# ---- requant_output_packer ----
`config.mk`:
```
export PLATFORM = sky130hd
export DESIGN_NAME = requant_output_packer
export DESIGN_NICKNAME = d
export VERILOG_FILES = /design/src/rtl/requant_output_packer.sv
export SDC_FILE = /design/constraint.sdc
export NUM_CORES = 1
export LEC_CHECK = 0
export CAP_MARGIN = 20
export CORE_MARGIN = 4
export CORE_UTILIZATION = 35
export CTS_CLUSTER_SIZE = 16
export DETAILED_ROUTE_END_ITERATION = 8
export SYNTH_ARGS = -nofsm -noshare
export SYNTH_HDL_FRONTEND = slang
export SYNTH_SLANG_ARGS = --single-unit
```
`constraint.sdc`:
```
create_clock -name clk -period 2.8 [get_ports clk]
set_clock_uncertainty 0.2 [all_clocks]
set_input_delay 0.42 -clock clk [delete_from_list [all_inputs] [get_ports clk]]
set_output_delay 0.42 -clock clk [all_outputs]
set_load 0.01 [all_outputs]
```
`src/rtl/requant_output_packer.sv`:
```
// requant_output_packer
//   Adds the output zero-point to each signed 32-bit scaled value, clamps the
//   sum to [act_min, act_max] (int8), and packs PACK consecutive bytes into a
//   32-bit word delivered over a valid/ready handshake.
//
// Ports
//   clk, rst            clock, asynchronous active-low reset
//   in_valid/in_ready   input handshake (in_ready = !out_valid || out_ready)
//   in_data             signed scaled value
//   in_last             closes the current word early
//   output_offset       signed zero-point, sampled on accept
//   act_min, act_max    signed int8 clamp bounds, sampled on accept
//   out_valid/out_ready output handshake
//   out_data            packed word, lane k at [8k+7:8k], lane 0 first
//   out_keep            filled-lane mask
//   out_last            word was closed by in_last
//   sat_count           (REQ_PACK_SAT_CNT_EN only) saturating count of
//                       accepted elements that were clamped
//
// Optional feature macro: REQ_PACK_SAT_CNT_EN
module requant_output_packer #(
  parameter int unsigned PACK = 4
) (
  input  logic        clk,
  input  logic        rst,
  input  logic        in_valid,
  output logic        in_ready,
  input  logic [31:0] in_data,
  input  logic        in_last,
  input  logic [31:0] output_offset,
  input  logic [7:0]  act_min,
  input  logic [7:0]  act_max,
  output logic        out_valid,
  input  logic        out_ready,
  output logic [31:0] out_data,
  output logic [3:0]  out_keep,
  output logic        out_last
`ifdef REQ_PACK_SAT_CNT_EN
  ,
  output logic [15:0] sat_count
`endif
);

  typedef enum logic {FILLING, HOLDING} state_t;

  localparam logic [1:0] LAST_LANE = 2'(PACK - 1);

  state_t      r_state;
  logic [1:0]  r_cnt;
  logic [31:0] r_buf;
  logic [3:0]  r_keep;

  logic signed [32:0] w_sum;
  logic signed [32:0] w_min;
  logic signed [32:0] w_max;
  logic [7:0]  w_byte;
  logic        w_sat;
  logic        w_accept;
  logic        w_close;
  logic [31:0] w_buf_next;
  logic [3:0]  w_keep_next;

  assign out_valid = (r_state == HOLDING);
  assign in_ready  = !out_valid || out_ready;
  assign w_accept  = in_valid && in_ready;
  assign w_close   = (r_cnt == LAST_LANE) || in_last;

  always_comb begin
    // 33-bit sum of two sign-extended 32-bit values cannot overflow
    w_sum = {in_data[31], in_data} + {output_offset[31], output_offset};
    w_min = {{25{act_min[7]}}, act_min};
    w_max = {{25{act_max[7]}}, act_max};
    w_byte = w_sum[7:0];
    w_sat  = 1'b0;
    // Inverted bounds always resolve to act_max, ahead of the ordered clamp
    if (w_min > w_max) begin
      w_byte = act_max;
      w_sat  = 1'b1;
    end else if (w_sum < w_min) begin
      w_byte = act_min;
      w_sat  = 1'b1;
    end else if (w_sum > w_max) begin
      w_byte = act_max;
      w_sat  = 1'b1;
    end
  end

  always_comb begin
    w_buf_next  = r_buf;
    w_keep_next = r_keep;
    for (int unsigned k = 0; k < 4; k++) begin
      if (r_cnt == 2'(k)) begin
        w_buf_next[8*k +: 8] = w_byte;
        w_keep_next[k]       = 1'b1;
      end
    end
  end

  always_ff @(posedge clk or negedge rst) begin
    if (!rst) begin
      r_state  <= FILLING;
      r_cnt    <= '0;
      r_buf    <= '0;
      r_keep   <= '0;
      out_data <= '0;
      out_keep <= '0;
      out_last <= 1'b0;
    end else begin
      if (w_accept) begin
        if (w_close) begin
          out_data <= w_buf_next;
          out_keep <= w_keep_next;
          out_last <= in_last;
          r_state  <= HOLDING;
          r_cnt    <= '0;
          r_buf    <= '0;
          r_keep   <= '0;
        end else begin
          r_cnt  <= r_cnt + 2'd1;
          r_buf  <= w_buf_next;
          r_keep <= w_keep_next;
        end
      end
      // A drain coinciding with a new close keeps HOLDING with the new word
      if (r_state == HOLDING && out_ready && !(w_accept && w_close))
        r_state <= FILLING;
    end
  end

`ifdef REQ_PACK_SAT_CNT_EN
  always_ff @(posedge clk or negedge rst) begin
    if (!rst)
      sat_count <= '0;
    else if (w_accept && w_sat && sat_count != 16'hFFFF)
      sat_count <= sat_count + 16'd1;
  end
`endif

endmodule

```
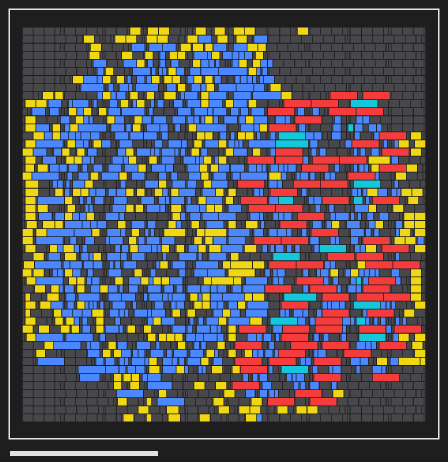
**Above:** requant_output_packer (cells coloured by class).
Scale bar: 50 µm. Fill, decap, tap and diode cells in grey.
class	colour	cells
remaining buffers and delay cells	yellow	322
remaining logic cells	blue	632
clock drivers and dummy loads	cyan	16
registers	red	76
area of all placed cells without fillers: 10600 µm²
register share of the cell area: 18.0%

==> GITHUB_STEP_SUMMARY <==
### Metrics collected by this job

| Metric | Value |
|---|---|
| Post-synthesis share of cell area spent on xor and xnor gates | `3.49%` |
| Initial antenna violation count | `0` |
| First-pass GRT wire length | `31200 µm` |
| Instance count along the most critical hold path | `2` |
| Average size of a mapped cell | `9.02 µm²` |
| Clock tree from TritonCTS | `yes` |
| Slew at the pin closest to its max-slew limit | `0.564 ns` |
| Sequential share of power | `25.9%` |
| Post-synthesis chip area from yosys | `6520 µm²` |
| Min setup slack post-route | `-2.08 ns` |
| Effective utilization at floorplan | `35.9%` |
| Num CTS Buffers | `9` |
| Ys Warns | `0` |
| Overall track demand over capacity in global routing | `18.1%` |
| Post-synthesis to final-layout area growth | `62.2%` |
| # Post-CTS Setup Buffers | `21` |
| Category of cells accounting for the largest share of critical-path delay | `AND-OR/OR-AND gates` |
| Die Y | `145 µm` |
| Critical Path Sink | `r_buf[11]$_DFFE_PN0P_` |
| Heaviest power group | `combinational logic` |
| DR DRC count | `0` |
| Sequential cell power | `1.53 mW` |
| Number of flops mapped to enable cells by yosys | `0` |
| Async set or reset register ratio after synthesis | `100%` |
| Clock network power | `1.25 mW` |
| Count of cell types in the netlist | `68` |
| Sequential cell count of the final layout | `76` |
| Area post-placement | `9350 µm²` |
| Library cell occupying the most area in the post-synthesis netlist | `sky130_fd_sc_hd__dfrtp_1` |
| Violated checks | `negative setup slack` |
| Share of the clock period used by the worst path after layout | `174%` |
| Area share of and-or/or-and cells after synthesis | `25.9%` |
| Share of final-layout standard cells stronger than drive strength 1 | `31.7%` |
| Number of standard cells reported by yosys | `723` |
| Biggest cell category by area in the final layout | `combinational gates` |
| Count of buffering cells on the critical path with inverters included | `2` |
| Number of failing hold endpoints at the final stage | `0` |
| Worst VDD drop | `321 µV` |
| Sequential cell area fraction in the yosys report | `29.2%` |
| Global Route met2 Usage | `32.0%` |
| Setup-violating endpoint count in the final report | `56` |
| Storage cell area | `1900 µm²` |
| Iteration-0 DRC count of the detailed router | `350` |
| Critical path arrival | `4.89 ns` |
| Status | `finished, violations left` |
| Max-capacitance violation count | `0` |
| Maximum count of clock buffers along a single path | `2` |
| Largest fanout on the critical path | `7` |
| Start point of the worst hold path | `out_keep[2]$_DFFE_PN0P_` |
| Required time of the critical path | `2.81 ns` |
| Antenna violation net count after detailed routing | `0` |
| Unrepaired setup endpoints after global routing | `yes` |
| Mapped cell area | `6520 µm²` |
## cell usage in the layout (no fill, tap or decap), drive strengths merged, types with 3 or more instances in the layout
cell type	Yosys	final
clkinv	0	4
o22ai	9	9
nor2b	7	7
a31oi	3	3
or3	9	9
dlygate4sd2	0	10
a221oi	3	3
a21o	22	22
nor3b	32	32
inv	30	30
or2	3	3
and2	12	12
clkdlybuf4s50	0	94
ha	109	109
a211oi	4	4
a21boi	3	3
clkdlybuf4s15	0	10
o21bai	4	4
nor2	22	22
a21oi	88	88
o31a	6	6
nand4	10	10
o21a	4	4
o31ai	3	3
o311ai	3	3
nand3	20	20
nand2	66	66
xnor2	18	18
and4	4	4
xor2	8	8
clkbuf	15	15
nand2b	5	5
o21ai	83	83
dfrtp	76	76
and3	8	8
buf	0	200
nor3	9	9
## through the flow
step	setup slack (ns)	power [mW]	hold slack, ns
detailed placement	-2.86	4.31	0.257
global route	-2.34	6.35	0.302
CTS	-2.07	5.81	0.270
global placement	-2.75	4.27	0.254
floorplan	-2.09	2.95	-0.0756
finish	-2.08	5.92	0.265

# ---- mem_port_arbiter ----
**mem_port_arbiter: local utilization**

10 x 10 tiles, from white (low) to dark blue (high), 0 to 100% covered.
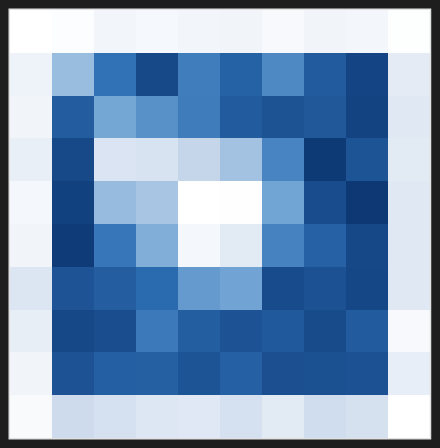
$ cat src/rtl/mem_port_arbiter.sv
// ---------------------------------------------------------------------------
// mem_port_arbiter
//   Shares the single-port unified instruction/data RAM between instruction
//   fetch and the execute stage's load/store port. At most one requester is
//   granted per free cycle (data beats fetch). Read latency is tracked with a
//   small countdown so read data is routed back to its owner, and a pipeline
//   stall is raised while a data access is blocked or a load is pending.
//
// Parameters
//   RD_LATENCY    cycles from a read strobe to valid ram_dout (1..3)
//   STARVE_LIMIT  consecutive denied fetch cycles before fetch is forced to
//                 win (used only with STARVE_GUARD_EN; 1..7)
//
// Configuration macro
//   STARVE_GUARD_EN  defined   : fetch starvation guard present
//                    undefined : strict data priority, no starve register
//
// Ports
//   clk, rst                         clock (rising edge), async active-high reset
//   if_req/if_addr -> if_gnt         fetch read request / accept
//   if_rvalid/if_rdata               fetched word return
//   d_en/d_we/d_addr/d_din -> d_gnt  data load/store request / accept
//   d_rvalid/d_rdata                 load data return
//   ram_en/ram_we/ram_addr/ram_din   RAM strobe, write enable, address, data
//   ram_dout                         RAM read data
//   stall                            freeze fetch/decode/execute this cycle
// ---------------------------------------------------------------------------
module mem_port_arbiter #(
  parameter int unsigned RD_LATENCY   = 2,
  parameter int unsigned STARVE_LIMIT = 4
) (
  input  logic        clk,
  input  logic        rst,
  input  logic        if_req,
  input  logic [29:0] if_addr,
  output logic        if_gnt,
  output logic        if_rvalid,
  output logic [31:0] if_rdata,
  input  logic        d_en,
  input  logic        d_we,
  input  logic [29:0] d_addr,
  input  logic [31:0] d_din,
  output logic        d_gnt,
  output logic        d_rvalid,
  output logic [31:0] d_rdata,
  output logic        ram_en,
  output logic        ram_we,
  output logic [29:0] ram_addr,
  output logic [31:0] ram_din,
  input  logic [31:0] ram_dout,
  output logic        stall
);

  if (RD_LATENCY < 1 || RD_LATENCY > 3) begin : g_bad_latency
    $error("mem_port_arbiter: RD_LATENCY must be in 1..3");
  end

  if (STARVE_LIMIT < 1 || STARVE_LIMIT > 7) begin : g_bad_starve
    $error("mem_port_arbiter: STARVE_LIMIT must be in 1..7");
  end

  localparam logic [1:0] LAT = 2'(RD_LATENCY);

  typedef enum logic {
    OWN_FETCH = 1'b0,
    OWN_DATA  = 1'b1
  } owner_e;

  logic [1:0] cnt_q, cnt_d;
  owner_e     owner_q, owner_d;
  logic       free;
  logic       ret;
  logic       fetch_first;

  // cnt == 1 is the return cycle; a new grant may overlap it.
  assign free = (cnt_q <= 2'd1);
  assign ret  = (cnt_q == 2'd1);

`ifdef STARVE_GUARD_EN
  localparam logic [2:0] STARVE_MAX = 3'(STARVE_LIMIT);
  logic [2:0] starve_q, starve_d;

  assign fetch_first = (starve_q == STARVE_MAX);

  always_comb begin
    starve_d = '0;
    if (if_req && !if_gnt) begin
      starve_d = (starve_q == STARVE_MAX) ? starve_q : starve_q + 3'd1;
    end
  end

  always_ff @(posedge clk or posedge rst) begin
    if (rst) starve_q <= '0;
    else     starve_q <= starve_d;
  end
`else
  assign fetch_first = 1'b0;
`endif

  // Grant and RAM drive
  always_comb begin
    if_gnt   = 1'b0;
    d_gnt    = 1'b0;
    ram_en   = 1'b0;
    ram_we   = 1'b0;
    ram_addr = '0;
    ram_din  = '0;
    if (!rst && free) begin
      if (if_req && (fetch_first || !d_en)) begin
        if_gnt   = 1'b1;
        ram_en   = 1'b1;
        ram_addr = if_addr;
      end else if (d_en) begin
        d_gnt    = 1'b1;
        ram_en   = 1'b1;
        ram_we   = d_we;
        ram_addr = d_addr;
        ram_din  = d_we ? d_din : '0;
      end
    end
  end

  // Read return routing and stall
  always_comb begin
    if_rvalid = !rst && ret && (owner_q == OWN_FETCH);
    d_rvalid  = !rst && ret && (owner_q == OWN_DATA);
    if_rdata  = if_rvalid ? ram_dout : '0;
    d_rdata   = d_rvalid  ? ram_dout : '0;
    // A load stalls from its grant cycle up to, but not including, its
    // return cycle; a blocked data request stalls as well.
    stall = !rst && ((d_en && !d_gnt) ||
                     (d_gnt && !d_we) ||
                     ((owner_q == OWN_DATA) && (cnt_q >= 2'd2)));
  end

  // Latency countdown and owner tracking; stores leave the countdown alone.
  always_comb begin
    cnt_d   = (cnt_q == 2'd0) ? 2'd0 : cnt_q - 2'd1;
    owner_d = owner_q;
    if (if_gnt) begin
      cnt_d   = LAT;
      owner_d = OWN_FETCH;
    end else if (d_gnt && !d_we) begin
      cnt_d   = LAT;
      owner_d = OWN_DATA;
    end
  end

  always_ff @(posedge clk or posedge rst) begin
    if (rst) begin
      cnt_q   <= '0;
      owner_q <= OWN_FETCH;
    end else begin
      cnt_q   <= cnt_d;
      owner_q <= owner_d;
    end
  end

endmodule

$ cat config.mk
export PLATFORM = sky130hd
export DESIGN_NAME = mem_port_arbiter
export DESIGN_NICKNAME = d
export VERILOG_FILES = /design/src/rtl/mem_port_arbiter.sv
export SDC_FILE = /design/constraint.sdc
export NUM_CORES = 1
export LEC_CHECK = 0
export CAP_MARGIN = 20
export CORE_AREA = 8 8 95 97
export CTS_BUF_LIST = sky130_fd_sc_hd__clkbuf_16
export DETAILED_ROUTE_END_ITERATION = 16
export DIE_AREA = 0 0 103 105
export PLACE_DENSITY = 0.8
export SYNTH_ARGS = -nofsm -noshare
export SYNTH_HDL_FRONTEND = slang
export SYNTH_SLANG_ARGS = --single-unit
$ cat constraint.sdc
create_clock -name clk -period 3 [get_ports clk]
set_clock_uncertainty 0.15 [all_clocks]
set_input_delay 0.45 -clock clk [delete_from_list [all_inputs] [get_ports clk]]
set_output_delay 0.45 -clock clk [all_outputs]
set_load 0.05 [all_outputs]
==> GITHUB_STEP_SUMMARY <==
### Metrics collected by this job

| Metric | Value |
|---|---|
| Clock network power | `211 µW` |
| Async set or reset register ratio after synthesis | `100%` |
| Post-detail-place hpwl | `10300 µm` |
| Average size of a mapped cell | `6.11 µm²` |
| Sequential cell area fraction in the yosys report | `6.11%` |
| Max-capacitance violation count | `0` |
| Number of standard cells reported by yosys | `201` |
| DR DRC count | `0` |
| Gate count after technology mapping | `201` |
| Count of final max-slew check failures | `0` |
| Total design power | `1.15 mW` |
| Status | `finished, final reports clean` |
| Final Non-Filler Cells | `555` |
| Heaviest power group | `combinational logic` |
| Fraction of power spent switching nets | `41.5%` |
| Gr ovfl total | `0` |
| Antenna Cells | `0` |
| Maximum count of clock buffers along a single path | `2` |
| Post-CTS sizing | `0` |
| Library cell occupying the most area in the post-synthesis netlist | `sky130_fd_sc_hd__and2_1` |
| Critical Path Slowest Stage Cell | `sky130_fd_sc_hd__clkdlybuf4s50_1` |
| Power Internal | `670 µW` |
| Placed Instances | `551` |
| Type of element capturing the critical path | `output pin` |
| Detailed Routing Iterations Pass 1 | `4` |
| Mapped cell area | `1230 µm²` |
| Power per standard cell area | `214 nW/µm²` |
| # Post-CTS Setup Buffers | `0` |
| Power dissipated in combinational cells | `877 µW` |
| Chip area | `10800 µm²` |
| Worst VDD drop | `177 µV` |
| Startpoint of the lowest-slack register-to-register path | `cnt_q[1]$_DFF_PP0_` |
| Clock tree from TritonCTS | `yes` |
| Cell count of the worst reg-to-reg path | `4` |
| Routed Wire Length | `11400 µm` |
| Slowest Stage Delay on Critical Path | `0.47 ns` |
| Top cell excl fill/tap | `sky130_fd_sc_hd__buf_12` |
| Detail-routed net length per standard cell | `20.5 µm` |
About 'local utilization' of mem_port_arbiter:
mean over tiles	48%
tiles over 75% full	39%
fullest tile	97%
nearly empty tiles	6.0%
Floorplan Core Area: 7530 µm²
Final Core Density: 71.1%
effective utilization at floorplan: 16.3%

## registers in the layout, summed over array words and instances (netlist names)
| name | cells |
|---|---|
| owner_q | 1 |
| cnt_q | 2 |
## worst max-delay path by stage
stage | end | from | slack [ns]
after global placement | if_rdata[11] | rst | 0.34
after CTS | if_rdata[27] | rst | 0.26
after floorplan | if_gnt | d_en | 0.45
after detailed placement | if_rdata[27] | rst | 0.29
final | if_rdata[27] | rst | 0.27
after global routing | if_rdata[27] | rst | 0.13
## layer usage
metal / part of all wire (%) / GRT usage (%)
met1: 31 / 18.4
met2: 55 / 39.5
met3: 12 / 8.49
met4: 1.3 / 4.34
met5: 0 / 0
## critical path, delay by kind of cell
kind                   cells  cell delay, ns
and+or+nand+nor            3            0.75
buffers and inverters      3            0.92
## final cells by class
cell class	instances	area, µm²
Fill cell	515	2180
Clock buffer	3	75.1
Inverter	2	7.51
Sequential cell	3	75.1
Clock inverter	1	3.75
Tap cell	102	128
Timing Repair Buffer	268	4000
Multi-Input combinational cell	176	1060
## cell families after synthesis
group | share of synthesized area [%]
AND-OR/OR-AND | 20.7
buffers and inverters | 7.54
flip-flops | 6.11
AND/OR/NAND/NOR | 65.7

# ---- pulse_sweep_sched ----
**pulse_sweep_sched: signal wires on met4**

Scale bar: 50 µm. Supply wires on this layer in grey. Cells faint in the background.
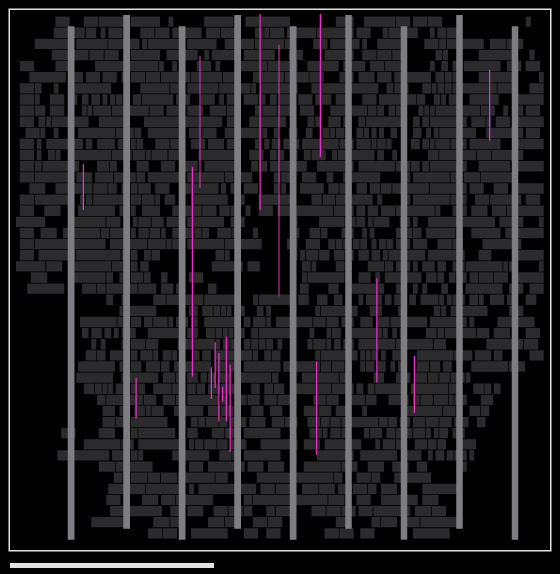
**pulse_sweep_sched: local utilization**

13 x 13 tiles, from white (low) to dark blue (high), 0 to 100% covered.
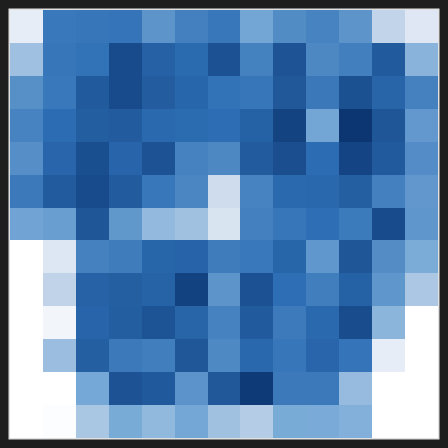
**pulse_sweep_sched: cells coloured by class**

Scale bar: 50 µm. Fill, decap, tap and diode cells in grey.
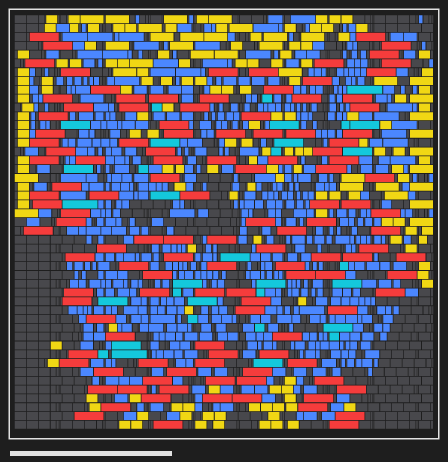
$ cat config.mk
export PLATFORM = sky130hd
export DESIGN_NAME = pulse_sweep_sched
export DESIGN_NICKNAME = d
export VERILOG_FILES = /design/src/rtl/pulse_sweep_sched.sv
export SDC_FILE = /design/constraint.sdc
export NUM_CORES = 1
export LEC_CHECK = 0
export CORE_UTILIZATION = 47
export CTS_CLUSTER_DIAMETER = 100
export DETAILED_ROUTE_END_ITERATION = 10
export HOLD_SLACK_MARGIN = 0.02
export MAX_ROUTING_LAYER = met4
export PLACE_DENSITY = 0.77
export SKIP_CTS_REPAIR_TIMING = 1
export SLEW_MARGIN = 20
export SYNTH_ARGS = -nofsm -noshare
export SYNTH_HDL_FRONTEND = slang
export SYNTH_SLANG_ARGS = --single-unit
$ cat constraint.sdc
create_clock -name clk -period 4.12 [get_ports clk]
set_clock_uncertainty 0.05 [all_clocks]
set_input_delay 0.824 -clock clk [delete_from_list [all_inputs] [get_ports clk]]
set_output_delay 0.824 -clock clk [all_outputs]
set_load 0.1 [all_outputs]
$ cat src/rtl/pulse_sweep_sched.sv
// pulse_sweep_sched
// Sole writer to the pulse generator's 32-bit command FIFO. Runs autonomous
// fine/coarse delay sweeps (set_period, reset_clock, then trains of
// send_pulse words) and round-robin arbitrates a host passthrough channel
// against the sweep engine, with at most one FIFO write per cycle.
//
// state      | meaning
// -----------+------------------------------------------------------------
// IDLE       | waiting for sweep_start; sweep has no pending word
// CFG_PERIOD | offering {8'h02, period}
// CFG_RST    | offering reset_clock (32'h0)
// PULSE      | offering {8'h01, coarse, fine}, reps words per delay step
// ADVANCE    | one cycle, no write: step delay or finish
// DONE       | one-cycle completion pulse on done
module pulse_sweep_sched #(
    parameter int FINE_MAX = 15,
    parameter int CNT_W    = 16
) (
    input  logic             clk,
    input  logic             rst,
    input  logic             host_valid,
    input  logic [31:0]      host_data,
    output logic             host_ready,
    input  logic             sweep_start,
    input  logic             sweep_abort,
    input  logic [23:0]      sweep_period,
    input  logic [15:0]      sweep_coarse_start,
    input  logic [7:0]       sweep_fine_start,
    input  logic [7:0]       sweep_step_fine,
    input  logic [CNT_W-1:0] sweep_num_steps,
    input  logic [CNT_W-1:0] sweep_reps,
    input  logic             fifo_full,
    output logic             fifo_wr,
    output logic [31:0]      fifo_wdata,
    output logic             busy,
    output logic             done,
    output logic [7:0]       state_out
);

    typedef enum logic [2:0] {
        S_IDLE       = 3'd0,
        S_CFG_PERIOD = 3'd1,
        S_CFG_RST    = 3'd2,
        S_PULSE      = 3'd3,
        S_ADVANCE    = 3'd4,
        S_DONE       = 3'd5
    } state_t;

    localparam logic [7:0] CMD_RESET_CLOCK = 8'h00;
    localparam logic [7:0] CMD_SEND_PULSE  = 8'h01;
    localparam logic [7:0] CMD_SET_PERIOD  = 8'h02;
    localparam logic [7:0] FINE_MAX_B      = 8'(FINE_MAX);
    localparam logic [8:0] FINE_MAX_W      = 9'(FINE_MAX);
    localparam logic [8:0] FINE_WRAP_W     = 9'(FINE_MAX + 1);

    state_t           state_q, state_d;
    logic [23:0]      period_q, period_d;
    logic [15:0]      coarse_q, coarse_d;
    logic [7:0]       fine_q, fine_d;
    logic [7:0]       step_q, step_d;
    logic [CNT_W-1:0] num_steps_q, num_steps_d;
    logic [CNT_W-1:0] reps_q, reps_d;
    logic [CNT_W-1:0] rep_cnt_q, rep_cnt_d;
    logic [CNT_W-1:0] step_cnt_q, step_cnt_d;
    // 1 when the host received the most recent FIFO write
    logic             last_host_q, last_host_d;

    logic             sweep_req;
    logic [31:0]      sweep_word;
    logic             grant_sweep;
    logic             grant_host;
    logic             wr_any;
    logic             sweep_wr;
    logic [7:0]       fine_start_clamped;
    logic [7:0]       step_clamped;
    logic [8:0]       fine_sum;
    logic [7:0]       fine_stepped;
    logic             fine_carry;
    logic [CNT_W-1:0] step_cnt_inc;
    logic [CNT_W-1:0] reps_last;

    // State and sweep registers; reset abandons any partial sequence
    always_ff @(posedge clk or posedge rst) begin
        if (rst) begin
            state_q     <= S_IDLE;
            period_q    <= '0;
            coarse_q    <= '0;
            fine_q      <= '0;
            step_q      <= '0;
            num_steps_q <= '0;
            reps_q      <= '0;
            rep_cnt_q   <= '0;
            step_cnt_q  <= '0;
            last_host_q <= 1'b1;
        end else begin
            state_q     <= state_d;
            period_q    <= period_d;
            coarse_q    <= coarse_d;
            fine_q      <= fine_d;
            step_q      <= step_d;
            num_steps_q <= num_steps_d;
            reps_q      <= reps_d;
            rep_cnt_q   <= rep_cnt_d;
            step_cnt_q  <= step_cnt_d;
            last_host_q <= last_host_d;
        end
    end

    // Input clamping and delay-step arithmetic
    always_comb begin
        fine_start_clamped = (sweep_fine_start > FINE_MAX_B) ? FINE_MAX_B : sweep_fine_start;
        step_clamped       = (sweep_step_fine > FINE_MAX_B) ? FINE_MAX_B : sweep_step_fine;
        fine_sum           = {1'b0, fine_q} + {1'b0, step_q};
        fine_carry         = (fine_sum > FINE_MAX_W);
        fine_stepped       = fine_carry ? 8'(fine_sum - FINE_WRAP_W) : fine_sum[7:0];
        step_cnt_inc       = step_cnt_q + CNT_W'(1);
        reps_last          = reps_q - CNT_W'(1);
    end

    // Sweep pending word and round-robin arbitration from registered state
    always_comb begin
        sweep_word = 32'h0000_0000;
        sweep_req  = 1'b0;
        case (state_q)
            S_CFG_PERIOD: begin
                sweep_word = {CMD_SET_PERIOD, period_q};
                sweep_req  = 1'b1;
            end
            S_CFG_RST: begin
                sweep_word = {CMD_RESET_CLOCK, 24'h000000};
                sweep_req  = 1'b1;
            end
            S_PULSE: begin
                sweep_word = {CMD_SEND_PULSE, coarse_q, fine_q};
                sweep_req  = 1'b1;
            end
            default: begin
                sweep_word = 32'h0000_0000;
                sweep_req  = 1'b0;
            end
        endcase
        // abort outranks the sweep's own write but leaves the host untouched
        if (sweep_abort) begin
            sweep_req = 1'b0;
        end

        grant_sweep = sweep_req && (!host_valid || last_host_q);
        grant_host  = host_valid && (!sweep_req || !last_host_q);
        wr_any      = (grant_sweep || grant_host) && !fifo_full && !rst;
        sweep_wr    = wr_any && grant_sweep;

        fifo_wr     = wr_any;
        fifo_wdata  = grant_host ? host_data : sweep_word;
        host_ready  = wr_any && grant_host;

        last_host_d = last_host_q;
        if (wr_any) begin
            last_host_d = grant_host;
        end
    end

    // Sweep sequencing: advances only on cycles where its word is written
    always_comb begin
        state_d     = state_q;
        period_d    = period_q;
        coarse_d    = coarse_q;
        fine_d      = fine_q;
        step_d      = step_q;
        num_steps_d = num_steps_q;
        reps_d      = reps_q;
        rep_cnt_d   = rep_cnt_q;
        step_cnt_d  = step_cnt_q;

        if (state_q != S_IDLE && sweep_abort) begin
            state_d = S_IDLE;
        end else begin
            case (state_q)
                S_IDLE: begin
                    if (sweep_start && !sweep_abort) begin
                        period_d    = sweep_period;
                        coarse_d    = sweep_coarse_start;
                        fine_d      = fine_start_clamped;
                        step_d      = step_clamped;
                        num_steps_d = sweep_num_steps;
                        reps_d      = sweep_reps;
                        rep_cnt_d   = '0;
                        step_cnt_d  = '0;
                        if (sweep_num_steps == '0 || sweep_reps == '0) begin
                            state_d = S_DONE;
                        end else begin
                            state_d = S_CFG_PERIOD;
                        end
                    end
                end
                S_CFG_PERIOD: begin
                    if (sweep_wr) begin
                        state_d = S_CFG_RST;
                    end
                end
                S_CFG_RST: begin
                    if (sweep_wr) begin
                        state_d = S_PULSE;
                    end
                end
                S_PULSE: begin
                    if (sweep_wr) begin
                        if (rep_cnt_q == reps_last) begin
                            rep_cnt_d = '0;
                            state_d   = S_ADVANCE;
                        end else begin
                            rep_cnt_d = rep_cnt_q + CNT_W'(1);
                        end
                    end
                end
                S_ADVANCE: begin
                    if (step_cnt_inc == num_steps_q) begin
                        state_d = S_DONE;
                    end else begin
                        step_cnt_d = step_cnt_inc;
                        fine_d     = fine_stepped;
                        if (fine_carry) begin
                            coarse_d = coarse_q + 16'd1;
                        end
                        state_d = S_PULSE;
                    end
                end
                S_DONE: begin
                    state_d = S_IDLE;
                end
                default: begin
                    state_d = S_IDLE;
                end
            endcase
        end
    end

    // Status outputs
    always_comb begin
        busy      = (state_q != S_IDLE);
        done      = (state_q == S_DONE) && !sweep_abort;
        state_out = {5'b00000, state_q};
    end

endmodule
==> GITHUB_STEP_SUMMARY <==
### Metrics collected by this job

| Metric | Value |
|---|---|
| Maximum number of pins on one net before global-route repair | `59` |
| Top cell excl fill/tap | `sky130_fd_sc_hd__clkdlybuf4s50_1` |
| Initial antenna violation count | `0` |
| Min-Delay Path Class | `register to register` |
| Gpl congestion | `0.891` |
| Count of buffering cells on the critical path with inverters included | `0` |
| H-tree levels | `4` |
| Share of power burned in combinational logic | `54.7%` |
| Min setup slack post-route | `0.352 ns` |
| Startpoint of the lowest-slack register-to-register path | `step_cnt_q[3]$_DFFE_PP0P_` |
| Total design power | `8.32 mW` |
| Fraction of power spent switching nets | `45.9%` |
| Leakage power of the design | `4.45 nW` |
| Power Internal | `4.50 mW` |
| Pre-CTS setup slack | `0.496 ns` |
| Detail-routed net length per standard cell | `17.0 µm` |
| Status | `finished, final reports clean` |
| Sequential cell area fraction in the yosys report | `39.1%` |
| Number of flops mapped to enable cells by yosys | `0` |
| Number of failing hold endpoints at the final stage | `0` |
| Heaviest power group | `combinational logic` |
| Slowest Stage Delay on Critical Path | `0.63 ns` |
| Critical Path Slowest Stage Cell | `sky130_fd_sc_hd__nor4_1` |
| Total number of cells along the worst setup path | `8` |
| Number of standard cells reported by yosys | `861` |
| Number of nets in the final layout | `1145` |
| Sequential cell power | `2.21 mW` |
| Cell count of the worst reg-to-reg path | `8` |
| Endpoint of the most critical register-to-register path | `step_cnt_q[5]$_DFFE_PP0P_` |
| Worst max-slew margin expressed relative to the limit | `31.8%` |
| Required time of the critical path | `4.39 ns` |
| Ys Warns | `0` |
| Fraction of synthesized cell area taken by the top area cell type | `38.7%` |
| Clock sink total | `124` |
| Commonest register cell after synthesis | `sky130_fd_sc_hd__dfrtp_1` |
| Count of final max-slew check failures | `0` |
| Worst VDD drop | `539 µV` |
| Average size of a mapped cell | `9.23 µm²` |
| Critical path's most frequent cell | `sky130_fd_sc_hd__nor4_1` |
| Setup crit start kind | `register` |
| Critical Path Sink | `step_cnt_q[5]$_DFFE_PP0P_` |
| Start point of the worst hold path | `step_q[5]$_DFFE_PP0P_` |
| WS Path Type | `register to register` |
| Register-to-register setup slack | `0.35 ns` |
| Gate count after technology mapping | `861` |
| Number of buffers inserted by port buffering | `164` |
| Overall die width | `132 µm` |
| Detailed-route vias per instance | `5.77` |
| Total Neg Setup Slack | `0 ns` |
| Chip area | `17400 µm²` |
| Via count of the first global-routing pass | `6872` |
| Clock network power | `1.56 mW` |
| CP Launch Point | `step_cnt_q[3]$_DFFE_PP0P_` |
| Fmax achieved | `0.265 GHz` |
| Detailed Routing Iterations Pass 1 | `5` |
| Number of I/O pins | `170` |
| Overall track demand over capacity in global routing | `25.5%` |
| Most frequently used cell type in the post-synthesis netlist | `sky130_fd_sc_hd__dfrtp_1` |
| Sequential share of power | `26.6%` |
| Critical-path cell list | `nand4_1 > nor4_1 > mux2_1 > nor4_1 > and4_1 > or2_1 > o21ai_0 > a21o_1` |
| Most used cells in the layout excluding fill and tap cells | `127 x sky130_fd_sc_hd__clkdlybuf4s50_1, 122 x sky130_fd_sc_hd__dfrtp_1, 91 x sky130_fd_sc_hd__nand2_1` |
| First-pass GRT wire length | `34500 µm` |
| Max-capacitance violation count | `0` |
| Count of cell types in the netlist | `82` |
| Worst-Skew Late Latency | `0.43 ns` |
| Type of element capturing the critical path | `register` |
| Antenna violation net count after detailed routing | `0` |
| Largest fanout on the critical path | `17` |
| Library cell occupying the most area in the post-synthesis netlist | `sky130_fd_sc_hd__dfrtp_1` |
| Hold Path Sink | `step_q[5]$_DFFE_PP0P_` |
Notes on 'signal wires on met4' of pulse_sweep_sched above:
nets with wire on the layer	13
share of all routed wire	1.9%
Routed Wire Length: 21100 µm
total vias in the final route: 7141

Notes on 'local utilization' of pulse_sweep_sched above:
nearly empty tiles	8.3%
mean over tiles	62%
fullest tile	98%
tiles over 75% full	39%
Floorplan Core Area: 16500 µm²
effective utilization at floorplan: 48.1%
Final Core Density: 66.8%

Notes on 'cells coloured by class' of pulse_sweep_sched above:
class	colour	cells
remaining buffers and delay cells	yellow	180
clock drivers and dummy loads	cyan	32
registers	red	124
remaining logic cells	blue	681
Cell Rows: 47
area of all placed cells without fillers: 11000 µm²
register share of the cell area: 28.1%

==> flip-flops by register name, summed over array words and instances (netlist names) <==
name	count
last_host_q	1
coarse_q	16
state_q	3
rep_cnt_q	16
num_steps_q	16
step_cnt_q	16
fine_q	8
reps_q	16
period_q	24
step_q	8
==> layer usage <==
| layer | vias up | part of all wire (%) | track usage (%) |
|---|---|---|---|
| met5 | - | 0 | - |
| met4 | 0 | 1.9 | 7.17 |
| met3 | 38 | 4.2 | 4.31 |
| met2 | 190 | 51 | 43.2 |
| met1 | 3482 | 43 | 31.3 |
| li1 | 3431 | - | - |
==> kinds of logic after synthesis <==
| group | after synthesis | synth area share [%] |
|---|---|---|
| buffers and inverters | 81 | 4.60 |
| adders and majority gates | 15 | 2.46 |
| xor gates and xnor gates | 53 | 5.84 |
| AOI/OAI and AO/OA | 192 | 15.9 |
| and+or+nand+nor | 311 | 20.7 |
| other | 1 | 0.0472 |
| DFF | 124 | 39.1 |
| muxes | 84 | 11.5 |
==> final cells by class <==
type	count	area [µm²]
fillers	1287	5480
multi-input cells	660	4860
flip-flops and latches	124	3110
repair buffers	180	2110
clock buffers	17	425
well taps	220	275
clock inverters	15	190
inverters	21	82.6

# ---- tdm_demux4_flat ----
**tdm_demux4_flat: cells coloured by class**

Scale bar: 20 µm. Fill, decap, tap and diode cells in grey.
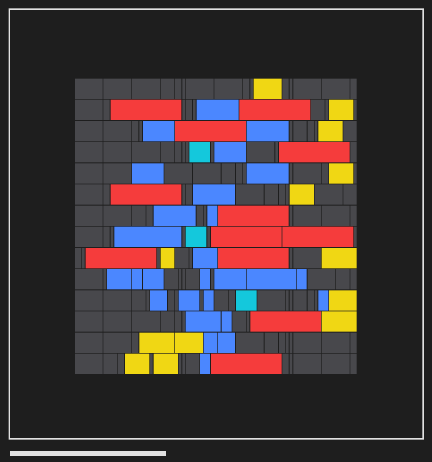
**tdm_demux4_flat: local utilization**

11 x 11 tiles, from white (low) to dark blue (high), 0 to 100% covered.
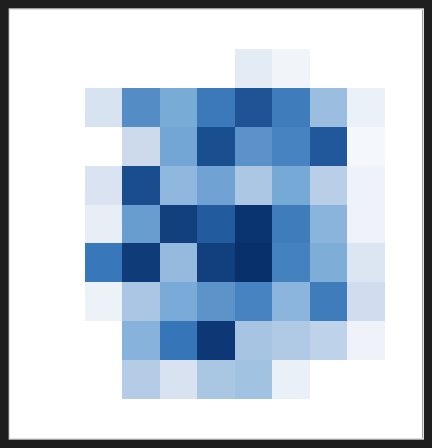
## config.mk

```make
export PLATFORM = sky130hd
export DESIGN_NAME = tdm_demux4_flat
export DESIGN_NICKNAME = d
export VERILOG_FILES = /design/src/rtl/tdm_demux4_if.sv /design/src/rtl/tdm_demux4.sv /design/src/flat_wrapper.sv
export SDC_FILE = /design/constraint.sdc
export NUM_CORES = 1
export LEC_CHECK = 0
export CORE_AREA = 8 8 45 47
export DETAILED_ROUTE_END_ITERATION = 8
export DIE_AREA = 0 0 53 55
export GPL_TIMING_DRIVEN = 0
export MAX_ROUTING_LAYER = met4
export PLACE_DENSITY = 0.66
export SYNTH_ARGS = -nofsm -noshare
export SYNTH_HDL_FRONTEND = slang
export SYNTH_SLANG_ARGS = --single-unit
```

## constraint.sdc

```tcl
create_clock -name clock -period 1.6 [get_ports clock]
set_input_delay 0.32 -clock clock [delete_from_list [all_inputs] [get_ports clock]]
set_output_delay 0.32 -clock clock [all_outputs]
set_load 0.03 [all_outputs]
```

## src/rtl/tdm_demux4_if.sv

```systemverilog
// Bus bundle for the 4-lane TDM receiver: serial sample side in, assembled frame side out.
interface tdm_demux4_if #(
  parameter int WIDTH = 1
);
  logic [WIDTH-1:0]   d_in;
  logic               valid_in;
  logic               frame_in;
  logic [4*WIDTH-1:0] y_out;
  logic               frame_valid_out;
  logic [1:0]         slot_out;
  logic               locked_out;
  logic               err_out;

  modport master (
    output d_in, valid_in, frame_in,
    input  y_out, frame_valid_out, slot_out, locked_out, err_out
  );

  modport slave (
    input  d_in, valid_in, frame_in,
    output y_out, frame_valid_out, slot_out, locked_out, err_out
  );
endinterface

```

## src/rtl/tdm_demux4.sv

```systemverilog
// Receive end of a 4-slot TDM link: locks on the slot-0 marker, collects four lanes
// into a parallel word and flags framing errors.
module tdm_demux4 #(
  parameter int WIDTH = 1
) (
  input logic         clock,
  input logic         reset,
  tdm_demux4_if.slave bus
);

  typedef enum logic {HUNT, LOCK} state_t;

  state_t             state, state_n;
  logic [1:0]         slot, slot_n;
  logic [WIDTH-1:0]   lane0, lane1, lane2;
  logic [WIDTH-1:0]   lane0_n, lane1_n, lane2_n;
  logic [4*WIDTH-1:0] y, y_n;
  logic               fv, fv_n;
  logic               err, err_n;

  always_ff @(posedge clock or posedge reset) begin
    if (reset) begin
      state <= HUNT;
      slot  <= '0;
      lane0 <= '0;
      lane1 <= '0;
      lane2 <= '0;
      y     <= '0;
      fv    <= 1'b0;
      err   <= 1'b0;
    end else begin
      state <= state_n;
      slot  <= slot_n;
      lane0 <= lane0_n;
      lane1 <= lane1_n;
      lane2 <= lane2_n;
      y     <= y_n;
      fv    <= fv_n;
      err   <= err_n;
    end
  end

  always_comb begin
    state_n = state;
    slot_n  = slot;
    lane0_n = lane0;
    lane1_n = lane1;
    lane2_n = lane2;
    y_n     = y;
    fv_n    = 1'b0;
    err_n   = 1'b0;

    if (bus.valid_in) begin
      unique case (state)
        HUNT: begin
          if (bus.frame_in) begin
            lane0_n = bus.d_in;
            slot_n  = 2'd1;
            state_n = LOCK;
          end
        end
        LOCK: begin
          if (bus.frame_in) begin
            // A marker always restarts the frame; off slot 0 it also discards the partial one.
            err_n   = (slot != 2'd0);
            lane0_n = bus.d_in;
            slot_n  = 2'd1;
          end else begin
            unique case (slot)
              2'd0: begin
                err_n   = 1'b1;
                state_n = HUNT;
              end
              2'd1: begin
                lane1_n = bus.d_in;
                slot_n  = 2'd2;
              end
              2'd2: begin
                lane2_n = bus.d_in;
                slot_n  = 2'd3;
              end
              2'd3: begin
                y_n    = {bus.d_in, lane2, lane1, lane0};
                fv_n   = 1'b1;
                slot_n = 2'd0;
              end
            endcase
          end
        end
      endcase
    end
  end

  assign bus.y_out           = y;
  assign bus.frame_valid_out = fv;
  assign bus.slot_out        = slot;
  assign bus.locked_out      = (state == LOCK);
  assign bus.err_out         = err;

endmodule

```

## src/flat_wrapper.sv

```systemverilog
// flat-port wrapper written by rule: the top's interface ports become plain ports
module tdm_demux4_flat 
#(
  parameter int WIDTH = 1
)
  (clock, reset, bus_d_in, bus_valid_in, bus_frame_in, bus_y_out, bus_frame_valid_out, bus_slot_out, bus_locked_out, bus_err_out);
  tdm_demux4_if #(.WIDTH(WIDTH)) bus_i ();
  input logic clock;
  input logic reset;
  input wire logic [$bits(bus_i.d_in)-1:0] bus_d_in;
  input wire logic [$bits(bus_i.valid_in)-1:0] bus_valid_in;
  input wire logic [$bits(bus_i.frame_in)-1:0] bus_frame_in;
  output wire logic [$bits(bus_i.y_out)-1:0] bus_y_out;
  output wire logic [$bits(bus_i.frame_valid_out)-1:0] bus_frame_valid_out;
  output wire logic [$bits(bus_i.slot_out)-1:0] bus_slot_out;
  output wire logic [$bits(bus_i.locked_out)-1:0] bus_locked_out;
  output wire logic [$bits(bus_i.err_out)-1:0] bus_err_out;
  assign bus_i.d_in = bus_d_in;
  assign bus_i.valid_in = bus_valid_in;
  assign bus_i.frame_in = bus_frame_in;
  assign bus_y_out = bus_i.y_out;
  assign bus_frame_valid_out = bus_i.frame_valid_out;
  assign bus_slot_out = bus_i.slot_out;
  assign bus_locked_out = bus_i.locked_out;
  assign bus_err_out = bus_i.err_out;
  tdm_demux4 #(.WIDTH(WIDTH)) u_core (.clock(clock), .reset(reset), .bus(bus_i));
endmodule
```

==> GITHUB_STEP_SUMMARY <==
### Metrics collected by this job

| Metric | Value |
|---|---|
| Status | `finished, final reports clean` |
| Async set or reset register ratio after synthesis | `100%` |
| Storage cell area | `300 µm²` |
| Commonest cells post-synth | `12 x sky130_fd_sc_hd__dfrtp_1, 4 x sky130_fd_sc_hd__mux2_4, 3 x sky130_fd_sc_hd__inv_1, 3 x sky130_fd_sc_hd__nand2_1` |
| Count of buffering cells on the critical path with inverters included | `1` |
| Gpl congestion | `0.803` |
| Min setup slack post-route | `0.0745 ns` |
| Critical path arrival | `1.21 ns` |
| First-pass GRT wire length | `1760 µm` |
| Initial antenna violation count | `0` |
| Num CTS Buffers | `3` |
| Overall die width | `53 µm` |
| Detailed Routing Iterations Pass 1 | `3` |
| Area post-placement | `704 µm²` |
| DR DRC count | `0` |
| Category of cells accounting for the largest share of critical-path delay | `flip-flops` |
| Taps Inserted | `16` |
| H-tree levels | `1` |
| Highest signal layer in the routed design | `met4` |
| Share of power burned in combinational logic | `42.0%` |
| Power dissipated in combinational cells | `498 µW` |
| Count of plain and timing-repair buffers | `13` |
| Gate count after technology mapping | `39` |
| Register-to-register setup slack | `0.24 ns` |
| Required time of the critical path | `1.28 ns` |
| Power per standard cell area | `1640 nW/µm²` |
| Count of final max-slew check failures | `0` |
| Most frequently used cell type in the post-synthesis netlist | `sky130_fd_sc_hd__dfrtp_1` |
| Detailed-route vias per instance | `4.97` |
| Commonest register cell after synthesis | `sky130_fd_sc_hd__dfrtp_1` |
| Number of flip-flops under the largest register name | `4` |
| Maximum number of pins on one net before global-route repair | `13` |
| Post-Route Skew | `0.00392 ns` |
| Startpoint of the lowest-slack register-to-register path | `u_core.bus.locked_out$_DFFE_PP0P_` |
| Worst VDD drop | `560 µV` |
| CP Launch Point | `u_core.bus.slot_out[1]$_DFFE_PP0P_` |
| Worst max-slew margin expressed relative to the limit | `70.6%` |
| Layout clock buffers | `3` |
| Leakage power of the design | `0.403 nW` |
| Routed wire length on met3 | `102 µm` |
| Critical-path cell list | `dlygate4sd2_1` |
| Setup-violating endpoint count in the final report | `0` |
| Sequential cell area fraction in the yosys report | `54.2%` |
| Sequential cell power | `506 µW` |
| Maximum count of clock buffers along a single path | `2` |
| Die Y | `55 µm` |
| Number of failing hold endpoints at the final stage | `0` |
| Post-synthesis chip area from yosys | `554 µm²` |
| Share of the clock period used by the worst path after layout | `95.3%` |
| Ys Warns | `0` |
| # Post-CTS Setup Buffers | `0` |
| Endpoint of the most critical register-to-register path | `u_core.lane2$_DFFE_PP0P_` |
| Register bit count reported by yosys | `12` |
| Average size of a mapped cell | `14.2 µm²` |
| Iteration-0 DRC count of the detailed router | `3` |
| Number of I/O pins | `14` |
About 'cells coloured by class' of tdm_demux4_flat:
class	colour	cells
clock-net drivers	cyan	3
remaining buffers and delay cells	yellow	13
registers	red	12
remaining logic cells	blue	27
Final Core Density: 52.2%
Cell Rows: 14
Floorplan Core Area: 1380 µm²
register share of the cell area: 41.6%
area of all placed cells without fillers: 722 µm²

About 'local utilization' of tdm_demux4_flat:
nearly empty tiles	50%
mean over tiles	24%
fullest tile	100%
tiles over 75% full	9.1%
effective utilization at floorplan: 40.1%

placed cells by master (no fill, tap or decap), types with 2 or more instances in the layout:
cell type,synthesis,layout
sky130_fd_sc_hd__clkbuf_4,0,3
sky130_fd_sc_hd__clkdlybuf4s50_1,0,3
sky130_fd_sc_hd__dfrtp_1,12,12
sky130_fd_sc_hd__dlygate4sd2_1,0,6
sky130_fd_sc_hd__dlymetal6s2s_1,0,3
sky130_fd_sc_hd__inv_1,3,3
sky130_fd_sc_hd__mux2_2,2,2
sky130_fd_sc_hd__mux2_4,4,4
sky130_fd_sc_hd__nand2_1,3,3
sky130_fd_sc_hd__nor2_1,2,2
per-stage QoR:
stage	total power [mW]	setup TNS, ns	hold WS [ns]	utilization [%]
2_1_floorplan	0.849	0	0.185	-
3_3_place_gp	1.06	-0.990	0.474	50.9
4_1_cts	1.20	0	0.376	51.9
6_report	1.19	0	0.351	52.2
5_1_grt	1.26	0	0.396	52.2
3_5_place_dp	1.08	-1.06	0.481	50.9
cell families (layout without fill, tap and decap cells):
kind of cell,after synthesis,in the layout,synth area share (%)
flops,12,12,54.2
simple gates,11,11,18.1
mux,7,7,16.9
compound gates,5,5,6.55
buf+inv,3,19,2.03
fa+ha+maj,1,1,2.26

# ---- mhp_frame_rx ----
**mhp_frame_rx: cells coloured by class**

Scale bar: 100 µm. Fill, decap, tap and diode cells in grey.
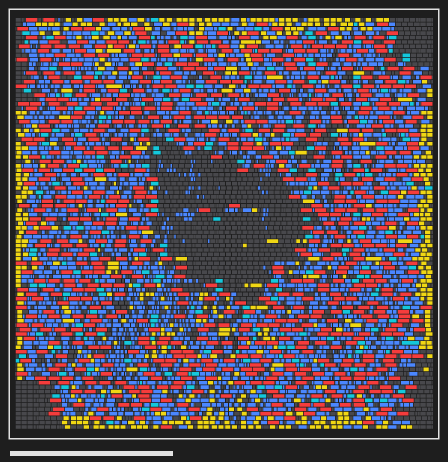
**config.mk**
```make
export PLATFORM = sky130hd
export DESIGN_NAME = mhp_frame_rx
export DESIGN_NICKNAME = d
export VERILOG_FILES = /design/src/rtl/mhp_frame_rx.sv
export SDC_FILE = /design/constraint.sdc
export NUM_CORES = 2
export LEC_CHECK = 0
export CORE_MARGIN = 3
export CORE_UTILIZATION = 59
export CTS_BUF_LIST = sky130_fd_sc_hd__clkbuf_4 sky130_fd_sc_hd__clkbuf_8
export CTS_CLUSTER_SIZE = 30
export DETAILED_ROUTE_END_ITERATION = 12
export MAX_ROUTING_LAYER = met4
export PLACE_DENSITY = 0.83
export SKIP_CTS_REPAIR_TIMING = 1
export SYNTH_ARGS = -nofsm -noshare
export SYNTH_HDL_FRONTEND = slang
export SYNTH_SLANG_ARGS = --single-unit
```
**constraint.sdc**
```tcl
create_clock -name i_clk -period 3.55 [get_ports i_clk]
set_input_delay 0.71 -clock i_clk [delete_from_list [all_inputs] [get_ports i_clk]]
set_output_delay 0.71 -clock i_clk [all_outputs]
set_load 0.01 [all_outputs]
```
**src/rtl/mhp_frame_rx.sv**
```systemverilog
// MHP link receive parser: pops one frame from the eth RX FIFO and decodes
// dst/src/size/{dir,type}/payload, flagging short, long, oversize or filtered frames.
module mhp_frame_rx #(
    parameter int unsigned MAX_PAYLOAD = 42,
    parameter logic [15:0] BCAST_ADDR  = 16'hFFFF
) (
    input  logic                     i_clk,
    input  logic                     i_rst,
    input  logic [7:0]               i_rdata,
    input  logic                     i_rready,
    output logic                     o_rreq,
    input  logic [15:0]              i_my_addr,
    input  logic                     i_filter_en,
    output logic [15:0]              o_dst,
    output logic [15:0]              o_src,
    output logic [15:0]              o_size,
    output logic                     o_dir,
    output logic [6:0]               o_type,
    output logic [8*MAX_PAYLOAD-1:0] o_payload,
    output logic                     o_valid,
    output logic                     o_err,
    output logic [1:0]               o_err_code,
    output logic                     o_busy
);
    localparam int unsigned PW    = 8 * MAX_PAYLOAD;
    localparam logic [15:0] MAX16 = 16'(MAX_PAYLOAD);

    typedef enum logic [2:0] {S_IDLE, S_HDR, S_PAY, S_DRAIN, S_DONE} state_t;

    state_t          state_q, state_d;
    logic            rreq_q, rreq_d;
    logic            rd_pend_q, rd_pend_d;
    logic [5:0]      cnt_q, cnt_d;
    logic [15:0]     sh_dst_q, sh_dst_d, sh_src_q, sh_src_d, sh_size_q, sh_size_d;
    logic [7:0]      sh_dt_q, sh_dt_d;
    logic [PW-1:0]   sh_pay_q, sh_pay_d;
    logic            os_q, os_d, short_q, short_d, long_q, long_d;
    logic [15:0]     dst_q, dst_d, src_q, src_d, size_q, size_d;
    logic [7:0]      dt_q, dt_d;
    logic [PW-1:0]   pay_q, pay_d;
    logic [1:0]      code_q, code_d;
    logic            end_c, ok_c, err_c, filt_c;

    always_comb begin
        state_d   = state_q;
        cnt_d     = cnt_q;
        sh_dst_d  = sh_dst_q;
        sh_src_d  = sh_src_q;
        sh_size_d = sh_size_q;
        sh_dt_d   = sh_dt_q;
        sh_pay_d  = sh_pay_q;
        os_d      = os_q;
        short_d   = short_q;
        long_d    = long_q;
        dst_d     = dst_q;
        src_d     = src_q;
        size_d    = size_q;
        dt_d      = dt_q;
        pay_d     = pay_q;
        code_d    = code_q;
        ok_c      = 1'b0;
        err_c     = 1'b0;
        end_c     = !i_rready && !rd_pend_q;
        filt_c    = i_filter_en && (sh_dst_q != i_my_addr) && (sh_dst_q != BCAST_ADDR);
        rd_pend_d = rreq_q && i_rready;

        if (rd_pend_q && cnt_q != 6'd63) cnt_d = cnt_q + 6'd1;

        case (state_q)
            S_IDLE: begin
                if (i_rready) begin
                    state_d  = S_HDR;
                    cnt_d    = '0;
                    sh_pay_d = '0;
                    os_d     = 1'b0;
                    short_d  = 1'b0;
                    long_d   = 1'b0;
                end
            end
            S_HDR: begin
                if (rd_pend_q) begin
                    case (cnt_q)
                        6'd0: sh_dst_d[15:8]  = i_rdata;
                        6'd1: sh_dst_d[7:0]   = i_rdata;
                        6'd2: sh_src_d[15:8]  = i_rdata;
                        6'd3: sh_src_d[7:0]   = i_rdata;
                        6'd4: sh_size_d[15:8] = i_rdata;
                        6'd5: sh_size_d[7:0]  = i_rdata;
                        6'd6: sh_dt_d         = i_rdata;
                        default: ;
                    endcase
                    // size is complete once byte 5 is in, so the branch can use the shadow
                    if (cnt_q == 6'd6) begin
                        if (sh_size_q > MAX16) begin
                            os_d    = 1'b1;
                            state_d = S_DRAIN;
                        end else if (sh_size_q == 16'd0) begin
                            state_d = S_DRAIN;
                        end else begin
                            state_d = S_PAY;
                        end
                    end
                end else if (end_c) begin
                    short_d = 1'b1;
                    state_d = S_DONE;
                end
            end
            S_PAY: begin
                if (rd_pend_q) begin
                    for (int unsigned i = 0; i < MAX_PAYLOAD; i++) begin
                        if ({26'd0, cnt_q} == i + 32'd7) sh_pay_d[8*i +: 8] = i_rdata;
                    end
                    if ({10'd0, cnt_q} == sh_size_q + 16'd6) state_d = S_DRAIN;
                end else if (end_c) begin
                    short_d = 1'b1;
                    state_d = S_DONE;
                end
            end
            S_DRAIN: begin
                if (rd_pend_q) begin
                    if (!os_q) long_d = 1'b1;
                end else if (end_c) begin
                    state_d = S_DONE;
                end
            end
            S_DONE: begin
                state_d = S_IDLE;
                if (!i_rst) begin
                    if (os_q || short_q || long_q || filt_c) begin
                        err_c  = 1'b1;
                        code_d = os_q ? 2'd2 : short_q ? 2'd0 : long_q ? 2'd1 : 2'd3;
                    end else begin
                        ok_c   = 1'b1;
                        dst_d  = sh_dst_q;
                        src_d  = sh_src_q;
                        size_d = sh_size_q;
                        dt_d   = sh_dt_q;
                        pay_d  = sh_pay_q;
                    end
                end
            end
            default: state_d = S_IDLE;
        endcase

        rreq_d = (state_d == S_HDR) || (state_d == S_PAY) || (state_d == S_DRAIN);
    end

    always_ff @(posedge i_clk) begin
        if (i_rst) begin
            state_q   <= S_IDLE;
            rreq_q    <= 1'b0;
            rd_pend_q <= 1'b0;
            cnt_q     <= '0;
            sh_dst_q  <= '0;
            sh_src_q  <= '0;
            sh_size_q <= '0;
            sh_dt_q   <= '0;
            sh_pay_q  <= '0;
            os_q      <= 1'b0;
            short_q   <= 1'b0;
            long_q    <= 1'b0;
            dst_q     <= '0;
            src_q     <= '0;
            size_q    <= '0;
            dt_q      <= '0;
            pay_q     <= '0;
            code_q    <= '0;
        end else begin
            state_q   <= state_d;
            rreq_q    <= rreq_d;
            rd_pend_q <= rd_pend_d;
            cnt_q     <= cnt_d;
            sh_dst_q  <= sh_dst_d;
            sh_src_q  <= sh_src_d;
            sh_size_q <= sh_size_d;
            sh_dt_q   <= sh_dt_d;
            sh_pay_q  <= sh_pay_d;
            os_q      <= os_d;
            short_q   <= short_d;
            long_q    <= long_d;
            dst_q     <= dst_d;
            src_q     <= src_d;
            size_q    <= size_d;
            dt_q      <= dt_d;
            pay_q     <= pay_d;
            code_q    <= code_d;
        end
    end

    // Fields present the new frame during the o_valid cycle itself, then stay registered
    assign o_rreq     = rreq_q;
    assign o_dst      = dst_d;
    assign o_src      = src_d;
    assign o_size     = size_d;
    assign o_dir      = dt_d[7];
    assign o_type     = dt_d[6:0];
    assign o_payload  = pay_d;
    assign o_valid    = ok_c;
    assign o_err      = err_c;
    assign o_err_code = code_d;
    assign o_busy     = (state_q != S_IDLE);
endmodule

```
==> GITHUB_STEP_SUMMARY <==
### Metrics collected by this job

| Metric | Value |
|---|---|
| Power Internal | `14.2 mW` |
| Num CTS Buffers | `136` |
| Min setup slack post-route | `-0.599 ns` |
| Effective utilization at floorplan | `60.1%` |
| Post-synthesis to final-layout area growth | `21.0%` |
| Number of inserted filler cells in the final layout | `4336` |
| Start point of the worst hold path | `o_rreq$_SDFF_PP0_` |
| Commonest cells post-synth | `800 x sky130_fd_sc_hd__dfxtp_1, 588 x sky130_fd_sc_hd__mux2i_1, 511 x sky130_fd_sc_hd__mux2_4` |
| Gr ovfl total | `0` |
| Share of power burned in combinational logic | `4.3%` |
| Startpoint of the lowest-slack register-to-register path | `sh_dst_q[12]$_SDFFE_PP0P_` |
| Cell count of the worst reg-to-reg path | `10` |
| Storage cell area | `16000 µm²` |
| Via count of the first global-routing pass | `27.2k` |
| Violated checks | `antenna violations, negative setup slack` |
| Area fraction in mux cells | `36.8%` |
| Hold Path Sink | `rd_pend_q$_SDFF_PP0_` |
| Area of the multi-input gates | `21300 µm²` |
| Area share of fa/ha/maj cells after synthesis | `0.160%` |
| Number of warning messages in the logs | `58` |
| Category of cells accounting for the largest share of critical-path delay | `buffers and inverters` |
| Critical path's most frequent cell | `sky130_fd_sc_hd__buf_12` |
| Post-synthesis share of cell area spent on xor and xnor gates | `0.651%` |
| Number of failing hold endpoints at the final stage | `0` |
| Total number of cells along the worst setup path | `8` |
| Setup-violating endpoint count in the final report | `392` |
| CP Launch Point | `sh_dst_q[12]$_SDFFE_PP0P_` |
| Number of standard cells reported by yosys | `3523` |
| Status | `finished, violations left` |
| Register bit count reported by yosys | `800` |
| DR DRC count | `0` |
| Gate count after technology mapping | `3523` |
| Top area cells in the synthesized netlist | `sky130_fd_sc_hd__dfxtp_1 41%, sky130_fd_sc_hd__mux2_4 20%, sky130_fd_sc_hd__mux2i_1 15%, sky130_fd_sc_hd__nand2b_1 6.5%, sky130_fd_sc_hd__nor2_1 4.0%` |
| Instance count along the most critical hold path | `2` |
| Number of nets in the final layout | `3973` |
| Number of flops mapped to enable cells by yosys | `0` |
| Worst hold slack after final layout | `0.425 ns` |
| Ys Warns | `0` |
| Post-synthesis chip area from yosys | `39000 µm²` |
| Most frequently used cell type in the post-synthesis netlist | `sky130_fd_sc_hd__dfxtp_1` |
| Antenna violation net count after detailed routing | `1` |
| Largest fanout on the critical path | `30` |
| Heaviest power group | `sequential cells` |
## Picture notes: 'cells coloured by class' of mhp_frame_rx
class	colour	cells
remaining buffers and delay cells	yellow	550
registers	red	800
remaining logic cells	blue	2452
clock drivers and dummy loads	cyan	238
area of all placed cells without fillers: 47200 µm²
register share of the cell area: 34.0%
Cell Rows: 93

==> layout make-up <==
type,instances,area share (%)
diodes,7,0.0371
clock buffers,214,5.66
clock inverters,24,0.435
inverters,12,0.111
multi-input cells,2440,45.2
flip-flops and latches,800,34.0
well taps,855,2.27
repair buffers,550,12.3
==> metal layers <==
| layer | routed length (µm) | GRT usage (%) | vias up | share of wire [%] |
|---|---|---|---|---|
| met3 | 6160 | 5.85 | 198 | 6.0 |
| met1 | 44800 | 36.7 | 13200 | 43 |
| met5 | 0 | - | - | 0 |
| met4 | 3420 | 11.7 | 0 | 3.3 |
| met2 | 48600 | 46.5 | 820 | 47 |
| li1 | - | - | 12700 | - |
==> state kept, by name, indices dropped and copies added, names as in the netlist <==
name	flops
dt_q	8
sh_dst_q	16
rd_pend_q	1
code_q	2
src_q	16
sh_src_q	16
long_q	1
state_q	3
sh_pay_q	336
dst_q	16
sh_size_q	16
cnt_q	6
pay_q	336
size_q	16
os_q	1
sh_dt_q	8
o_rreq	1
short_q	1

# ---- vga_scanout_flat ----
`src/rtl/vga_pkg.sv`:
```
// Shared VGA 640x480@60 timing constants and pixel-word layout for the scanout path.
package vga_pkg;

    localparam int unsigned H_ACTIVE   = 640;
    localparam int unsigned H_FP_END   = 656;
    localparam int unsigned H_SYNC_END = 752;
    localparam int unsigned H_TOTAL    = 800;

    localparam int unsigned V_ACTIVE   = 480;
    localparam int unsigned V_FP_END   = 490;
    localparam int unsigned V_SYNC_END = 492;
    localparam int unsigned V_TOTAL    = 525;

    localparam int unsigned SCALE_SHIFT = 2;

    localparam int unsigned PIX_TRANSP_BIT = 15;
    localparam int unsigned PIX_RGB_MSB    = 11;

    typedef struct packed {
        logic [3:0] r;
        logic [3:0] g;
        logic [3:0] b;
    } rgb444_t;

    typedef struct packed {
        logic       transp;
        logic [2:0] rsvd;
        rgb444_t    rgb;
    } pixel_t;

    // Screen coordinate to logical (upscaled) coordinate.
    function automatic logic [7:0] scale_down(logic [9:0] c);
        return 8'(c >> SCALE_SHIFT);
    endfunction

endpackage

```
`src/rtl/vga_scanout_if.sv`:
```
// Pixel-read request/response plus board VGA pins, grouped for the scanout block.
interface vga_scanout_if;

    logic [7:0]  ram_addr_x;
    logic [7:0]  ram_addr_y;
    logic [15:0] ram_data;
    logic [3:0]  vga_r;
    logic [3:0]  vga_g;
    logic [3:0]  vga_b;
    logic        hsync;
    logic        vsync;
    logic        frame_start;

    modport master (
        output ram_addr_x, ram_addr_y, vga_r, vga_g, vga_b, hsync, vsync, frame_start,
        input  ram_data
    );

    modport slave (
        input  ram_addr_x, ram_addr_y, vga_r, vga_g, vga_b, hsync, vsync, frame_start,
        output ram_data
    );

endinterface

```
`src/rtl/vga_timing.sv`:
```
// Pixel-phase divider and 800x525 raster counters with active/sync decode.
module vga_timing
    import vga_pkg::*;
(
    input  logic       clk,
    input  logic       rst,
    output logic [1:0] phase_o,
    output logic [9:0] h_cnt_o,
    output logic [9:0] v_cnt_o,
    output logic       active_o,
    output logic       hsync_n_o,
    output logic       vsync_n_o
);

    logic [1:0] phase_q, phase_d;
    logic [9:0] h_cnt_q, h_cnt_d;
    logic [9:0] v_cnt_q, v_cnt_d;
    logic       tick;

    assign tick = (phase_q == 2'd3);

    always_ff @(posedge clk or posedge rst) begin
        if (rst) begin
            phase_q <= '0;
            h_cnt_q <= '0;
            v_cnt_q <= '0;
        end else begin
            phase_q <= phase_d;
            h_cnt_q <= h_cnt_d;
            v_cnt_q <= v_cnt_d;
        end
    end

    always_comb begin
        phase_d = phase_q + 2'd1;
        h_cnt_d = h_cnt_q;
        v_cnt_d = v_cnt_q;
        if (tick) begin
            if (h_cnt_q == 10'(H_TOTAL - 1)) begin
                h_cnt_d = '0;
                v_cnt_d = (v_cnt_q == 10'(V_TOTAL - 1)) ? '0 : v_cnt_q + 10'd1;
            end else begin
                h_cnt_d = h_cnt_q + 10'd1;
            end
        end
    end

    assign phase_o   = phase_q;
    assign h_cnt_o   = h_cnt_q;
    assign v_cnt_o   = v_cnt_q;
    assign active_o  = (h_cnt_q < 10'(H_ACTIVE)) && (v_cnt_q < 10'(V_ACTIVE));
    assign hsync_n_o = !((h_cnt_q >= 10'(H_FP_END)) && (h_cnt_q < 10'(H_SYNC_END)));
    assign vsync_n_o = !((v_cnt_q >= 10'(V_FP_END)) && (v_cnt_q < 10'(V_SYNC_END)));

endmodule

```
`src/rtl/vga_scanout.sv`:
```
// VGA scanout: 4x-upscaled address generation, latency-matched pixel capture, sync and
// frame_start outputs kept aligned with the captured colour.
module vga_scanout
    import vga_pkg::*;
#(
    parameter int unsigned READ_LAT = 1,
    parameter logic [11:0] BG_COLOR = 12'h000
) (
    input  logic          clk,
    input  logic          rst,
    vga_scanout_if.master bus_io
);

    logic [1:0] phase;
    logic [9:0] h_cnt;
    logic [9:0] v_cnt;
    logic       active;
    logic       hsync_n;
    logic       vsync_n;
    logic       capture;
    pixel_t     pix;
    logic       unused_rsvd;

    rgb444_t rgb_q, rgb_d;
    logic    hsync_q, hsync_d;
    logic    vsync_q, vsync_d;
    logic    frame_start_q, frame_start_d;

    vga_timing u_timing (
        .clk       (clk),
        .rst       (rst),
        .phase_o   (phase),
        .h_cnt_o   (h_cnt),
        .v_cnt_o   (v_cnt),
        .active_o  (active),
        .hsync_n_o (hsync_n),
        .vsync_n_o (vsync_n)
    );

    assign bus_io.ram_addr_x = active ? scale_down(h_cnt) : '0;
    assign bus_io.ram_addr_y = active ? scale_down(v_cnt) : '0;

    assign pix         = pixel_t'(bus_io.ram_data);
    assign unused_rsvd = ^pix.rsvd;

    // Memory data is valid once READ_LAT clocks have passed since the address moved.
    assign capture = (phase == 2'(READ_LAT));

    always_comb begin
        rgb_d         = rgb_q;
        hsync_d       = hsync_q;
        vsync_d       = vsync_q;
        frame_start_d = 1'b0;
        if (capture) begin
            hsync_d       = hsync_n;
            vsync_d       = vsync_n;
            frame_start_d = (h_cnt == '0) && (v_cnt == '0);
            if (!active) begin
                rgb_d = '0;
            end else if (pix.transp) begin
                rgb_d = rgb444_t'(BG_COLOR);
            end else begin
                rgb_d = pix.rgb;
            end
        end
    end

    always_ff @(posedge clk or posedge rst) begin
        if (rst) begin
            rgb_q         <= '0;
            hsync_q       <= 1'b1;
            vsync_q       <= 1'b1;
            frame_start_q <= 1'b0;
        end else begin
            rgb_q         <= rgb_d;
            hsync_q       <= hsync_d;
            vsync_q       <= vsync_d;
            frame_start_q <= frame_start_d;
        end
    end

    assign bus_io.vga_r       = rgb_q.r;
    assign bus_io.vga_g       = rgb_q.g;
    assign bus_io.vga_b       = rgb_q.b;
    assign bus_io.hsync       = hsync_q;
    assign bus_io.vsync       = vsync_q;
    assign bus_io.frame_start = frame_start_q;

endmodule
```
`src/flat_wrapper.sv`:
```
// flat-port wrapper written by rule: the top's interface ports become plain ports
module vga_scanout_flat import vga_pkg::*;
#(
    parameter int unsigned READ_LAT = 1,
    parameter logic [11:0] BG_COLOR = 12'h000
)
  (clk, rst, bus_io_ram_addr_x, bus_io_ram_addr_y, bus_io_vga_r, bus_io_vga_g, bus_io_vga_b, bus_io_hsync, bus_io_vsync, bus_io_frame_start, bus_io_ram_data);
  vga_scanout_if bus_io_i ();
  input  logic clk;
  input  logic rst;
  output wire logic [$bits(bus_io_i.ram_addr_x)-1:0] bus_io_ram_addr_x;
  output wire logic [$bits(bus_io_i.ram_addr_y)-1:0] bus_io_ram_addr_y;
  output wire logic [$bits(bus_io_i.vga_r)-1:0] bus_io_vga_r;
  output wire logic [$bits(bus_io_i.vga_g)-1:0] bus_io_vga_g;
  output wire logic [$bits(bus_io_i.vga_b)-1:0] bus_io_vga_b;
  output wire logic [$bits(bus_io_i.hsync)-1:0] bus_io_hsync;
  output wire logic [$bits(bus_io_i.vsync)-1:0] bus_io_vsync;
  output wire logic [$bits(bus_io_i.frame_start)-1:0] bus_io_frame_start;
  input wire logic [$bits(bus_io_i.ram_data)-1:0] bus_io_ram_data;
  assign bus_io_ram_addr_x = bus_io_i.ram_addr_x;
  assign bus_io_ram_addr_y = bus_io_i.ram_addr_y;
  assign bus_io_vga_r = bus_io_i.vga_r;
  assign bus_io_vga_g = bus_io_i.vga_g;
  assign bus_io_vga_b = bus_io_i.vga_b;
  assign bus_io_hsync = bus_io_i.hsync;
  assign bus_io_vsync = bus_io_i.vsync;
  assign bus_io_frame_start = bus_io_i.frame_start;
  assign bus_io_i.ram_data = bus_io_ram_data;
  vga_scanout #(.READ_LAT(READ_LAT), .BG_COLOR(BG_COLOR)) u_core (.clk(clk), .rst(rst), .bus_io(bus_io_i));
endmodule
```
`config.mk`:
```
export PLATFORM = sky130hd
export DESIGN_NAME = vga_scanout_flat
export DESIGN_NICKNAME = d
export VERILOG_FILES = /design/src/rtl/vga_pkg.sv /design/src/rtl/vga_scanout_if.sv /design/src/rtl/vga_timing.sv /design/src/rtl/vga_scanout.sv /design/src/flat_wrapper.sv
export SDC_FILE = /design/constraint.sdc
export NUM_CORES = 1
export LEC_CHECK = 0
export ABC_AREA = 1
export ABC_CLOCK_PERIOD_IN_PS = 3500
export CAP_MARGIN = 20
export CORE_ASPECT_RATIO = 1.4
export CORE_UTILIZATION = 53
export DETAILED_ROUTE_END_ITERATION = 6
export PLACE_DENSITY_LB_ADDON = 0.05
export SYNTH_ARGS = -nofsm -noshare
export SYNTH_HDL_FRONTEND = slang
export SYNTH_SLANG_ARGS = --single-unit
```
`constraint.sdc`:
```
create_clock -name clk -period 3.5 [get_ports clk]
set_input_delay 0.7 -clock clk [delete_from_list [all_inputs] [get_ports clk]]
set_output_delay 0.7 -clock clk [all_outputs]
set_load 0.01 [all_outputs]
```
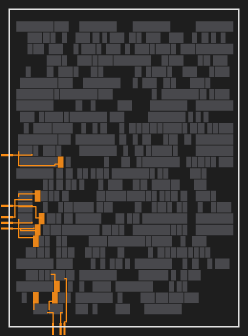
**Above:** vga_scanout_flat (wires at chosen ports, followed through buffers).
port	colour	bits	direction	edge	end cells	buffers	wire
bus_io_ram_addr_x	orange	8	output	5 west, 3 south	8	8	96.0 µm
number of buffers inserted by port buffering: 44
number of I/O pins: 49

==> GITHUB_STEP_SUMMARY <==
### Metrics collected by this job

| Metric | Value |
|---|---|
| Commonest register cell after synthesis | `sky130_fd_sc_hd__dfrtp_1` |
| Hold-fix buffer count after cts | `0` |
| Antenna violation net count after detailed routing | `0` |
| Status | `finished, final reports clean` |
| Top area cells in the synthesized netlist | `sky130_fd_sc_hd__dfrtp_1 42%, sky130_fd_sc_hd__nand2_1 11%, sky130_fd_sc_hd__inv_1 6.5%, sky130_fd_sc_hd__nor2_1 5.6%, sky130_fd_sc_hd__o21ai_0 5.3%` |
| Count of final max-slew check failures | `0` |
| Worst VDD drop | `283 µV` |
| Clock tree from TritonCTS | `yes` |
| Area post-placement | `2510 µm²` |
| Clk Tree Root Cell | `sky130_fd_sc_hd__clkbuf_8` |
| Overall die width | `54.9 µm` |
| Cell Rows | `26` |
| Post-detail-place hpwl | `3090 µm` |
| Worst max-slew margin expressed relative to the limit | `55.0%` |
| Post-synthesis chip area from yosys | `2080 µm²` |
| Post-CTS sizing | `0` |
| Sequential cell count of the final layout | `37` |
| Detailed-route vias per instance | `5.08` |
| Min setup slack post-route | `0.598 ns` |
| Die Y | `76.0 µm` |
| H-tree levels | `2` |
| Area of the multi-input gates | `937 µm²` |
| Num CTS Buffers | `5` |
| Taps Inserted | `42` |
| Ys Warns | `0` |
| Fraction of synthesized cell area taken by the top area cell type | `42.2%` |
| Antenna Cells | `0` |
| Total design power | `851 µW` |
| Gpl congestion | `0.793` |
| WS Path Type | `register to output pin` |
| Top cell excl fill/tap | `sky130_fd_sc_hd__nand2_1` |
| Register bit count reported by yosys | `37` |
| Count of cell types in the netlist | `33` |
| Detail-routed net length per standard cell | `12.4 µm` |
| Register-to-register setup slack | `1.63 ns` |
| Setup crit start kind | `register` |
| Number of nets in the final layout | `331` |
| Instance count along the most critical hold path | `1` |
| Gate count after technology mapping | `263` |
| Unrepaired setup endpoints after global routing | `no` |
| Async set or reset register ratio after synthesis | `100%` |
| First-pass GRT wire length | `7380 µm` |
| Area of all placed cells without fillers | `2620 µm²` |
| Startpoint of the lowest-slack register-to-register path | `u_core.u_timing.phase_o[1]$_DFF_PP0_` |
==> power breakdown <==
part	switching, mW	internal [mW]
clock	0.151	0.212
sequential	0.00346	0.434
combinational	0.0218	0.0292
==> logic make-up after synthesis <==
| kind of cell | synth area share (%) |
|---|---|
| other | 0.181 |
| buffers and inverters | 10.1 |
| AND/OR/NAND/NOR | 31.8 |
| AND-OR/OR-AND | 8.32 |
| XOR/XNOR | 1.27 |
| adder cells (fa/ha/maj) | 3.62 |
| flip-flops | 44.7 |
==> per-layer routing <==
layer / part of all wire (%) / routed length (µm) / track usage, % / up-vias
li1: - / - / - / 921
met1: 45 / 1930 / 29.2 / 822
met2: 51 / 2230 / 40.6 / 32
met3: 3.0 / 129 / 4.99 / 4
met4: 1.1 / 47 / 7.75 / 0
met5: 0 / 0 / 0 / -
==> worst max-delay path: stages (launching register included) <==
cell and delay, ns:
sky130_fd_sc_hd__dfrtp_1 0.48, sky130_fd_sc_hd__nand2_1 0.08, sky130_fd_sc_hd__nor2_1 0.27, sky130_fd_sc_hd__inv_1 0.11
sky130_fd_sc_hd__nand2_2 0.40, sky130_fd_sc_hd__nor2_1 0.10, sky130_fd_sc_hd__clkdlybuf4s50_1 0.49

# ---- rapid_dcache ----
**rapid_dcache: signal wires on met4**

Scale bar: 100 µm. Supply wires on this layer in grey. Cells faint in the background.
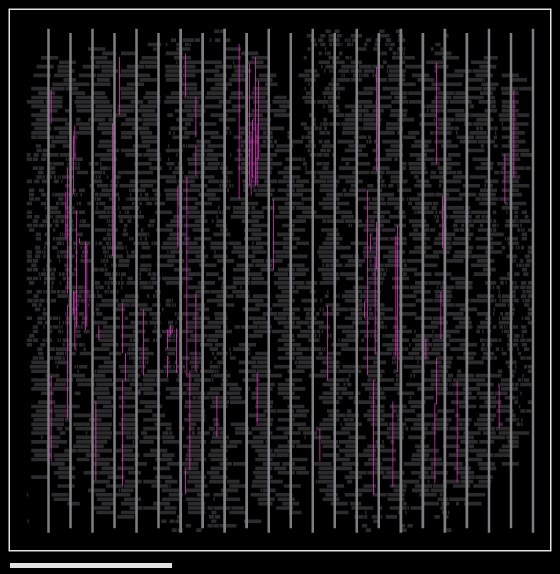
**rapid_dcache: local utilization**

33 x 33 tiles, from white (low) to dark blue (high), 0 to 100% covered.
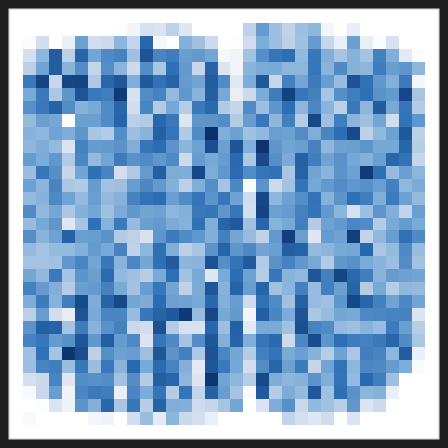
File: src/rtl/rapid_dcache.sv
// rapid_dcache: blocking, direct-mapped, write-through / no-write-allocate data cache
// with one 32-bit word per line, sitting between the memory stage and backing memory.
package rapid_dcache_pkg;
    localparam int WORD_WIDTH = 4;

    typedef enum logic [1:0] {
        CACHE_NOP = 2'd0,
        BYTE      = 2'd1,
        HALF_WORD = 2'd2,
        WORD      = 2'd3
    } op_e;

    typedef enum logic [2:0] {
        IDLE,
        LOOKUP,
        REFILL,
        WRITE,
        RESPOND
    } state_e;
endpackage

module rapid_dcache
    import rapid_dcache_pkg::*;
#(
    parameter int LINES = 16
) (
    input  logic        clk,
    input  logic        rst,
    input  logic        req_valid,
    output logic        req_ready,
    input  logic        req_rw,
    input  logic [1:0]  req_op,
    input  logic        req_unsigned,
    input  logic [31:0] req_addr,
    input  logic [31:0] req_wdata,
    output logic        resp_valid,
    output logic [31:0] resp_rdata,
    output logic        resp_error,
    output logic        mem_req,
    output logic        mem_we,
    output logic [31:0] mem_addr,
    output logic [31:0] mem_wdata,
    output logic [3:0]  mem_wstrb,
    input  logic        mem_ready,
    input  logic [31:0] mem_rdata
);
    localparam int INDEX_BITS = $clog2(LINES);
    localparam int TAG_BITS   = 32 - INDEX_BITS - 2;
    localparam int DATA_BITS  = 8 * WORD_WIDTH;

    state_e state, state_nxt;

    logic                  r_rw;
    op_e                   r_op;
    logic                  r_unsigned;
    logic [31:0]           r_addr;
    logic [31:0]           r_wdata;
    logic [DATA_BITS-1:0]  word_q;
    logic [LINES-1:0]      valid_q;

    logic [TAG_BITS-1:0]   tag_mem  [LINES];
    logic [DATA_BITS-1:0]  data_mem [LINES];

    logic [INDEX_BITS-1:0] idx;
    logic [TAG_BITS-1:0]   tag;
    logic                  hit;
    logic                  misalign;
    logic                  bypass;
    logic                  accept;
    logic [3:0]            strb;
    logic [31:0]           shifted_wdata;
    logic [DATA_BITS-1:0]  merged;
    logic [7:0]            lane_byte;
    logic [15:0]           lane_half;
    logic [31:0]           load_data;

    assign idx      = r_addr[INDEX_BITS+1:2];
    assign tag      = r_addr[31:INDEX_BITS+2];
    assign hit      = valid_q[idx] && (tag_mem[idx] == tag);
    assign misalign = ((r_op == HALF_WORD) && r_addr[0]) ||
                      ((r_op == WORD) && (r_addr[1:0] != 2'b00));
    assign bypass   = (r_op == CACHE_NOP) || misalign;
    assign accept   = req_valid && req_ready;

    assign shifted_wdata = r_wdata << {r_addr[1:0], 3'b000};
    assign lane_byte     = word_q[{r_addr[1:0], 3'b000} +: 8];
    assign lane_half     = word_q[{r_addr[1], 4'b0000} +: 16];

    // NOTE: every signal assigned in always_comb gets a default first so no latch is inferred.
    always_comb begin
        strb = 4'b0000;
        case (r_op)
            BYTE:      strb = 4'b0001 << r_addr[1:0];
            HALF_WORD: strb = 4'b0011 << r_addr[1:0];
            WORD:      strb = 4'b1111;
            default:   strb = 4'b0000;
        endcase
    end

    // Store-hit merge: only the strobed lanes take the new data.
    always_comb begin
        merged = data_mem[idx];
        for (int i = 0; i < WORD_WIDTH; i++) begin
            if (strb[i]) merged[8*i +: 8] = shifted_wdata[8*i +: 8];
        end
    end

    always_comb begin
        load_data = 32'h0;
        case (r_op)
            BYTE:      load_data = r_unsigned ? {24'h0, lane_byte}
                                              : {{24{lane_byte[7]}}, lane_byte};
            HALF_WORD: load_data = r_unsigned ? {16'h0, lane_half}
                                              : {{16{lane_half[15]}}, lane_half};
            WORD:      load_data = word_q;
            default:   load_data = 32'h0;
        endcase
    end

    always_comb begin
        state_nxt = state;
        case (state)
            IDLE:    if (accept) state_nxt = LOOKUP;
            LOOKUP: begin
                if (bypass)     state_nxt = RESPOND;
                else if (r_rw)  state_nxt = WRITE;
                else if (hit)   state_nxt = RESPOND;
                else            state_nxt = REFILL;
            end
            REFILL:  if (mem_ready) state_nxt = RESPOND;
            WRITE:   if (mem_ready) state_nxt = RESPOND;
            RESPOND: state_nxt = IDLE;
            default: state_nxt = IDLE;
        endcase
    end

    // NOTE: sequential state uses non-blocking assignments so every register samples pre-edge values.
    always_ff @(posedge clk) begin
        if (rst) begin
            state      <= IDLE;
            valid_q    <= '0;
            r_rw       <= 1'b0;
            r_op       <= CACHE_NOP;
            r_unsigned <= 1'b0;
            r_addr     <= 32'h0;
            r_wdata    <= 32'h0;
            word_q     <= '0;
        end else begin
            state <= state_nxt;
            if (accept) begin
                r_rw       <= req_rw;
                r_op       <= op_e'(req_op);
                r_unsigned <= req_unsigned;
                r_addr     <= req_addr;
                r_wdata    <= req_wdata;
            end
            if (state == LOOKUP && !bypass && !r_rw && hit) word_q <= data_mem[idx];
            if (state == REFILL && mem_ready) begin
                valid_q[idx] <= 1'b1;
                word_q       <= mem_rdata;
            end
        end
    end

    // NOTE: tag/data arrays have no reset; cleared valid bits make their contents irrelevant.
    always_ff @(posedge clk) begin
        if (state == REFILL && mem_ready) begin
            tag_mem[idx]  <= tag;
            data_mem[idx] <= mem_rdata;
        end else if (state == LOOKUP && !bypass && r_rw && hit) begin
            data_mem[idx] <= merged;
        end
    end

    assign req_ready  = (state == IDLE) && !rst;
    assign resp_valid = (state == RESPOND);
    assign resp_error = (state == RESPOND) && misalign;
    assign resp_rdata = ((state == RESPOND) && !r_rw && !misalign) ? load_data : 32'h0;

    assign mem_req   = (state == REFILL) || (state == WRITE);
    assign mem_we    = (state == WRITE);
    assign mem_addr  = mem_req ? {r_addr[31:2], 2'b00} : 32'h0;
    assign mem_wdata = (state == WRITE) ? shifted_wdata : 32'h0;
    assign mem_wstrb = (state == WRITE) ? strb : 4'b0000;
endmodule
File: config.mk
export PLATFORM = sky130hd
export DESIGN_NAME = rapid_dcache
export DESIGN_NICKNAME = d
export VERILOG_FILES = /design/src/rtl/rapid_dcache.sv
export SDC_FILE = /design/constraint.sdc
export NUM_CORES = 1
export LEC_CHECK = 0
export CORE_MARGIN = 10
export CORE_UTILIZATION = 44
export CTS_CLUSTER_DIAMETER = 60
export CTS_CLUSTER_SIZE = 12
export DETAILED_ROUTE_END_ITERATION = 12
export PLACE_DENSITY_LB_ADDON = 0.08
export SLEW_MARGIN = 25
export SYNTH_ARGS = -nofsm -noshare
export SYNTH_HDL_FRONTEND = slang
export SYNTH_SLANG_ARGS = --single-unit
File: constraint.sdc
create_clock -name clk -period 7.1 [get_ports clk]
set_input_delay 1.42 -clock clk [delete_from_list [all_inputs] [get_ports clk]]
set_output_delay 1.42 -clock clk [all_outputs]
set_load 0.1 [all_outputs]
==> GITHUB_STEP_SUMMARY <==
### Metrics collected by this job

| Metric | Value |
|---|---|
| Clk Tree Root Cell | `sky130_fd_sc_hd__clkbuf_16` |
| Area share of fa/ha/maj cells after synthesis | `0.116%` |
| Clock sink total | `1051` |
| H-tree levels | `3` |
| CP Launch Point | `state[1]$_SDFFE_PP0P_` |
| Top cell excl fill/tap | `sky130_fd_sc_hd__edfxtp_1` |
| Gate count after technology mapping | `2402` |
| Most frequently used cell type in the post-synthesis netlist | `sky130_fd_sc_hd__edfxtp_1` |
| Comb area share | `24.1%` |
| Maximum number of pins on one net before global-route repair | `101` |
| Worst max-slew margin expressed relative to the limit | `29.8%` |
| Fraction of synthesized cell area taken by the top area cell type | `64.8%` |
| Worst VDD drop | `202 µV` |
| Total design power | `13.3 mW` |
| Unrepaired setup endpoints after global routing | `no` |
| Pre-CTS setup slack | `1.79 ns` |
| Register bit count reported by yosys | `1051` |
| Share of power burned in combinational logic | `7.9%` |
| Clock power share | `40.2%` |
| Die Y | `333 µm` |
| Gpl congestion | `0.899` |
| Count of final max-slew check failures | `0` |
| Share of final-layout standard cells stronger than drive strength 1 | `22.9%` |
| Cell count of the worst reg-to-reg path | `11` |
| Overall track demand over capacity in global routing | `21.8%` |
| Ys Warns | `0` |
| Area share of and-or/or-and cells after synthesis | `3.33%` |
| Maximum count of clock buffers along a single path | `3` |
| Setup-violating endpoint count in the final report | `0` |
| Most used cells in the layout excluding fill and tap cells | `928 x sky130_fd_sc_hd__edfxtp_1, 271 x sky130_fd_sc_hd__nand2_1, 261 x sky130_fd_sc_hd__mux4_2` |
| Busiest metal layer after global routing | `met2` |
| Post-detail-place hpwl | `72600 µm` |
| Iteration-0 DRC count of the detailed router | `2320` |
| Storage cell area | `30300 µm²` |
| Status | `finished, final reports clean` |
| Start point of the worst hold path | `valid_q[10]$_SDFFE_PP0P_` |
| Fmax achieved | `0.169 GHz` |
| Fraction of power spent switching nets | `22.9%` |
| Layout clock buffers | `168` |
| Detailed-route vias per instance | `5.94` |
| Commonest register cell after synthesis | `sky130_fd_sc_hd__edfxtp_1` |
| Antenna Cells | `2` |
| Total number of cells along the worst setup path | `8` |
| Share of the clock period used by the worst path after layout | `83.1%` |
| Non-clock inverter count | `10` |
| Area post-placement | `46800 µm²` |
| Post-Route Skew | `0.0277 ns` |
Notes on 'signal wires on met4' of rapid_dcache above:
main direction	vertical
longest straight run	122 µm
nets with wire on the layer	42
Routed Wire Length: 122000 µm
total vias in the final route: 23.8k

Notes on 'local utilization' of rapid_dcache above:
nearly empty tiles	17%
densest ninth of the die	centre
tiles over 75% full	11%
mean over tiles	44%
Floorplan Core Area: 96900 µm²
Final Core Density: 51.7%
effective utilization at floorplan: 44.4%

## worst min-delay path by stage
stage,endpoint,slack (ns),depth (start not counted)
after floorplan,valid_q[8]$_SDFFE_PP0P_,0.43,2
after global placement,valid_q[5]$_SDFFE_PP0P_,0.44,2
after detailed placement,valid_q[15]$_SDFFE_PP0P_,0.46,2
after CTS,r_wdata[31]$_SDFFE_PP0P_,0.47,2
after global routing,valid_q[0]$_SDFFE_PP0P_,0.50,2
final,valid_q[10]$_SDFFE_PP0P_,0.47,2
## power by group through the flow
stage / combinational (mW) / sequential (mW) / clock [mW]
global route: 1.13 / 6.93 / 5.70
global placement: 1.05 / 7.04 / 0
floorplan: 0.725 / 6.97 / 0
CTS: 1.07 / 6.92 / 5.47
detailed placement: 1.06 / 7.05 / 0
finish: 1.06 / 6.92 / 5.37
## per-layer routing
layer	up-vias	part of all wire (%)
met3	178	8.5
met5	-	0.0098
met2	981	47
met4	2	2.3
li1	10000	-
met1	12600	42
## state kept, by name, indices dropped and copies added, names as in the netlist, named ones only
signal and flops:
valid_q 16, r_unsigned 1, r_op 2, word_q 32
data_mem 512, tag_mem 416, state 3, r_addr 32
r_rw 1, r_wdata 32

# ---- serial_op_engine_flat ----
**serial_op_engine_flat: signal wires on met4**

Scale bar: 100 µm. Supply wires on this layer in grey. Cells faint in the background.
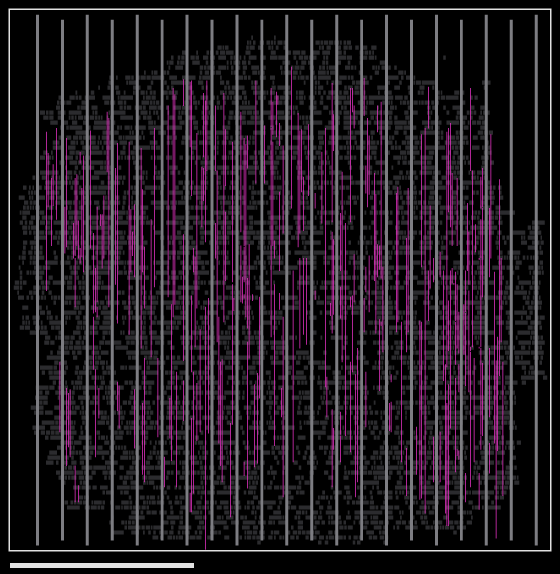
**serial_op_engine_flat: metal 1**

Supply wires on this layer in grey.
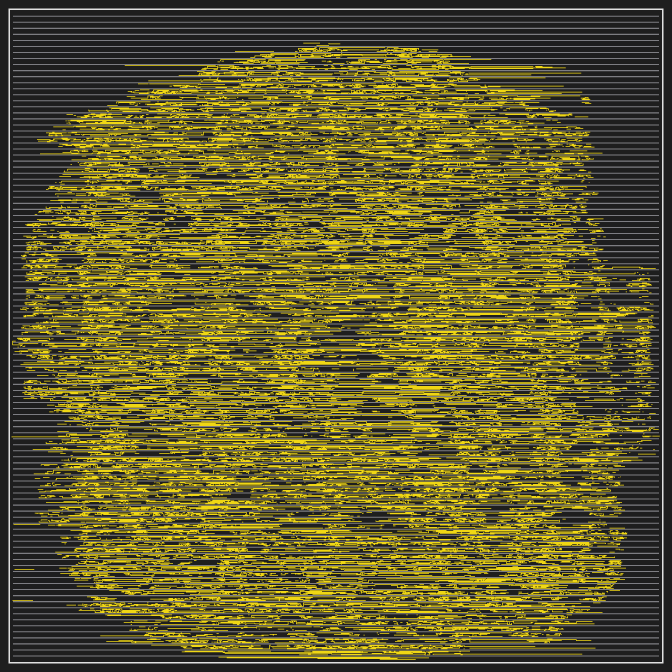
**serial_op_engine_flat: local utilization**

29 x 29 tiles, from white (low) to dark blue (high), 0 to 100% covered.
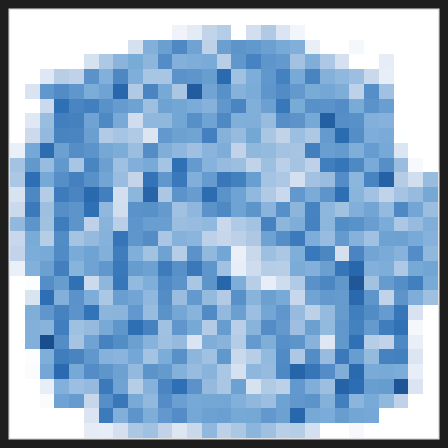
$ cat config.mk
export PLATFORM = sky130hd
export DESIGN_NAME = serial_op_engine_flat
export DESIGN_NICKNAME = d
export VERILOG_FILES = /design/src/rtl/serial_op_engine_if.sv /design/src/rtl/serial_op_engine.sv /design/src/flat_wrapper.sv
export SDC_FILE = /design/constraint.sdc
export NUM_CORES = 2
export LEC_CHECK = 0
export CORE_UTILIZATION = 40
export CTS_CLUSTER_DIAMETER = 200
export DETAILED_ROUTE_END_ITERATION = 12
export DONT_BUFFER_PORTS = 1
export HOLD_SLACK_MARGIN = 0.05
export MAX_ROUTING_LAYER = met4
export RECOVER_POWER = 50
export SYNTH_ARGS = -nofsm -noshare
export SYNTH_HDL_FRONTEND = slang
export SYNTH_SLANG_ARGS = --single-unit
$ cat constraint.sdc
create_clock -name clk -period 18.6 [get_ports clk]
set_clock_uncertainty 0.05 [all_clocks]
set_input_delay 1.86 -clock clk [delete_from_list [all_inputs] [get_ports clk]]
set_output_delay 1.86 -clock clk [all_outputs]
set_load 0.005 [all_outputs]
$ cat src/rtl/serial_op_engine_if.sv
// Handshake and control bundle for serial_op_engine.
// Valid/ready rule for both streams: a beat transfers on a rising clk edge
// where valid and ready are both high; the producer keeps valid and data
// stable until that edge, and ready never depends combinationally on valid.
interface serial_op_engine_if #(
  parameter int W      = 4,
  parameter int ITER_W = 4
);
  logic              start;
  logic [2:0]        op;
  logic [ITER_W-1:0] iters;
  logic              acc_clr;
  logic              in_valid;
  logic              in_ready;
  logic [W-1:0]      a_in;
  logic [W-1:0]      b_in;
  logic              out_valid;
  logic              out_ready;
  logic [W-1:0]      out_data;
  logic              out_last;
  logic              busy;
  logic [1:0]        state_o;

  // Job issuer / stream source and sink side.
  modport master (
    output start, op, iters, acc_clr, in_valid, a_in, b_in, out_ready,
    input  in_ready, out_valid, out_data, out_last, busy, state_o
  );

  // Engine side.
  modport slave (
    input  start, op, iters, acc_clr, in_valid, a_in, b_in, out_ready,
    output in_ready, out_valid, out_data, out_last, busy, state_o
  );
endinterface

$ cat src/rtl/serial_op_engine.sv
// Serial operand loader, iterated accumulate engine and result streamer.
// Operands arrive W bits per beat (LSB chunk first), the accumulator is
// updated once per EXEC cycle, then streamed out W bits per beat.
module serial_op_engine #(
  parameter int N      = 64,
  parameter int W      = 4,
  parameter int ITER_W = 4
) (
  input  logic clk,
  input  logic rst,
  serial_op_engine_if.slave bus
);

  localparam int BEATS = N / W;
  localparam int CNT_W = (BEATS > 1) ? $clog2(BEATS) : 1;
  localparam logic [CNT_W-1:0] LAST_BEAT = CNT_W'(BEATS - 1);

  typedef enum logic [1:0] {
    S_IDLE  = 2'd0,
    S_LOAD  = 2'd1,
    S_EXEC  = 2'd2,
    S_DRAIN = 2'd3
  } state_t;

  state_t            state_q, state_d;
  logic [N-1:0]      a_q, a_d;
  logic [N-1:0]      b_q, b_d;
  logic [N-1:0]      acc_q, acc_d;
  logic [2:0]        op_q, op_d;
  logic [ITER_W-1:0] iters_q, iters_d;
  logic [ITER_W-1:0] iter_cnt_q, iter_cnt_d;
  logic [CNT_W-1:0]  beat_cnt_q, beat_cnt_d;

  logic [N-1:0]      f_res;
  logic [N-1:0]      mn;
  logic [N-1:0]      mx;
  logic [N-1:0]      diff;
  logic [N:0]        sum;

  // Accumulate function selected by the captured opcode.
  always_comb begin
    f_res = '0;
    mn    = (a_q < b_q) ? a_q : b_q;
    mx    = (a_q < b_q) ? b_q : a_q;
    diff  = mx - mn;
    sum   = {1'b0, a_q} + {1'b0, b_q};
    case (op_q)
      3'd0: f_res = (a_q & b_q) | acc_q;
      3'd1: f_res = (a_q ^ b_q) + acc_q;
      3'd2: f_res = diff ^ acc_q;
      3'd3: f_res = {acc_q[N-1:N/2], mn[N/2-1:0]};
      3'd4: f_res = mx + (acc_q << 1);
      3'd5: f_res = (sum[N] ? {N{1'b1}} : sum[N-1:0]) & acc_q;
      3'd6: f_res = ((a_q & b_q) + ((a_q ^ b_q) >> 1)) | acc_q;
      3'd7: f_res = {a_q[N-2:0], a_q[N-1]} ^ b_q ^ acc_q;
      default: f_res = '0;
    endcase
  end

  // Next-state and output decode; outputs come only from registered state.
  always_comb begin
    state_d      = state_q;
    a_d          = a_q;
    b_d          = b_q;
    acc_d        = acc_q;
    op_d         = op_q;
    iters_d      = iters_q;
    iter_cnt_d   = iter_cnt_q;
    beat_cnt_d   = beat_cnt_q;
    bus.in_ready  = 1'b0;
    bus.out_valid = 1'b0;
    bus.out_data  = '0;
    bus.out_last  = 1'b0;
    bus.busy      = (state_q != S_IDLE);
    bus.state_o   = state_q;

    case (state_q)
      S_IDLE: begin
        if (bus.start) begin
          op_d       = bus.op;
          iters_d    = bus.iters;
          a_d        = '0;
          b_d        = '0;
          if (bus.acc_clr) acc_d = '0;
          beat_cnt_d = '0;
          state_d    = S_LOAD;
        end
      end
      S_LOAD: begin
        bus.in_ready = 1'b1;
        if (bus.in_valid) begin
          a_d[beat_cnt_q*W +: W] = bus.a_in;
          b_d[beat_cnt_q*W +: W] = bus.b_in;
          if (beat_cnt_q == LAST_BEAT) begin
            beat_cnt_d = '0;
            iter_cnt_d = '0;
            state_d    = S_EXEC;
          end else begin
            beat_cnt_d = beat_cnt_q + 1'b1;
          end
        end
      end
      S_EXEC: begin
        acc_d = f_res;
        if (iter_cnt_q == iters_q) begin
          beat_cnt_d = '0;
          state_d    = S_DRAIN;
        end else begin
          iter_cnt_d = iter_cnt_q + 1'b1;
        end
      end
      S_DRAIN: begin
        bus.out_valid = 1'b1;
        bus.out_data  = acc_q[beat_cnt_q*W +: W];
        bus.out_last  = (beat_cnt_q == LAST_BEAT);
        if (bus.out_ready) begin
          if (beat_cnt_q == LAST_BEAT) begin
            beat_cnt_d = '0;
            state_d    = S_IDLE;
          end else begin
            beat_cnt_d = beat_cnt_q + 1'b1;
          end
        end
      end
      default: state_d = S_IDLE;
    endcase
  end

  // State and datapath registers; reset aborts any in-flight job.
  always_ff @(posedge clk) begin
    if (!rst) begin
      state_q    <= S_IDLE;
      a_q        <= '0;
      b_q        <= '0;
      acc_q      <= '0;
      op_q       <= '0;
      iters_q    <= '0;
      iter_cnt_q <= '0;
      beat_cnt_q <= '0;
    end else begin
      state_q    <= state_d;
      a_q        <= a_d;
      b_q        <= b_d;
      acc_q      <= acc_d;
      op_q       <= op_d;
      iters_q    <= iters_d;
      iter_cnt_q <= iter_cnt_d;
      beat_cnt_q <= beat_cnt_d;
    end
  end

endmodule

$ cat src/flat_wrapper.sv
// flat-port wrapper written by rule: the top's interface ports become plain ports
module serial_op_engine_flat 
#(
  parameter int N      = 64,
  parameter int W      = 4,
  parameter int ITER_W = 4
)
  (clk, rst, bus_start, bus_op, bus_iters, bus_acc_clr, bus_in_valid, bus_a_in, bus_b_in, bus_out_ready, bus_in_ready, bus_out_valid, bus_out_data, bus_out_last, bus_busy, bus_state_o);
  serial_op_engine_if #(.W(W), .ITER_W(ITER_W)) bus_i ();
  input  logic clk;
  input  logic rst;
  input wire logic [$bits(bus_i.start)-1:0] bus_start;
  input wire logic [$bits(bus_i.op)-1:0] bus_op;
  input wire logic [$bits(bus_i.iters)-1:0] bus_iters;
  input wire logic [$bits(bus_i.acc_clr)-1:0] bus_acc_clr;
  input wire logic [$bits(bus_i.in_valid)-1:0] bus_in_valid;
  input wire logic [$bits(bus_i.a_in)-1:0] bus_a_in;
  input wire logic [$bits(bus_i.b_in)-1:0] bus_b_in;
  input wire logic [$bits(bus_i.out_ready)-1:0] bus_out_ready;
  output wire logic [$bits(bus_i.in_ready)-1:0] bus_in_ready;
  output wire logic [$bits(bus_i.out_valid)-1:0] bus_out_valid;
  output wire logic [$bits(bus_i.out_data)-1:0] bus_out_data;
  output wire logic [$bits(bus_i.out_last)-1:0] bus_out_last;
  output wire logic [$bits(bus_i.busy)-1:0] bus_busy;
  output wire logic [$bits(bus_i.state_o)-1:0] bus_state_o;
  assign bus_i.start = bus_start;
  assign bus_i.op = bus_op;
  assign bus_i.iters = bus_iters;
  assign bus_i.acc_clr = bus_acc_clr;
  assign bus_i.in_valid = bus_in_valid;
  assign bus_i.a_in = bus_a_in;
  assign bus_i.b_in = bus_b_in;
  assign bus_i.out_ready = bus_out_ready;
  assign bus_in_ready = bus_i.in_ready;
  assign bus_out_valid = bus_i.out_valid;
  assign bus_out_data = bus_i.out_data;
  assign bus_out_last = bus_i.out_last;
  assign bus_busy = bus_i.busy;
  assign bus_state_o = bus_i.state_o;
  serial_op_engine #(.N(N), .W(W), .ITER_W(ITER_W)) u_core (.clk(clk), .rst(rst), .bus(bus_i));
endmodule
==> GITHUB_STEP_SUMMARY <==
### Metrics collected by this job

| Metric | Value |
|---|---|
| Met2 wire length | `69200 µm` |
| Mapped cell area | `34100 µm²` |
| Routed length on met1 | `68600 µm` |
| Cell Rows | `106` |
| Gate count after technology mapping | `4754` |
| WS Path Type | `register to register` |
| Routed wire length on met3 | `19300 µm` |
| Max-capacitance violation count | `2` |
| Status | `finished, violations left` |
| Worst max-slew margin expressed relative to the limit | `-47.4%` |
| Post-synthesis to final-layout area growth | `5.63%` |
| Share of the clock period used by the worst path after layout | `54.0%` |
| Number of standard cells reported by yosys | `4754` |
| Clk Tree Root Cell | `sky130_fd_sc_hd__clkbuf_16` |
| Antenna violation net count after detailed routing | `0` |
| Slowest Stage Delay on Critical Path | `1.01 ns` |
| Library cell occupying the most area in the post-synthesis netlist | `sky130_fd_sc_hd__dfxtp_1` |
| Min setup slack post-route | `8.55 ns` |
| Number of warning messages in the logs | `161` |
| Ys Warns | `0` |
| CP Launch Point | `u_core.b_q[39]$_SDFFE_PN0P_` |
| Final Non-Filler Cells | `5744` |
| Violated checks | `max-capacitance violations, max-slew violations` |
| Count of final max-slew check failures | `30` |
| Number of I/O pins | `31` |
| Post-CTS sizing | `0` |
| Clock sink total | `209` |
| Register bit count reported by yosys | `209` |
| Most frequently used cell type in the post-synthesis netlist | `sky130_fd_sc_hd__nand2_1` |
| Number of failing hold endpoints at the final stage | `0` |
| Pre-CTS setup slack | `9.00 ns` |
| Setup crit start kind | `register` |
| Initial antenna violation count | `11` |
| Iteration-0 DRC count of the detailed router | `5695` |
Notes on 'signal wires on met4' of serial_op_engine_flat above:
main direction	vertical
nets with wire on the layer	145
Routed Wire Length: 168000 µm
total vias in the final route: 38.4k

Notes on 'metal 1' of serial_op_engine_flat above:
wire length on this layer	68.6 mm
main direction	horizontal
nets with wire on the layer	4671
GRT met1 Usage: 50.7%

Notes on 'local utilization' of serial_op_engine_flat above:
tiles over 75% full	2.7%
emptiest ninth of the die	north-east
nearly empty tiles	17%
effective utilization at floorplan: 40.6%
Final Core Density: 42.9%
Floorplan Core Area: 84000 µm²

cells by family after synthesis:
logic type / Yosys count / share of synthesized area (%)
buffers and inverters: 480 / 5.70
and+or+nand+nor: 1576 / 22.3
adders and majority gates: 391 / 15.8
xor gates and xnor gates: 358 / 9.20
AOI/OAI and AO/OA: 1701 / 32.8
muxes: 39 / 1.89
DFF: 209 / 12.3
area by class of cell:
class,instances,area (µm²)
fill,8727,48000
inverter,206,773
timing repair buffer,64,477
antenna,13,32.5
sequential,209,4190
multi-input combinational,4065,28000
clock buffer,38,810
clock inverter,15,254
tap,1134,1420
registers in the layout, indices dropped and copies added, names as in the netlist:
register	flops
u_core.a_q	64
u_core.acc_q	64
u_core.b_q	64
u_core.beat_cnt_q	4
u_core.bus.state_o	2
u_core.iter_cnt_q	4
u_core.iters_q	4
u_core.op_q	3
report_power, final:
group	switching [mW]	total, mW	internal (mW)	leakage (nW)
logic	1.07	1.46	0.386	13.4
clock network	0.261	0.662	0.401	0.529
registers	0.0519	0.516	0.464	1.69
worst max-delay path, delay by kind of cell (launching register included):
family          cells  cell delay, ns
simple gates       10            3.23
flops               1            0.48
xor+xnor            1            0.16
buf+inv             3            0.67
compound gates     14            4.10
fa+ha+maj           3            1.20

# ---- axis_packet_fifo ----
**axis_packet_fifo: wires at chosen ports, followed through buffers**

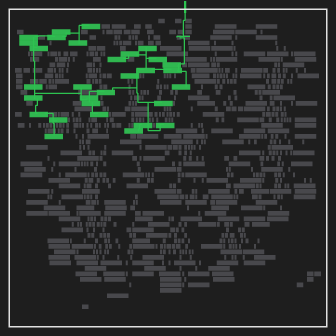
--- src/rtl/axis_packet_fifo.sv ---
// -----------------------------------------------------------------------------
// axis_packet_fifo
//
// Purpose
//   Synchronous FIFO between two valid/ready streams. Each entry is a data
//   word plus a last-of-packet flag. All outputs come straight from flops.
//   In stream mode (PACKET=0) a word is offered downstream as soon as it is
//   stored. In packet mode (PACKET=1) a packet is held back until its last
//   word is stored (store-and-forward). If a single packet fills the whole
//   buffer, it is released early (cut-through) so that the FIFO cannot
//   deadlock. The block also reports fill level, the number of complete
//   packets held and an almost-full flag.
//
// Parameters
//   WIDTH       data width in bits (>= 1)
//   DEPTH       capacity in words (>= 2, need not be a power of two)
//   PACKET      0 = stream mode, 1 = packet (store-and-forward) mode
//   AFULL       almost-full threshold in words (1..DEPTH)
//   SIZE_WIDTH  width of the size / packets counters
//
// Ports
//   clock    in   single clock, all state changes on the rising edge
//   resetn   in   asynchronous active-low reset
//   idata    in   input word
//   ilast    in   input word ends a packet (sampled only when a word is taken)
//   ivalid   in   input word valid
//   iready   out  FIFO will take a word at the next edge (registered)
//   odata    out  head word (registered)
//   olast    out  last flag of the head word (registered)
//   ovalid   out  head word may be taken (registered)
//   oready   in   downstream takes the head word
//   size     out  number of stored words, including the one on odata
//   packets  out  number of complete packets stored
//   afull    out  size >= AFULL (registered)
// -----------------------------------------------------------------------------
module axis_packet_fifo #(
    parameter int WIDTH      = 8,
    parameter int DEPTH      = 16,
    parameter int PACKET     = 0,
    parameter int AFULL      = DEPTH - 2,
    parameter int SIZE_WIDTH = $clog2(DEPTH + 1)
) (
    input  logic                  clock,
    input  logic                  resetn,

    input  logic [WIDTH-1:0]      idata,
    input  logic                  ilast,
    input  logic                  ivalid,
    output logic                  iready,

    output logic [WIDTH-1:0]      odata,
    output logic                  olast,
    output logic                  ovalid,
    input  logic                  oready,

    output logic [SIZE_WIDTH-1:0] size,
    output logic [SIZE_WIDTH-1:0] packets,
    output logic                  afull
);

    // -------------------------------------------------------------------------
    // Local constants and types
    // -------------------------------------------------------------------------
    localparam int PTR_WIDTH = (DEPTH > 1) ? $clog2(DEPTH) : 1;

    localparam logic [PTR_WIDTH-1:0]  LAST_PTR = PTR_WIDTH'(DEPTH - 1);
    localparam logic [SIZE_WIDTH-1:0] DEPTH_S  = SIZE_WIDTH'(DEPTH);
    localparam logic [SIZE_WIDTH-1:0] AFULL_S  = SIZE_WIDTH'(AFULL);

    typedef struct packed {
        logic             last;
        logic [WIDTH-1:0] data;
    } entry_t;

    // Pointers wrap explicitly at DEPTH-1 so that any DEPTH works, not only
    // powers of two.
    function automatic logic [PTR_WIDTH-1:0] ptr_inc(input logic [PTR_WIDTH-1:0] ptr);
        return (ptr == LAST_PTR) ? '0 : ptr + PTR_WIDTH'(1);
    endfunction

    // -------------------------------------------------------------------------
    // State
    // -------------------------------------------------------------------------
    entry_t                mem_q [DEPTH];

    logic [PTR_WIDTH-1:0]  wr_ptr_q,  wr_ptr_d;
    logic [PTR_WIDTH-1:0]  rd_ptr_q,  rd_ptr_d;
    logic [SIZE_WIDTH-1:0] size_q,    size_d;
    logic [SIZE_WIDTH-1:0] packets_q, packets_d;
    logic                  open_q,    open_d;
    logic                  iready_q,  iready_d;
    logic                  ovalid_q,  ovalid_d;
    logic                  afull_q,   afull_d;
    logic [WIDTH-1:0]      odata_q,   odata_d;
    logic                  olast_q,   olast_d;

    // -------------------------------------------------------------------------
    // Handshakes
    // -------------------------------------------------------------------------
    logic   itransfer;
    logic   otransfer;
    entry_t in_entry;

    assign itransfer = ivalid && iready_q;
    assign otransfer = ovalid_q && oready;
    assign in_entry  = '{last: ilast, data: idata};

    // -------------------------------------------------------------------------
    // Next-state logic
    // -------------------------------------------------------------------------
    logic   head_load;
    entry_t head_next;

    always_comb begin
        // NOTE: combinational logic uses blocking '=' and gives every signal a
        // default at the top of the block, so no latch can be inferred.
        wr_ptr_d  = wr_ptr_q;
        rd_ptr_d  = rd_ptr_q;
        open_d    = open_q;
        odata_d   = odata_q;
        olast_d   = olast_q;
        head_load = 1'b0;
        head_next = '0;

        if (itransfer) begin
            wr_ptr_d = ptr_inc(wr_ptr_q);
        end
        if (otransfer) begin
            rd_ptr_d = ptr_inc(rd_ptr_q);
        end

        // Occupancy and complete-packet counters. Their increments and
        // decrements can cancel in the same cycle.
        size_d    = size_q
                  + SIZE_WIDTH'(itransfer)
                  - SIZE_WIDTH'(otransfer);
        packets_d = packets_q
                  + SIZE_WIDTH'(itransfer && ilast)
                  - SIZE_WIDTH'(otransfer && olast_q);

        // A packet is "open" once any non-last word of it has left. Its
        // remaining words must then flow as they arrive. Otherwise a
        // half-sent packet could stall behind the store-and-forward rule.
        if (PACKET != 0) begin
            if (otransfer) begin
                open_d = !olast_q;
            end
        end else begin
            open_d = 1'b0;
        end

        // Registered flags are computed from the post-edge occupancy, so
        // they describe the FIFO as it will be after this edge.
        iready_d = (size_d < DEPTH_S);
        afull_d  = (size_d >= AFULL_S);

        if (PACKET != 0) begin
            // Store-and-forward. The second term is the oversize guard: a
            // packet that fills the entire buffer can never see its last
            // word, so it is released cut-through.
            ovalid_d = ((size_d != '0) && ((packets_d != '0) || open_d))
                    || ((size_d == DEPTH_S) && (packets_d == '0));
        end else begin
            ovalid_d = (size_d != '0);
        end

        // The output register mirrors the head entry. It is reloaded only
        // when the head changes: the old head leaves, or an empty FIFO takes
        // its first word. If the new head is the word being written in this
        // same cycle, it bypasses storage.
        head_load = (size_d != '0) && (otransfer || (size_q == '0));
        head_next = (itransfer && (wr_ptr_q == rd_ptr_d)) ? in_entry
                                                           : mem_q[rd_ptr_d];
        if (head_load) begin
            odata_d = head_next.data;
            olast_d = head_next.last;
        end
    end

    // -------------------------------------------------------------------------
    // Storage array
    // -------------------------------------------------------------------------
    // NOTE: the storage array has no reset. Pointers and counters define which
    // entries are valid, so clearing the data would only cost reset fan-out.
    always_ff @(posedge clock) begin
        if (itransfer) begin
            mem_q[wr_ptr_q] <= in_entry;
        end
    end

    // -------------------------------------------------------------------------
    // Control and output registers
    // -------------------------------------------------------------------------
    // NOTE: sequential blocks use non-blocking '<=' only, so every flop samples
    // the values from before the edge regardless of statement order.
    always_ff @(posedge clock or negedge resetn) begin
        if (!resetn) begin
            wr_ptr_q  <= '0;
            rd_ptr_q  <= '0;
            size_q    <= '0;
            packets_q <= '0;
            open_q    <= 1'b0;
            iready_q  <= 1'b0;
            ovalid_q  <= 1'b0;
            afull_q   <= 1'b0;
            odata_q   <= '0;
            olast_q   <= 1'b0;
        end else begin
            wr_ptr_q  <= wr_ptr_d;
            rd_ptr_q  <= rd_ptr_d;
            size_q    <= size_d;
            packets_q <= packets_d;
            open_q    <= open_d;
            iready_q  <= iready_d;
            ovalid_q  <= ovalid_d;
            afull_q   <= afull_d;
            odata_q   <= odata_d;
            olast_q   <= olast_d;
        end
    end

    // -------------------------------------------------------------------------
    // Outputs
    // -------------------------------------------------------------------------
    assign iready  = iready_q;
    assign ovalid  = ovalid_q;
    assign odata   = odata_q;
    assign olast   = olast_q;
    assign size    = size_q;
    assign packets = packets_q;
    assign afull   = afull_q;

endmodule

--- config.mk ---
export PLATFORM = sky130hd
export DESIGN_NAME = axis_packet_fifo
export DESIGN_NICKNAME = d
export VERILOG_FILES = /design/src/rtl/axis_packet_fifo.sv
export SDC_FILE = /design/constraint.sdc
export NUM_CORES = 1
export LEC_CHECK = 0
export ABC_AREA = 1
export CAP_MARGIN = 0
export CORE_MARGIN = 2
export CORE_UTILIZATION = 35
export CTS_CLUSTER_DIAMETER = 60
export DETAILED_ROUTE_END_ITERATION = 6
export PLACE_DENSITY_LB_ADDON = 0.12
export SLEW_MARGIN = 20
export SYNTH_ARGS = -nofsm -noshare
export SYNTH_HDL_FRONTEND = slang
export SYNTH_SLANG_ARGS = --single-unit
--- constraint.sdc ---
create_clock -name clock -period 8.05 [get_ports clock]
set_input_delay 1.61 -clock clock [delete_from_list [all_inputs] [get_ports clock]]
set_output_delay 1.61 -clock clock [all_outputs]
set_load 0.05 [all_outputs]
==> GITHUB_STEP_SUMMARY <==
### Metrics collected by this job

| Metric | Value |
|---|---|
| Status | `finished, final reports clean` |
| Met2 wire length | `9890 µm` |
| Via count of the first global-routing pass | `5513` |
| Met3 GRT Util | `3.77%` |
| Cell Rows | `55` |
| First-pass GRT wire length | `31500 µm` |
| Area fraction in mux cells | `0%` |
| Top area cells in the synthesized netlist | `sky130_fd_sc_hd__edfxtp_1 53%, sky130_fd_sc_hd__nand3_1 11%, sky130_fd_sc_hd__dfrtp_1 9.2%, sky130_fd_sc_hd__inv_1 6.6%, sky130_fd_sc_hd__nand2_1 5.9%` |
| Number of warning messages in the logs | `30` |
| DR DRC count | `0` |
| Final Non-Filler Cells | `1108` |
| Post-Route Skew | `0.0120 ns` |
| Count of cell types in the netlist | `31` |
| Area of the multi-input gates | `2300 µm²` |
| Cell count of the worst reg-to-reg path | `14` |
| Unrepaired setup endpoints after global routing | `no` |
| Final Core Density | `40.6%` |
| Total design power | `3.72 mW` |
| Clock sink total | `174` |
| Register share of the cell area | `55.0%` |
| Detailed-route vias per instance | `4.99` |
| Endpoint of the most critical register-to-register path | `odata[2]$_DFFE_PN0P_` |
| Critical path's most frequent cell | `sky130_fd_sc_hd__nand2_2` |
| Instance count along the most critical hold path | `2` |
| Post-CTS sizing | `0` |
| Sequential cell count of the final layout | `174` |
| Library cell occupying the most area in the post-synthesis netlist | `sky130_fd_sc_hd__edfxtp_1` |
| Area share of fa/ha/maj cells after synthesis | `2.80%` |
| Critical Path Slowest Stage Cell | `sky130_fd_sc_hd__buf_4` |
| Top cell excl fill/tap | `sky130_fd_sc_hd__nand3_1` |
| Power per standard cell area | `403 nW/µm²` |
| Most frequently used cell type in the post-synthesis netlist | `sky130_fd_sc_hd__nand3_1` |
| Routed wire length on met3 | `878 µm` |
| Initial antenna violation count | `0` |
| Register ranked first by flip-flop count | `mem_q` |
| Register bit count reported by yosys | `174` |
| Chip area | `24500 µm²` |
| Floorplan Core Area | `22700 µm²` |
| Synthesized Nets | `816` |
| Biggest cell category by area in the final layout | `registers` |
| Multi-In Gates | `428` |
| Routed length on met1 | `9230 µm` |
| Dominant kind of combinational cell | `simple AND/OR/NAND/NOR gates` |
| Max-capacitance violation count | `0` |
| Number of flip-flops under the largest register name | `144` |
| Minimum clock period | `4.39 ns` |
| Area of all placed cells without fillers | `9230 µm²` |
| Num CTS Buffers | `17` |
| Busiest metal layer after global routing | `met2` |
| Slew at the pin closest to its max-slew limit | `1.02 ns` |
| Iteration-0 DRC count of the detailed router | `407` |
| Fraction of synthesized cell area taken by the top area cell type | `53.2%` |
| Largest fanout on the critical path | `73` |
| Detail-routed net length per standard cell | `18.2 µm` |
| Gpl congestion | `0.829` |
| Clock transition at the register clock pins on the worst setup and hold paths after CTS | `0.06 ns` |
| Count of plain and timing-repair buffers | `42` |
| Highest signal layer in the routed design | `met4` |
| Worst-Skew Late Latency | `0.43 ns` |
| WS Path Type | `input pin to register` |
| Worst hold slack after final layout | `0.504 ns` |
## Picture notes: 'wires at chosen ports, followed through buffers' of axis_packet_fifo
port	colour	bits	direction	edge	end cells	buffers	wire
resetn	green	1	input	north	30	2	315 µm
number of buffers inserted by port buffering: 34
number of I/O pins: 35

[worst max-delay path, delay by kind of cell]
| kind | cells | cell delay [ns] |
|---|---|---|
| buffers and inverters | 4 | 1.64 |
| xor gates and xnor gates | 1 | 0.24 |
| and+or+nand+nor | 8 | 1.17 |
[worst max path at each step]
stage | slack (ns) | endpoint | cells after the start | from
2_1_floorplan | 4.07 | odata[7]$_DFFE_PN0P_ | 19 | ivalid
3_3_place_gp | 3.33 | odata[6]$_DFFE_PN0P_ | 14 | oready
3_5_place_dp | 3.23 | olast$_DFFE_PN0P_ | 14 | oready
4_1_cts | 3.67 | odata[2]$_DFFE_PN0P_ | 14 | oready
5_1_grt | 3.41 | odata[2]$_DFFE_PN0P_ | 14 | oready
6_report | 3.66 | odata[2]$_DFFE_PN0P_ | 13 | oready
[where the power goes]
| part | total [mW] | internal (mW) | leakage (nW) | switching, mW |
|---|---|---|---|---|
| clock network | 0.770 | 0.425 | 0.260 | 0.345 |
| registers | 1.19 | 1.11 | 1.65 | 0.0810 |
| logic | 1.76 | 0.540 | 1.97 | 1.22 |
| total | 3.72 | 2.07 | 3.88 | 1.65 |

# ---- int_addsub_pipe ----
**int_addsub_pipe: local utilization**

15 x 15 tiles, from white (low) to dark blue (high), 0 to 100% covered.
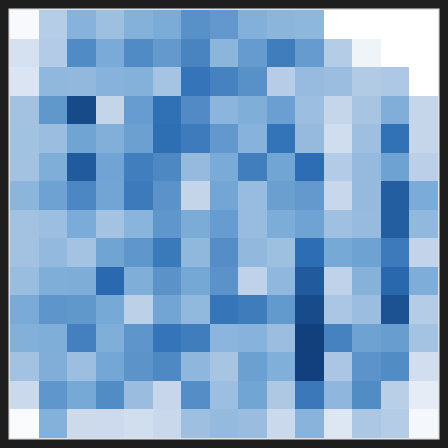
<file path="src/rtl/int_addsub_pipe.sv">
// int_addsub_pipe -- pipelined integer add/subtract unit.
//
// The DATA_WIDTH-bit carry chain is cut into NUM_STAGES equal segments of
// SEG = DATA_WIDTH/NUM_STAGES bits. Stage k adds segment k using the carry
// registered by stage k-1. Operands and the partial sum travel down the pipe
// alongside. A valid/ready handshake with per-stage valid bits gives full
// throughput, backpressure and bubble collapsing.
//
// Ports:
//   clk, rst            rising-edge clock, synchronous active-high reset
//   in_valid/in_ready   operand beat handshake
//   data_a, data_b      operands
//   op                  00 ADD, 01 ADC, 10 SUB, 11 SBB
//   carry_in            initial carry for ADC/SBB (SBB: 1 = no borrow)
//   sat_en              only with INT_ADDSUB_SATURATE_EN: clamp on signed overflow
//   out_valid/out_ready result beat handshake
//   sum                 result (saturated when enabled and overflowing)
//   carry_out           raw carry out of the MSB (SUB/SBB: 1 = no borrow)
//   overflow            signed overflow
//   zero, negative      flags of the final sum
//
// Build option: define INT_ADDSUB_SATURATE_EN to add the sat_en port.
// Requires DATA_WIDTH >= 2 and DATA_WIDTH a multiple of NUM_STAGES.

module int_addsub_pipe #(
  parameter int unsigned DATA_WIDTH = 32,
  parameter int unsigned NUM_STAGES = 4
) (
  input  logic                  clk,
  input  logic                  rst,
  input  logic                  in_valid,
  output logic                  in_ready,
  input  logic [DATA_WIDTH-1:0] data_a,
  input  logic [DATA_WIDTH-1:0] data_b,
  input  logic [1:0]            op,
  input  logic                  carry_in,
`ifdef INT_ADDSUB_SATURATE_EN
  input  logic                  sat_en,
`endif
  output logic                  out_valid,
  input  logic                  out_ready,
  output logic [DATA_WIDTH-1:0] sum,
  output logic                  carry_out,
  output logic                  overflow,
  output logic                  zero,
  output logic                  negative
);

  localparam int unsigned SEG  = DATA_WIDTH / NUM_STAGES;
  localparam int unsigned MSB  = DATA_WIDTH - 1;
  localparam int unsigned LAST = NUM_STAGES - 1;

  // Stage registers
  logic [NUM_STAGES-1:0] v_q;
  logic [DATA_WIDTH-1:0] a_q   [NUM_STAGES];
  logic [DATA_WIDTH-1:0] b_q   [NUM_STAGES];
  logic [DATA_WIDTH-1:0] s_q   [NUM_STAGES];
  logic                  c_q   [NUM_STAGES];
  logic                  sat_q [NUM_STAGES];
  logic                  ovf_q, zero_q, neg_q;

  // Inputs feeding each stage (port for stage 0, previous register otherwise)
  logic [DATA_WIDTH-1:0] a_src   [NUM_STAGES];
  logic [DATA_WIDTH-1:0] b_src   [NUM_STAGES];
  logic [DATA_WIDTH-1:0] s_src   [NUM_STAGES];
  logic                  c_src   [NUM_STAGES];
  logic                  sat_src [NUM_STAGES];
  logic                  vld_src [NUM_STAGES];

  // Next-state values
  logic [DATA_WIDTH-1:0] s_d [NUM_STAGES];
  logic                  c_d [NUM_STAGES];
  logic [DATA_WIDTH-1:0] sum_fin_d;
  logic                  ovf_d;

  logic [NUM_STAGES-1:0] ld, adv;

  // Handshake: resolved from the output backwards so a stage can load
  // in the same cycle its occupant moves on.
  always_comb begin
    adv = '0;
    ld  = '0;
    adv[LAST] = v_q[LAST] & out_ready;
    ld[LAST]  = ~v_q[LAST] | adv[LAST];
    for (int unsigned i = 1; i < NUM_STAGES; i++) begin
      adv[LAST-i] = v_q[LAST-i] & ld[LAST-i+1];
      ld[LAST-i]  = ~v_q[LAST-i] | adv[LAST-i];
    end
  end

  assign in_ready = ld[0];

  // Stage inputs. Subtraction is A + ~B + c0.
  always_comb begin
    a_src[0]   = data_a;
    b_src[0]   = op[1] ? ~data_b : data_b;
    s_src[0]   = '0;
    c_src[0]   = op[0] ? carry_in : op[1];
`ifdef INT_ADDSUB_SATURATE_EN
    sat_src[0] = sat_en;
`else
    sat_src[0] = 1'b0;
`endif
    vld_src[0] = in_valid;
    for (int unsigned k = 1; k < NUM_STAGES; k++) begin
      a_src[k]   = a_q[k-1];
      b_src[k]   = b_q[k-1];
      s_src[k]   = s_q[k-1];
      c_src[k]   = c_q[k-1];
      sat_src[k] = sat_q[k-1];
      vld_src[k] = v_q[k-1];
    end
  end

  // Per-stage segment add, then overflow/saturation in the last stage.
  always_comb begin
    logic [SEG:0] seg;
    seg = '0;
    for (int unsigned k = 0; k < NUM_STAGES; k++) begin
      seg = {1'b0, a_src[k][k*SEG +: SEG]} + {1'b0, b_src[k][k*SEG +: SEG]}
            + {{SEG{1'b0}}, c_src[k]};
      s_d[k] = s_src[k];
      s_d[k][k*SEG +: SEG] = seg[SEG-1:0];
      c_d[k] = seg[SEG];
    end
    ovf_d = (a_src[LAST][MSB] == b_src[LAST][MSB]) &&
            (s_d[LAST][MSB] != a_src[LAST][MSB]);
    sum_fin_d = s_d[LAST];
    if (sat_src[LAST] && ovf_d) begin
      sum_fin_d = a_src[LAST][MSB] ? {1'b1, {(DATA_WIDTH-1){1'b0}}}
                                   : {1'b0, {(DATA_WIDTH-1){1'b1}}};
    end
  end

  // Data registers only load with a valid beat, so outputs hold their last
  // value while stalled or idle.
  always_ff @(posedge clk) begin
    if (rst) begin
      v_q    <= '0;
      ovf_q  <= 1'b0;
      zero_q <= 1'b0;
      neg_q  <= 1'b0;
      for (int unsigned k = 0; k < NUM_STAGES; k++) begin
        a_q[k]   <= '0;
        b_q[k]   <= '0;
        s_q[k]   <= '0;
        c_q[k]   <= 1'b0;
        sat_q[k] <= 1'b0;
      end
    end else begin
      for (int unsigned k = 0; k < NUM_STAGES; k++) begin
        if (ld[k]) begin
          v_q[k] <= vld_src[k];
        end
        if (ld[k] && vld_src[k]) begin
          a_q[k]   <= a_src[k];
          b_q[k]   <= b_src[k];
          s_q[k]   <= (k == LAST) ? sum_fin_d : s_d[k];
          c_q[k]   <= c_d[k];
          sat_q[k] <= sat_src[k];
        end
      end
      if (ld[LAST] && vld_src[LAST]) begin
        ovf_q  <= ovf_d;
        zero_q <= (sum_fin_d == '0);
        neg_q  <= sum_fin_d[MSB];
      end
    end
  end

  assign out_valid = v_q[LAST];
  assign sum       = s_q[LAST];
  assign carry_out = c_q[LAST];
  assign overflow  = ovf_q;
  assign zero      = zero_q;
  assign negative  = neg_q;

endmodule
</file>
<file path="config.mk">
export PLATFORM = sky130hd
export DESIGN_NAME = int_addsub_pipe
export DESIGN_NICKNAME = d
export VERILOG_FILES = /design/src/rtl/int_addsub_pipe.sv
export SDC_FILE = /design/constraint.sdc
export NUM_CORES = 1
export LEC_CHECK = 0
export ABC_AREA = 1
export CAP_MARGIN = 40
export CELL_PAD_IN_SITES_DETAIL_PLACEMENT = 1
export CELL_PAD_IN_SITES_GLOBAL_PLACEMENT = 1
export CORE_UTILIZATION = 40
export DETAILED_ROUTE_END_ITERATION = 12
export MAX_ROUTING_LAYER = met4
export PLACE_DENSITY_LB_ADDON = 0.1
export RECOVER_POWER = 50
export SYNTH_ARGS = -nofsm -noshare
export SYNTH_HDL_FRONTEND = slang
export SYNTH_SLANG_ARGS = --single-unit
</file>
<file path="constraint.sdc">
create_clock -name clk -period 2.53 [get_ports clk]
set_input_delay 0.506 -clock clk [delete_from_list [all_inputs] [get_ports clk]]
set_output_delay 0.506 -clock clk [all_outputs]
set_load 0.005 [all_outputs]
</file>
==> GITHUB_STEP_SUMMARY <==
### Metrics collected by this job

| Metric | Value |
|---|---|
| Number of inserted filler cells in the final layout | `2367` |
| Sequential cell power | `3.65 mW` |
| Number of standard cells reported by yosys | `832` |
| Cell Rows | `54` |
| Status | `finished, final reports clean` |
| GRT met1 Usage | `20.7%` |
| Post-synthesis share of cell area spent on xor and xnor gates | `3.26%` |
| Total vias in the final route | `5617` |
| DR DRC count | `0` |
| Mapped cell area | `8870 µm²` |
| Number of failing hold endpoints at the final stage | `0` |
| Number of flops mapped to enable cells by yosys | `180` |
| Comb area share | `22.8%` |
| Max-capacitance violation count | `0` |
| Busiest metal layer after global routing | `met2` |
| Most frequently used cell type in the post-synthesis netlist | `sky130_fd_sc_hd__nor2_1` |
| Register-to-register setup slack | `0.47 ns` |
| Chip area | `22800 µm²` |
| Taps Inserted | `280` |
| Via count of the first global-routing pass | `5707` |
| Share of synthesized cell area in and, or, nand and nor gates | `15.3%` |
| Fraction of power spent switching nets | `22.5%` |
| Gpl congestion | `0.859` |
| Effective utilization at floorplan | `40.8%` |
| Critical path arrival | `2.53 ns` |
| Post-Route Skew | `0.0118 ns` |
| Async set or reset register ratio after synthesis | `0%` |
| Area post-placement | `10300 µm²` |
| Count of cell types in the netlist | `31` |
| Dominant kind of combinational cell | `simple AND/OR/NAND/NOR gates` |
| Relative area of non-clock buffer cells in the final design | `11.3%` |
| Clock transition at the register clock pins on the worst setup and hold paths after CTS | `0.07 ns` |
| Fmax achieved | `0.423 GHz` |
| Global Route met2 Usage | `24.8%` |
| Post-CTS sizing | `0` |
| Top area cells in the synthesized netlist | `sky130_fd_sc_hd__edfxtp_1 61%, sky130_fd_sc_hd__nor2_1 7.9%, sky130_fd_sc_hd__inv_1 7.1%, sky130_fd_sc_hd__ha_1 4.0%, sky130_fd_sc_hd__nand2_1 3.0%` |
| Required time of the critical path | `2.70 ns` |
| Most used cells in the layout excluding fill and tap cells | `189 x sky130_fd_sc_hd__nor2_1, 180 x sky130_fd_sc_hd__edfxtp_1, 168 x sky130_fd_sc_hd__inv_1` |
About 'local utilization' of int_addsub_pipe:
fullest tile	94%
mean over tiles	47%
nearly empty tiles	3.1%
Final Core Density: 50.2%
Floorplan Core Area: 21800 µm²

per-stage QoR:
step	setup TNS [ns]	instances
finish	0	1250
CTS	0	1250
global route	0	1250
global placement	-0.856	1218
floorplan	0	832
detailed placement	-1.28	1218
routing by layer:
layer	vias up	routed length, µm
li1	2924	-
met1	2547	8110
met2	128	7450
met3	18	662
met4	0	214
met5	-	0
flip-flops by register name, summed over array words and instances, names as in the netlist:
register	cells
a_q	48
v_q	4
negative	1
s_q	80
b_q	48
overflow	1
zero	1
c_q	4
worst paths after layout:
| path | start | end | depth (start not counted) |
|---|---|---|---|
| worst max-delay path | op[0] | s_q[0][6]$_SDFFCE_PN0P_ | 8 |
| worst min-delay path | negative$_SDFFE_PP0P_ | negative$_SDFFE_PP0P_ | 2 |
| worst max register to register | c_q[2]$_SDFFCE_PN0P_ | zero$_SDFFE_PP0P_ | 11 |
| worst min register to register | negative$_SDFFE_PP0P_ | negative$_SDFFE_PP0P_ | 2 |
worst min-delay path, cell delays in order (launching register included):
cell	delay, ns
sky130_fd_sc_hd__dfxtp_1	0.31
sky130_fd_sc_hd__nand3_1	0.07
sky130_fd_sc_hd__o21ai_1	0.06

# ---- ram_rmw_ctrl ----
**ram_rmw_ctrl: wires at chosen ports, followed through buffers**

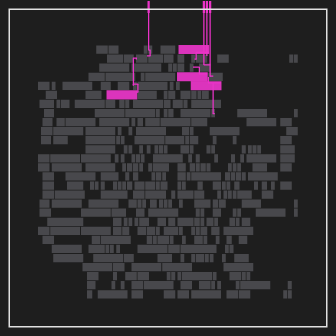
**ram_rmw_ctrl: cells coloured by class**

Scale bar: 20 µm. Fill, decap, tap and diode cells in grey.
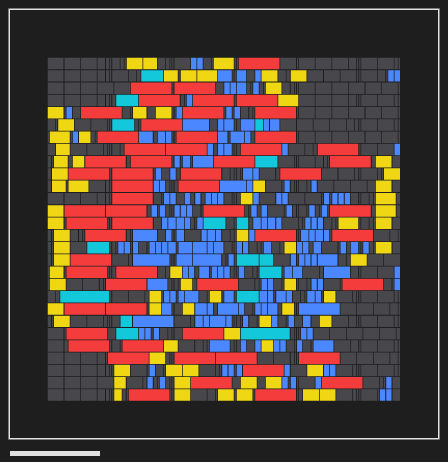
**ram_rmw_ctrl: metal 1**

Supply wires on this layer in grey.
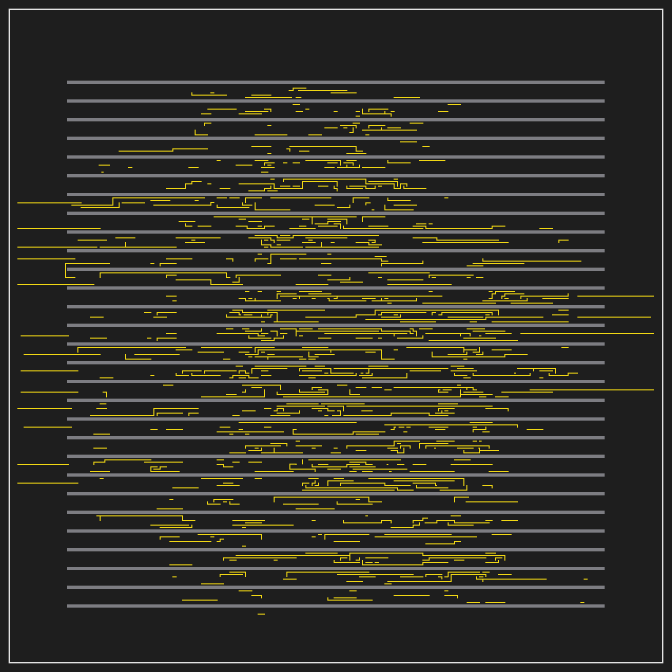
[src/rtl/ram_rmw_ctrl.sv]
// Read-modify-write engine for a pipelined two-port RAM of statistics
// counters. After reset the whole RAM is zero-filled, then one request per
// cycle is accepted: the counter is read, the old value is taken from the
// hazard-corrected read-refresh stage, and the updated value is written back.
module ram_rmw_ctrl #(
    parameter int RAM_PIPE_STAGE = 2,
    parameter int ADDR_WIDTH     = 4,
    parameter int DATA_WIDTH     = 8
) (
    input  logic                  clk,
    input  logic                  rst_n,
    input  logic                  req_valid,
    output logic                  req_ready,
    input  logic [1:0]            req_op,
    input  logic [ADDR_WIDTH-1:0] req_addr,
    input  logic [DATA_WIDTH-1:0] req_data,
    output logic                  rsp_valid,
    output logic [DATA_WIDTH-1:0] rsp_data,
    output logic                  init_done,
    output logic                  ram_rd,
    output logic [ADDR_WIDTH-1:0] ram_raddr,
    output logic                  ram_wr,
    output logic [ADDR_WIDTH-1:0] ram_waddr,
    output logic [DATA_WIDTH-1:0] ram_wmask,
    output logic [DATA_WIDTH-1:0] ram_wdata,
    input  logic [DATA_WIDTH-1:0] ram_rdata_proc
);

    typedef enum logic [1:0] {
        OP_ADD   = 2'b00,
        OP_CLEAR = 2'b01,
        OP_READ  = 2'b10,
        OP_SET   = 2'b11
    } op_t;

    typedef enum logic {
        ST_INIT,
        ST_RUN
    } state_t;

    // One slot of the op pipeline that tracks a request while its read is
    // in flight through the RAM.
    typedef struct packed {
        logic                  valid;
        op_t                   op;
        logic [ADDR_WIDTH-1:0] addr;
        logic [DATA_WIDTH-1:0] data;
    } stage_t;

    localparam logic [ADDR_WIDTH-1:0] ADDR_LAST = '1;

    state_t                  state_q;
    state_t                  state_d;
    logic [ADDR_WIDTH-1:0]   init_cnt_q;
    logic [ADDR_WIDTH-1:0]   init_cnt_d;
    stage_t                  pipe_q [RAM_PIPE_STAGE];
    stage_t                  tail;
    logic                    accept;
    logic [DATA_WIDTH:0]     sum;
    logic [DATA_WIDTH-1:0]   result;

    logic                    req_ready_d;
    logic                    init_done_d;
    logic                    rsp_valid_d;
    logic [DATA_WIDTH-1:0]   rsp_data_d;
    logic                    ram_wr_d;
    logic [ADDR_WIDTH-1:0]   ram_waddr_d;
    logic [DATA_WIDTH-1:0]   ram_wdata_d;

    // The read is launched in the same cycle the request is accepted.
    assign accept    = req_valid & req_ready;
    assign ram_rd    = accept;
    assign ram_raddr = req_addr;
    assign ram_wmask = '1;

    // The last pipeline slot lines up with ram_rdata_proc for its request.
    assign tail = pipe_q[RAM_PIPE_STAGE-1];

    // Apply the operation to the old value; ADD saturates at all ones.
    always_comb begin
        // NOTE: every variable written here gets a default first so no path
        // leaves it unassigned, which would otherwise infer a latch.
        sum    = {1'b0, ram_rdata_proc} + {1'b0, tail.data};
        result = '0;
        unique case (tail.op)
            OP_ADD:   result = sum[DATA_WIDTH] ? '1 : sum[DATA_WIDTH-1:0];
            OP_CLEAR: result = '0;
            OP_SET:   result = tail.data;
            default:  result = ram_rdata_proc;
        endcase
    end

    // Next state and next registered outputs for the INIT/RUN controller.
    always_comb begin
        state_d     = state_q;
        init_cnt_d  = init_cnt_q;
        req_ready_d = 1'b0;
        init_done_d = 1'b0;
        rsp_valid_d = 1'b0;
        rsp_data_d  = rsp_data;
        ram_wr_d    = 1'b0;
        ram_waddr_d = ram_waddr;
        ram_wdata_d = ram_wdata;

        unique case (state_q)
            ST_INIT: begin
                ram_wr_d    = 1'b1;
                ram_waddr_d = init_cnt_q;
                ram_wdata_d = '0;
                init_cnt_d  = init_cnt_q + ADDR_WIDTH'(1);
                if (init_cnt_q == ADDR_LAST) begin
                    state_d = ST_RUN;
                end
            end
            ST_RUN: begin
                req_ready_d = 1'b1;
                init_done_d = 1'b1;
                if (tail.valid) begin
                    rsp_valid_d = 1'b1;
                    rsp_data_d  = ram_rdata_proc;
                    if (tail.op != OP_READ) begin
                        ram_wr_d    = 1'b1;
                        ram_waddr_d = tail.addr;
                        ram_wdata_d = result;
                    end
                end
            end
            default: begin
                state_d = ST_INIT;
            end
        endcase
    end

    // Controller state and registered outputs; reset drops everything.
    always_ff @(posedge clk or negedge rst_n) begin
        // NOTE: sequential state uses non-blocking assignments so every
        // register samples the pre-edge values regardless of statement order.
        if (!rst_n) begin
            state_q    <= ST_INIT;
            init_cnt_q <= '0;
            req_ready  <= 1'b0;
            init_done  <= 1'b0;
            rsp_valid  <= 1'b0;
            rsp_data   <= '0;
            ram_wr     <= 1'b0;
            ram_waddr  <= '0;
            ram_wdata  <= '0;
        end else begin
            state_q    <= state_d;
            init_cnt_q <= init_cnt_d;
            req_ready  <= req_ready_d;
            init_done  <= init_done_d;
            rsp_valid  <= rsp_valid_d;
            rsp_data   <= rsp_data_d;
            ram_wr     <= ram_wr_d;
            ram_waddr  <= ram_waddr_d;
            ram_wdata  <= ram_wdata_d;
        end
    end

    // Valid-tagged shift pipeline that carries op, addr and data alongside
    // the RAM read latency.
    always_ff @(posedge clk or negedge rst_n) begin
        // NOTE: the pipeline is a handful of flops, not a memory array, so the
        // whole slot is reset; only the valid bits matter functionally.
        if (!rst_n) begin
            for (int i = 0; i < RAM_PIPE_STAGE; i++) begin
                pipe_q[i] <= '0;
            end
        end else begin
            pipe_q[0] <= '{valid: accept, op: op_t'(req_op), addr: req_addr, data: req_data};
            for (int i = 1; i < RAM_PIPE_STAGE; i++) begin
                pipe_q[i] <= pipe_q[i-1];
            end
        end
    end

endmodule

[config.mk]
export PLATFORM = sky130hd
export DESIGN_NAME = ram_rmw_ctrl
export DESIGN_NICKNAME = d
export VERILOG_FILES = /design/src/rtl/ram_rmw_ctrl.sv
export SDC_FILE = /design/constraint.sdc
export NUM_CORES = 1
export LEC_CHECK = 0
export ABC_AREA = 1
export CAP_MARGIN = 20
export CORE_MARGIN = 8
export CORE_UTILIZATION = 40
export DETAILED_ROUTE_END_ITERATION = 10
export GPL_TIMING_DRIVEN = 1
export PLACE_DENSITY = 0.8
export RECOVER_POWER = 25
export SLEW_MARGIN = 20
export SYNTH_ARGS = -nofsm -noshare
export SYNTH_HDL_FRONTEND = slang
export SYNTH_SLANG_ARGS = --single-unit
[constraint.sdc]
create_clock -name clk -period 1.6 [get_ports clk]
set_input_delay 0.32 -clock clk [delete_from_list [all_inputs] [get_ports clk]]
set_output_delay 0.32 -clock clk [all_outputs]
set_load 0.01 [all_outputs]
==> GITHUB_STEP_SUMMARY <==
### Metrics collected by this job

| Metric | Value |
|---|---|
| Area of the multi-input gates | `928 µm²` |
| Violated checks | `negative setup slack` |
| Average size of a mapped cell | `9.53 µm²` |
| Setup-violating endpoint count in the final report | `8` |
| Hold Path Sink | `pipe_q[0]$_DFF_PN0_` |
| Instance count along the most critical hold path | `0` |
| Maximum count of clock buffers along a single path | `2` |
| Worst max-slew margin expressed relative to the limit | `49.0%` |
| Largest fanout on the critical path | `5` |
| Setup crit start kind | `input pin` |
| Clock buffers and inverters, area share | `6.51%` |
| Async set or reset register ratio after synthesis | `100%` |
| Overall die width | `94.8 µm` |
| Worst hold slack after final layout | `0.348 ns` |
| Number of flip-flops under the largest register name | `30` |
| Status | `finished, violations left` |
| WS Path Type | `input pin to register` |
| Min setup slack post-route | `-0.139 ns` |
| Minimum clock period | `1.74 ns` |
| Critical path arrival | `1.96 ns` |
| Power dissipated in combinational cells | `608 µW` |
| Ys Warns | `0` |
| Post-CTS sizing | `14` |
| Clock transition at the register clock pins on the worst setup and hold paths after CTS | `0.07 ns` |
| Post-synthesis share of cell area spent on xor and xnor gates | `2.11%` |
| Comb area share | `26.7%` |
| Post-synthesis to final-layout area growth | `40.0%` |
| Hold-fix buffer count after cts | `1` |
| Unrepaired setup endpoints after global routing | `yes` |
| Post-synthesis chip area from yosys | `2490 µm²` |
| Gpl congestion | `0.870` |
| Endpoint of the most critical register-to-register path | `ram_wdata[2]$_DFFE_PN0P_` |
| Fmax achieved | `0.575 GHz` |
| Worst VDD drop | `752 µV` |
| Gate count after technology mapping | `261` |
| Detailed Routing Iterations Pass 1 | `4` |
| Met2 wire length | `2810 µm` |
| Number of inserted filler cells in the final layout | `523` |
| Antenna violation net count after detailed routing | `0` |
| Via count of the first global-routing pass | `1988` |
| Global Route met2 Usage | `22.1%` |
## Picture notes: 'wires at chosen ports, followed through buffers' of ram_rmw_ctrl
port	colour	bits	direction	edge	end cells	buffers	wire
ram_waddr	magenta	4	output	north	4	4	108 µm
number of buffers inserted by port buffering: 53
number of I/O pins: 62

## Picture notes: 'cells coloured by class' of ram_rmw_ctrl
class	colour	cells
clock drivers and dummy loads	cyan	16
remaining buffers and delay cells	yellow	73
registers	red	58
remaining logic cells	blue	196
Floorplan Core Area: 5960 µm²
Cell Rows: 28
area of all placed cells without fillers: 3480 µm²
register share of the cell area: 41.7%
Final Core Density: 58.4%

## Picture notes: 'metal 1' of ram_rmw_ctrl
main direction	horizontal
share of all routed wire	44%
wire length on this layer	2520 µm
nets with wire on the layer	326
GRT met1 Usage: 16.5%
Routed Wire Length: 5740 µm
total vias in the final route: 1932

[synth_stat cells, types with 2 or more instances]
cell type | number | area (µm²)
sky130_fd_sc_hd__nand2_1 | 102 | 383
sky130_fd_sc_hd__dfrtp_1 | 58 | 1450
sky130_fd_sc_hd__inv_1 | 20 | 75.1
sky130_fd_sc_hd__buf_4 | 13 | 97.6
sky130_fd_sc_hd__nand3_1 | 11 | 55.1
sky130_fd_sc_hd__ha_1 | 9 | 113
sky130_fd_sc_hd__nor2_1 | 8 | 30.0
sky130_fd_sc_hd__o21ai_0 | 8 | 40.0
sky130_fd_sc_hd__xor2_1 | 5 | 43.8
sky130_fd_sc_hd__nand2_2 | 3 | 18.8
sky130_fd_sc_hd__a21oi_2 | 2 | 17.5
sky130_fd_sc_hd__a31oi_1 | 2 | 12.5
sky130_fd_sc_hd__inv_2 | 2 | 7.51
sky130_fd_sc_hd__nand3_2 | 2 | 20.0
sky130_fd_sc_hd__nand4_1 | 2 | 12.5
sky130_fd_sc_hd__nor2_2 | 2 | 12.5
[worst register-to-register path, delay by kind of cell (launching register included)]
kind	cells	cell delay, ns
adders and majority gates	2	0.53
AOI/OAI and AO/OA	1	0.15
and+or+nand+nor	7	0.57
DFF	1	0.38

# ---- msxbus_sequencer_flat ----
**msxbus_sequencer_flat: routing congestion map**

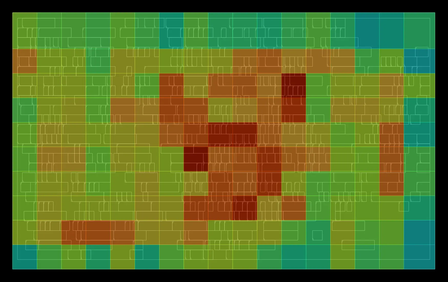
**msxbus_sequencer_flat: local utilization**

12 x 7 tiles, from white (low) to dark blue (high), 0 to 100% covered.
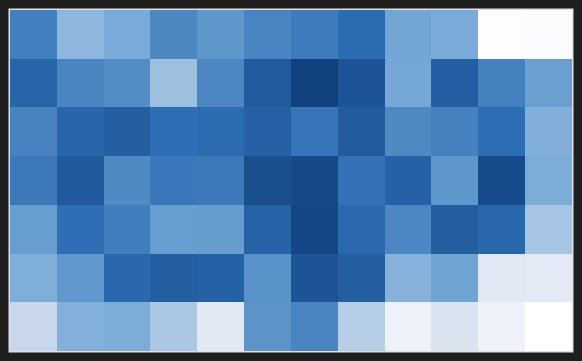
--- src/rtl/msxbus_sequencer_if.sv ---
// Bundles the request, response and MSX bus master signals of msxbus_sequencer.
//   req_*   host request (valid/ready handshake, fields registered on accept)
//   mode    bus master phase select (0 addr, 1 access, 2 ack, 3 release)
//   md_*    MD pin values, per-bit enables, and MD as seen at the pins
//   ready   bus master READY, low = phase complete, asynchronous to clk
//   rsp_*   single-cycle response with read data, bus status and error flag
// The sequencer uses modport master; the host/bus side uses modport slave.
interface msxbus_sequencer_if;
    logic        req_valid;
    logic        req_ready;
    logic [15:0] req_addr;
    logic [7:0]  req_wdata;
    logic        req_write;
    logic        req_io;
    logic        req_slot;
    logic [1:0]  mode;
    logic [20:0] md_out;
    logic [20:0] md_oe;
    logic [20:0] md_in;
    logic        ready;
    logic        rsp_valid;
    logic [7:0]  rsp_rdata;
    logic [4:0]  rsp_stat;
    logic        rsp_err;

    modport master (
        input  req_valid, req_addr, req_wdata, req_write, req_io, req_slot, md_in, ready,
        output req_ready, mode, md_out, md_oe, rsp_valid, rsp_rdata, rsp_stat, rsp_err
    );

    modport slave (
        output req_valid, req_addr, req_wdata, req_write, req_io, req_slot, md_in, ready,
        input  req_ready, mode, md_out, md_oe, rsp_valid, rsp_rdata, rsp_stat, rsp_err
    );
endinterface

--- src/rtl/msxbus_sequencer.sv ---
// Host-side transaction sequencer for the MAX II MSX bus master. One accepted
// request is walked through the address, handshake-ack, access and release
// phases, paced by the master's READY, and answered with a one-cycle response.
//   clk    rising-edge clock, all state lives here
//   rst_n  asynchronous active-low reset; releases the bus immediately
//   bus    msxbus_sequencer_if.master: request, MODE/MD, READY, response
// TIMEOUT_CYCLES bounds every READY wait; RELEASE_CYCLES is the MODE=3 hold
// after each transaction (must be at least 1).
module msxbus_sequencer #(
    parameter int unsigned TIMEOUT_CYCLES = 4095,
    parameter int unsigned RELEASE_CYCLES = 4
) (
    input  logic                clk,
    input  logic                rst_n,
    msxbus_sequencer_if.master  bus
);
    localparam int unsigned TmoW = $clog2(TIMEOUT_CYCLES + 1);
    localparam int unsigned RelW = (RELEASE_CYCLES > 1) ? $clog2(RELEASE_CYCLES) : 1;

    typedef enum logic [2:0] {StIdle, StAddr, StAddrAck, StAccess, StRelease} state_e;

    state_e          state_q;
    logic [1:0]      sync_q;
    logic [TmoW-1:0] tmo_cnt_q;
    logic [RelW-1:0] rel_cnt_q;
    logic [15:0]     addr_q;
    logic [7:0]      wdata_q;
    logic            write_q;
    logic            io_q;
    logic            slot_q;
    logic [1:0]      mode_q;
    logic [20:0]     md_out_q;
    logic [20:0]     md_oe_q;
    logic            rsp_valid_q;
    logic [7:0]      rsp_rdata_q;
    logic [4:0]      rsp_stat_q;
    logic            rsp_err_q;

    logic rdy_s;
    logic tmo_hit;
    logic rel_done;
    logic unused_md;

    assign rdy_s     = sync_q[1];
    // A wait state has used its whole budget when the count reaches the last value.
    assign tmo_hit   = (tmo_cnt_q == TmoW'(TIMEOUT_CYCLES - 1));
    assign rel_done  = (rel_cnt_q == RelW'(RELEASE_CYCLES - 1));
    assign unused_md = ^bus.md_in[20:13];

    always_ff @(posedge clk or negedge rst_n) begin
        if (!rst_n) begin
            state_q     <= StIdle;
            sync_q      <= 2'b11;
            tmo_cnt_q   <= '0;
            rel_cnt_q   <= '0;
            addr_q      <= '0;
            wdata_q     <= '0;
            write_q     <= 1'b0;
            io_q        <= 1'b0;
            slot_q      <= 1'b0;
            mode_q      <= 2'd3;
            md_out_q    <= '0;
            md_oe_q     <= '0;
            rsp_valid_q <= 1'b0;
            rsp_rdata_q <= '0;
            rsp_stat_q  <= '0;
            rsp_err_q   <= 1'b0;
        end else begin
            sync_q      <= {sync_q[0], bus.ready};
            rsp_valid_q <= 1'b0;
            unique case (state_q)
                StIdle: begin
                    if (bus.req_valid) begin
                        addr_q    <= bus.req_addr;
                        wdata_q   <= bus.req_wdata;
                        write_q   <= bus.req_write;
                        io_q      <= bus.req_io;
                        slot_q    <= bus.req_slot;
                        state_q   <= StAddr;
                        tmo_cnt_q <= '0;
                        mode_q    <= 2'd0;
                        md_out_q  <= {5'b0, bus.req_addr};
                        md_oe_q   <= 21'h00ffff;
                    end
                end
                StAddr: begin
                    if (!rdy_s) begin
                        state_q   <= StAddrAck;
                        tmo_cnt_q <= '0;
                        mode_q    <= 2'd2;
                        md_out_q  <= '0;
                        md_oe_q   <= '0;
                    end else if (tmo_hit) begin
                        state_q     <= StRelease;
                        rel_cnt_q   <= '0;
                        mode_q      <= 2'd3;
                        md_out_q    <= '0;
                        md_oe_q     <= '0;
                        rsp_err_q   <= 1'b1;
                        rsp_rdata_q <= 8'hff;
                    end else begin
                        tmo_cnt_q <= tmo_cnt_q + TmoW'(1);
                    end
                end
                StAddrAck: begin
                    if (rdy_s) begin
                        state_q   <= StAccess;
                        tmo_cnt_q <= '0;
                        mode_q    <= 2'd1;
                        // MD[12:8] carries bus status inbound and is never driven.
                        md_out_q  <= {2'b0, slot_q, write_q, io_q, 8'h00,
                                      write_q ? wdata_q : 8'h00};
                        md_oe_q   <= {2'b0, 3'b111, 8'h00, {8{write_q}}};
                    end else if (tmo_hit) begin
                        state_q     <= StRelease;
                        rel_cnt_q   <= '0;
                        mode_q      <= 2'd3;
                        md_out_q    <= '0;
                        md_oe_q     <= '0;
                        rsp_err_q   <= 1'b1;
                        rsp_rdata_q <= 8'hff;
                    end else begin
                        tmo_cnt_q <= tmo_cnt_q + TmoW'(1);
                    end
                end
                StAccess: begin
                    // Exit is tested first so a completion on the last budget cycle wins.
                    if (!rdy_s) begin
                        rsp_rdata_q <= write_q ? 8'h00 : bus.md_in[7:0];
                        rsp_stat_q  <= bus.md_in[12:8];
                        rsp_err_q   <= 1'b0;
                        state_q     <= StRelease;
                        rel_cnt_q   <= '0;
                        mode_q      <= 2'd3;
                        md_out_q    <= '0;
                        md_oe_q     <= '0;
                    end else if (tmo_hit) begin
                        state_q     <= StRelease;
                        rel_cnt_q   <= '0;
                        mode_q      <= 2'd3;
                        md_out_q    <= '0;
                        md_oe_q     <= '0;
                        rsp_err_q   <= 1'b1;
                        rsp_rdata_q <= 8'hff;
                    end else begin
                        tmo_cnt_q <= tmo_cnt_q + TmoW'(1);
                    end
                end
                StRelease: begin
                    if (rel_done) begin
                        state_q     <= StIdle;
                        rsp_valid_q <= 1'b1;
                    end else begin
                        rel_cnt_q <= rel_cnt_q + RelW'(1);
                    end
                end
                default: begin
                    state_q  <= StIdle;
                    mode_q   <= 2'd3;
                    md_out_q <= '0;
                    md_oe_q  <= '0;
                end
            endcase
        end
    end

    assign bus.req_ready = (state_q == StIdle);
    assign bus.mode      = mode_q;
    assign bus.md_out    = md_out_q;
    assign bus.md_oe     = md_oe_q;
    assign bus.rsp_valid = rsp_valid_q;
    assign bus.rsp_rdata = rsp_rdata_q;
    assign bus.rsp_stat  = rsp_stat_q;
    assign bus.rsp_err   = rsp_err_q;
endmodule

--- src/flat_wrapper.sv ---
// flat-port wrapper written by rule: the top's interface ports become plain ports
module msxbus_sequencer_flat 
#(
    parameter int unsigned TIMEOUT_CYCLES = 4095,
    parameter int unsigned RELEASE_CYCLES = 4
)
  (clk, rst_n, bus_req_valid, bus_req_addr, bus_req_wdata, bus_req_write, bus_req_io, bus_req_slot, bus_md_in, bus_ready, bus_req_ready, bus_mode, bus_md_out, bus_md_oe, bus_rsp_valid, bus_rsp_rdata, bus_rsp_stat, bus_rsp_err);
  msxbus_sequencer_if bus_i ();
  input  logic clk;
  input  logic rst_n;
  input wire logic [$bits(bus_i.req_valid)-1:0] bus_req_valid;
  input wire logic [$bits(bus_i.req_addr)-1:0] bus_req_addr;
  input wire logic [$bits(bus_i.req_wdata)-1:0] bus_req_wdata;
  input wire logic [$bits(bus_i.req_write)-1:0] bus_req_write;
  input wire logic [$bits(bus_i.req_io)-1:0] bus_req_io;
  input wire logic [$bits(bus_i.req_slot)-1:0] bus_req_slot;
  input wire logic [$bits(bus_i.md_in)-1:0] bus_md_in;
  input wire logic [$bits(bus_i.ready)-1:0] bus_ready;
  output wire logic [$bits(bus_i.req_ready)-1:0] bus_req_ready;
  output wire logic [$bits(bus_i.mode)-1:0] bus_mode;
  output wire logic [$bits(bus_i.md_out)-1:0] bus_md_out;
  output wire logic [$bits(bus_i.md_oe)-1:0] bus_md_oe;
  output wire logic [$bits(bus_i.rsp_valid)-1:0] bus_rsp_valid;
  output wire logic [$bits(bus_i.rsp_rdata)-1:0] bus_rsp_rdata;
  output wire logic [$bits(bus_i.rsp_stat)-1:0] bus_rsp_stat;
  output wire logic [$bits(bus_i.rsp_err)-1:0] bus_rsp_err;
  assign bus_i.req_valid = bus_req_valid;
  assign bus_i.req_addr = bus_req_addr;
  assign bus_i.req_wdata = bus_req_wdata;
  assign bus_i.req_write = bus_req_write;
  assign bus_i.req_io = bus_req_io;
  assign bus_i.req_slot = bus_req_slot;
  assign bus_i.md_in = bus_md_in;
  assign bus_i.ready = bus_ready;
  assign bus_req_ready = bus_i.req_ready;
  assign bus_mode = bus_i.mode;
  assign bus_md_out = bus_i.md_out;
  assign bus_md_oe = bus_i.md_oe;
  assign bus_rsp_valid = bus_i.rsp_valid;
  assign bus_rsp_rdata = bus_i.rsp_rdata;
  assign bus_rsp_stat = bus_i.rsp_stat;
  assign bus_rsp_err = bus_i.rsp_err;
  msxbus_sequencer #(.TIMEOUT_CYCLES(TIMEOUT_CYCLES), .RELEASE_CYCLES(RELEASE_CYCLES)) u_core (.clk(clk), .rst_n(rst_n), .bus(bus_i));
endmodule
--- config.mk ---
export PLATFORM = sky130hd
export DESIGN_NAME = msxbus_sequencer_flat
export DESIGN_NICKNAME = d
export VERILOG_FILES = /design/src/rtl/msxbus_sequencer_if.sv /design/src/rtl/msxbus_sequencer.sv /design/src/flat_wrapper.sv
export SDC_FILE = /design/constraint.sdc
export NUM_CORES = 1
export LEC_CHECK = 0
export ABC_AREA = 1
export CORE_ASPECT_RATIO = 0.6
export CORE_MARGIN = 1
export CORE_UTILIZATION = 47
export DETAILED_ROUTE_END_ITERATION = 7
export GPL_ROUTABILITY_DRIVEN = 0
export GPL_TIMING_DRIVEN = 1
export HOLD_SLACK_MARGIN = 0.06
export PLACE_DENSITY = 0.84
export SLEW_MARGIN = 20
export SYNTH_ARGS = -nofsm -noshare
export SYNTH_HDL_FRONTEND = slang
export SYNTH_SLANG_ARGS = --single-unit
--- constraint.sdc ---
create_clock -name clk -period 2 [get_ports clk]
set_input_delay 0.4 -clock clk [delete_from_list [all_inputs] [get_ports clk]]
set_output_delay 0.4 -clock clk [all_outputs]
set_load 0.1 [all_outputs]
==> GITHUB_STEP_SUMMARY <==
### Metrics collected by this job

| Metric | Value |
|---|---|
| Slowest Stage Delay on Critical Path | `0.45 ns` |
| Instance count along the most critical hold path | `0` |
| Area share of fa/ha/maj cells after synthesis | `0.969%` |
| Die Y | `72.3 µm` |
| Antenna Cells | `0` |
| Post-detail-place hpwl | `6530 µm` |
| Clock sink total | `89` |
| Total Neg Setup Slack | `0 ns` |
| Max-capacitance violation count | `0` |
| Post-synthesis share of cell area spent on xor and xnor gates | `0.452%` |
| Number of I/O pins | `112` |
| Detailed-route vias per instance | `4.85` |
| Count of buffering cells on the critical path with inverters included | `2` |
| Status | `finished, final reports clean` |
| Setup crit start kind | `register` |
| Count of final max-slew check failures | `0` |
| Chip area | `8620 µm²` |
| Overall track demand over capacity in global routing | `23.6%` |
| Register-to-register setup slack | `0.15 ns` |
| Area share of and-or/or-and cells after synthesis | `4.33%` |
| Synthesized Nets | `517` |
| Via count of the first global-routing pass | `3318` |
| Largest fanout on the critical path | `6` |
| Number of failing hold endpoints at the final stage | `0` |
| Ys Warns | `0` |
| Critical path arrival | `1.50 ns` |
| Type of element capturing the critical path | `output pin` |
| Iteration-0 DRC count of the detailed router | `175` |
| Share of the clock period used by the worst path after layout | `95.0%` |
| Cell count of the worst reg-to-reg path | `10` |
| Maximum number of pins on one net before global-route repair | `45` |
| Mapped cell area | `3870 µm²` |
| Setup-violating endpoint count in the final report | `0` |
| Share of final-layout standard cells stronger than drive strength 1 | `18.8%` |
| Count of cell types in the netlist | `32` |
| Start point of the worst hold path | `u_core.sync_q[0]$_DFF_PN1_` |
| Clock transition at the register clock pins on the worst setup and hold paths after CTS | `0.06 ns` |
| First-pass GRT wire length | `15600 µm` |
| Slew at the pin closest to its max-slew limit | `0.488 ns` |
| Unrepaired setup endpoints after global routing | `no` |
| Number of standard cells reported by yosys | `462` |
Notes on 'routing congestion map' of msxbus_sequencer_flat above:
Final Core Density: 67.1%
met3 GRT Util: 9.98%

Notes on 'local utilization' of msxbus_sequencer_flat above:
tiles over 75% full	33%
emptiest ninth of the die	south-east
fullest tile	93%
mean over tiles	60%
Floorplan Core Area: 7910 µm²
effective utilization at floorplan: 48.9%

## area by class of cell
class | instances | area, µm²
clock inverters | 5 | 104
clock buffers | 11 | 243
well taps | 108 | 135
multi-input cells | 316 | 1420
repair buffers | 112 | 998
inverters | 47 | 179
flip-flops and latches | 89 | 2230
fillers | 606 | 2610
## what timing repair did
action                                  in CTS  in global routing
hold buffers                                 1                  0
gates resized                                0                  3
hold endpoints to repair                    21                  0
endpoints found under the setup margin       0                 54
## per-stage QoR
stage	area [µm²]	util (%)	setup WS, ns	cells
floorplan	3870	-	0.295	462
global placement	4940	62.4	0.159	671
detailed placement	4940	62.4	0.0655	671
CTS	5290	66.9	0.0485	688
global route	5310	67.1	0.00510	688
finish	5310	67.1	0.101	688
## metal layers
metal	GRT usage, %	routed length, µm	vias up
li1	-	-	1652
met1	30.2	3960	1509
met2	36.0	4120	150
met3	9.98	987	23
met4	9.14	189	0
met5	0	0	-

# ---- mem_arbiter ----
**mem_arbiter: cells coloured by class**

Scale bar: 20 µm. Fill, decap, tap and diode cells in grey.
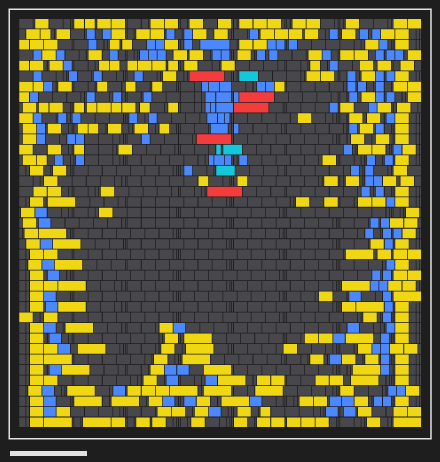
<file path="src/rtl/mem_arbiter.sv">
// Two-port memory arbiter: a fetch port and a data port share one synchronous RAM.
// One grant per cycle, data has priority unless fetch has waited STARVE_LIMIT grants.
module mem_arbiter #(
    parameter int STARVE_LIMIT = 4
) (
    input  logic        clock,
    input  logic        reset_n,

    input  logic        i_req,
    input  logic [31:0] i_addr,
    output logic        i_gnt,
    output logic        i_rvalid,
    output logic [31:0] i_rdata,

    input  logic        d_req,
    input  logic        d_we,
    input  logic [31:0] d_addr,
    input  logic [3:0]  d_be,
    input  logic [31:0] d_wdata,
    output logic        d_gnt,
    output logic        d_rvalid,
    output logic [31:0] d_rdata,

    output logic [31:0] ram_address,
    output logic [3:0]  ram_byteena,
    output logic [31:0] ram_data,
    output logic        ram_wren,
    input  logic [31:0] ram_q
);

    localparam int CNT_W = (STARVE_LIMIT < 1) ? 1 : $clog2(STARVE_LIMIT + 1);
    localparam logic [CNT_W-1:0] LIMIT = CNT_W'(STARVE_LIMIT);

    typedef enum logic [1:0] {
        TAG_NONE  = 2'd0,
        TAG_FETCH = 2'd1,
        TAG_DATA  = 2'd2
    } tag_t;

    tag_t             tag;
    logic [CNT_W-1:0] starve_cnt;
    logic             starved;
    logic             fetch_wins;

    // Grants are gated by reset_n so nothing is accepted while reset is held.
    always_comb begin
        starved    = (starve_cnt == LIMIT);
        fetch_wins = i_req && (!d_req || starved);
        i_gnt      = reset_n && fetch_wins;
        d_gnt      = reset_n && d_req && !fetch_wins;
    end

    // Reads keep byteena at zero so bypass bytes can never disturb ram_q.
    always_comb begin
        ram_address = '0;
        ram_byteena = '0;
        ram_data    = '0;
        ram_wren    = 1'b0;
        if (i_gnt) begin
            ram_address = i_addr;
        end else if (d_gnt) begin
            ram_address = d_addr;
            if (d_we) begin
                ram_wren    = 1'b1;
                ram_byteena = d_be;
                ram_data    = d_wdata;
            end
        end
    end

    always_ff @(posedge clock or negedge reset_n) begin
        if (!reset_n) begin
            tag        <= TAG_NONE;
            starve_cnt <= '0;
        end else begin
            if (i_gnt) begin
                tag <= TAG_FETCH;
            end else if (d_gnt) begin
                tag <= TAG_DATA;
            end else begin
                tag <= TAG_NONE;
            end

            if (!i_req || i_gnt) begin
                starve_cnt <= '0;
            end else if (d_gnt && !starved) begin
                starve_cnt <= starve_cnt + 1'b1;
            end
        end
    end

    // ram_q carries the word addressed last cycle, so the tag routes it.
    always_comb begin
        i_rvalid = (tag == TAG_FETCH);
        d_rvalid = (tag == TAG_DATA);
        i_rdata  = i_rvalid ? ram_q : '0;
        d_rdata  = d_rvalid ? ram_q : '0;
    end

endmodule
</file>
<file path="config.mk">
export PLATFORM = sky130hd
export DESIGN_NAME = mem_arbiter
export DESIGN_NICKNAME = d
export VERILOG_FILES = /design/src/rtl/mem_arbiter.sv
export SDC_FILE = /design/constraint.sdc
export NUM_CORES = 1
export LEC_CHECK = 0
export CORE_AREA = 2 2 107 109
export CTS_BUF_LIST = sky130_fd_sc_hd__clkbuf_8
export DETAILED_ROUTE_END_ITERATION = 10
export DIE_AREA = 0 0 109 111
export PLACE_DENSITY = 0.63
export SYNTH_ARGS = -nofsm -noshare
export SYNTH_HDL_FRONTEND = slang
export SYNTH_SLANG_ARGS = --single-unit
</file>
<file path="constraint.sdc">
create_clock -name clock -period 4 [get_ports clock]
set_clock_uncertainty 0.2 [all_clocks]
set_input_delay 0.4 -clock clock [delete_from_list [all_inputs] [get_ports clock]]
set_output_delay 0.4 -clock clock [all_outputs]
set_load 0.05 [all_outputs]
</file>
==> GITHUB_STEP_SUMMARY <==
### Metrics collected by this job

| Metric | Value |
|---|---|
| Number of buffers inserted by port buffering | `273` |
| Ys Warns | `0` |
| Storage cell area | `125 µm²` |
| Commonest cells post-synth | `65 x sky130_fd_sc_hd__and2_1, 36 x sky130_fd_sc_hd__and3_1, 32 x sky130_fd_sc_hd__a22o_1` |
| Library cell occupying the most area in the post-synthesis netlist | `sky130_fd_sc_hd__and2_1` |
| Slew at the pin closest to its max-slew limit | `0.591 ns` |
| Biggest cell category by area in the final layout | `buffers` |
| Share of the clock period used by the worst path after layout | `80.5%` |
| Relative area of non-clock buffer cells in the final design | `67.9%` |
| Post-CTS sizing | `0` |
| Total number of cells along the worst setup path | `5` |
| Critical path arrival | `2.62 ns` |
| Endpoint of the most critical register-to-register path | `starve_cnt[1]$_DFFE_PN0P_` |
| Number of flops mapped to enable cells by yosys | `0` |
| Chip area | `12100 µm²` |
| Gr ovfl total | `0` |
| Num CTS Buffers | `3` |
| CP Launch Point | `reset_n` |
| # Post-CTS Setup Buffers | `0` |
| Startpoint of the lowest-slack register-to-register path | `starve_cnt[0]$_DFFE_PN0P_` |
| Layout clock buffers | `3` |
| Number of I/O pins | `274` |
| Type of element capturing the critical path | `output pin` |
| Total Neg Setup Slack | `0 ns` |
| Total design power | `698 µW` |
| Gpl congestion | `0.753` |
| First-pass GRT wire length | `12400 µm` |
| Status | `finished, final reports clean` |
| Unrepaired setup endpoints after global routing | `no` |
| Detailed-route vias per instance | `4.09` |
| Number of inserted filler cells in the final layout | `1125` |
| H-tree levels | `1` |
| Die Y | `111 µm` |
| Number of standard cells reported by yosys | `180` |
| Average size of a mapped cell | `7.37 µm²` |
| Antenna Cells | `0` |
| Effective utilization at floorplan | `12.0%` |
| Post-detail-place hpwl | `7640 µm` |
| Overall track demand over capacity in global routing | `12.8%` |
| Non-clock inverter count | `3` |
| Taps Inserted | `143` |
| Maximum count of clock buffers along a single path | `2` |
| Register bit count reported by yosys | `5` |
| Required time of the critical path | `3.40 ns` |
| Register-to-register setup slack | `2.42 ns` |
| Category of cells accounting for the largest share of critical-path delay | `buffers and inverters` |
| Count of final max-slew check failures | `0` |
| Post-synthesis to final-layout area growth | `235%` |
| Sequential cell area fraction in the yosys report | `9.43%` |
| Initial antenna violation count | `0` |
About 'cells coloured by class' of mem_arbiter:
class	colour	cells
remaining logic cells	blue	156
clock drivers and dummy loads	cyan	4
remaining buffers and delay cells	yellow	278
registers	red	5
Cell Rows: 39
register share of the cell area: 2.81%
area of all placed cells without fillers: 4450 µm²

## sequential cells by signal (all words and copies together), names as in the netlist
register,count
tag,2
starve_cnt,3
## power breakdown
group / leakage (nW) / switching (mW) / total, mW / internal (mW)
combinational: 1.83 / 0.281 / 0.552 / 0.271
sequential: 0.0676 / 0.00115 / 0.0537 / 0.0525
clock: 0.0269 / 0.0261 / 0.0920 / 0.0659
total: 1.92 / 0.308 / 0.698 / 0.389
## layer usage
layer,routed length (µm),GRT usage [%]
met3,1150,4.23
met1,2970,12.9
met2,4400,25.1
met5,0,0
met4,36,2.31
## metrics by stage
| step | instances | worst slack [ns] |
|---|---|---|
| after floorplan | 180 | 1.55 |
| after global placement | 582 | 0.888 |
| after detailed placement | 582 | 0.792 |
| after CTS | 586 | 0.783 |
| after global routing | 586 | 0.622 |
| final | 586 | 0.781 |
## kinds of logic after synthesis
| family | synth area share (%) |
|---|---|
| AOI/OAI and AO/OA | 26.1 |
| adders and majority gates | 1.89 |
| buffers and inverters | 10.2 |
| DFF | 9.43 |
| and+or+nand+nor | 52.4 |

# ---- serial_subtractor ----
**serial_subtractor: routing congestion map**

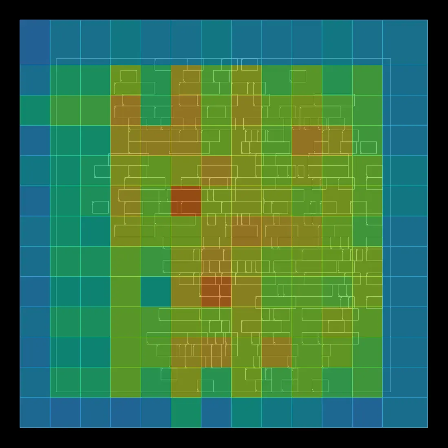
**config.mk**
```make
export PLATFORM = sky130hd
export DESIGN_NAME = serial_subtractor
export DESIGN_NICKNAME = d
export VERILOG_FILES = /design/src/rtl/serial_subtractor.sv
export SDC_FILE = /design/constraint.sdc
export NUM_CORES = 1
export LEC_CHECK = 0
export ABC_CLOCK_PERIOD_IN_PS = 3200
export CORE_MARGIN = 8
export CORE_UTILIZATION = 30
export DETAILED_ROUTE_END_ITERATION = 8
export GPL_ROUTABILITY_DRIVEN = 0
export PLACE_DENSITY = 0.57
export SETUP_SLACK_MARGIN = 0.05
export SYNTH_ARGS = -nofsm -noshare
export SYNTH_HDL_FRONTEND = slang
export SYNTH_SLANG_ARGS = --single-unit
```
**constraint.sdc**
```tcl
create_clock -name clk -period 3.2 [get_ports clk]
set_input_delay 0.48 -clock clk [delete_from_list [all_inputs] [get_ports clk]]
set_output_delay 0.48 -clock clk [all_outputs]
set_load 0.01 [all_outputs]
```
**src/rtl/serial_subtractor.sv**
```systemverilog
// serial_subtractor: bit-serial a - b - bin, LSB first, one full-subtractor step per clock.
// A start in IDLE captures the operands; WIDTH shift steps follow, then a one-cycle DONE
// state presents diff/bout, which then hold until the next operation completes.
// Optional feature: define SERIAL_SUB_OVF_EN to add the signed-overflow output ovf.
module serial_subtractor #(
    parameter int WIDTH = 8
) (
    input  logic             clk,
    input  logic             rst,
    input  logic             start,
    input  logic [WIDTH-1:0] a,
    input  logic [WIDTH-1:0] b,
    input  logic             bin,
    output logic             busy,
    output logic             done,
    output logic [WIDTH-1:0] diff,
    output logic             bout
`ifdef SERIAL_SUB_OVF_EN
    ,
    output logic             ovf
`endif
);

    localparam int            CW   = $clog2(WIDTH) + 1;
    localparam logic [CW-1:0] LAST = CW'(WIDTH - 1);

    typedef enum logic [1:0] {
        IDLE  = 2'd0,
        SHIFT = 2'd1,
        DONE  = 2'd2
    } state_t;

    state_t           state;
    state_t           state_next;
    logic [WIDTH-1:0] a_sr;
    logic [WIDTH-1:0] b_sr;
    logic [WIDTH-2:0] diff_sr;
    logic             borrow;
    logic [CW-1:0]    count;
    logic             x;
    logic             y;
    logic             d;
    logic             brw;
    logic [WIDTH-1:0] shifted;
    logic             last_step;

    // Single full-subtractor cell on the current LSBs, plus the result word as it would look after this step
    always_comb begin
        x         = a_sr[0];
        y         = b_sr[0];
        d         = x ^ y ^ borrow;
        brw       = (~x & y) | (~x & borrow) | (y & borrow);
        shifted   = {d, diff_sr};
        last_step = (state == SHIFT) && (count == LAST);
    end

    // State register; reset aborts any operation in flight
    always_ff @(posedge clk or posedge rst) begin
        if (rst) begin
            state <= IDLE;
        end else begin
            state <= state_next;
        end
    end

    // Next-state decode; busy and done come straight from the registered state so they are glitch-free
    always_comb begin
        state_next = state;
        busy       = 1'b0;
        done       = 1'b0;
        case (state)
            IDLE: begin
                if (start) begin
                    state_next = SHIFT;
                end
            end
            SHIFT: begin
                busy = 1'b1;
                if (count == LAST) begin
                    state_next = DONE;
                end
            end
            DONE: begin
                busy       = 1'b1;
                done       = 1'b1;
                state_next = IDLE;
            end
            default: begin
                state_next = IDLE;
            end
        endcase
    end

    // Operand capture, bit-serial shifting, and the final result update on the last step only
    always_ff @(posedge clk or posedge rst) begin
        if (rst) begin
            a_sr    <= '0;
            b_sr    <= '0;
            diff_sr <= '0;
            borrow  <= 1'b0;
            count   <= '0;
            diff    <= '0;
            bout    <= 1'b0;
        end else if (state == IDLE && start) begin
            a_sr   <= a;
            b_sr   <= b;
            borrow <= bin;
            count  <= '0;
        end else if (state == SHIFT) begin
            a_sr    <= a_sr >> 1;
            b_sr    <= b_sr >> 1;
            diff_sr <= shifted[WIDTH-1:1];
            borrow  <= brw;
            count   <= count + CW'(1);
            if (last_step) begin
                diff <= shifted;
                bout <= brw;
            end
        end
    end

`ifdef SERIAL_SUB_OVF_EN
    // On the last step x and y are the captured operand MSBs, so overflow needs no extra storage
    always_ff @(posedge clk or posedge rst) begin
        if (rst) begin
            ovf <= 1'b0;
        end else if (last_step) begin
            ovf <= (x ^ y) & (d ^ x);
        end
    end
`endif

endmodule

```
==> GITHUB_STEP_SUMMARY <==
### Metrics collected by this job

| Metric | Value |
|---|---|
| Mapped cell area | `1780 µm²` |
| Gate count after technology mapping | `146` |
| Fraction of power spent switching nets | `32.4%` |
| Total number of cells along the worst setup path | `3` |
| Critical Path Sink | `busy` |
| Post-synthesis share of cell area spent on xor and xnor gates | `1.47%` |
| Sequential cell power | `832 µW` |
| Instance count along the most critical hold path | `1` |
| Startpoint of the lowest-slack register-to-register path | `state[1]$_DFFE_PP0P_` |
| Gr ovfl total | `0` |
| Post-synthesis chip area from yosys | `1780 µm²` |
| Share of final-layout standard cells stronger than drive strength 1 | `16.7%` |
| Power per standard cell area | `888 nW/µm²` |
| Overall die width | `93.1 µm` |
| Required time of the critical path | `2.72 ns` |
| Type of element capturing the critical path | `output pin` |
| Worst hold slack after final layout | `0.511 ns` |
| Floorplan Core Area | `5820 µm²` |
| Critical path arrival | `1.55 ns` |
| Antenna violation net count after detailed routing | `0` |
| Register-to-register setup slack | `1.41 ns` |
| Top cell excl fill/tap | `sky130_fd_sc_hd__dfrtp_1` |
| P_sw | `650 µW` |
| Status | `finished, final reports clean` |
| Initial antenna violation count | `0` |
| Maximum count of clock buffers along a single path | `2` |
| Count of buffering cells on the critical path with inverters included | `2` |
| Hold Path Sink | `diff_sr[0]$_DFFE_PP0P_` |
| Category of cells accounting for the largest share of critical-path delay | `buffers and inverters` |
| Sequential cell area fraction in the yosys report | `54.7%` |
| Top area cells in the synthesized netlist | `sky130_fd_sc_hd__dfrtp_1 55%, sky130_fd_sc_hd__mux2_2 9.5%, sky130_fd_sc_hd__mux2i_1 9.0%, sky130_fd_sc_hd__o21ai_0 4.8%, sky130_fd_sc_hd__nand2_1 3.8%` |
| Post-Route Skew | `0.00483 ns` |
| Leakage power of the design | `1.04 nW` |
| Worst-Skew Late Latency | `0.29 ns` |
| Chip area | `8670 µm²` |
| H-tree levels | `2` |
| Dominant kind of combinational cell | `multiplexers` |
| Post-synthesis to final-layout area growth | `26.9%` |
| Slew at the pin closest to its max-slew limit | `0.478 ns` |
## Picture notes: 'routing congestion map' of serial_subtractor
Global Route met2 Usage: 13.1%
detail-routed net length per standard cell: 12.4 µm
met3 GRT Util: 3.45%

==> layer usage <==
metal | vias up | GRT usage, % | share of wire [%]
met5 | - | 0 | 0
met3 | 7 | 3.45 | 6.2
met4 | 0 | 2.82 | 1.4
met2 | 19 | 13.1 | 47
met1 | 549 | 9.36 | 45
li1 | 556 | - | -
==> stage by stage <==
step	power, mW	setup slack, ns	utilization (%)	cell area [µm²]	std cells
5_1_grt	2.19	1.09	38.9	2260	255
2_1_floorplan	1.41	1.71	-	1780	146
3_3_place_gp	1.62	1.24	37.0	2150	247
4_1_cts	2.05	1.15	38.9	2260	255
3_5_place_dp	1.64	1.23	37.0	2150	247
6_report	2.01	1.17	38.9	2260	255
==> layout make-up <==
cell class / instances / area [µm²] / share of cell area [%]
Multi-Input combinational cell: 94 / 727 / 32.1
Tap cell: 75 / 93.8 / 4.15
Clock buffer: 5 / 68.8 / 3.04
Sequential cell: 39 / 976 / 43.1
Clock inverter: 3 / 43.8 / 1.94
Inverter: 4 / 15.0 / 0.664
Timing Repair Buffer: 35 / 338 / 14.9
==> registers in the layout, summed over array words and instances (netlist names) <==
name     cells
a_sr         8
b_sr         8
state        2
count        4
bout         1
diff         8
borrow       1
diff_sr      7

# ---- muldiv_unit ----
**muldiv_unit: cells coloured by class**

Scale bar: 100 µm. Fill, decap, tap and diode cells in grey.
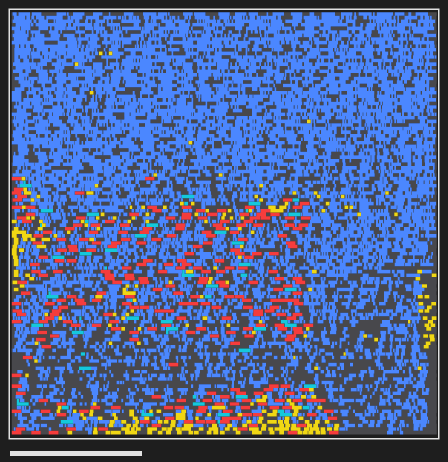
**muldiv_unit: routing congestion map**

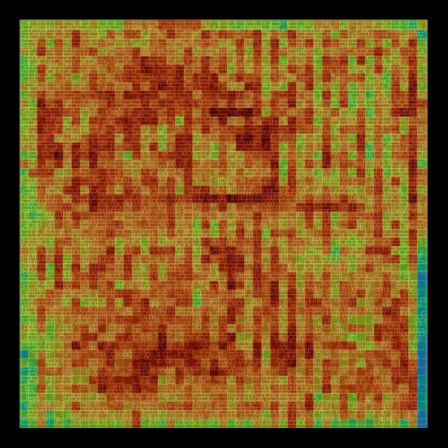
**muldiv_unit: metal 1**

Supply wires on this layer in grey.
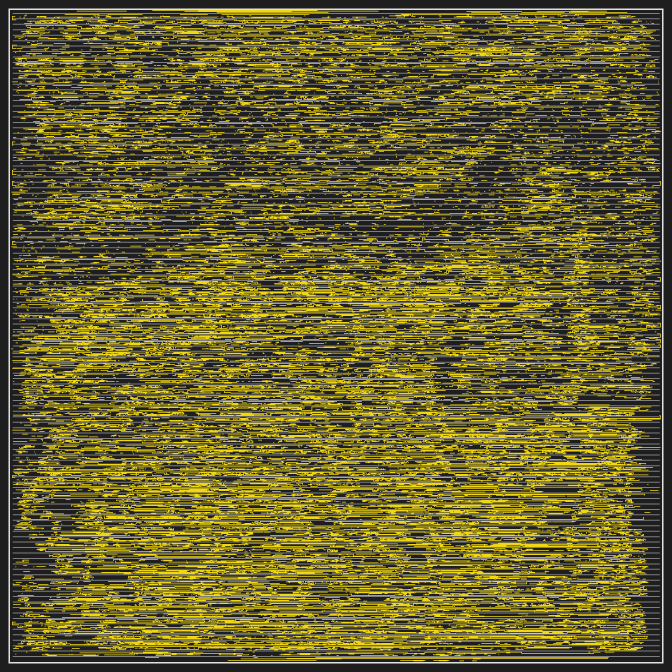
### src/rtl/muldiv_unit.sv
// Multi-cycle multiply/divide unit for the EX stage.
// Owns the architectural HI/LO pair. Multiply commits after a fixed number of busy
// cycles. Divide runs a radix-2 restoring loop on operand magnitudes, followed by one
// sign-fix cycle.

module muldiv_unit #(
    parameter int unsigned WIDTH      = 32,
    parameter int unsigned MUL_CYCLES = 2
) (
    input  logic             clock,
    input  logic             reset_n,
    input  logic             op_valid_i,
    output logic             op_ready_o,
    input  logic [3:0]       op_i,
    input  logic             signed_i,
    input  logic [WIDTH-1:0] a_i,
    input  logic [WIDTH-1:0] b_i,
    input  logic             flush_i,
    output logic [WIDTH-1:0] res_o,
    output logic             res_valid_o,
    output logic             done_o,
    output logic [WIDTH-1:0] hi_o,
    output logic [WIDTH-1:0] lo_o
);

    localparam logic [3:0] OpMul  = 4'd1;
    localparam logic [3:0] OpDiv  = 4'd2;
    localparam logic [3:0] OpMadd = 4'd3;
    localparam logic [3:0] OpMfhi = 4'd4;
    localparam logic [3:0] OpMflo = 4'd5;
    localparam logic [3:0] OpMthi = 4'd6;
    localparam logic [3:0] OpMtlo = 4'd7;
    localparam logic [3:0] OpMsub = 4'd8;

    localparam int unsigned     CntW    = $clog2(WIDTH + MUL_CYCLES + 1);
    localparam logic [CntW-1:0] MulLast = CntW'(MUL_CYCLES - 1);
    localparam logic [CntW-1:0] DivLast = CntW'(WIDTH - 1);

    typedef enum logic [1:0] {
        StIdle,
        StMul,
        StDiv,
        StFix
    } state_e;

    state_e            state_q, state_d;
    logic [CntW-1:0]   cnt_q, cnt_d;
    logic [WIDTH-1:0]  hi_q, hi_d;
    logic [WIDTH-1:0]  lo_q, lo_d;
    logic [WIDTH-1:0]  res_q, res_d;
    logic              res_valid_q, res_valid_d;
    logic              done_q, done_d;
    logic [3:0]        op_q, op_d;
    logic              sgn_q, sgn_d;
    logic [WIDTH-1:0]  opa_q, opa_d;
    logic [WIDTH-1:0]  opb_q, opb_d;
    // Divider: quo holds the remaining dividend bits and shifts in quotient bits
    logic [WIDTH-1:0]  quo_q, quo_d;
    logic [WIDTH-1:0]  rem_q, rem_d;
    logic [WIDTH-1:0]  dvs_q, dvs_d;
    logic              qneg_q, qneg_d;
    logic              rneg_q, rneg_d;

    logic              op_known;
    logic              accept;
    logic [WIDTH-1:0]  a_mag, b_mag;
    logic [2*WIDTH-1:0] ext_a, ext_b, prod, hilo, acc;
    logic [WIDTH:0]    div_sh, div_trial;
    logic [WIDTH-1:0]  quo_fix, rem_fix;

    assign op_ready_o  = (state_q == StIdle) && reset_n;
    assign res_o       = res_q;
    assign res_valid_o = res_valid_q;
    assign done_o      = done_q;
    assign hi_o        = hi_q;
    assign lo_o        = lo_q;

    // Operand conditioning, product, accumulate and one restoring divide step
    always_comb begin
        op_known = (op_i >= OpMul) && (op_i <= OpMsub);
        accept   = op_valid_i && op_ready_o && op_known && !flush_i;

        a_mag = (signed_i && a_i[WIDTH-1]) ? -a_i : a_i;
        b_mag = (signed_i && b_i[WIDTH-1]) ? -b_i : b_i;

        // Extending to 2*WIDTH before multiplying gives the exact product mod 2^(2*WIDTH)
        ext_a = {{WIDTH{sgn_q & opa_q[WIDTH-1]}}, opa_q};
        ext_b = {{WIDTH{sgn_q & opb_q[WIDTH-1]}}, opb_q};
        prod  = ext_a * ext_b;
        hilo  = {hi_q, lo_q};
        if (op_q == OpMadd) begin
            acc = hilo + prod;
        end else if (op_q == OpMsub) begin
            acc = hilo - prod;
        end else begin
            acc = prod;
        end

        div_sh    = {rem_q, quo_q[WIDTH-1]};
        div_trial = div_sh - {1'b0, dvs_q};

        quo_fix = qneg_q ? -quo_q : quo_q;
        rem_fix = rneg_q ? -rem_q : rem_q;
    end

    // Next-state logic: sequencing, operand capture, HI/LO commit
    always_comb begin
        state_d     = state_q;
        cnt_d       = cnt_q;
        hi_d        = hi_q;
        lo_d        = lo_q;
        res_d       = res_q;
        res_valid_d = 1'b0;
        done_d      = 1'b0;
        op_d        = op_q;
        sgn_d       = sgn_q;
        opa_d       = opa_q;
        opb_d       = opb_q;
        quo_d       = quo_q;
        rem_d       = rem_q;
        dvs_d       = dvs_q;
        qneg_d      = qneg_q;
        rneg_d      = rneg_q;

        unique case (state_q)
            StIdle: begin
                if (accept) begin
                    unique case (op_i)
                        OpMul, OpMadd, OpMsub: begin
                            state_d = StMul;
                            cnt_d   = '0;
                            op_d    = op_i;
                            sgn_d   = signed_i;
                            opa_d   = a_i;
                            opb_d   = b_i;
                        end
                        OpDiv: begin
                            state_d = StDiv;
                            cnt_d   = '0;
                            op_d    = op_i;
                            sgn_d   = signed_i;
                            opa_d   = a_i;
                            opb_d   = b_i;
                            quo_d   = a_mag;
                            rem_d   = '0;
                            dvs_d   = b_mag;
                            qneg_d  = signed_i && (a_i[WIDTH-1] ^ b_i[WIDTH-1]);
                            rneg_d  = signed_i && a_i[WIDTH-1];
                        end
                        OpMfhi: begin
                            res_d       = hi_q;
                            res_valid_d = 1'b1;
                        end
                        OpMflo: begin
                            res_d       = lo_q;
                            res_valid_d = 1'b1;
                        end
                        OpMthi: hi_d = a_i;
                        OpMtlo: lo_d = a_i;
                        default: ;
                    endcase
                end
            end
            StMul: begin
                if (flush_i) begin
                    state_d = StIdle;
                    cnt_d   = '0;
                end else if (cnt_q == MulLast) begin
                    {hi_d, lo_d} = acc;
                    done_d       = 1'b1;
                    state_d      = StIdle;
                    cnt_d        = '0;
                end else begin
                    cnt_d = cnt_q + 1'b1;
                end
            end
            StDiv: begin
                if (flush_i) begin
                    state_d = StIdle;
                    cnt_d   = '0;
                end else begin
                    // Restore (keep shifted remainder) when the trial subtract borrows
                    if (!div_trial[WIDTH]) begin
                        rem_d = div_trial[WIDTH-1:0];
                        quo_d = {quo_q[WIDTH-2:0], 1'b1};
                    end else begin
                        rem_d = div_sh[WIDTH-1:0];
                        quo_d = {quo_q[WIDTH-2:0], 1'b0};
                    end
                    if (cnt_q == DivLast) begin
                        state_d = StFix;
                        cnt_d   = '0;
                    end else begin
                        cnt_d = cnt_q + 1'b1;
                    end
                end
            end
            StFix: begin
                state_d = StIdle;
                cnt_d   = '0;
                if (!flush_i) begin
                    done_d = 1'b1;
                    if (opb_q == '0) begin
                        lo_d = '1;
                        hi_d = opa_q;
                    end else begin
                        // MIN / -1 falls out naturally: magnitude 2^(W-1), no negation
                        lo_d = quo_fix;
                        hi_d = rem_fix;
                    end
                end
            end
            default: begin
                state_d = StIdle;
                cnt_d   = '0;
            end
        endcase
    end

    // State registers with synchronous active-low reset
    always_ff @(posedge clock) begin
        if (!reset_n) begin
            state_q     <= StIdle;
            cnt_q       <= '0;
            hi_q        <= '0;
            lo_q        <= '0;
            res_q       <= '0;
            res_valid_q <= 1'b0;
            done_q      <= 1'b0;
            op_q        <= '0;
            sgn_q       <= 1'b0;
            opa_q       <= '0;
            opb_q       <= '0;
            quo_q       <= '0;
            rem_q       <= '0;
            dvs_q       <= '0;
            qneg_q      <= 1'b0;
            rneg_q      <= 1'b0;
        end else begin
            state_q     <= state_d;
            cnt_q       <= cnt_d;
            hi_q        <= hi_d;
            lo_q        <= lo_d;
            res_q       <= res_d;
            res_valid_q <= res_valid_d;
            done_q      <= done_d;
            op_q        <= op_d;
            sgn_q       <= sgn_d;
            opa_q       <= opa_d;
            opb_q       <= opb_d;
            quo_q       <= quo_d;
            rem_q       <= rem_d;
            dvs_q       <= dvs_d;
            qneg_q      <= qneg_d;
            rneg_q      <= rneg_d;
        end
    end

endmodule

### config.mk
export PLATFORM = sky130hd
export DESIGN_NAME = muldiv_unit
export DESIGN_NICKNAME = d
export VERILOG_FILES = /design/src/rtl/muldiv_unit.sv
export SDC_FILE = /design/constraint.sdc
export NUM_CORES = 2
export LEC_CHECK = 0
export CAP_MARGIN = 40
export CORE_UTILIZATION = 60
export DETAILED_ROUTE_END_ITERATION = 8
export PLACE_DENSITY_LB_ADDON = 0.1
export SKIP_CTS_REPAIR_TIMING = 1
export SLEW_MARGIN = 5
export SYNTH_ARGS = -nofsm -noshare
export SYNTH_HDL_FRONTEND = slang
export SYNTH_SLANG_ARGS = --single-unit
### constraint.sdc
create_clock -name clock -period 22.5 [get_ports clock]
set_input_delay 5.625 -clock clock [delete_from_list [all_inputs] [get_ports clock]]
set_output_delay 5.625 -clock clock [all_outputs]
set_load 0.01 [all_outputs]
==> GITHUB_STEP_SUMMARY <==
### Metrics collected by this job

| Metric | Value |
|---|---|
| Count of buffering cells on the critical path with inverters included | `3` |
| Number of nets in the final layout | `9079` |
| Power Internal | `1.60 mW` |
| Worst-Skew Late Latency | `0.57 ns` |
| Number of warning messages in the logs | `94` |
| Busiest metal layer after global routing | `met2` |
| Share of the clock period used by the worst path after layout | `56.3%` |
| Average size of a mapped cell | `8.21 µm²` |
| Status | `finished, final reports clean` |
| Slowest Stage Delay on Critical Path | `0.56 ns` |
| Library cell occupying the most area in the post-synthesis netlist | `sky130_fd_sc_hd__fa_1` |
| Final Non-Filler Cells | `8902` |
| Share of power burned in combinational logic | `64.5%` |
| Highest signal layer in the routed design | `met5` |
| Critical-path cell list | `buf_2 > buf_4 > and2_1 > clkdlybuf4s50_1` |
| Leakage power of the design | `29.5 nW` |
| Clock sink total | `273` |
| Area share of and-or/or-and cells after synthesis | `15.2%` |
| Placed Instances | `8839` |
| Met2 wire length | `98000 µm` |
| Overall die width | `325 µm` |
| Post-synthesis to final-layout area growth | `6.08%` |
| Total design power | `3.42 mW` |
| Sequential share of power | `19.5%` |
| Maximum number of pins on one net before global-route repair | `71` |
| CP Launch Point | `reset_n` |
| Instance count along the most critical hold path | `2` |
| Initial antenna violation count | `9` |
| Post-Route Skew | `0.0238 ns` |
| Number of standard cells reported by yosys | `7641` |
| Clock tree from TritonCTS | `yes` |
| DR DRC count | `0` |
| Area of the multi-input gates | `50700 µm²` |
| Routed length on met1 | `86300 µm` |
| Worst max-slew margin expressed relative to the limit | `35.0%` |
| Detail-routed net length per standard cell | `24.8 µm` |
About 'cells coloured by class' of muldiv_unit:
class	colour	cells
remaining logic cells	blue	6882
clock drivers and dummy loads	cyan	58
registers	red	273
remaining buffers and delay cells	yellow	305
Floorplan Core Area: 104000 µm²
Cell Rows: 118
area of all placed cells without fillers: 66600 µm²

About 'routing congestion map' of muldiv_unit:
overall track demand over capacity in global routing: 41.8%
Global Route met2 Usage: 64.2%

About 'metal 1' of muldiv_unit:
longest straight run	160 µm
wire length on this layer	86.3 mm
nets with wire on the layer	8286
main direction	horizontal
share of all routed wire	39%
GRT met1 Usage: 55.7%
Routed Wire Length: 221000 µm
total vias in the final route: 55.8k

[cell usage in the layout (no fill, tap or decap), types with 170 or more instances in the layout]
cell type,Yosys,final
sky130_fd_sc_hd__dfxtp_1,273,270
sky130_fd_sc_hd__o21ai_0,270,270
sky130_fd_sc_hd__a21oi_1,411,408
sky130_fd_sc_hd__nand2_1,1105,1103
sky130_fd_sc_hd__inv_1,1276,1276
sky130_fd_sc_hd__nor2_1,373,369
sky130_fd_sc_hd__and2_1,394,393
sky130_fd_sc_hd__ha_1,381,378
sky130_fd_sc_hd__fa_1,1128,1128
sky130_fd_sc_hd__clkdlybuf4s50_1,0,170
[cell type report]
class	count	share of cell area, %
Clock inverter	9	0.0846
Timing Repair Buffer	305	4.20
Sequential cell	273	8.22
Tap cell	1380	2.59
Multi-Input combinational cell	5604	76.2
Antenna cell	4	0.0150
Clock buffer	49	1.50
Inverter	1278	7.21
[worst min-delay path, cell delays in order, from the launching register on]
cell,delay (ns)
sky130_fd_sc_hd__dfxtp_1,0.30
sky130_fd_sc_hd__nand2_1,0.05
sky130_fd_sc_hd__a21oi_1,0.05

# ---- branch_resolver ----
[src/rtl/branch_resolver_pkg.sv]
// Shared definitions for the branch resolver: condition codes, FSM encoding
// and the status-flag bundle also used by the ALU flag register.
package branch_resolver_pkg;

    localparam logic [3:0] COND_EQ = 4'd0;
    localparam logic [3:0] COND_NE = 4'd1;
    localparam logic [3:0] COND_HS = 4'd2;
    localparam logic [3:0] COND_LO = 4'd3;
    localparam logic [3:0] COND_HI = 4'd4;
    localparam logic [3:0] COND_LS = 4'd5;
    localparam logic [3:0] COND_LT = 4'd6;
    localparam logic [3:0] COND_GE = 4'd7;
    localparam logic [3:0] COND_GT = 4'd8;
    localparam logic [3:0] COND_LE = 4'd9;
    localparam logic [3:0] COND_UC = 4'd14;
    localparam logic [3:0] COND_NV = 4'd15;

    typedef enum logic [1:0] {
        ST_IDLE     = 2'd0,
        ST_FLAGWAIT = 2'd1,
        ST_RESP     = 2'd2
    } br_state_t;

    typedef struct packed {
        logic low;
        logic negative;
        logic zero;
    } flags_t;

endpackage

[src/rtl/branch_cond_eval.sv]
// Combinational condition-code evaluator: decides taken/illegal from the
// condition code and the {low, negative, zero} flag bundle.
module branch_cond_eval
    import branch_resolver_pkg::*;
(
    input  logic [3:0] cond,
    input  logic [2:0] flags,
    output logic       taken,
    output logic       illegal
);

    flags_t f_s;
    assign f_s = flags_t'(flags);

    // Condition table; codes 10-13 are reserved and never taken
    always_comb begin
        taken   = 1'b0;
        illegal = 1'b0;
        case (cond)
            COND_EQ: taken = f_s.zero;
            COND_NE: taken = !f_s.zero;
            COND_HS: taken = !f_s.low;
            COND_LO: taken = f_s.low;
            COND_HI: taken = !f_s.low && !f_s.zero;
            COND_LS: taken = f_s.low || f_s.zero;
            COND_LT: taken = f_s.negative;
            COND_GE: taken = !f_s.negative;
            COND_GT: taken = !f_s.negative && !f_s.zero;
            COND_LE: taken = f_s.negative || f_s.zero;
            COND_UC: taken = 1'b1;
            COND_NV: taken = 1'b0;
            default: illegal = 1'b1;
        endcase
    end

endmodule

[src/rtl/branch_resolver.sv]
// Conditional-branch resolver: waits out flag writes, evaluates the condition
// and hands next PC to fetch. Define BRANCH_STATS_EN for taken/not-taken counters.
module branch_resolver
    import branch_resolver_pkg::*;
#(
    parameter int ADDR_WIDTH = 16,
    parameter int DISP_WIDTH = 8
) (
    input  logic                  clk,
    input  logic                  reset,
    input  logic                  br_valid,
    output logic                  br_ready,
    input  logic [3:0]            br_cond,
    input  logic [ADDR_WIDTH-1:0] br_pc,
    input  logic [DISP_WIDTH-1:0] br_disp,
    input  logic                  low,
    input  logic                  negative,
    input  logic                  zero,
    input  logic                  flag_wr_pending,
    output logic                  res_valid,
    input  logic                  res_ready,
    output logic                  res_taken,
    output logic [ADDR_WIDTH-1:0] res_target,
    output logic                  res_illegal
`ifdef BRANCH_STATS_EN
    ,
    output logic [15:0]           stat_taken,
    output logic [15:0]           stat_not_taken
`endif
);

    br_state_t             state_r;
    logic [3:0]            cond_r;
    logic [ADDR_WIDTH-1:0] pc_r;
    logic [DISP_WIDTH-1:0] disp_r;

    logic [3:0]            cond_s;
    logic [ADDR_WIDTH-1:0] pc_s;
    logic [DISP_WIDTH-1:0] disp_s;
    logic [ADDR_WIDTH-1:0] fall_s;
    logic [ADDR_WIDTH-1:0] jump_s;
    logic [ADDR_WIDTH-1:0] target_s;
    logic                  taken_s;
    logic                  illegal_s;

    // In IDLE the request is evaluated straight from the bus; later, from the latched copy
    always_comb begin
        if (state_r == ST_IDLE) begin
            cond_s = br_cond;
            pc_s   = br_pc;
            disp_s = br_disp;
        end else begin
            cond_s = cond_r;
            pc_s   = pc_r;
            disp_s = disp_r;
        end
    end

    branch_cond_eval u_eval (
        .cond    (cond_s),
        .flags   ({low, negative, zero}),
        .taken   (taken_s),
        .illegal (illegal_s)
    );

    assign fall_s   = pc_s + ADDR_WIDTH'(1'b1);
    assign jump_s   = fall_s + ADDR_WIDTH'($signed(disp_s));
    assign target_s = taken_s ? jump_s : fall_s;

    // Request FSM with registered handshake and result outputs
    always_ff @(posedge clk) begin
        if (reset) begin
            state_r     <= ST_IDLE;
            br_ready    <= 1'b1;
            res_valid   <= 1'b0;
            res_taken   <= 1'b0;
            res_target  <= {ADDR_WIDTH{1'b0}};
            res_illegal <= 1'b0;
            cond_r      <= 4'd0;
            pc_r        <= {ADDR_WIDTH{1'b0}};
            disp_r      <= {DISP_WIDTH{1'b0}};
        end else begin
            case (state_r)
                ST_IDLE: begin
                    if (br_valid && br_ready) begin
                        cond_r   <= br_cond;
                        pc_r     <= br_pc;
                        disp_r   <= br_disp;
                        br_ready <= 1'b0;
                        if (flag_wr_pending) begin
                            state_r <= ST_FLAGWAIT;
                        end else begin
                            res_taken   <= taken_s;
                            res_target  <= target_s;
                            res_illegal <= illegal_s;
                            res_valid   <= 1'b1;
                            state_r     <= ST_RESP;
                        end
                    end
                end
                ST_FLAGWAIT: begin
                    if (!flag_wr_pending) begin
                        res_taken   <= taken_s;
                        res_target  <= target_s;
                        res_illegal <= illegal_s;
                        res_valid   <= 1'b1;
                        state_r     <= ST_RESP;
                    end
                end
                ST_RESP: begin
                    if (res_ready) begin
                        res_valid <= 1'b0;
                        br_ready  <= 1'b1;
                        state_r   <= ST_IDLE;
                    end
                end
                default: begin
                    res_valid <= 1'b0;
                    br_ready  <= 1'b1;
                    state_r   <= ST_IDLE;
                end
            endcase
        end
    end

`ifdef BRANCH_STATS_EN
    // Saturating outcome counters, bumped once per accepted result
    always_ff @(posedge clk) begin
        if (reset) begin
            stat_taken     <= 16'd0;
            stat_not_taken <= 16'd0;
        end else if (res_valid && res_ready) begin
            if (res_taken) begin
                if (stat_taken != 16'hFFFF) begin
                    stat_taken <= stat_taken + 16'd1;
                end
            end else begin
                if (stat_not_taken != 16'hFFFF) begin
                    stat_not_taken <= stat_not_taken + 16'd1;
                end
            end
        end
    end
`endif

endmodule

[config.mk]
export PLATFORM = sky130hd
export DESIGN_NAME = branch_resolver
export DESIGN_NICKNAME = d
export VERILOG_FILES = /design/src/rtl/branch_resolver_pkg.sv /design/src/rtl/branch_cond_eval.sv /design/src/rtl/branch_resolver.sv
export SDC_FILE = /design/constraint.sdc
export NUM_CORES = 1
export LEC_CHECK = 0
export CAP_MARGIN = 15
export CORE_MARGIN = 10
export CORE_UTILIZATION = 50
export CTS_CLUSTER_SIZE = 24
export DETAILED_ROUTE_END_ITERATION = 6
export GPL_TIMING_DRIVEN = 0
export PLACE_DENSITY = 0.86
export SLEW_MARGIN = 0
export SYNTH_ARGS = -nofsm -noshare
export SYNTH_HDL_FRONTEND = slang
export SYNTH_SLANG_ARGS = --single-unit
[constraint.sdc]
create_clock -name clk -period 8.45 [get_ports clk]
set_clock_uncertainty 0.1 [all_clocks]
set_input_delay 1.69 -clock clk [delete_from_list [all_inputs] [get_ports clk]]
set_output_delay 1.69 -clock clk [all_outputs]
set_load 0.1 [all_outputs]
==> GITHUB_STEP_SUMMARY <==
### Metrics collected by this job

| Metric | Value |
|---|---|
| Cell count of the worst reg-to-reg path | `20` |
| Critical-path cell list | `clkdlybuf4s50_1 > or3b_4 > nand2_1 > ha_1 > nand3_1 > nor4b_1 > o21ai_0 > xor2_1 > mux2i_1 > ha_1 > a21oi_1 > o21ai_1 > or3_1 > o21a_1 > o41a_1 > a31o_1 > a311oi_1` |
| Fraction of power spent switching nets | `42.1%` |
| Number of inserted filler cells in the final layout | `712` |
| Register-to-register setup slack | `2.41 ns` |
| Critical Path Sink | `res_target[15]$_SDFFE_PP0P_` |
| Start point of the worst hold path | `res_taken$_SDFFE_PP0P_` |
| Via count of the first global-routing pass | `3805` |
| Slowest Stage Delay on Critical Path | `0.75 ns` |
| Power dissipated in combinational cells | `390 µW` |
| Met3 GRT Util | `4.25%` |
| Total number of cells along the worst setup path | `17` |
| Sequential cell area fraction in the yosys report | `26.7%` |
| Number of buffers inserted by port buffering | `52` |
| Highest signal layer in the routed design | `met4` |
| Initial antenna violation count | `0` |
| Heaviest power group | `combinational logic` |
| Top area cells in the synthesized netlist | `sky130_fd_sc_hd__dfxtp_1 27%, sky130_fd_sc_hd__nand2_1 10%, sky130_fd_sc_hd__a21oi_1 6.5%, sky130_fd_sc_hd__ha_1 5.3%, sky130_fd_sc_hd__mux2i_1 5.3%` |
| First-pass GRT wire length | `18700 µm` |
| Async set or reset register ratio after synthesis | `0%` |
| Routed wire length on met3 | `947 µm` |
| H-tree levels | `2` |
| Fmax achieved | `0.156 GHz` |
| Maximum number of pins on one net before global-route repair | `17` |
| Chip area | `11400 µm²` |
| Top cell excl fill/tap | `sky130_fd_sc_hd__nand2_1` |
| Min setup slack post-route | `2.05 ns` |
| Status | `finished, final reports clean` |
| Detailed Routing Iterations Pass 1 | `5` |
| Post-synthesis chip area from yosys | `3750 µm²` |
| Gpl congestion | `0.965` |
| Num CTS Buffers | `5` |
| Worst hold slack after final layout | `0.366 ns` |
| Critical path arrival | `6.53 ns` |
| Antenna Cells | `0` |
| Number of standard cells reported by yosys | `498` |
| Iteration-0 DRC count of the detailed router | `303` |
| Share of the clock period used by the worst path after layout | `75.7%` |
| Number of nets in the final layout | `611` |
| Antenna violation net count after detailed routing | `0` |
| Ys Warns | `0` |
| Number of flops mapped to enable cells by yosys | `0` |
| Pre-CTS setup slack | `1.82 ns` |
| Commonest cells post-synth | `102 x sky130_fd_sc_hd__nand2_1, 50 x sky130_fd_sc_hd__dfxtp_1, 49 x sky130_fd_sc_hd__a21oi_1` |
[logic make-up (layout without fill, tap and decap cells)]
group                      Yosys count  after routing  synth area share [%]
and+or+nand+nor                    202            202                  24.9
adders and majority gates           17             17                  5.86
buffers and inverters               42            103                  5.30
xor gates and xnor gates            26             26                  6.26
AOI/OAI and AO/OA                  136            136                  24.1
muxes                               25             25                  6.93
DFF                                 50             50                  26.7
[state kept, by name, indices dropped and copies added (netlist names)]
| signal | flops |
|---|---|
| res_target | 16 |
| res_taken | 1 |
| res_valid | 1 |
| cond_r | 4 |
| res_illegal | 1 |
| state_r | 2 |
| disp_r | 8 |
| br_ready | 1 |
| pc_r | 16 |
[metrics by stage]
stage	std cells	cell area, µm²	utilization [%]
4_1_cts	658	4520	61.9
6_report	658	4520	61.9
3_5_place_dp	650	4400	60.4
3_3_place_gp	649	4400	60.3
5_1_grt	658	4520	61.9
2_1_floorplan	498	3750	-
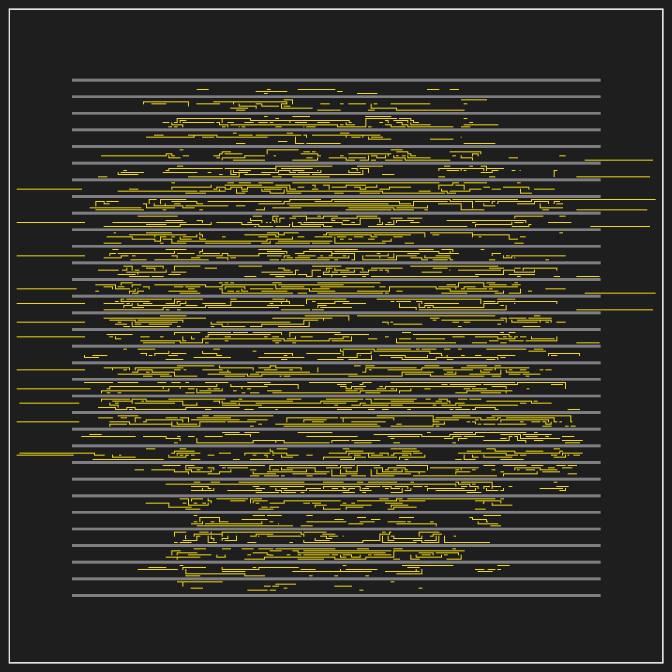
**Above:** branch_resolver (metal 1).
Supply wires on this layer in grey.
longest straight run	47.4 µm
wire length on this layer	4950 µm
GRT met1 Usage: 24.9%
Routed Wire Length: 11700 µm
total vias in the final route: 3978

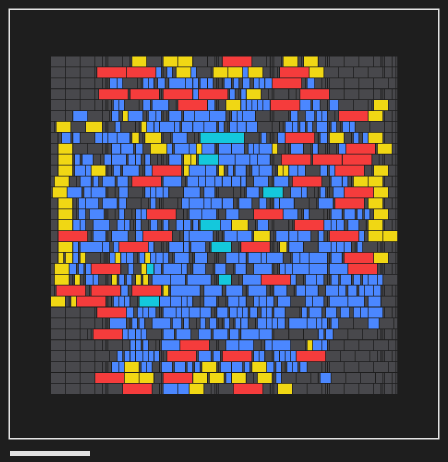
**Above:** branch_resolver (cells coloured by class).
Scale bar: 20 µm. Fill, decap, tap and diode cells in grey.
class	colour	cells
remaining buffers and delay cells	yellow	82
clock drivers and dummy loads	cyan	8
registers	red	50
remaining logic cells	blue	419
area of all placed cells without fillers: 4520 µm²
register share of the cell area: 22.2%


# ---- code_loader_flat ----
### config.mk
export PLATFORM = sky130hd
export DESIGN_NAME = code_loader_flat
export DESIGN_NICKNAME = d
export VERILOG_FILES = /design/src/rtl/code_loader_if.sv /design/src/rtl/code_loader.sv /design/src/flat_wrapper.sv
export SDC_FILE = /design/constraint.sdc
export NUM_CORES = 1
export LEC_CHECK = 0
export ABC_CLOCK_PERIOD_IN_PS = 2400
export CAP_MARGIN = 40
export CORE_UTILIZATION = 50
export DETAILED_ROUTE_END_ITERATION = 8
export PLACE_DENSITY = 0.79
export RECOVER_POWER = 100
export SLEW_MARGIN = 20
export SYNTH_ARGS = -nofsm -noshare
export SYNTH_HDL_FRONTEND = slang
export SYNTH_SLANG_ARGS = --single-unit
### constraint.sdc
create_clock -name clk -period 2.4 [get_ports clk]
set_input_delay 0.36 -clock clk [delete_from_list [all_inputs] [get_ports clk]]
set_output_delay 0.36 -clock clk [all_outputs]
set_load 0.01 [all_outputs]
### src/rtl/code_loader_if.sv
// Byte-stream input and code-memory write port of the program loader.
// master: the loader side; slave: byte source and code memory.
interface code_loader_if #(
  parameter int unsigned ADDR_WIDTH = 10,
  parameter int unsigned DATA_WIDTH = 32
);
  logic                  in_valid;
  logic [7:0]            in_data;
  logic                  in_ready;
  logic                  mem_we;
  logic [ADDR_WIDTH-1:0] mem_addr;
  logic [DATA_WIDTH-1:0] mem_wdata;

  modport master (
    input  in_valid,
    input  in_data,
    output in_ready,
    output mem_we,
    output mem_addr,
    output mem_wdata
  );

  modport slave (
    output in_valid,
    output in_data,
    input  in_ready,
    input  mem_we,
    input  mem_addr,
    input  mem_wdata
  );
endinterface

### src/rtl/code_loader.sv
// Loads a byte-serial program image (16-bit count, LE words, 8-bit sum)
// into code memory while holding the CPU off.
module code_loader #(
  parameter int unsigned CODE_WORDS      = 1024,
  parameter int unsigned CODE_ADDR_WIDTH = 10,
  parameter int unsigned CODE_WIDTH      = 32
) (
  input  logic        clk,
  input  logic        reset,
  input  logic        start,
  code_loader_if.master bus,
  output logic        cpu_hold,
  output logic        busy,
  output logic        done,
  output logic        error,
  output logic [15:0] words_loaded
);

  localparam int unsigned LEN_WIDTH  = 16;
  localparam int unsigned BYTE_WIDTH = 8;
  localparam int unsigned BUF_WIDTH  = 24;

  typedef enum logic [2:0] {
    S_IDLE,
    S_LEN0,
    S_LEN1,
    S_DATA,
    S_CSUM,
    S_DONE,
    S_ERR
  } state_t;

  state_t state_q, state_d;

  logic                       in_ready_q, in_ready_d;
  logic                       mem_we_q, mem_we_d;
  logic [CODE_ADDR_WIDTH-1:0] mem_addr_q, mem_addr_d;
  logic [CODE_WIDTH-1:0]      mem_wdata_q, mem_wdata_d;
  logic                       cpu_hold_q, cpu_hold_d;
  logic                       busy_q, busy_d;
  logic                       done_q, done_d;
  logic                       error_q, error_d;
  logic [LEN_WIDTH-1:0]       words_q, words_d;
  logic [LEN_WIDTH-1:0]       len_q, len_d;
  logic [BYTE_WIDTH-1:0]      csum_q, csum_d;
  logic [1:0]                 byte_cnt_q, byte_cnt_d;
  logic [BUF_WIDTH-1:0]       word_buf_q, word_buf_d;

  logic                  xfer_c;
  logic [LEN_WIDTH-1:0]  len_full_c;
  logic                  len_too_big_c;
  logic                  len_zero_c;
  logic                  last_word_c;
  logic [BYTE_WIDTH-1:0] csum_next_c;
  logic                  csum_ok_c;

  assign xfer_c        = bus.in_valid & in_ready_q;
  assign len_full_c    = {bus.in_data, len_q[7:0]};
  assign len_too_big_c = 32'(len_full_c) > 32'(CODE_WORDS);
  assign len_zero_c    = (len_full_c == LEN_WIDTH'(0));
  assign last_word_c   = ((words_q + LEN_WIDTH'(1)) == len_q);
  assign csum_next_c   = csum_q + bus.in_data;
  assign csum_ok_c     = (bus.in_data == csum_q);

  // State register
  always_ff @(posedge clk) begin
    if (reset) begin
      state_q <= S_IDLE;
    end else begin
      state_q <= state_d;
    end
  end

  // Next-state logic
  always_comb begin
    state_d = state_q;
    unique case (state_q)
      S_IDLE, S_DONE, S_ERR: begin
        if (start) state_d = S_LEN0;
      end
      S_LEN0: begin
        if (xfer_c) state_d = S_LEN1;
      end
      S_LEN1: begin
        if (xfer_c) begin
          if (len_too_big_c)   state_d = S_ERR;
          else if (len_zero_c) state_d = S_CSUM;
          else                 state_d = S_DATA;
        end
      end
      S_DATA: begin
        if (xfer_c && (byte_cnt_q == 2'd3) && last_word_c) state_d = S_CSUM;
      end
      S_CSUM: begin
        if (xfer_c) state_d = csum_ok_c ? S_DONE : S_ERR;
      end
      default: state_d = S_IDLE;
    endcase
  end

  // Next values of the registered outputs and datapath
  always_comb begin
    in_ready_d  = (state_d == S_LEN0) || (state_d == S_LEN1) ||
                  (state_d == S_DATA) || (state_d == S_CSUM);
    mem_we_d    = 1'b0;
    mem_addr_d  = mem_addr_q;
    mem_wdata_d = mem_wdata_q;
    cpu_hold_d  = cpu_hold_q;
    busy_d      = busy_q;
    done_d      = done_q;
    error_d     = error_q;
    words_d     = words_q;
    len_d       = len_q;
    csum_d      = csum_q;
    byte_cnt_d  = byte_cnt_q;
    word_buf_d  = word_buf_q;

    unique case (state_q)
      S_IDLE, S_DONE, S_ERR: begin
        if (start) begin
          done_d     = 1'b0;
          error_d    = 1'b0;
          words_d    = '0;
          csum_d     = '0;
          byte_cnt_d = '0;
          cpu_hold_d = 1'b1;
          busy_d     = 1'b1;
        end
      end
      S_LEN0: begin
        if (xfer_c) begin
          len_d[7:0] = bus.in_data;
          csum_d     = csum_next_c;
        end
      end
      S_LEN1: begin
        if (xfer_c) begin
          len_d[15:8] = bus.in_data;
          csum_d      = csum_next_c;
          if (len_too_big_c) begin
            error_d = 1'b1;
            busy_d  = 1'b0;
          end
        end
      end
      S_DATA: begin
        if (xfer_c) begin
          csum_d     = csum_next_c;
          byte_cnt_d = byte_cnt_q + 2'd1;
          unique case (byte_cnt_q)
            2'd0: word_buf_d[7:0]   = bus.in_data;
            2'd1: word_buf_d[15:8]  = bus.in_data;
            2'd2: word_buf_d[23:16] = bus.in_data;
            default: begin
              // Fourth byte completes the word: write it out directly
              mem_we_d    = 1'b1;
              mem_wdata_d = CODE_WIDTH'({bus.in_data, word_buf_q});
              mem_addr_d  = CODE_ADDR_WIDTH'(words_q);
              words_d     = words_q + LEN_WIDTH'(1);
            end
          endcase
        end
      end
      S_CSUM: begin
        if (xfer_c) begin
          busy_d = 1'b0;
          if (csum_ok_c) begin
            done_d     = 1'b1;
            cpu_hold_d = 1'b0;
          end else begin
            // Keep the CPU stalled on a corrupted image
            error_d = 1'b1;
          end
        end
      end
      default: ;
    endcase
  end

  // Output and datapath registers
  always_ff @(posedge clk) begin
    if (reset) begin
      in_ready_q  <= 1'b0;
      mem_we_q    <= 1'b0;
      mem_addr_q  <= '0;
      mem_wdata_q <= '0;
      cpu_hold_q  <= 1'b0;
      busy_q      <= 1'b0;
      done_q      <= 1'b0;
      error_q     <= 1'b0;
      words_q     <= '0;
      len_q       <= '0;
      csum_q      <= '0;
      byte_cnt_q  <= '0;
      word_buf_q  <= '0;
    end else begin
      in_ready_q  <= in_ready_d;
      mem_we_q    <= mem_we_d;
      mem_addr_q  <= mem_addr_d;
      mem_wdata_q <= mem_wdata_d;
      cpu_hold_q  <= cpu_hold_d;
      busy_q      <= busy_d;
      done_q      <= done_d;
      error_q     <= error_d;
      words_q     <= words_d;
      len_q       <= len_d;
      csum_q      <= csum_d;
      byte_cnt_q  <= byte_cnt_d;
      word_buf_q  <= word_buf_d;
    end
  end

  assign bus.in_ready  = in_ready_q;
  assign bus.mem_we    = mem_we_q;
  assign bus.mem_addr  = mem_addr_q;
  assign bus.mem_wdata = mem_wdata_q;
  assign cpu_hold      = cpu_hold_q;
  assign busy          = busy_q;
  assign done          = done_q;
  assign error         = error_q;
  assign words_loaded  = words_q;

endmodule
### src/flat_wrapper.sv
// flat-port wrapper written by rule: the top's interface ports become plain ports
module code_loader_flat 
#(
  parameter int unsigned CODE_WORDS      = 1024,
  parameter int unsigned CODE_ADDR_WIDTH = 10,
  parameter int unsigned CODE_WIDTH      = 32
)
  (clk, reset, start, cpu_hold, busy, done, error, words_loaded, bus_in_valid, bus_in_data, bus_in_ready, bus_mem_we, bus_mem_addr, bus_mem_wdata);
  code_loader_if bus_i ();
  input  logic clk;
  input  logic reset;
  input  logic start;
  output logic cpu_hold;
  output logic busy;
  output logic done;
  output logic error;
  output logic [15:0] words_loaded;
  input wire logic [$bits(bus_i.in_valid)-1:0] bus_in_valid;
  input wire logic [$bits(bus_i.in_data)-1:0] bus_in_data;
  output wire logic [$bits(bus_i.in_ready)-1:0] bus_in_ready;
  output wire logic [$bits(bus_i.mem_we)-1:0] bus_mem_we;
  output wire logic [$bits(bus_i.mem_addr)-1:0] bus_mem_addr;
  output wire logic [$bits(bus_i.mem_wdata)-1:0] bus_mem_wdata;
  assign bus_i.in_valid = bus_in_valid;
  assign bus_i.in_data = bus_in_data;
  assign bus_in_ready = bus_i.in_ready;
  assign bus_mem_we = bus_i.mem_we;
  assign bus_mem_addr = bus_i.mem_addr;
  assign bus_mem_wdata = bus_i.mem_wdata;
  code_loader #(.CODE_WORDS(CODE_WORDS), .CODE_ADDR_WIDTH(CODE_ADDR_WIDTH), .CODE_WIDTH(CODE_WIDTH)) u_core (.clk(clk), .reset(reset), .start(start), .bus(bus_i), .cpu_hold(cpu_hold), .busy(busy), .done(done), .error(error), .words_loaded(words_loaded));
endmodule
==> GITHUB_STEP_SUMMARY <==
### Metrics collected by this job

| Metric | Value |
|---|---|
| Status | `finished, final reports clean` |
| Heaviest power group | `clock` |
| Final Non-Filler Cells | `970` |
| Dominant kind of combinational cell | `simple AND/OR/NAND/NOR gates` |
| Detailed-route vias per instance | `5.84` |
| Hold Path Sink | `u_core.csum_q[3]$_SDFFE_PP0P_` |
| Worst max-slew margin expressed relative to the limit | `62.3%` |
| Area post-placement | `6770 µm²` |
| Async set or reset register ratio after synthesis | `0%` |
| Sequential share of power | `42.0%` |
| Number of I/O pins | `76` |
| Via count of the first global-routing pass | `5355` |
| Average size of a mapped cell | `7.78 µm²` |
| Sequential cell area fraction in the yosys report | `42.4%` |
| Area share of and-or/or-and cells after synthesis | `19.3%` |
| Endpoint of the most critical register-to-register path | `u_core.state_q[0]$_SDFF_PP0_` |
| Clock tree from TritonCTS | `yes` |
| Critical-path cell list | `buf_6 > nand4_1 > buf_4 > or3_4 > a32o_1 > o211ai_1 > o41ai_2 > buf_4 > a21oi_1` |
what timing repair did:
item,CTS,global route
hold endpoints to repair,0,0
gates resized,0,17
buffers inserted,0,2
setup endpoints to repair,0,3
cells in the mapped netlist (all sizes together), types with 6 or more instances:
library cell  instances
clkbuf               35
xor2                 10
o21ai                31
or3                   7
nor4                  8
ha                   13
nand4                11
nand2               153
inv                  13
nor2                 35
xnor2                18
dfxtp               117
a21oi               117
buf                  14
nor3                  9
nand3                35
nand3b                9
or4                   6
a22oi                 8
area by class of cell:
type / count / area (µm²)
fillers: 842 / 3080
multi-input cells: 531 / 3010
flip-flops and latches: 117 / 2350
repair buffers: 141 / 1260
clock buffers: 17 / 414
clock inverters: 15 / 173
well taps: 136 / 170
inverters: 13 / 48.8
state kept, by name, summed over array words and instances (netlist names):
signal and flops:
u_core.bus.in_ready 1, u_core.bus.mem_addr 10, u_core.bus.mem_wdata 32, u_core.bus.mem_we 1
u_core.busy 1, u_core.byte_cnt_q 2, u_core.cpu_hold 1, u_core.csum_q 8
u_core.done 1, u_core.error 1, u_core.len_q 16, u_core.state_q 3
u_core.word_buf_q 24, u_core.words_loaded 16
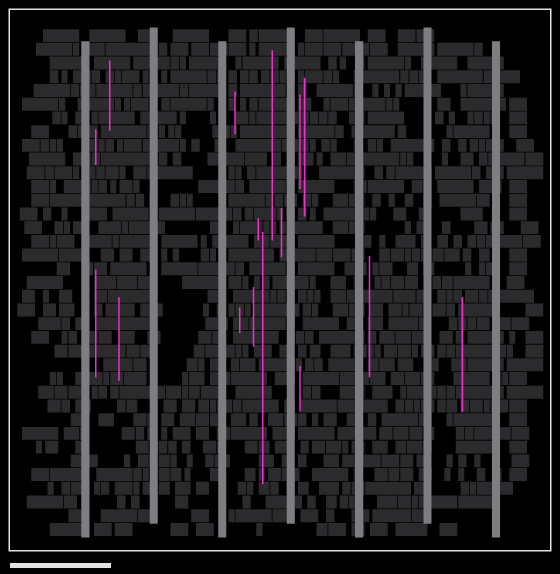
**Above:** code_loader_flat (signal wires on met4).
Scale bar: 20 µm. Supply wires on this layer in grey. Cells faint in the background.
nets with wire on the layer	13
main direction	vertical
wire length on this layer	284 µm
longest straight run	49.6 µm
share of all routed wire	1.8%
total vias in the final route: 5669
Routed Wire Length: 15800 µm

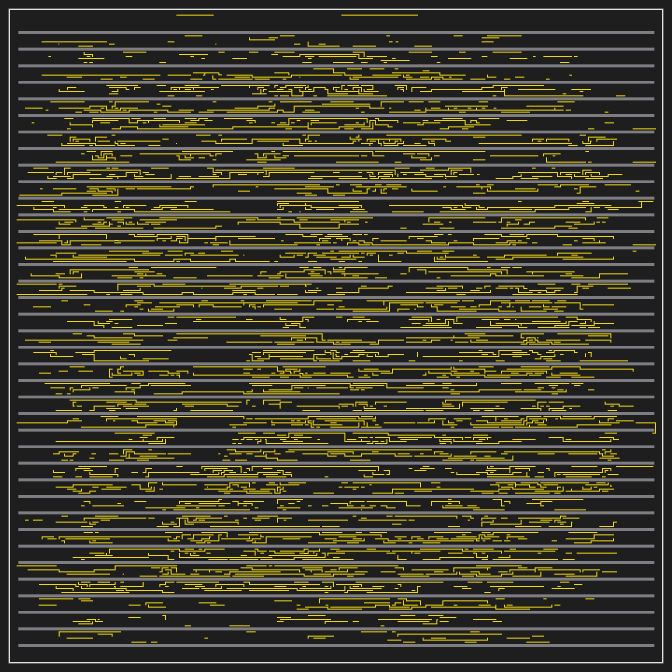
**Above:** code_loader_flat (metal 1).
Supply wires on this layer in grey.
wire length on this layer	6850 µm
share of all routed wire	43%
main direction	horizontal
nets with wire on the layer	779
longest straight run	29.4 µm
GRT met1 Usage: 36.1%

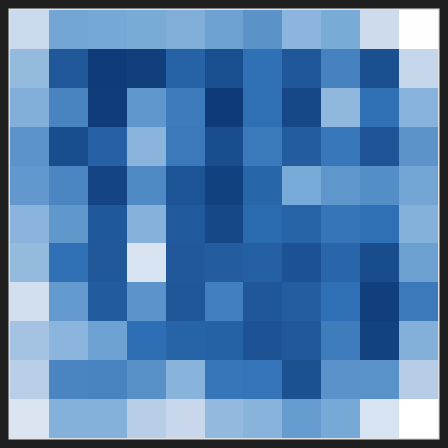
**Above:** code_loader_flat (local utilization).
11 x 11 tiles, from white (low) to dark blue (high), 0 to 100% covered.
emptiest ninth of the die	south-west
nearly empty tiles	1.7%
densest ninth of the die	centre
tiles over 75% full	35%
fullest tile	96%
mean over tiles	63%
effective utilization at floorplan: 52.5%
Final Core Density: 70.7%


# ---- txtnt_bus_arb ----
$ cat src/rtl/txtnt_bus_pkg.sv
// Shared types and defaults for the TxtNtModW bus arbiter.
// State encoding, bus widths and default timeout.
package txtnt_bus_pkg;

  typedef enum logic [1:0] {
    IDLE    = 2'd0,
    ACCESS  = 2'd1,
    RELEASE = 2'd2
  } busState_e;

  localparam int TXTNT_ADDR_W      = 32;
  localparam int TXTNT_DATA_W      = 32;
  localparam int TXTNT_TIMEOUT_DEF = 255;

endpackage

$ cat src/rtl/txtnt_rr_pick.sv
// Two-way combinational round-robin picker.
// On a tie, the port that did not win last time is chosen.
module txtnt_rr_pick (
  input  logic req0,
  input  logic req1,
  input  logic last,
  output logic gntValid,
  output logic gntIdx
);

  // pick the winner from the request pair and the previous winner
  always_comb begin
    gntValid = req0 | req1;
    gntIdx   = 1'b0;
    unique case (1'b1)
      req0 & req1:  gntIdx = ~last;
      req1 & ~req0: gntIdx = 1'b1;
      default:      gntIdx = 1'b0;
    endcase
  end

endmodule

$ cat src/rtl/txtnt_bus_arb.sv
// Two-port round-robin master for the TxtNtModW register bus.
// Optional access timeout: define TXTNT_BUSARB_TIMEOUT_EN.
module txtnt_bus_arb
  import txtnt_bus_pkg::*;
#(
  parameter int ADDR_W         = TXTNT_ADDR_W,
  parameter int DATA_W         = TXTNT_DATA_W,
  parameter int TIMEOUT_CYCLES = TXTNT_TIMEOUT_DEF
) (
  input  logic              clock,
  input  logic              reset,
  input  logic              req0,
  input  logic              req1,
  input  logic              wr0,
  input  logic              wr1,
  input  logic [ADDR_W-1:0] addr0,
  input  logic [ADDR_W-1:0] addr1,
  input  logic [DATA_W-1:0] wdata0,
  input  logic [DATA_W-1:0] wdata1,
  output logic              ack0,
  output logic              ack1,
  output logic              err0,
  output logic              err1,
  output logic [DATA_W-1:0] rdata,
  output logic [ADDR_W-1:0] busAddr,
  output logic [DATA_W-1:0] busDataOut,
  input  logic [DATA_W-1:0] busDataIn,
  output logic              busOE,
  output logic              busWR,
  input  logic              busOK
);

  busState_e state, stateNxt;

  logic last, lastNxt;
  logic gnt, gntNxt;
  logic pickValid, pickIdx;
  logic selWr;

  logic [ADDR_W-1:0] addrNxt;
  logic [DATA_W-1:0] doutNxt;
  logic [DATA_W-1:0] rdataNxt;
  logic oeNxt, wrNxt;
  logic ack0Nxt, ack1Nxt;
  logic err0Nxt, err1Nxt;

`ifdef TXTNT_BUSARB_TIMEOUT_EN
  localparam int CLOG = $clog2(TIMEOUT_CYCLES + 1);
  localparam int CNT_W = (CLOG > 8) ? CLOG : 8;
  logic [CNT_W-1:0] cnt, cntNxt;
  logic timeout;
  assign timeout = (cnt == CNT_W'(TIMEOUT_CYCLES - 1));
`else
  logic unusedTimeout;
  assign unusedTimeout = ^TIMEOUT_CYCLES;
`endif

  txtnt_rr_pick uPick (
    .req0     (req0),
    .req1     (req1),
    .last     (last),
    .gntValid (pickValid),
    .gntIdx   (pickIdx)
  );

  assign selWr = pickIdx ? wr1 : wr0;

  // state register
  always_ff @(posedge clock) begin
    if (!reset) state <= IDLE;
    else        state <= stateNxt;
  end

  // next state, bus strobes, acks and read data
  always_comb begin
    stateNxt = state;
    lastNxt  = last;
    gntNxt   = gnt;
    addrNxt  = busAddr;
    doutNxt  = busDataOut;
    oeNxt    = busOE;
    wrNxt    = busWR;
    rdataNxt = rdata;
    ack0Nxt  = 1'b0;
    ack1Nxt  = 1'b0;
    err0Nxt  = 1'b0;
    err1Nxt  = 1'b0;
`ifdef TXTNT_BUSARB_TIMEOUT_EN
    cntNxt   = cnt;
`endif
    unique case (state)
      IDLE: begin
        if (pickValid) begin
          stateNxt = ACCESS;
          lastNxt  = pickIdx;
          gntNxt   = pickIdx;
          addrNxt  = pickIdx ? addr1 : addr0;
          doutNxt  = pickIdx ? wdata1 : wdata0;
          wrNxt    = selWr;
          oeNxt    = ~selWr;
`ifdef TXTNT_BUSARB_TIMEOUT_EN
          cntNxt   = '0;
`endif
        end
      end
      ACCESS: begin
        if (busOK) begin
          stateNxt = RELEASE;
          oeNxt    = 1'b0;
          wrNxt    = 1'b0;
          ack0Nxt  = ~gnt;
          ack1Nxt  = gnt;
          if (busOE) rdataNxt = busDataIn;
        end
`ifdef TXTNT_BUSARB_TIMEOUT_EN
        else if (timeout) begin
          stateNxt = RELEASE;
          oeNxt    = 1'b0;
          wrNxt    = 1'b0;
          ack0Nxt  = ~gnt;
          ack1Nxt  = gnt;
          err0Nxt  = ~gnt;
          err1Nxt  = gnt;
          rdataNxt = '0;
        end else begin
          cntNxt = cnt + CNT_W'(1);
        end
`endif
      end
      RELEASE: stateNxt = IDLE;
      default: stateNxt = IDLE;
    endcase
  end

  // registered bus and requester outputs
  always_ff @(posedge clock) begin
    if (!reset) begin
      last       <= 1'b1;
      gnt        <= 1'b0;
      busAddr    <= '0;
      busDataOut <= '0;
      busOE      <= 1'b0;
      busWR      <= 1'b0;
      rdata      <= '0;
      ack0       <= 1'b0;
      ack1       <= 1'b0;
      err0       <= 1'b0;
      err1       <= 1'b0;
    end else begin
      last       <= lastNxt;
      gnt        <= gntNxt;
      busAddr    <= addrNxt;
      busDataOut <= doutNxt;
      busOE      <= oeNxt;
      busWR      <= wrNxt;
      rdata      <= rdataNxt;
      ack0       <= ack0Nxt;
      ack1       <= ack1Nxt;
      err0       <= err0Nxt;
      err1       <= err1Nxt;
    end
  end

`ifdef TXTNT_BUSARB_TIMEOUT_EN
  // access watchdog counter
  always_ff @(posedge clock) begin
    if (!reset) cnt <= '0;
    else        cnt <= cntNxt;
  end
`endif

endmodule

$ cat config.mk
export PLATFORM = sky130hd
export DESIGN_NAME = txtnt_bus_arb
export DESIGN_NICKNAME = d
export VERILOG_FILES = /design/src/rtl/txtnt_bus_pkg.sv /design/src/rtl/txtnt_rr_pick.sv /design/src/rtl/txtnt_bus_arb.sv
export SDC_FILE = /design/constraint.sdc
export NUM_CORES = 1
export LEC_CHECK = 0
export ABC_AREA = 1
export CAP_MARGIN = 10
export CORE_ASPECT_RATIO = 0.8
export CORE_UTILIZATION = 36
export CTS_BUF_LIST = sky130_fd_sc_hd__clkbuf_4 sky130_fd_sc_hd__clkbuf_8
export CTS_CLUSTER_SIZE = 12
export DETAILED_ROUTE_END_ITERATION = 7
export PLACE_DENSITY_LB_ADDON = 0.3
export SETUP_SLACK_MARGIN = 0.1
export SLEW_MARGIN = 20
export SYNTH_ARGS = -nofsm -noshare
export SYNTH_HDL_FRONTEND = slang
export SYNTH_SLANG_ARGS = --single-unit
$ cat constraint.sdc
create_clock -name clock -period 1.1 [get_ports clock]
set_input_delay 0.22 -clock clock [delete_from_list [all_inputs] [get_ports clock]]
set_output_delay 0.22 -clock clock [all_outputs]
set_load 0.05 [all_outputs]
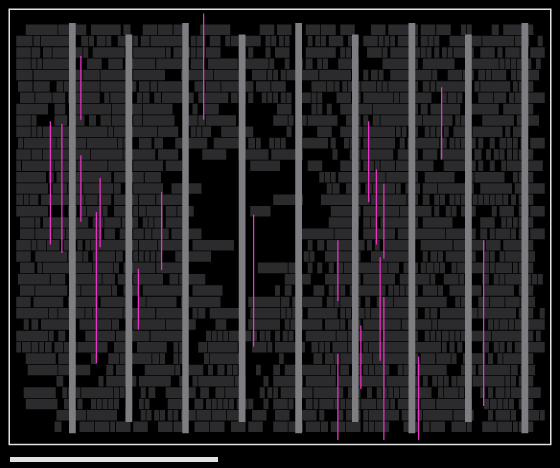
**Above:** txtnt_bus_arb (signal wires on met4).
Scale bar: 50 µm. Supply wires on this layer in grey. Cells faint in the background.
main direction	vertical
wire length on this layer	471 µm
longest straight run	39.4 µm
share of all routed wire	2.4%
Routed Wire Length: 19500 µm
total vias in the final route: 5587

==> GITHUB_STEP_SUMMARY <==
### Metrics collected by this job

| Metric | Value |
|---|---|
| Worst VDD drop | `777 µV` |
| Clock power share | `20.3%` |
| Register-to-register setup slack | `-0.22 ns` |
| Die Y | `104 µm` |
| Top cell excl fill/tap | `sky130_fd_sc_hd__nor2_1` |
| Async set or reset register ratio after synthesis | `0%` |
| Initial antenna violation count | `0` |
| Status | `finished, violations left` |
| Post-Route Skew | `0.0138 ns` |
| Hold-fix buffer count after cts | `0` |
| Required time of the critical path | `1.36 ns` |
| Unrepaired setup endpoints after global routing | `yes` |
| Register bit count reported by yosys | `104` |
| Clock transition at the register clock pins on the worst setup and hold paths after CTS | `0.09 ns` |
| Number of warning messages in the logs | `29` |
| Worst-Skew Late Latency | `0.37 ns` |
| Overall track demand over capacity in global routing | `25.5%` |
| Endpoint of the most critical register-to-register path | `busDataOut[1]$_SDFFE_PN0P_` |
| Antenna violation net count after detailed routing | `0` |
| Cell Rows | `36` |
| Leakage power of the design | `4.47 nW` |
| Busiest metal layer after global routing | `met2` |
| Area of all placed cells without fillers | `9720 µm²` |
| Num CTS Buffers | `9` |
| Category of cells accounting for the largest share of critical-path delay | `buffers and inverters` |
| Critical Path Sink | `busDataOut[1]$_SDFFE_PN0P_` |
| Iteration-0 DRC count of the detailed router | `278` |
| Met3 GRT Util | `9.72%` |
| Floorplan Core Area | `12400 µm²` |
| Min setup slack post-route | `-0.227 ns` |
| Detail-routed net length per standard cell | `16.3 µm` |
| Sequential cell area fraction in the yosys report | `44.5%` |
| Number of nets in the final layout | `1184` |
| Clk Tree Root Cell | `sky130_fd_sc_hd__clkbuf_8` |
| Startpoint of the lowest-slack register-to-register path | `state[1]$_SDFFE_PN0P_` |
| Max-capacitance violation count | `0` |
| # Post-CTS Setup Buffers | `13` |
| Clock sink total | `104` |
| Maximum number of pins on one net before global-route repair | `53` |
| Maximum count of clock buffers along a single path | `2` |
| Clock tree from TritonCTS | `yes` |
| Ys Warns | `0` |
| WS Path Type | `input pin to register` |
| Fraction of power spent switching nets | `34.7%` |
| Antenna Cells | `0` |
| Commonest cells post-synth | `260 x sky130_fd_sc_hd__nor2_1, 141 x sky130_fd_sc_hd__nand2_1, 104 x sky130_fd_sc_hd__dfxtp_1` |
| Post-synthesis chip area from yosys | `4680 µm²` |
| Setup-violating endpoint count in the final report | `123` |
| Share of the clock period used by the worst path after layout | `121%` |
| Storage cell area | `2230 µm²` |
| Setup crit start kind | `input pin` |
| Detailed-route vias per instance | `4.69` |
| Number of I/O pins | `269` |
| Total number of cells along the worst setup path | `9` |
| Routed length on met1 | `7300 µm` |
| Power per standard cell area | `1240 nW/µm²` |
| Routed wire length on met3 | `1750 µm` |
| Top area cells in the synthesized netlist | `sky130_fd_sc_hd__dfxtp_1 44%, sky130_fd_sc_hd__nor2_1 21%, sky130_fd_sc_hd__nand2_1 11%, sky130_fd_sc_hd__o21ai_0 8.7%, sky130_fd_sc_hd__inv_1 5.8%` |
| Slowest Stage Delay on Critical Path | `0.51 ns` |
| Violated checks | `negative setup slack` |
| Share of power burned in combinational logic | `42.0%` |
| Effective utilization at floorplan | `37.7%` |
| Gate count after technology mapping | `735` |
| Type of element capturing the critical path | `register` |
| Most frequently used cell type in the post-synthesis netlist | `sky130_fd_sc_hd__nor2_1` |
| Overall die width | `130 µm` |
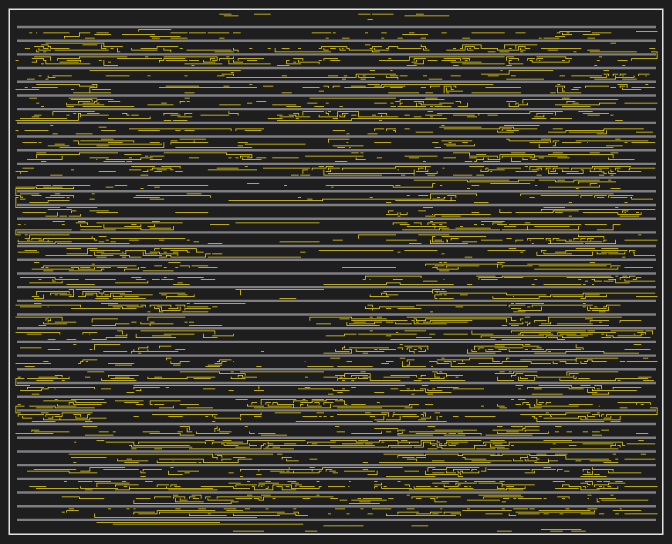
**Above:** txtnt_bus_arb (metal 1).
Supply wires on this layer in grey.
wire length on this layer	7300 µm
share of all routed wire	38%
GRT met1 Usage: 27.2%

power groups by stage:
| stage | registers (mW) | logic (mW) | clock network (mW) |
|---|---|---|---|
| 2_1_floorplan | 5.47 | 1.09 | 0 |
| 3_3_place_gp | 4.52 | 4.31 | 0 |
| 3_5_place_dp | 4.53 | 4.36 | 0 |
| 4_1_cts | 4.52 | 4.71 | 2.49 |
| 5_1_grt | 4.57 | 5.31 | 2.67 |
| 6_report | 4.53 | 5.06 | 2.45 |
state kept, by name, indices dropped and copies added (netlist names):
name	count
busDataOut	32
rdata	32
ack1	1
busAddr	32
state	2
gnt	1
busOE	1
busWR	1
ack0	1
last	1
kinds of logic (layout without fill, tap and decap cells):
kind of cell	after synthesis	count (layout)	synth area share (%)
AND/OR/NAND/NOR	412	412	33.6
flip-flops	104	104	44.5
AND-OR/OR-AND	99	99	10.6
buffers and inverters	119	404	11.3
other	1	2	0.0801
layout make-up:
class / count / area share (%)
well taps: 171 / 2.20
flip-flops and latches: 104 / 22.9
multi-input cells: 513 / 24.3
clock inverters: 3 / 0.438
repair buffers: 315 / 45.4
inverters: 72 / 2.91
clock buffers: 12 / 1.57
repair inverters: 2 / 0.296

# ---- operand_fetch_stage ----
**operand_fetch_stage: local utilization**

12 x 12 tiles, from white (low) to dark blue (high), 0 to 100% covered.
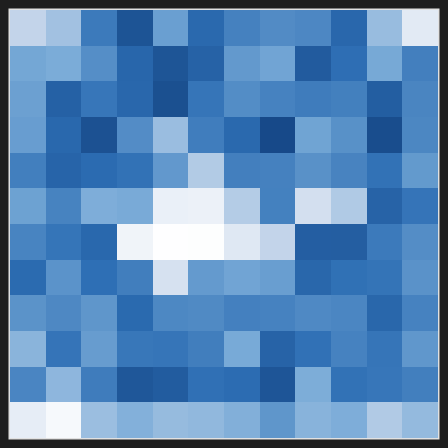
**operand_fetch_stage: metal 1**

Supply wires on this layer in grey.
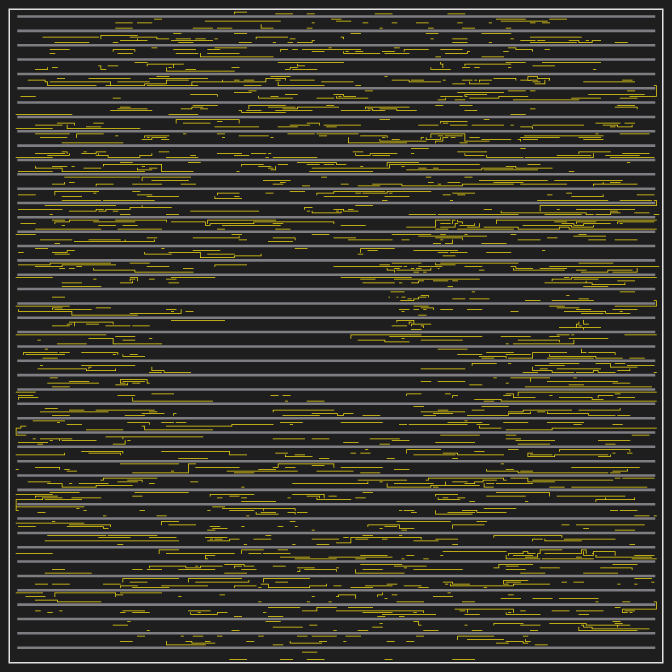
$ cat src/rtl/operand_fetch_stage.sv
// Operand fetch and ID/EX pipeline register with EX/MEM bypass and a load-use interlock.
// Optional feature macro: FORWARD_EN (EX/MEM bypass). When it is undefined, any EX/MEM writer interlocks.
module operand_fetch_stage #(
    parameter int unsigned LOAD_LAT = 1,
    parameter int unsigned WORD_W   = 32
) (
    input  logic              CLK,
    input  logic              nRST,
    input  logic              flush,
    input  logic              in_valid,
    output logic              in_ready,
    input  logic [31:0]       in_instr,
    input  logic [31:0]       in_pc,
    output logic [4:0]        rsel1,
    output logic [4:0]        rsel2,
    input  logic [WORD_W-1:0] rdat1,
    input  logic [WORD_W-1:0] rdat2,
    input  logic              em_wen,
    input  logic [4:0]        em_wsel,
    input  logic              em_load,
    input  logic [WORD_W-1:0] em_wdat,
    output logic              out_valid,
    input  logic              out_ready,
    output logic [31:0]       out_instr,
    output logic [31:0]       out_pc,
    output logic [WORD_W-1:0] out_opa,
    output logic [WORD_W-1:0] out_opb
);

    typedef enum logic [0:0] {
        ST_RUN   = 1'b0,
        ST_STALL = 1'b1
    } state_t;

    // Bubbles still owed after the one inserted on the hazard cycle itself.
    localparam logic [2:0] STALL_INIT   = 3'(LOAD_LAT - 32'd1);
    localparam bit         MULTI_BUBBLE = (LOAD_LAT > 32'd1);

    // Register 0 is hardwired, so it never produces a match.
    function automatic logic reg_match(
        input logic       wen,
        input logic [4:0] wsel,
        input logic [4:0] rsel
    );
        return wen & (wsel != 5'd0) & (wsel == rsel);
    endfunction

    state_t            state_q,     state_d;
    logic [2:0]        stall_cnt_q, stall_cnt_d;
    logic              out_valid_q, out_valid_d;
    logic [31:0]       instr_q,     instr_d;
    logic [31:0]       pc_q,        pc_d;
    logic [WORD_W-1:0] opa_q,       opa_d;
    logic [WORD_W-1:0] opb_q,       opb_d;

    logic              match1_s;
    logic              match2_s;
    logic              hazard_s;
    logic              adv_s;
    logic [WORD_W-1:0] opa_sel_s;
    logic [WORD_W-1:0] opb_sel_s;

    assign rsel1     = in_instr[25:21];
    assign rsel2     = in_instr[20:16];
    assign out_valid = out_valid_q;
    assign out_instr = instr_q;
    assign out_pc    = pc_q;
    assign out_opa   = opa_q;
    assign out_opb   = opb_q;

`ifndef FORWARD_EN
    logic unused_s;
    assign unused_s = em_load ^ (^em_wdat);
`endif

    // Hazard detection, operand selection and input handshake.
    always_comb begin
        match1_s = reg_match(em_wen, em_wsel, rsel1);
        match2_s = reg_match(em_wen, em_wsel, rsel2);
        adv_s    = out_ready | ~out_valid_q;
`ifdef FORWARD_EN
        hazard_s  = in_valid & em_load & (match1_s | match2_s);
        opa_sel_s = (match1_s & ~em_load) ? em_wdat : rdat1;
        opb_sel_s = (match2_s & ~em_load) ? em_wdat : rdat2;
`else
        hazard_s  = in_valid & (match1_s | match2_s);
        opa_sel_s = rdat1;
        opb_sel_s = rdat2;
`endif
        in_ready = adv_s & ~hazard_s & (state_q == ST_RUN) & ~flush;
    end

    // Next-state for the interlock FSM and the ID/EX register.
    always_comb begin
        state_d     = state_q;
        stall_cnt_d = stall_cnt_q;
        out_valid_d = out_valid_q;
        instr_d     = instr_q;
        pc_d        = pc_q;
        opa_d       = opa_q;
        opb_d       = opb_q;
        if (flush) begin
            out_valid_d = 1'b0;
            stall_cnt_d = 3'd0;
            state_d     = ST_RUN;
        end else if (adv_s) begin
            case (state_q)
                ST_RUN: begin
                    if (hazard_s) begin
                        out_valid_d = 1'b0;
                        stall_cnt_d = STALL_INIT;
                        state_d     = MULTI_BUBBLE ? ST_STALL : ST_RUN;
                    end else if (in_valid) begin
                        out_valid_d = 1'b1;
                        instr_d     = in_instr;
                        pc_d        = in_pc;
                        opa_d       = opa_sel_s;
                        opb_d       = opb_sel_s;
                    end else begin
                        out_valid_d = 1'b0;
                    end
                end
                ST_STALL: begin
                    out_valid_d = 1'b0;
                    // A zero count can only come from corruption; leave the stall rather than wrap.
                    if (stall_cnt_q <= 3'd1) begin
                        stall_cnt_d = 3'd0;
                        state_d     = ST_RUN;
                    end else begin
                        stall_cnt_d = stall_cnt_q - 3'd1;
                    end
                end
                default: begin
                    out_valid_d = 1'b0;
                    stall_cnt_d = 3'd0;
                    state_d     = ST_RUN;
                end
            endcase
        end else begin
            state_d = state_q;
        end
    end

    // State and pipeline register update.
    always_ff @(posedge CLK or negedge nRST) begin
        if (!nRST) begin
            state_q     <= ST_RUN;
            stall_cnt_q <= 3'd0;
            out_valid_q <= 1'b0;
            instr_q     <= 32'd0;
            pc_q        <= 32'd0;
            opa_q       <= '0;
            opb_q       <= '0;
        end else begin
            state_q     <= state_d;
            stall_cnt_q <= stall_cnt_d;
            out_valid_q <= out_valid_d;
            instr_q     <= instr_d;
            pc_q        <= pc_d;
            opa_q       <= opa_d;
            opb_q       <= opb_d;
        end
    end

endmodule
$ cat config.mk
export PLATFORM = sky130hd
export DESIGN_NAME = operand_fetch_stage
export DESIGN_NICKNAME = d
export VERILOG_FILES = /design/src/rtl/operand_fetch_stage.sv
export SDC_FILE = /design/constraint.sdc
export NUM_CORES = 1
export LEC_CHECK = 0
export CAP_MARGIN = 20
export CORE_UTILIZATION = 39
export DETAILED_ROUTE_END_ITERATION = 8
export PLACE_DENSITY_LB_ADDON = 0.15
export SYNTH_ARGS = -nofsm -noshare
export SYNTH_HDL_FRONTEND = slang
export SYNTH_SLANG_ARGS = --single-unit
$ cat constraint.sdc
create_clock -name CLK -period 2.25 [get_ports CLK]
set_clock_uncertainty 0.05 [all_clocks]
set_input_delay 0.225 -clock CLK [delete_from_list [all_inputs] [get_ports CLK]]
set_output_delay 0.225 -clock CLK [all_outputs]
set_load 0.02 [all_outputs]
==> GITHUB_STEP_SUMMARY <==
### Metrics collected by this job

| Metric | Value |
|---|---|
| Post-synthesis chip area from yosys | `5770 µm²` |
| Min setup slack post-route | `0.138 ns` |
| Post-synthesis to final-layout area growth | `62.9%` |
| Pre-CTS setup slack | `-0.287 ns` |
| Layout clock buffers | `22` |
| Count of cell types in the netlist | `27` |
| Mapped cell area | `5770 µm²` |
| Number of nets in the final layout | `813` |
| Clock tree from TritonCTS | `yes` |
| Worst hold slack after final layout | `0.143 ns` |
| Status | `finished, final reports clean` |
| Ys Warns | `0` |
| DR DRC count | `0` |
| Highest signal layer in the routed design | `met4` |
| Detailed Routing Iterations Pass 1 | `4` |
| Number of warning messages in the logs | `60` |
| Number of inserted filler cells in the final layout | `1117` |
| Non-clock inverter count | `4` |
| Minimum clock period | `2.11 ns` |
| Async set or reset register ratio after synthesis | `100%` |
| Detail-routed net length per standard cell | `16.8 µm` |
| Largest fanout on the critical path | `10` |
| Via count of the first global-routing pass | `4024` |
| Routed length on met1 | `5710 µm` |
| Sequential cell area fraction in the yosys report | `57.7%` |
| H-tree levels | `4` |
| Number of standard cells reported by yosys | `330` |
| Total design power | `8.44 mW` |
| Post-detail-place hpwl | `10500 µm` |
| Final Non-Filler Cells | `835` |
| Number of failing hold endpoints at the final stage | `0` |
| Setup-violating endpoint count in the final report | `0` |
| Chip area | `15300 µm²` |
| Num CTS Buffers | `17` |
| Cell Rows | `44` |
| Register-to-register setup slack | `0.44 ns` |
| Area of the multi-input gates | `2100 µm²` |
| Leakage power of the design | `4.13 nW` |
| Synthesized Nets | `504` |
| CP Launch Point | `em_wsel[1]` |
| Met3 GRT Util | `6.87%` |
| Share of the clock period used by the worst path after layout | `93.9%` |
| Comb area share | `22.4%` |
| Sequential cell count of the final layout | `133` |
About 'local utilization' of operand_fetch_stage:
nearly empty tiles	1.4%
fullest tile	90%
emptiest ninth of the die	centre
mean over tiles	60%
effective utilization at floorplan: 39.9%
Final Core Density: 64.9%
Floorplan Core Area: 14500 µm²

About 'metal 1' of operand_fetch_stage:
longest straight run	30.4 µm
share of all routed wire	41%
wire length on this layer	5710 µm
Routed Wire Length: 14000 µm
GRT met1 Usage: 21.4%
total vias in the final route: 3811

where the power goes:
part	switching, mW	internal, mW	total (mW)	leakage [nW]
Clock	0.991	1.59	2.58	0.272
Sequential	0.255	2.85	3.11	1.57
Combinational	1.14	1.61	2.75	2.28
Total	2.38	6.05	8.44	4.13
worst max-delay path, cell delays in order:
cell                              delay (ns)
sky130_fd_sc_hd__clkdlybuf4s50_1        0.41
sky130_fd_sc_hd__or4_1                  0.56
sky130_fd_sc_hd__o21ai_2                0.18
sky130_fd_sc_hd__o2111a_2               0.30
sky130_fd_sc_hd__buf_12                 0.16
sky130_fd_sc_hd__buf_4                  0.15
sky130_fd_sc_hd__mux2_1                 0.34
flip-flops by register name, summed over array words and instances (netlist names):
| signal | cells |
|---|---|
| out_instr | 32 |
| out_opa | 32 |
| out_opb | 32 |
| out_pc | 32 |
| out_valid | 1 |
| stall_cnt_q | 3 |
| state_q | 1 |
cell families after synthesis:
kind of cell             share of synthesized area (%)
flip-flops                                        57.7
adder cells (fa/ha/maj)                          0.434
XOR/XNOR                                          1.52
multiplexers                                      31.7
AND/OR/NAND/NOR                                   1.41
AND-OR/OR-AND                                     1.41
buffers and inverters                             5.90

# ---- pipe_stage_skid_reg_flat ----
==> config.mk <==
export PLATFORM = sky130hd
export DESIGN_NAME = pipe_stage_skid_reg_flat
export DESIGN_NICKNAME = d
export VERILOG_FILES = /design/src/rtl/pipe_stage_skid_reg_if.sv /design/src/rtl/pipe_stage_skid_reg.sv /design/src/flat_wrapper.sv
export SDC_FILE = /design/constraint.sdc
export NUM_CORES = 1
export LEC_CHECK = 0
export ABC_AREA = 1
export CAP_MARGIN = 20
export CORE_ASPECT_RATIO = 1.75
export CORE_MARGIN = 5
export CORE_UTILIZATION = 45
export DETAILED_ROUTE_END_ITERATION = 8
export PLACE_DENSITY = 0.77
export SLEW_MARGIN = 20
export SYNTH_ARGS = -nofsm -noshare
export SYNTH_HDL_FRONTEND = slang
export SYNTH_SLANG_ARGS = --single-unit
export TNS_END_PERCENT = 10
==> constraint.sdc <==
create_clock -name cpu_clk_50M -period 2.3 [get_ports cpu_clk_50M]
set_input_delay 0.23 -clock cpu_clk_50M [delete_from_list [all_inputs] [get_ports cpu_clk_50M]]
set_output_delay 0.23 -clock cpu_clk_50M [all_outputs]
set_load 0.01 [all_outputs]
==> src/rtl/pipe_stage_skid_reg_if.sv <==
// Valid/ready payload channel between two pipeline stages (control + data fields).
// The master drives valid/ctrl/data; the slave drives ready.
interface pipe_stage_skid_reg_if #(
  parameter int CTRL_W = 16,
  parameter int DATA_W = 128
);
  logic              valid;
  logic              ready;
  logic [CTRL_W-1:0] ctrl;
  logic [DATA_W-1:0] data;

  modport master (output valid, output ctrl, output data, input ready);
  modport slave  (input valid, input ctrl, input data, output ready);
endinterface

==> src/rtl/pipe_stage_skid_reg.sv <==
// Inter-stage pipeline register with a 2-entry skid buffer and registered in_ready.
// Optional macro PIPE_BUBBLE_ZERO_EN forces out_ctrl/out_data to a bubble while out_valid=0.
module pipe_stage_skid_reg #(
  parameter int                CTRL_W   = 16,
  parameter int                DATA_W   = 128,
  parameter logic [CTRL_W-1:0] CTRL_NOP = '0
) (
  input  logic                         cpu_clk_50M,
  input  logic                         cpu_rst_n,
  input  logic                         flush,
  pipe_stage_skid_reg_if.slave         src,
  pipe_stage_skid_reg_if.master        dst,
  output logic [1:0]                   occupancy
);

  logic              main_valid_reg, main_valid_next;
  logic              skid_valid_reg, skid_valid_next;
  logic [CTRL_W-1:0] main_ctrl_reg,  main_ctrl_next;
  logic [CTRL_W-1:0] skid_ctrl_reg,  skid_ctrl_next;
  logic [DATA_W-1:0] main_data_reg,  main_data_next;
  logic [DATA_W-1:0] skid_data_reg,  skid_data_next;
  logic              in_ready_reg;
  logic [1:0]        occupancy_reg;

  logic accept;
  logic consume;

  assign accept  = src.valid & in_ready_reg;
  assign consume = main_valid_reg & dst.ready;

  always_comb begin
    main_valid_next = main_valid_reg;
    skid_valid_next = skid_valid_reg;
    main_ctrl_next  = main_ctrl_reg;
    skid_ctrl_next  = skid_ctrl_reg;
    main_data_next  = main_data_reg;
    skid_data_next  = skid_data_reg;

    if (flush) begin
      // Squash everything, including a transfer accepted in this very cycle.
      main_valid_next = 1'b0;
      skid_valid_next = 1'b0;
      main_ctrl_next  = CTRL_NOP;
      skid_ctrl_next  = CTRL_NOP;
      main_data_next  = '0;
      skid_data_next  = '0;
    end else if (!main_valid_reg) begin
      if (accept) begin
        main_valid_next = 1'b1;
        main_ctrl_next  = src.ctrl;
        main_data_next  = src.data;
      end
    end else if (consume) begin
      if (skid_valid_reg) begin
        main_ctrl_next  = skid_ctrl_reg;
        main_data_next  = skid_data_reg;
        skid_valid_next = 1'b0;
      end else if (accept) begin
        main_ctrl_next  = src.ctrl;
        main_data_next  = src.data;
      end else begin
        // Payload flops keep the consumed value; only the valid bit drops.
        main_valid_next = 1'b0;
      end
    end else if (accept) begin
      skid_valid_next = 1'b1;
      skid_ctrl_next  = src.ctrl;
      skid_data_next  = src.data;
    end
  end

  always_ff @(posedge cpu_clk_50M or negedge cpu_rst_n) begin
    if (!cpu_rst_n) begin
      main_valid_reg <= 1'b0;
      skid_valid_reg <= 1'b0;
      main_ctrl_reg  <= CTRL_NOP;
      skid_ctrl_reg  <= CTRL_NOP;
      main_data_reg  <= '0;
      skid_data_reg  <= '0;
      in_ready_reg   <= 1'b1;
      occupancy_reg  <= 2'd0;
    end else begin
      main_valid_reg <= main_valid_next;
      skid_valid_reg <= skid_valid_next;
      main_ctrl_reg  <= main_ctrl_next;
      skid_ctrl_reg  <= skid_ctrl_next;
      main_data_reg  <= main_data_next;
      skid_data_reg  <= skid_data_next;
      // Derived from next-state so ready and occupancy stay flop outputs, free of out_ready.
      in_ready_reg   <= ~skid_valid_next;
      occupancy_reg  <= {1'b0, main_valid_next} + {1'b0, skid_valid_next};
    end
  end

  assign src.ready = in_ready_reg;
  assign dst.valid = main_valid_reg;
  assign occupancy = occupancy_reg;

`ifdef PIPE_BUBBLE_ZERO_EN
  assign dst.ctrl = main_valid_reg ? main_ctrl_reg : CTRL_NOP;
  assign dst.data = main_valid_reg ? main_data_reg : '0;
`else
  assign dst.ctrl = main_ctrl_reg;
  assign dst.data = main_data_reg;
`endif

endmodule

==> src/flat_wrapper.sv <==
// flat-port wrapper written by rule: the top's interface ports become plain ports
module pipe_stage_skid_reg_flat 
#(
  parameter int                CTRL_W   = 16,
  parameter int                DATA_W   = 128,
  parameter logic [CTRL_W-1:0] CTRL_NOP = '0
)
  (cpu_clk_50M, cpu_rst_n, flush, occupancy, src_valid, src_ctrl, src_data, src_ready, dst_valid, dst_ctrl, dst_data, dst_ready);
  pipe_stage_skid_reg_if #(.CTRL_W(CTRL_W), .DATA_W(DATA_W)) src_i ();
  pipe_stage_skid_reg_if #(.CTRL_W(CTRL_W), .DATA_W(DATA_W)) dst_i ();
  input  logic cpu_clk_50M;
  input  logic cpu_rst_n;
  input  logic flush;
  output logic [1:0] occupancy;
  input wire logic [$bits(src_i.valid)-1:0] src_valid;
  input wire logic [$bits(src_i.ctrl)-1:0] src_ctrl;
  input wire logic [$bits(src_i.data)-1:0] src_data;
  output wire logic [$bits(src_i.ready)-1:0] src_ready;
  output wire logic [$bits(dst_i.valid)-1:0] dst_valid;
  output wire logic [$bits(dst_i.ctrl)-1:0] dst_ctrl;
  output wire logic [$bits(dst_i.data)-1:0] dst_data;
  input wire logic [$bits(dst_i.ready)-1:0] dst_ready;
  assign src_i.valid = src_valid;
  assign src_i.ctrl = src_ctrl;
  assign src_i.data = src_data;
  assign src_ready = src_i.ready;
  assign dst_valid = dst_i.valid;
  assign dst_ctrl = dst_i.ctrl;
  assign dst_data = dst_i.data;
  assign dst_i.ready = dst_ready;
  pipe_stage_skid_reg #(.CTRL_W(CTRL_W), .DATA_W(DATA_W), .CTRL_NOP(CTRL_NOP)) u_core (.cpu_clk_50M(cpu_clk_50M), .cpu_rst_n(cpu_rst_n), .flush(flush), .src(src_i), .dst(dst_i), .occupancy(occupancy));
endmodule
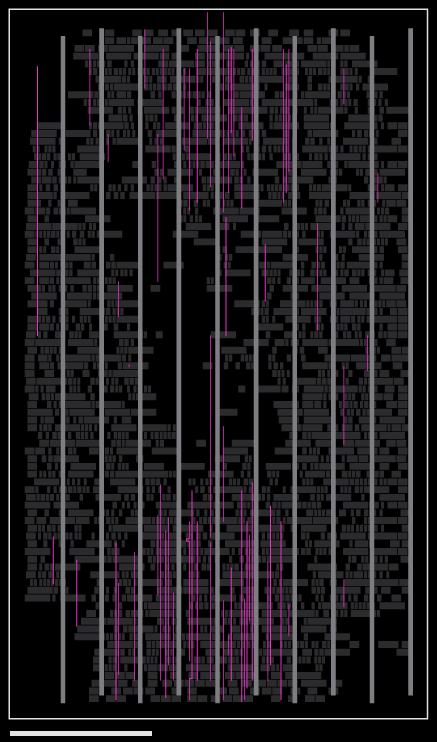
**Above:** pipe_stage_skid_reg_flat (signal wires on met4).
Scale bar: 50 µm. Supply wires on this layer in grey. Cells faint in the background.
wire length on this layer	2320 µm
main direction	vertical
longest straight run	94.5 µm
Routed Wire Length: 46500 µm
total vias in the final route: 14.7k

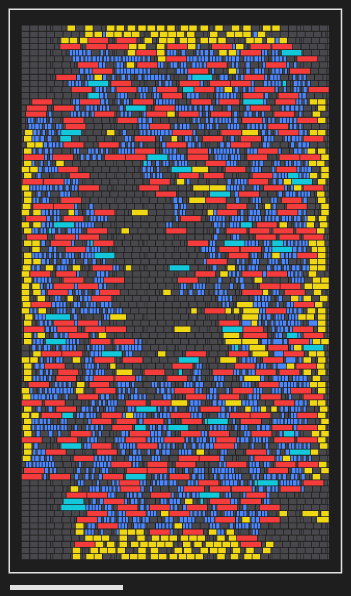
**Above:** pipe_stage_skid_reg_flat (cells coloured by class).
Scale bar: 50 µm. Fill, decap, tap and diode cells in grey.
class	colour	cells
registers	red	293
remaining logic cells	blue	1602
clock drivers and dummy loads	cyan	50
remaining buffers and delay cells	yellow	335
Final Core Density: 58.8%
Floorplan Core Area: 32200 µm²

==> GITHUB_STEP_SUMMARY <==
### Metrics collected by this job

| Metric | Value |
|---|---|
| Number of buffers inserted by port buffering | `296` |
| Antenna Cells | `1` |
| Gate count after technology mapping | `2051` |
| Clock sink total | `293` |
| Final Non-Filler Cells | `2681` |
| Non-clock inverter count | `4` |
| Worst-Skew Late Latency | `0.56 ns` |
| Gpl congestion | `0.821` |
| Storage cell area | `7340 µm²` |
| Area share of and-or/or-and cells after synthesis | `0.128%` |
| Num CTS Buffers | `29` |
| Critical path arrival | `1.82 ns` |
| Fmax achieved | `0.487 GHz` |
| Gr ovfl total | `0` |
| Category of cells accounting for the largest share of critical-path delay | `flip-flops` |
| Ys Warns | `0` |
| Leakage power of the design | `10.4 nW` |
| Number of nets in the final layout | `2411` |
| Area of all placed cells without fillers | `19000 µm²` |
| Share of the clock period used by the worst path after layout | `89.3%` |
| Register bit count reported by yosys | `293` |
| Maximum number of pins on one net before global-route repair | `145` |
| Register-to-register setup slack | `0.37 ns` |
| Via count of the first global-routing pass | `14.5k` |
| Post-detail-place hpwl | `28700 µm` |
| Power per standard cell area | `659 nW/µm²` |
| Critical-path cell list | `clkdlybuf4s50_1` |
| WS Path Type | `register to output pin` |
| Min-Delay Path Class | `input pin to asynchronous set/reset pin` |
| Taps Inserted | `400` |
| Multi-In Gates | `1598` |
| Status | `finished, final reports clean` |
| Dominant kind of combinational cell | `simple AND/OR/NAND/NOR gates` |
| Clock transition at the register clock pins on the worst setup and hold paths after CTS | `0.07 ns` |
| P_sw | `3.36 mW` |
| Synthesized Nets | `2201` |
| Register share of the cell area | `38.7%` |
| Power Internal | `9.13 mW` |
| Clk Tree Root Cell | `sky130_fd_sc_hd__clkbuf_16` |
| Share of power burned in combinational logic | `15.7%` |
| Clock network power | `4.89 mW` |
| Required time of the critical path | `2.07 ns` |
| Layout clock buffers | `44` |
| Fraction of power spent switching nets | `26.9%` |
| Effective utilization at floorplan | `45.5%` |
| Startpoint of the lowest-slack register-to-register path | `u_core.src.ready$_DFF_PN1_` |
worst reg2reg max path, cell delays in order (launching register included):
cell	delay, ns
sky130_fd_sc_hd__dfstp_4	0.53
sky130_fd_sc_hd__nand2_4	0.21
sky130_fd_sc_hd__buf_4	0.66
sky130_fd_sc_hd__nand2_1	0.23
sky130_fd_sc_hd__nand3_1	0.12
sky130_fd_sc_hd__nand2_1	0.06
sky130_fd_sc_hd__nand2_1	0.05
cell usage after synthesis, drive strengths merged:
cell / number / area (µm²)
clkbuf: 45 / 169
ha: 1 / 12.5
buf: 111 / 577
nor2: 291 / 1090
nand3: 432 / 2160
o211ai: 1 / 7.51
dfrtp: 292 / 7310
inv: 4 / 15.0
dfstp: 1 / 26.3
nand2: 871 / 3280
o21ai: 1 / 5.00
a31oi: 1 / 6.26
per-layer routing:
layer / up-vias / GRT usage [%] / wire (µm)
met5: - / 0 / 20
met4: 2 / 12.1 / 2320
met3: 125 / 3.90 / 3390
met2: 700 / 41.7 / 22600
met1: 6971 / 31.6 / 18200
li1: 6898 / - / -


==> screenshots <==
Signal wires on met4.
panel A
Scale bar: 100 µm. Supply wires on this layer in grey. Cells faint in the background.
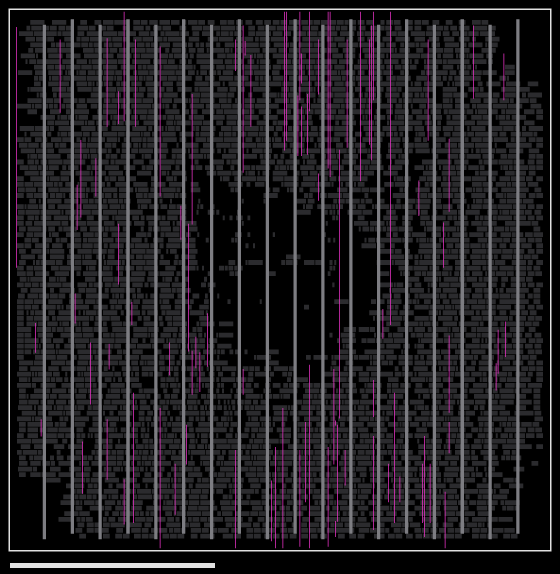
panel B
Scale bar: 50 µm. Supply wires on this layer in grey. Cells faint in the background.
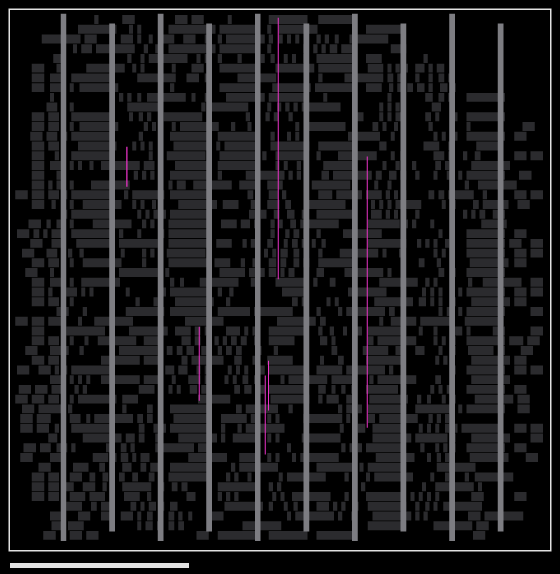
panel C
Scale bar: 20 µm. Supply wires on this layer in grey. Cells faint in the background.
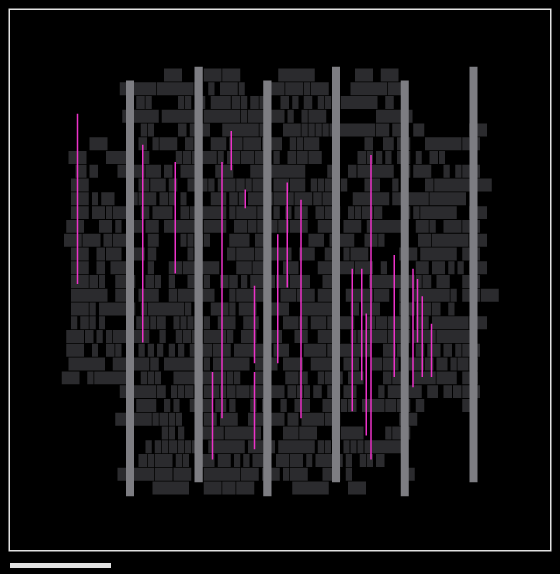
panel D
Scale bar: 20 µm. Supply wires on this layer in grey. Cells faint in the background.
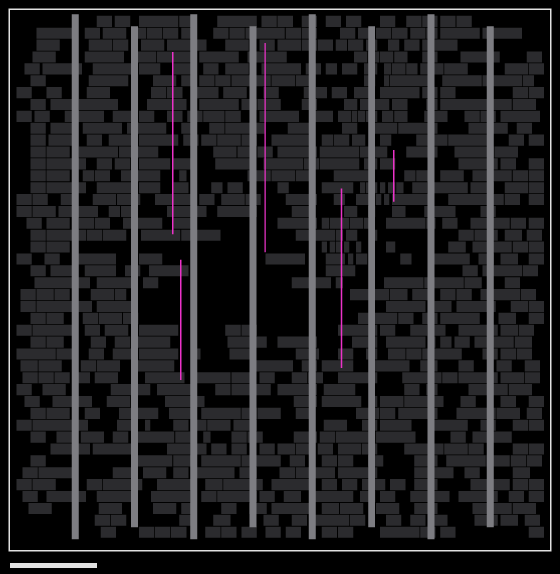
panel E
Scale bar: 50 µm. Supply wires on this layer in grey. Cells faint in the background.
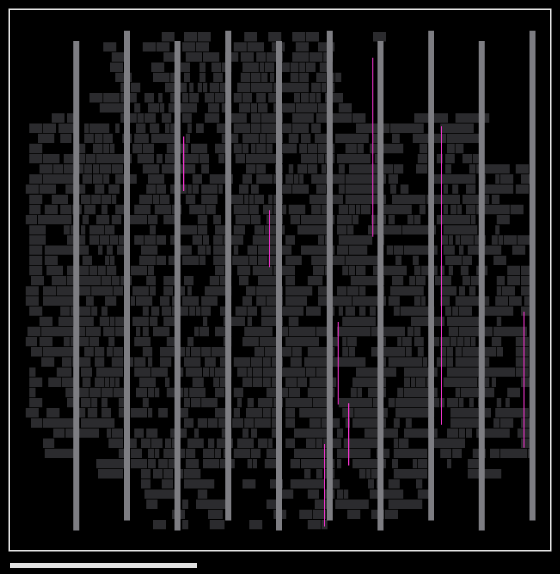
panel F
Scale bar: 100 µm. Supply wires on this layer in grey. Cells faint in the background.
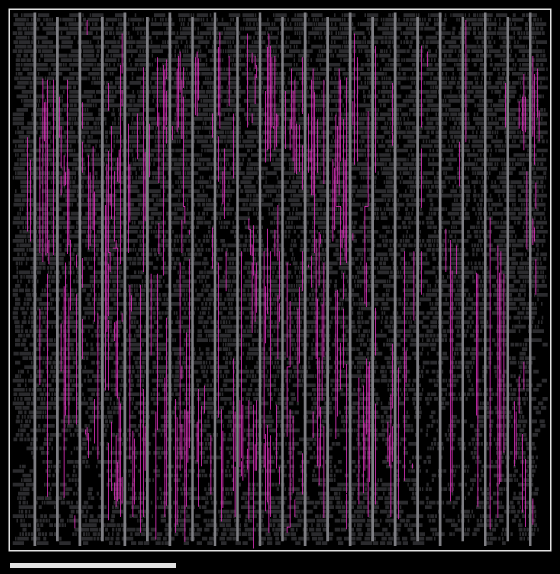
Of these, largest die: panel F
| from | picture |
|---|---|
| branch_resolver | panel C |
| operand_fetch_stage | panel D |
| muldiv_unit | panel F |
| requant_output_packer | panel E |
| mhp_frame_rx | panel A |
| int_addsub_pipe | panel B |


==> layout pictures side by side <==
Cells coloured by class.
image #1
Scale bar: 50 µm. Fill, decap, tap and diode cells in grey.
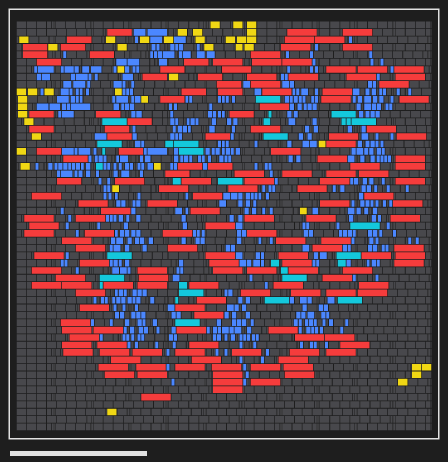
image #2
Scale bar: 20 µm. Fill, decap, tap and diode cells in grey.
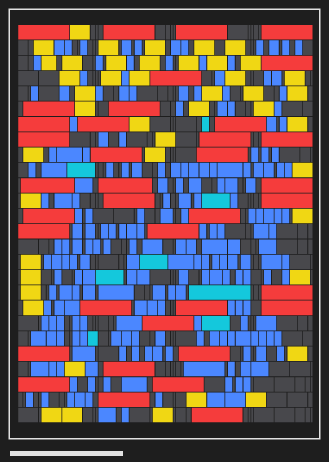
image #3
Scale bar: 20 µm. Fill, decap, tap and diode cells in grey.
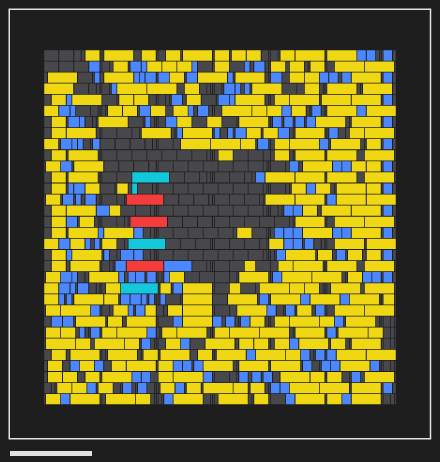
image #4
Scale bar: 100 µm. Fill, decap, tap and diode cells in grey.
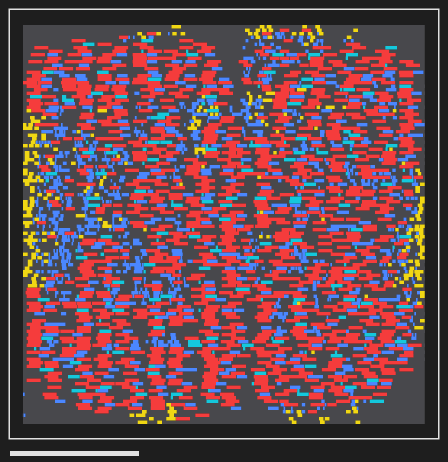
image #5
Scale bar: 20 µm. Fill, decap, tap and diode cells in grey.
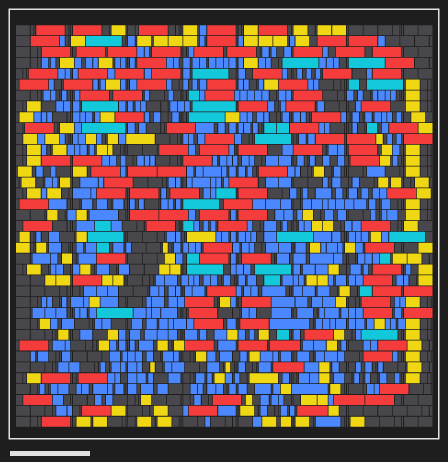
image #6
Scale bar: 20 µm. Fill, decap, tap and diode cells in grey.
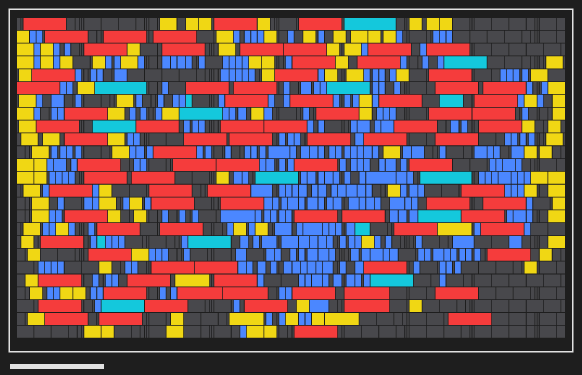
The one with the smallest die is image #2.
image #6: msxbus_sequencer_flat
image #3: mem_port_arbiter
image #2: vga_scanout_flat
image #1: axis_packet_fifo
image #5: code_loader_flat
image #4: rapid_dcache

Key to image #2:
class	colour	cells
registers	red	37
remaining logic cells	blue	218
clock drivers and dummy loads	cyan	8
remaining buffers and delay cells	yellow	45

Power figures rest on the tool's default switching activity, not on a simulated workload.
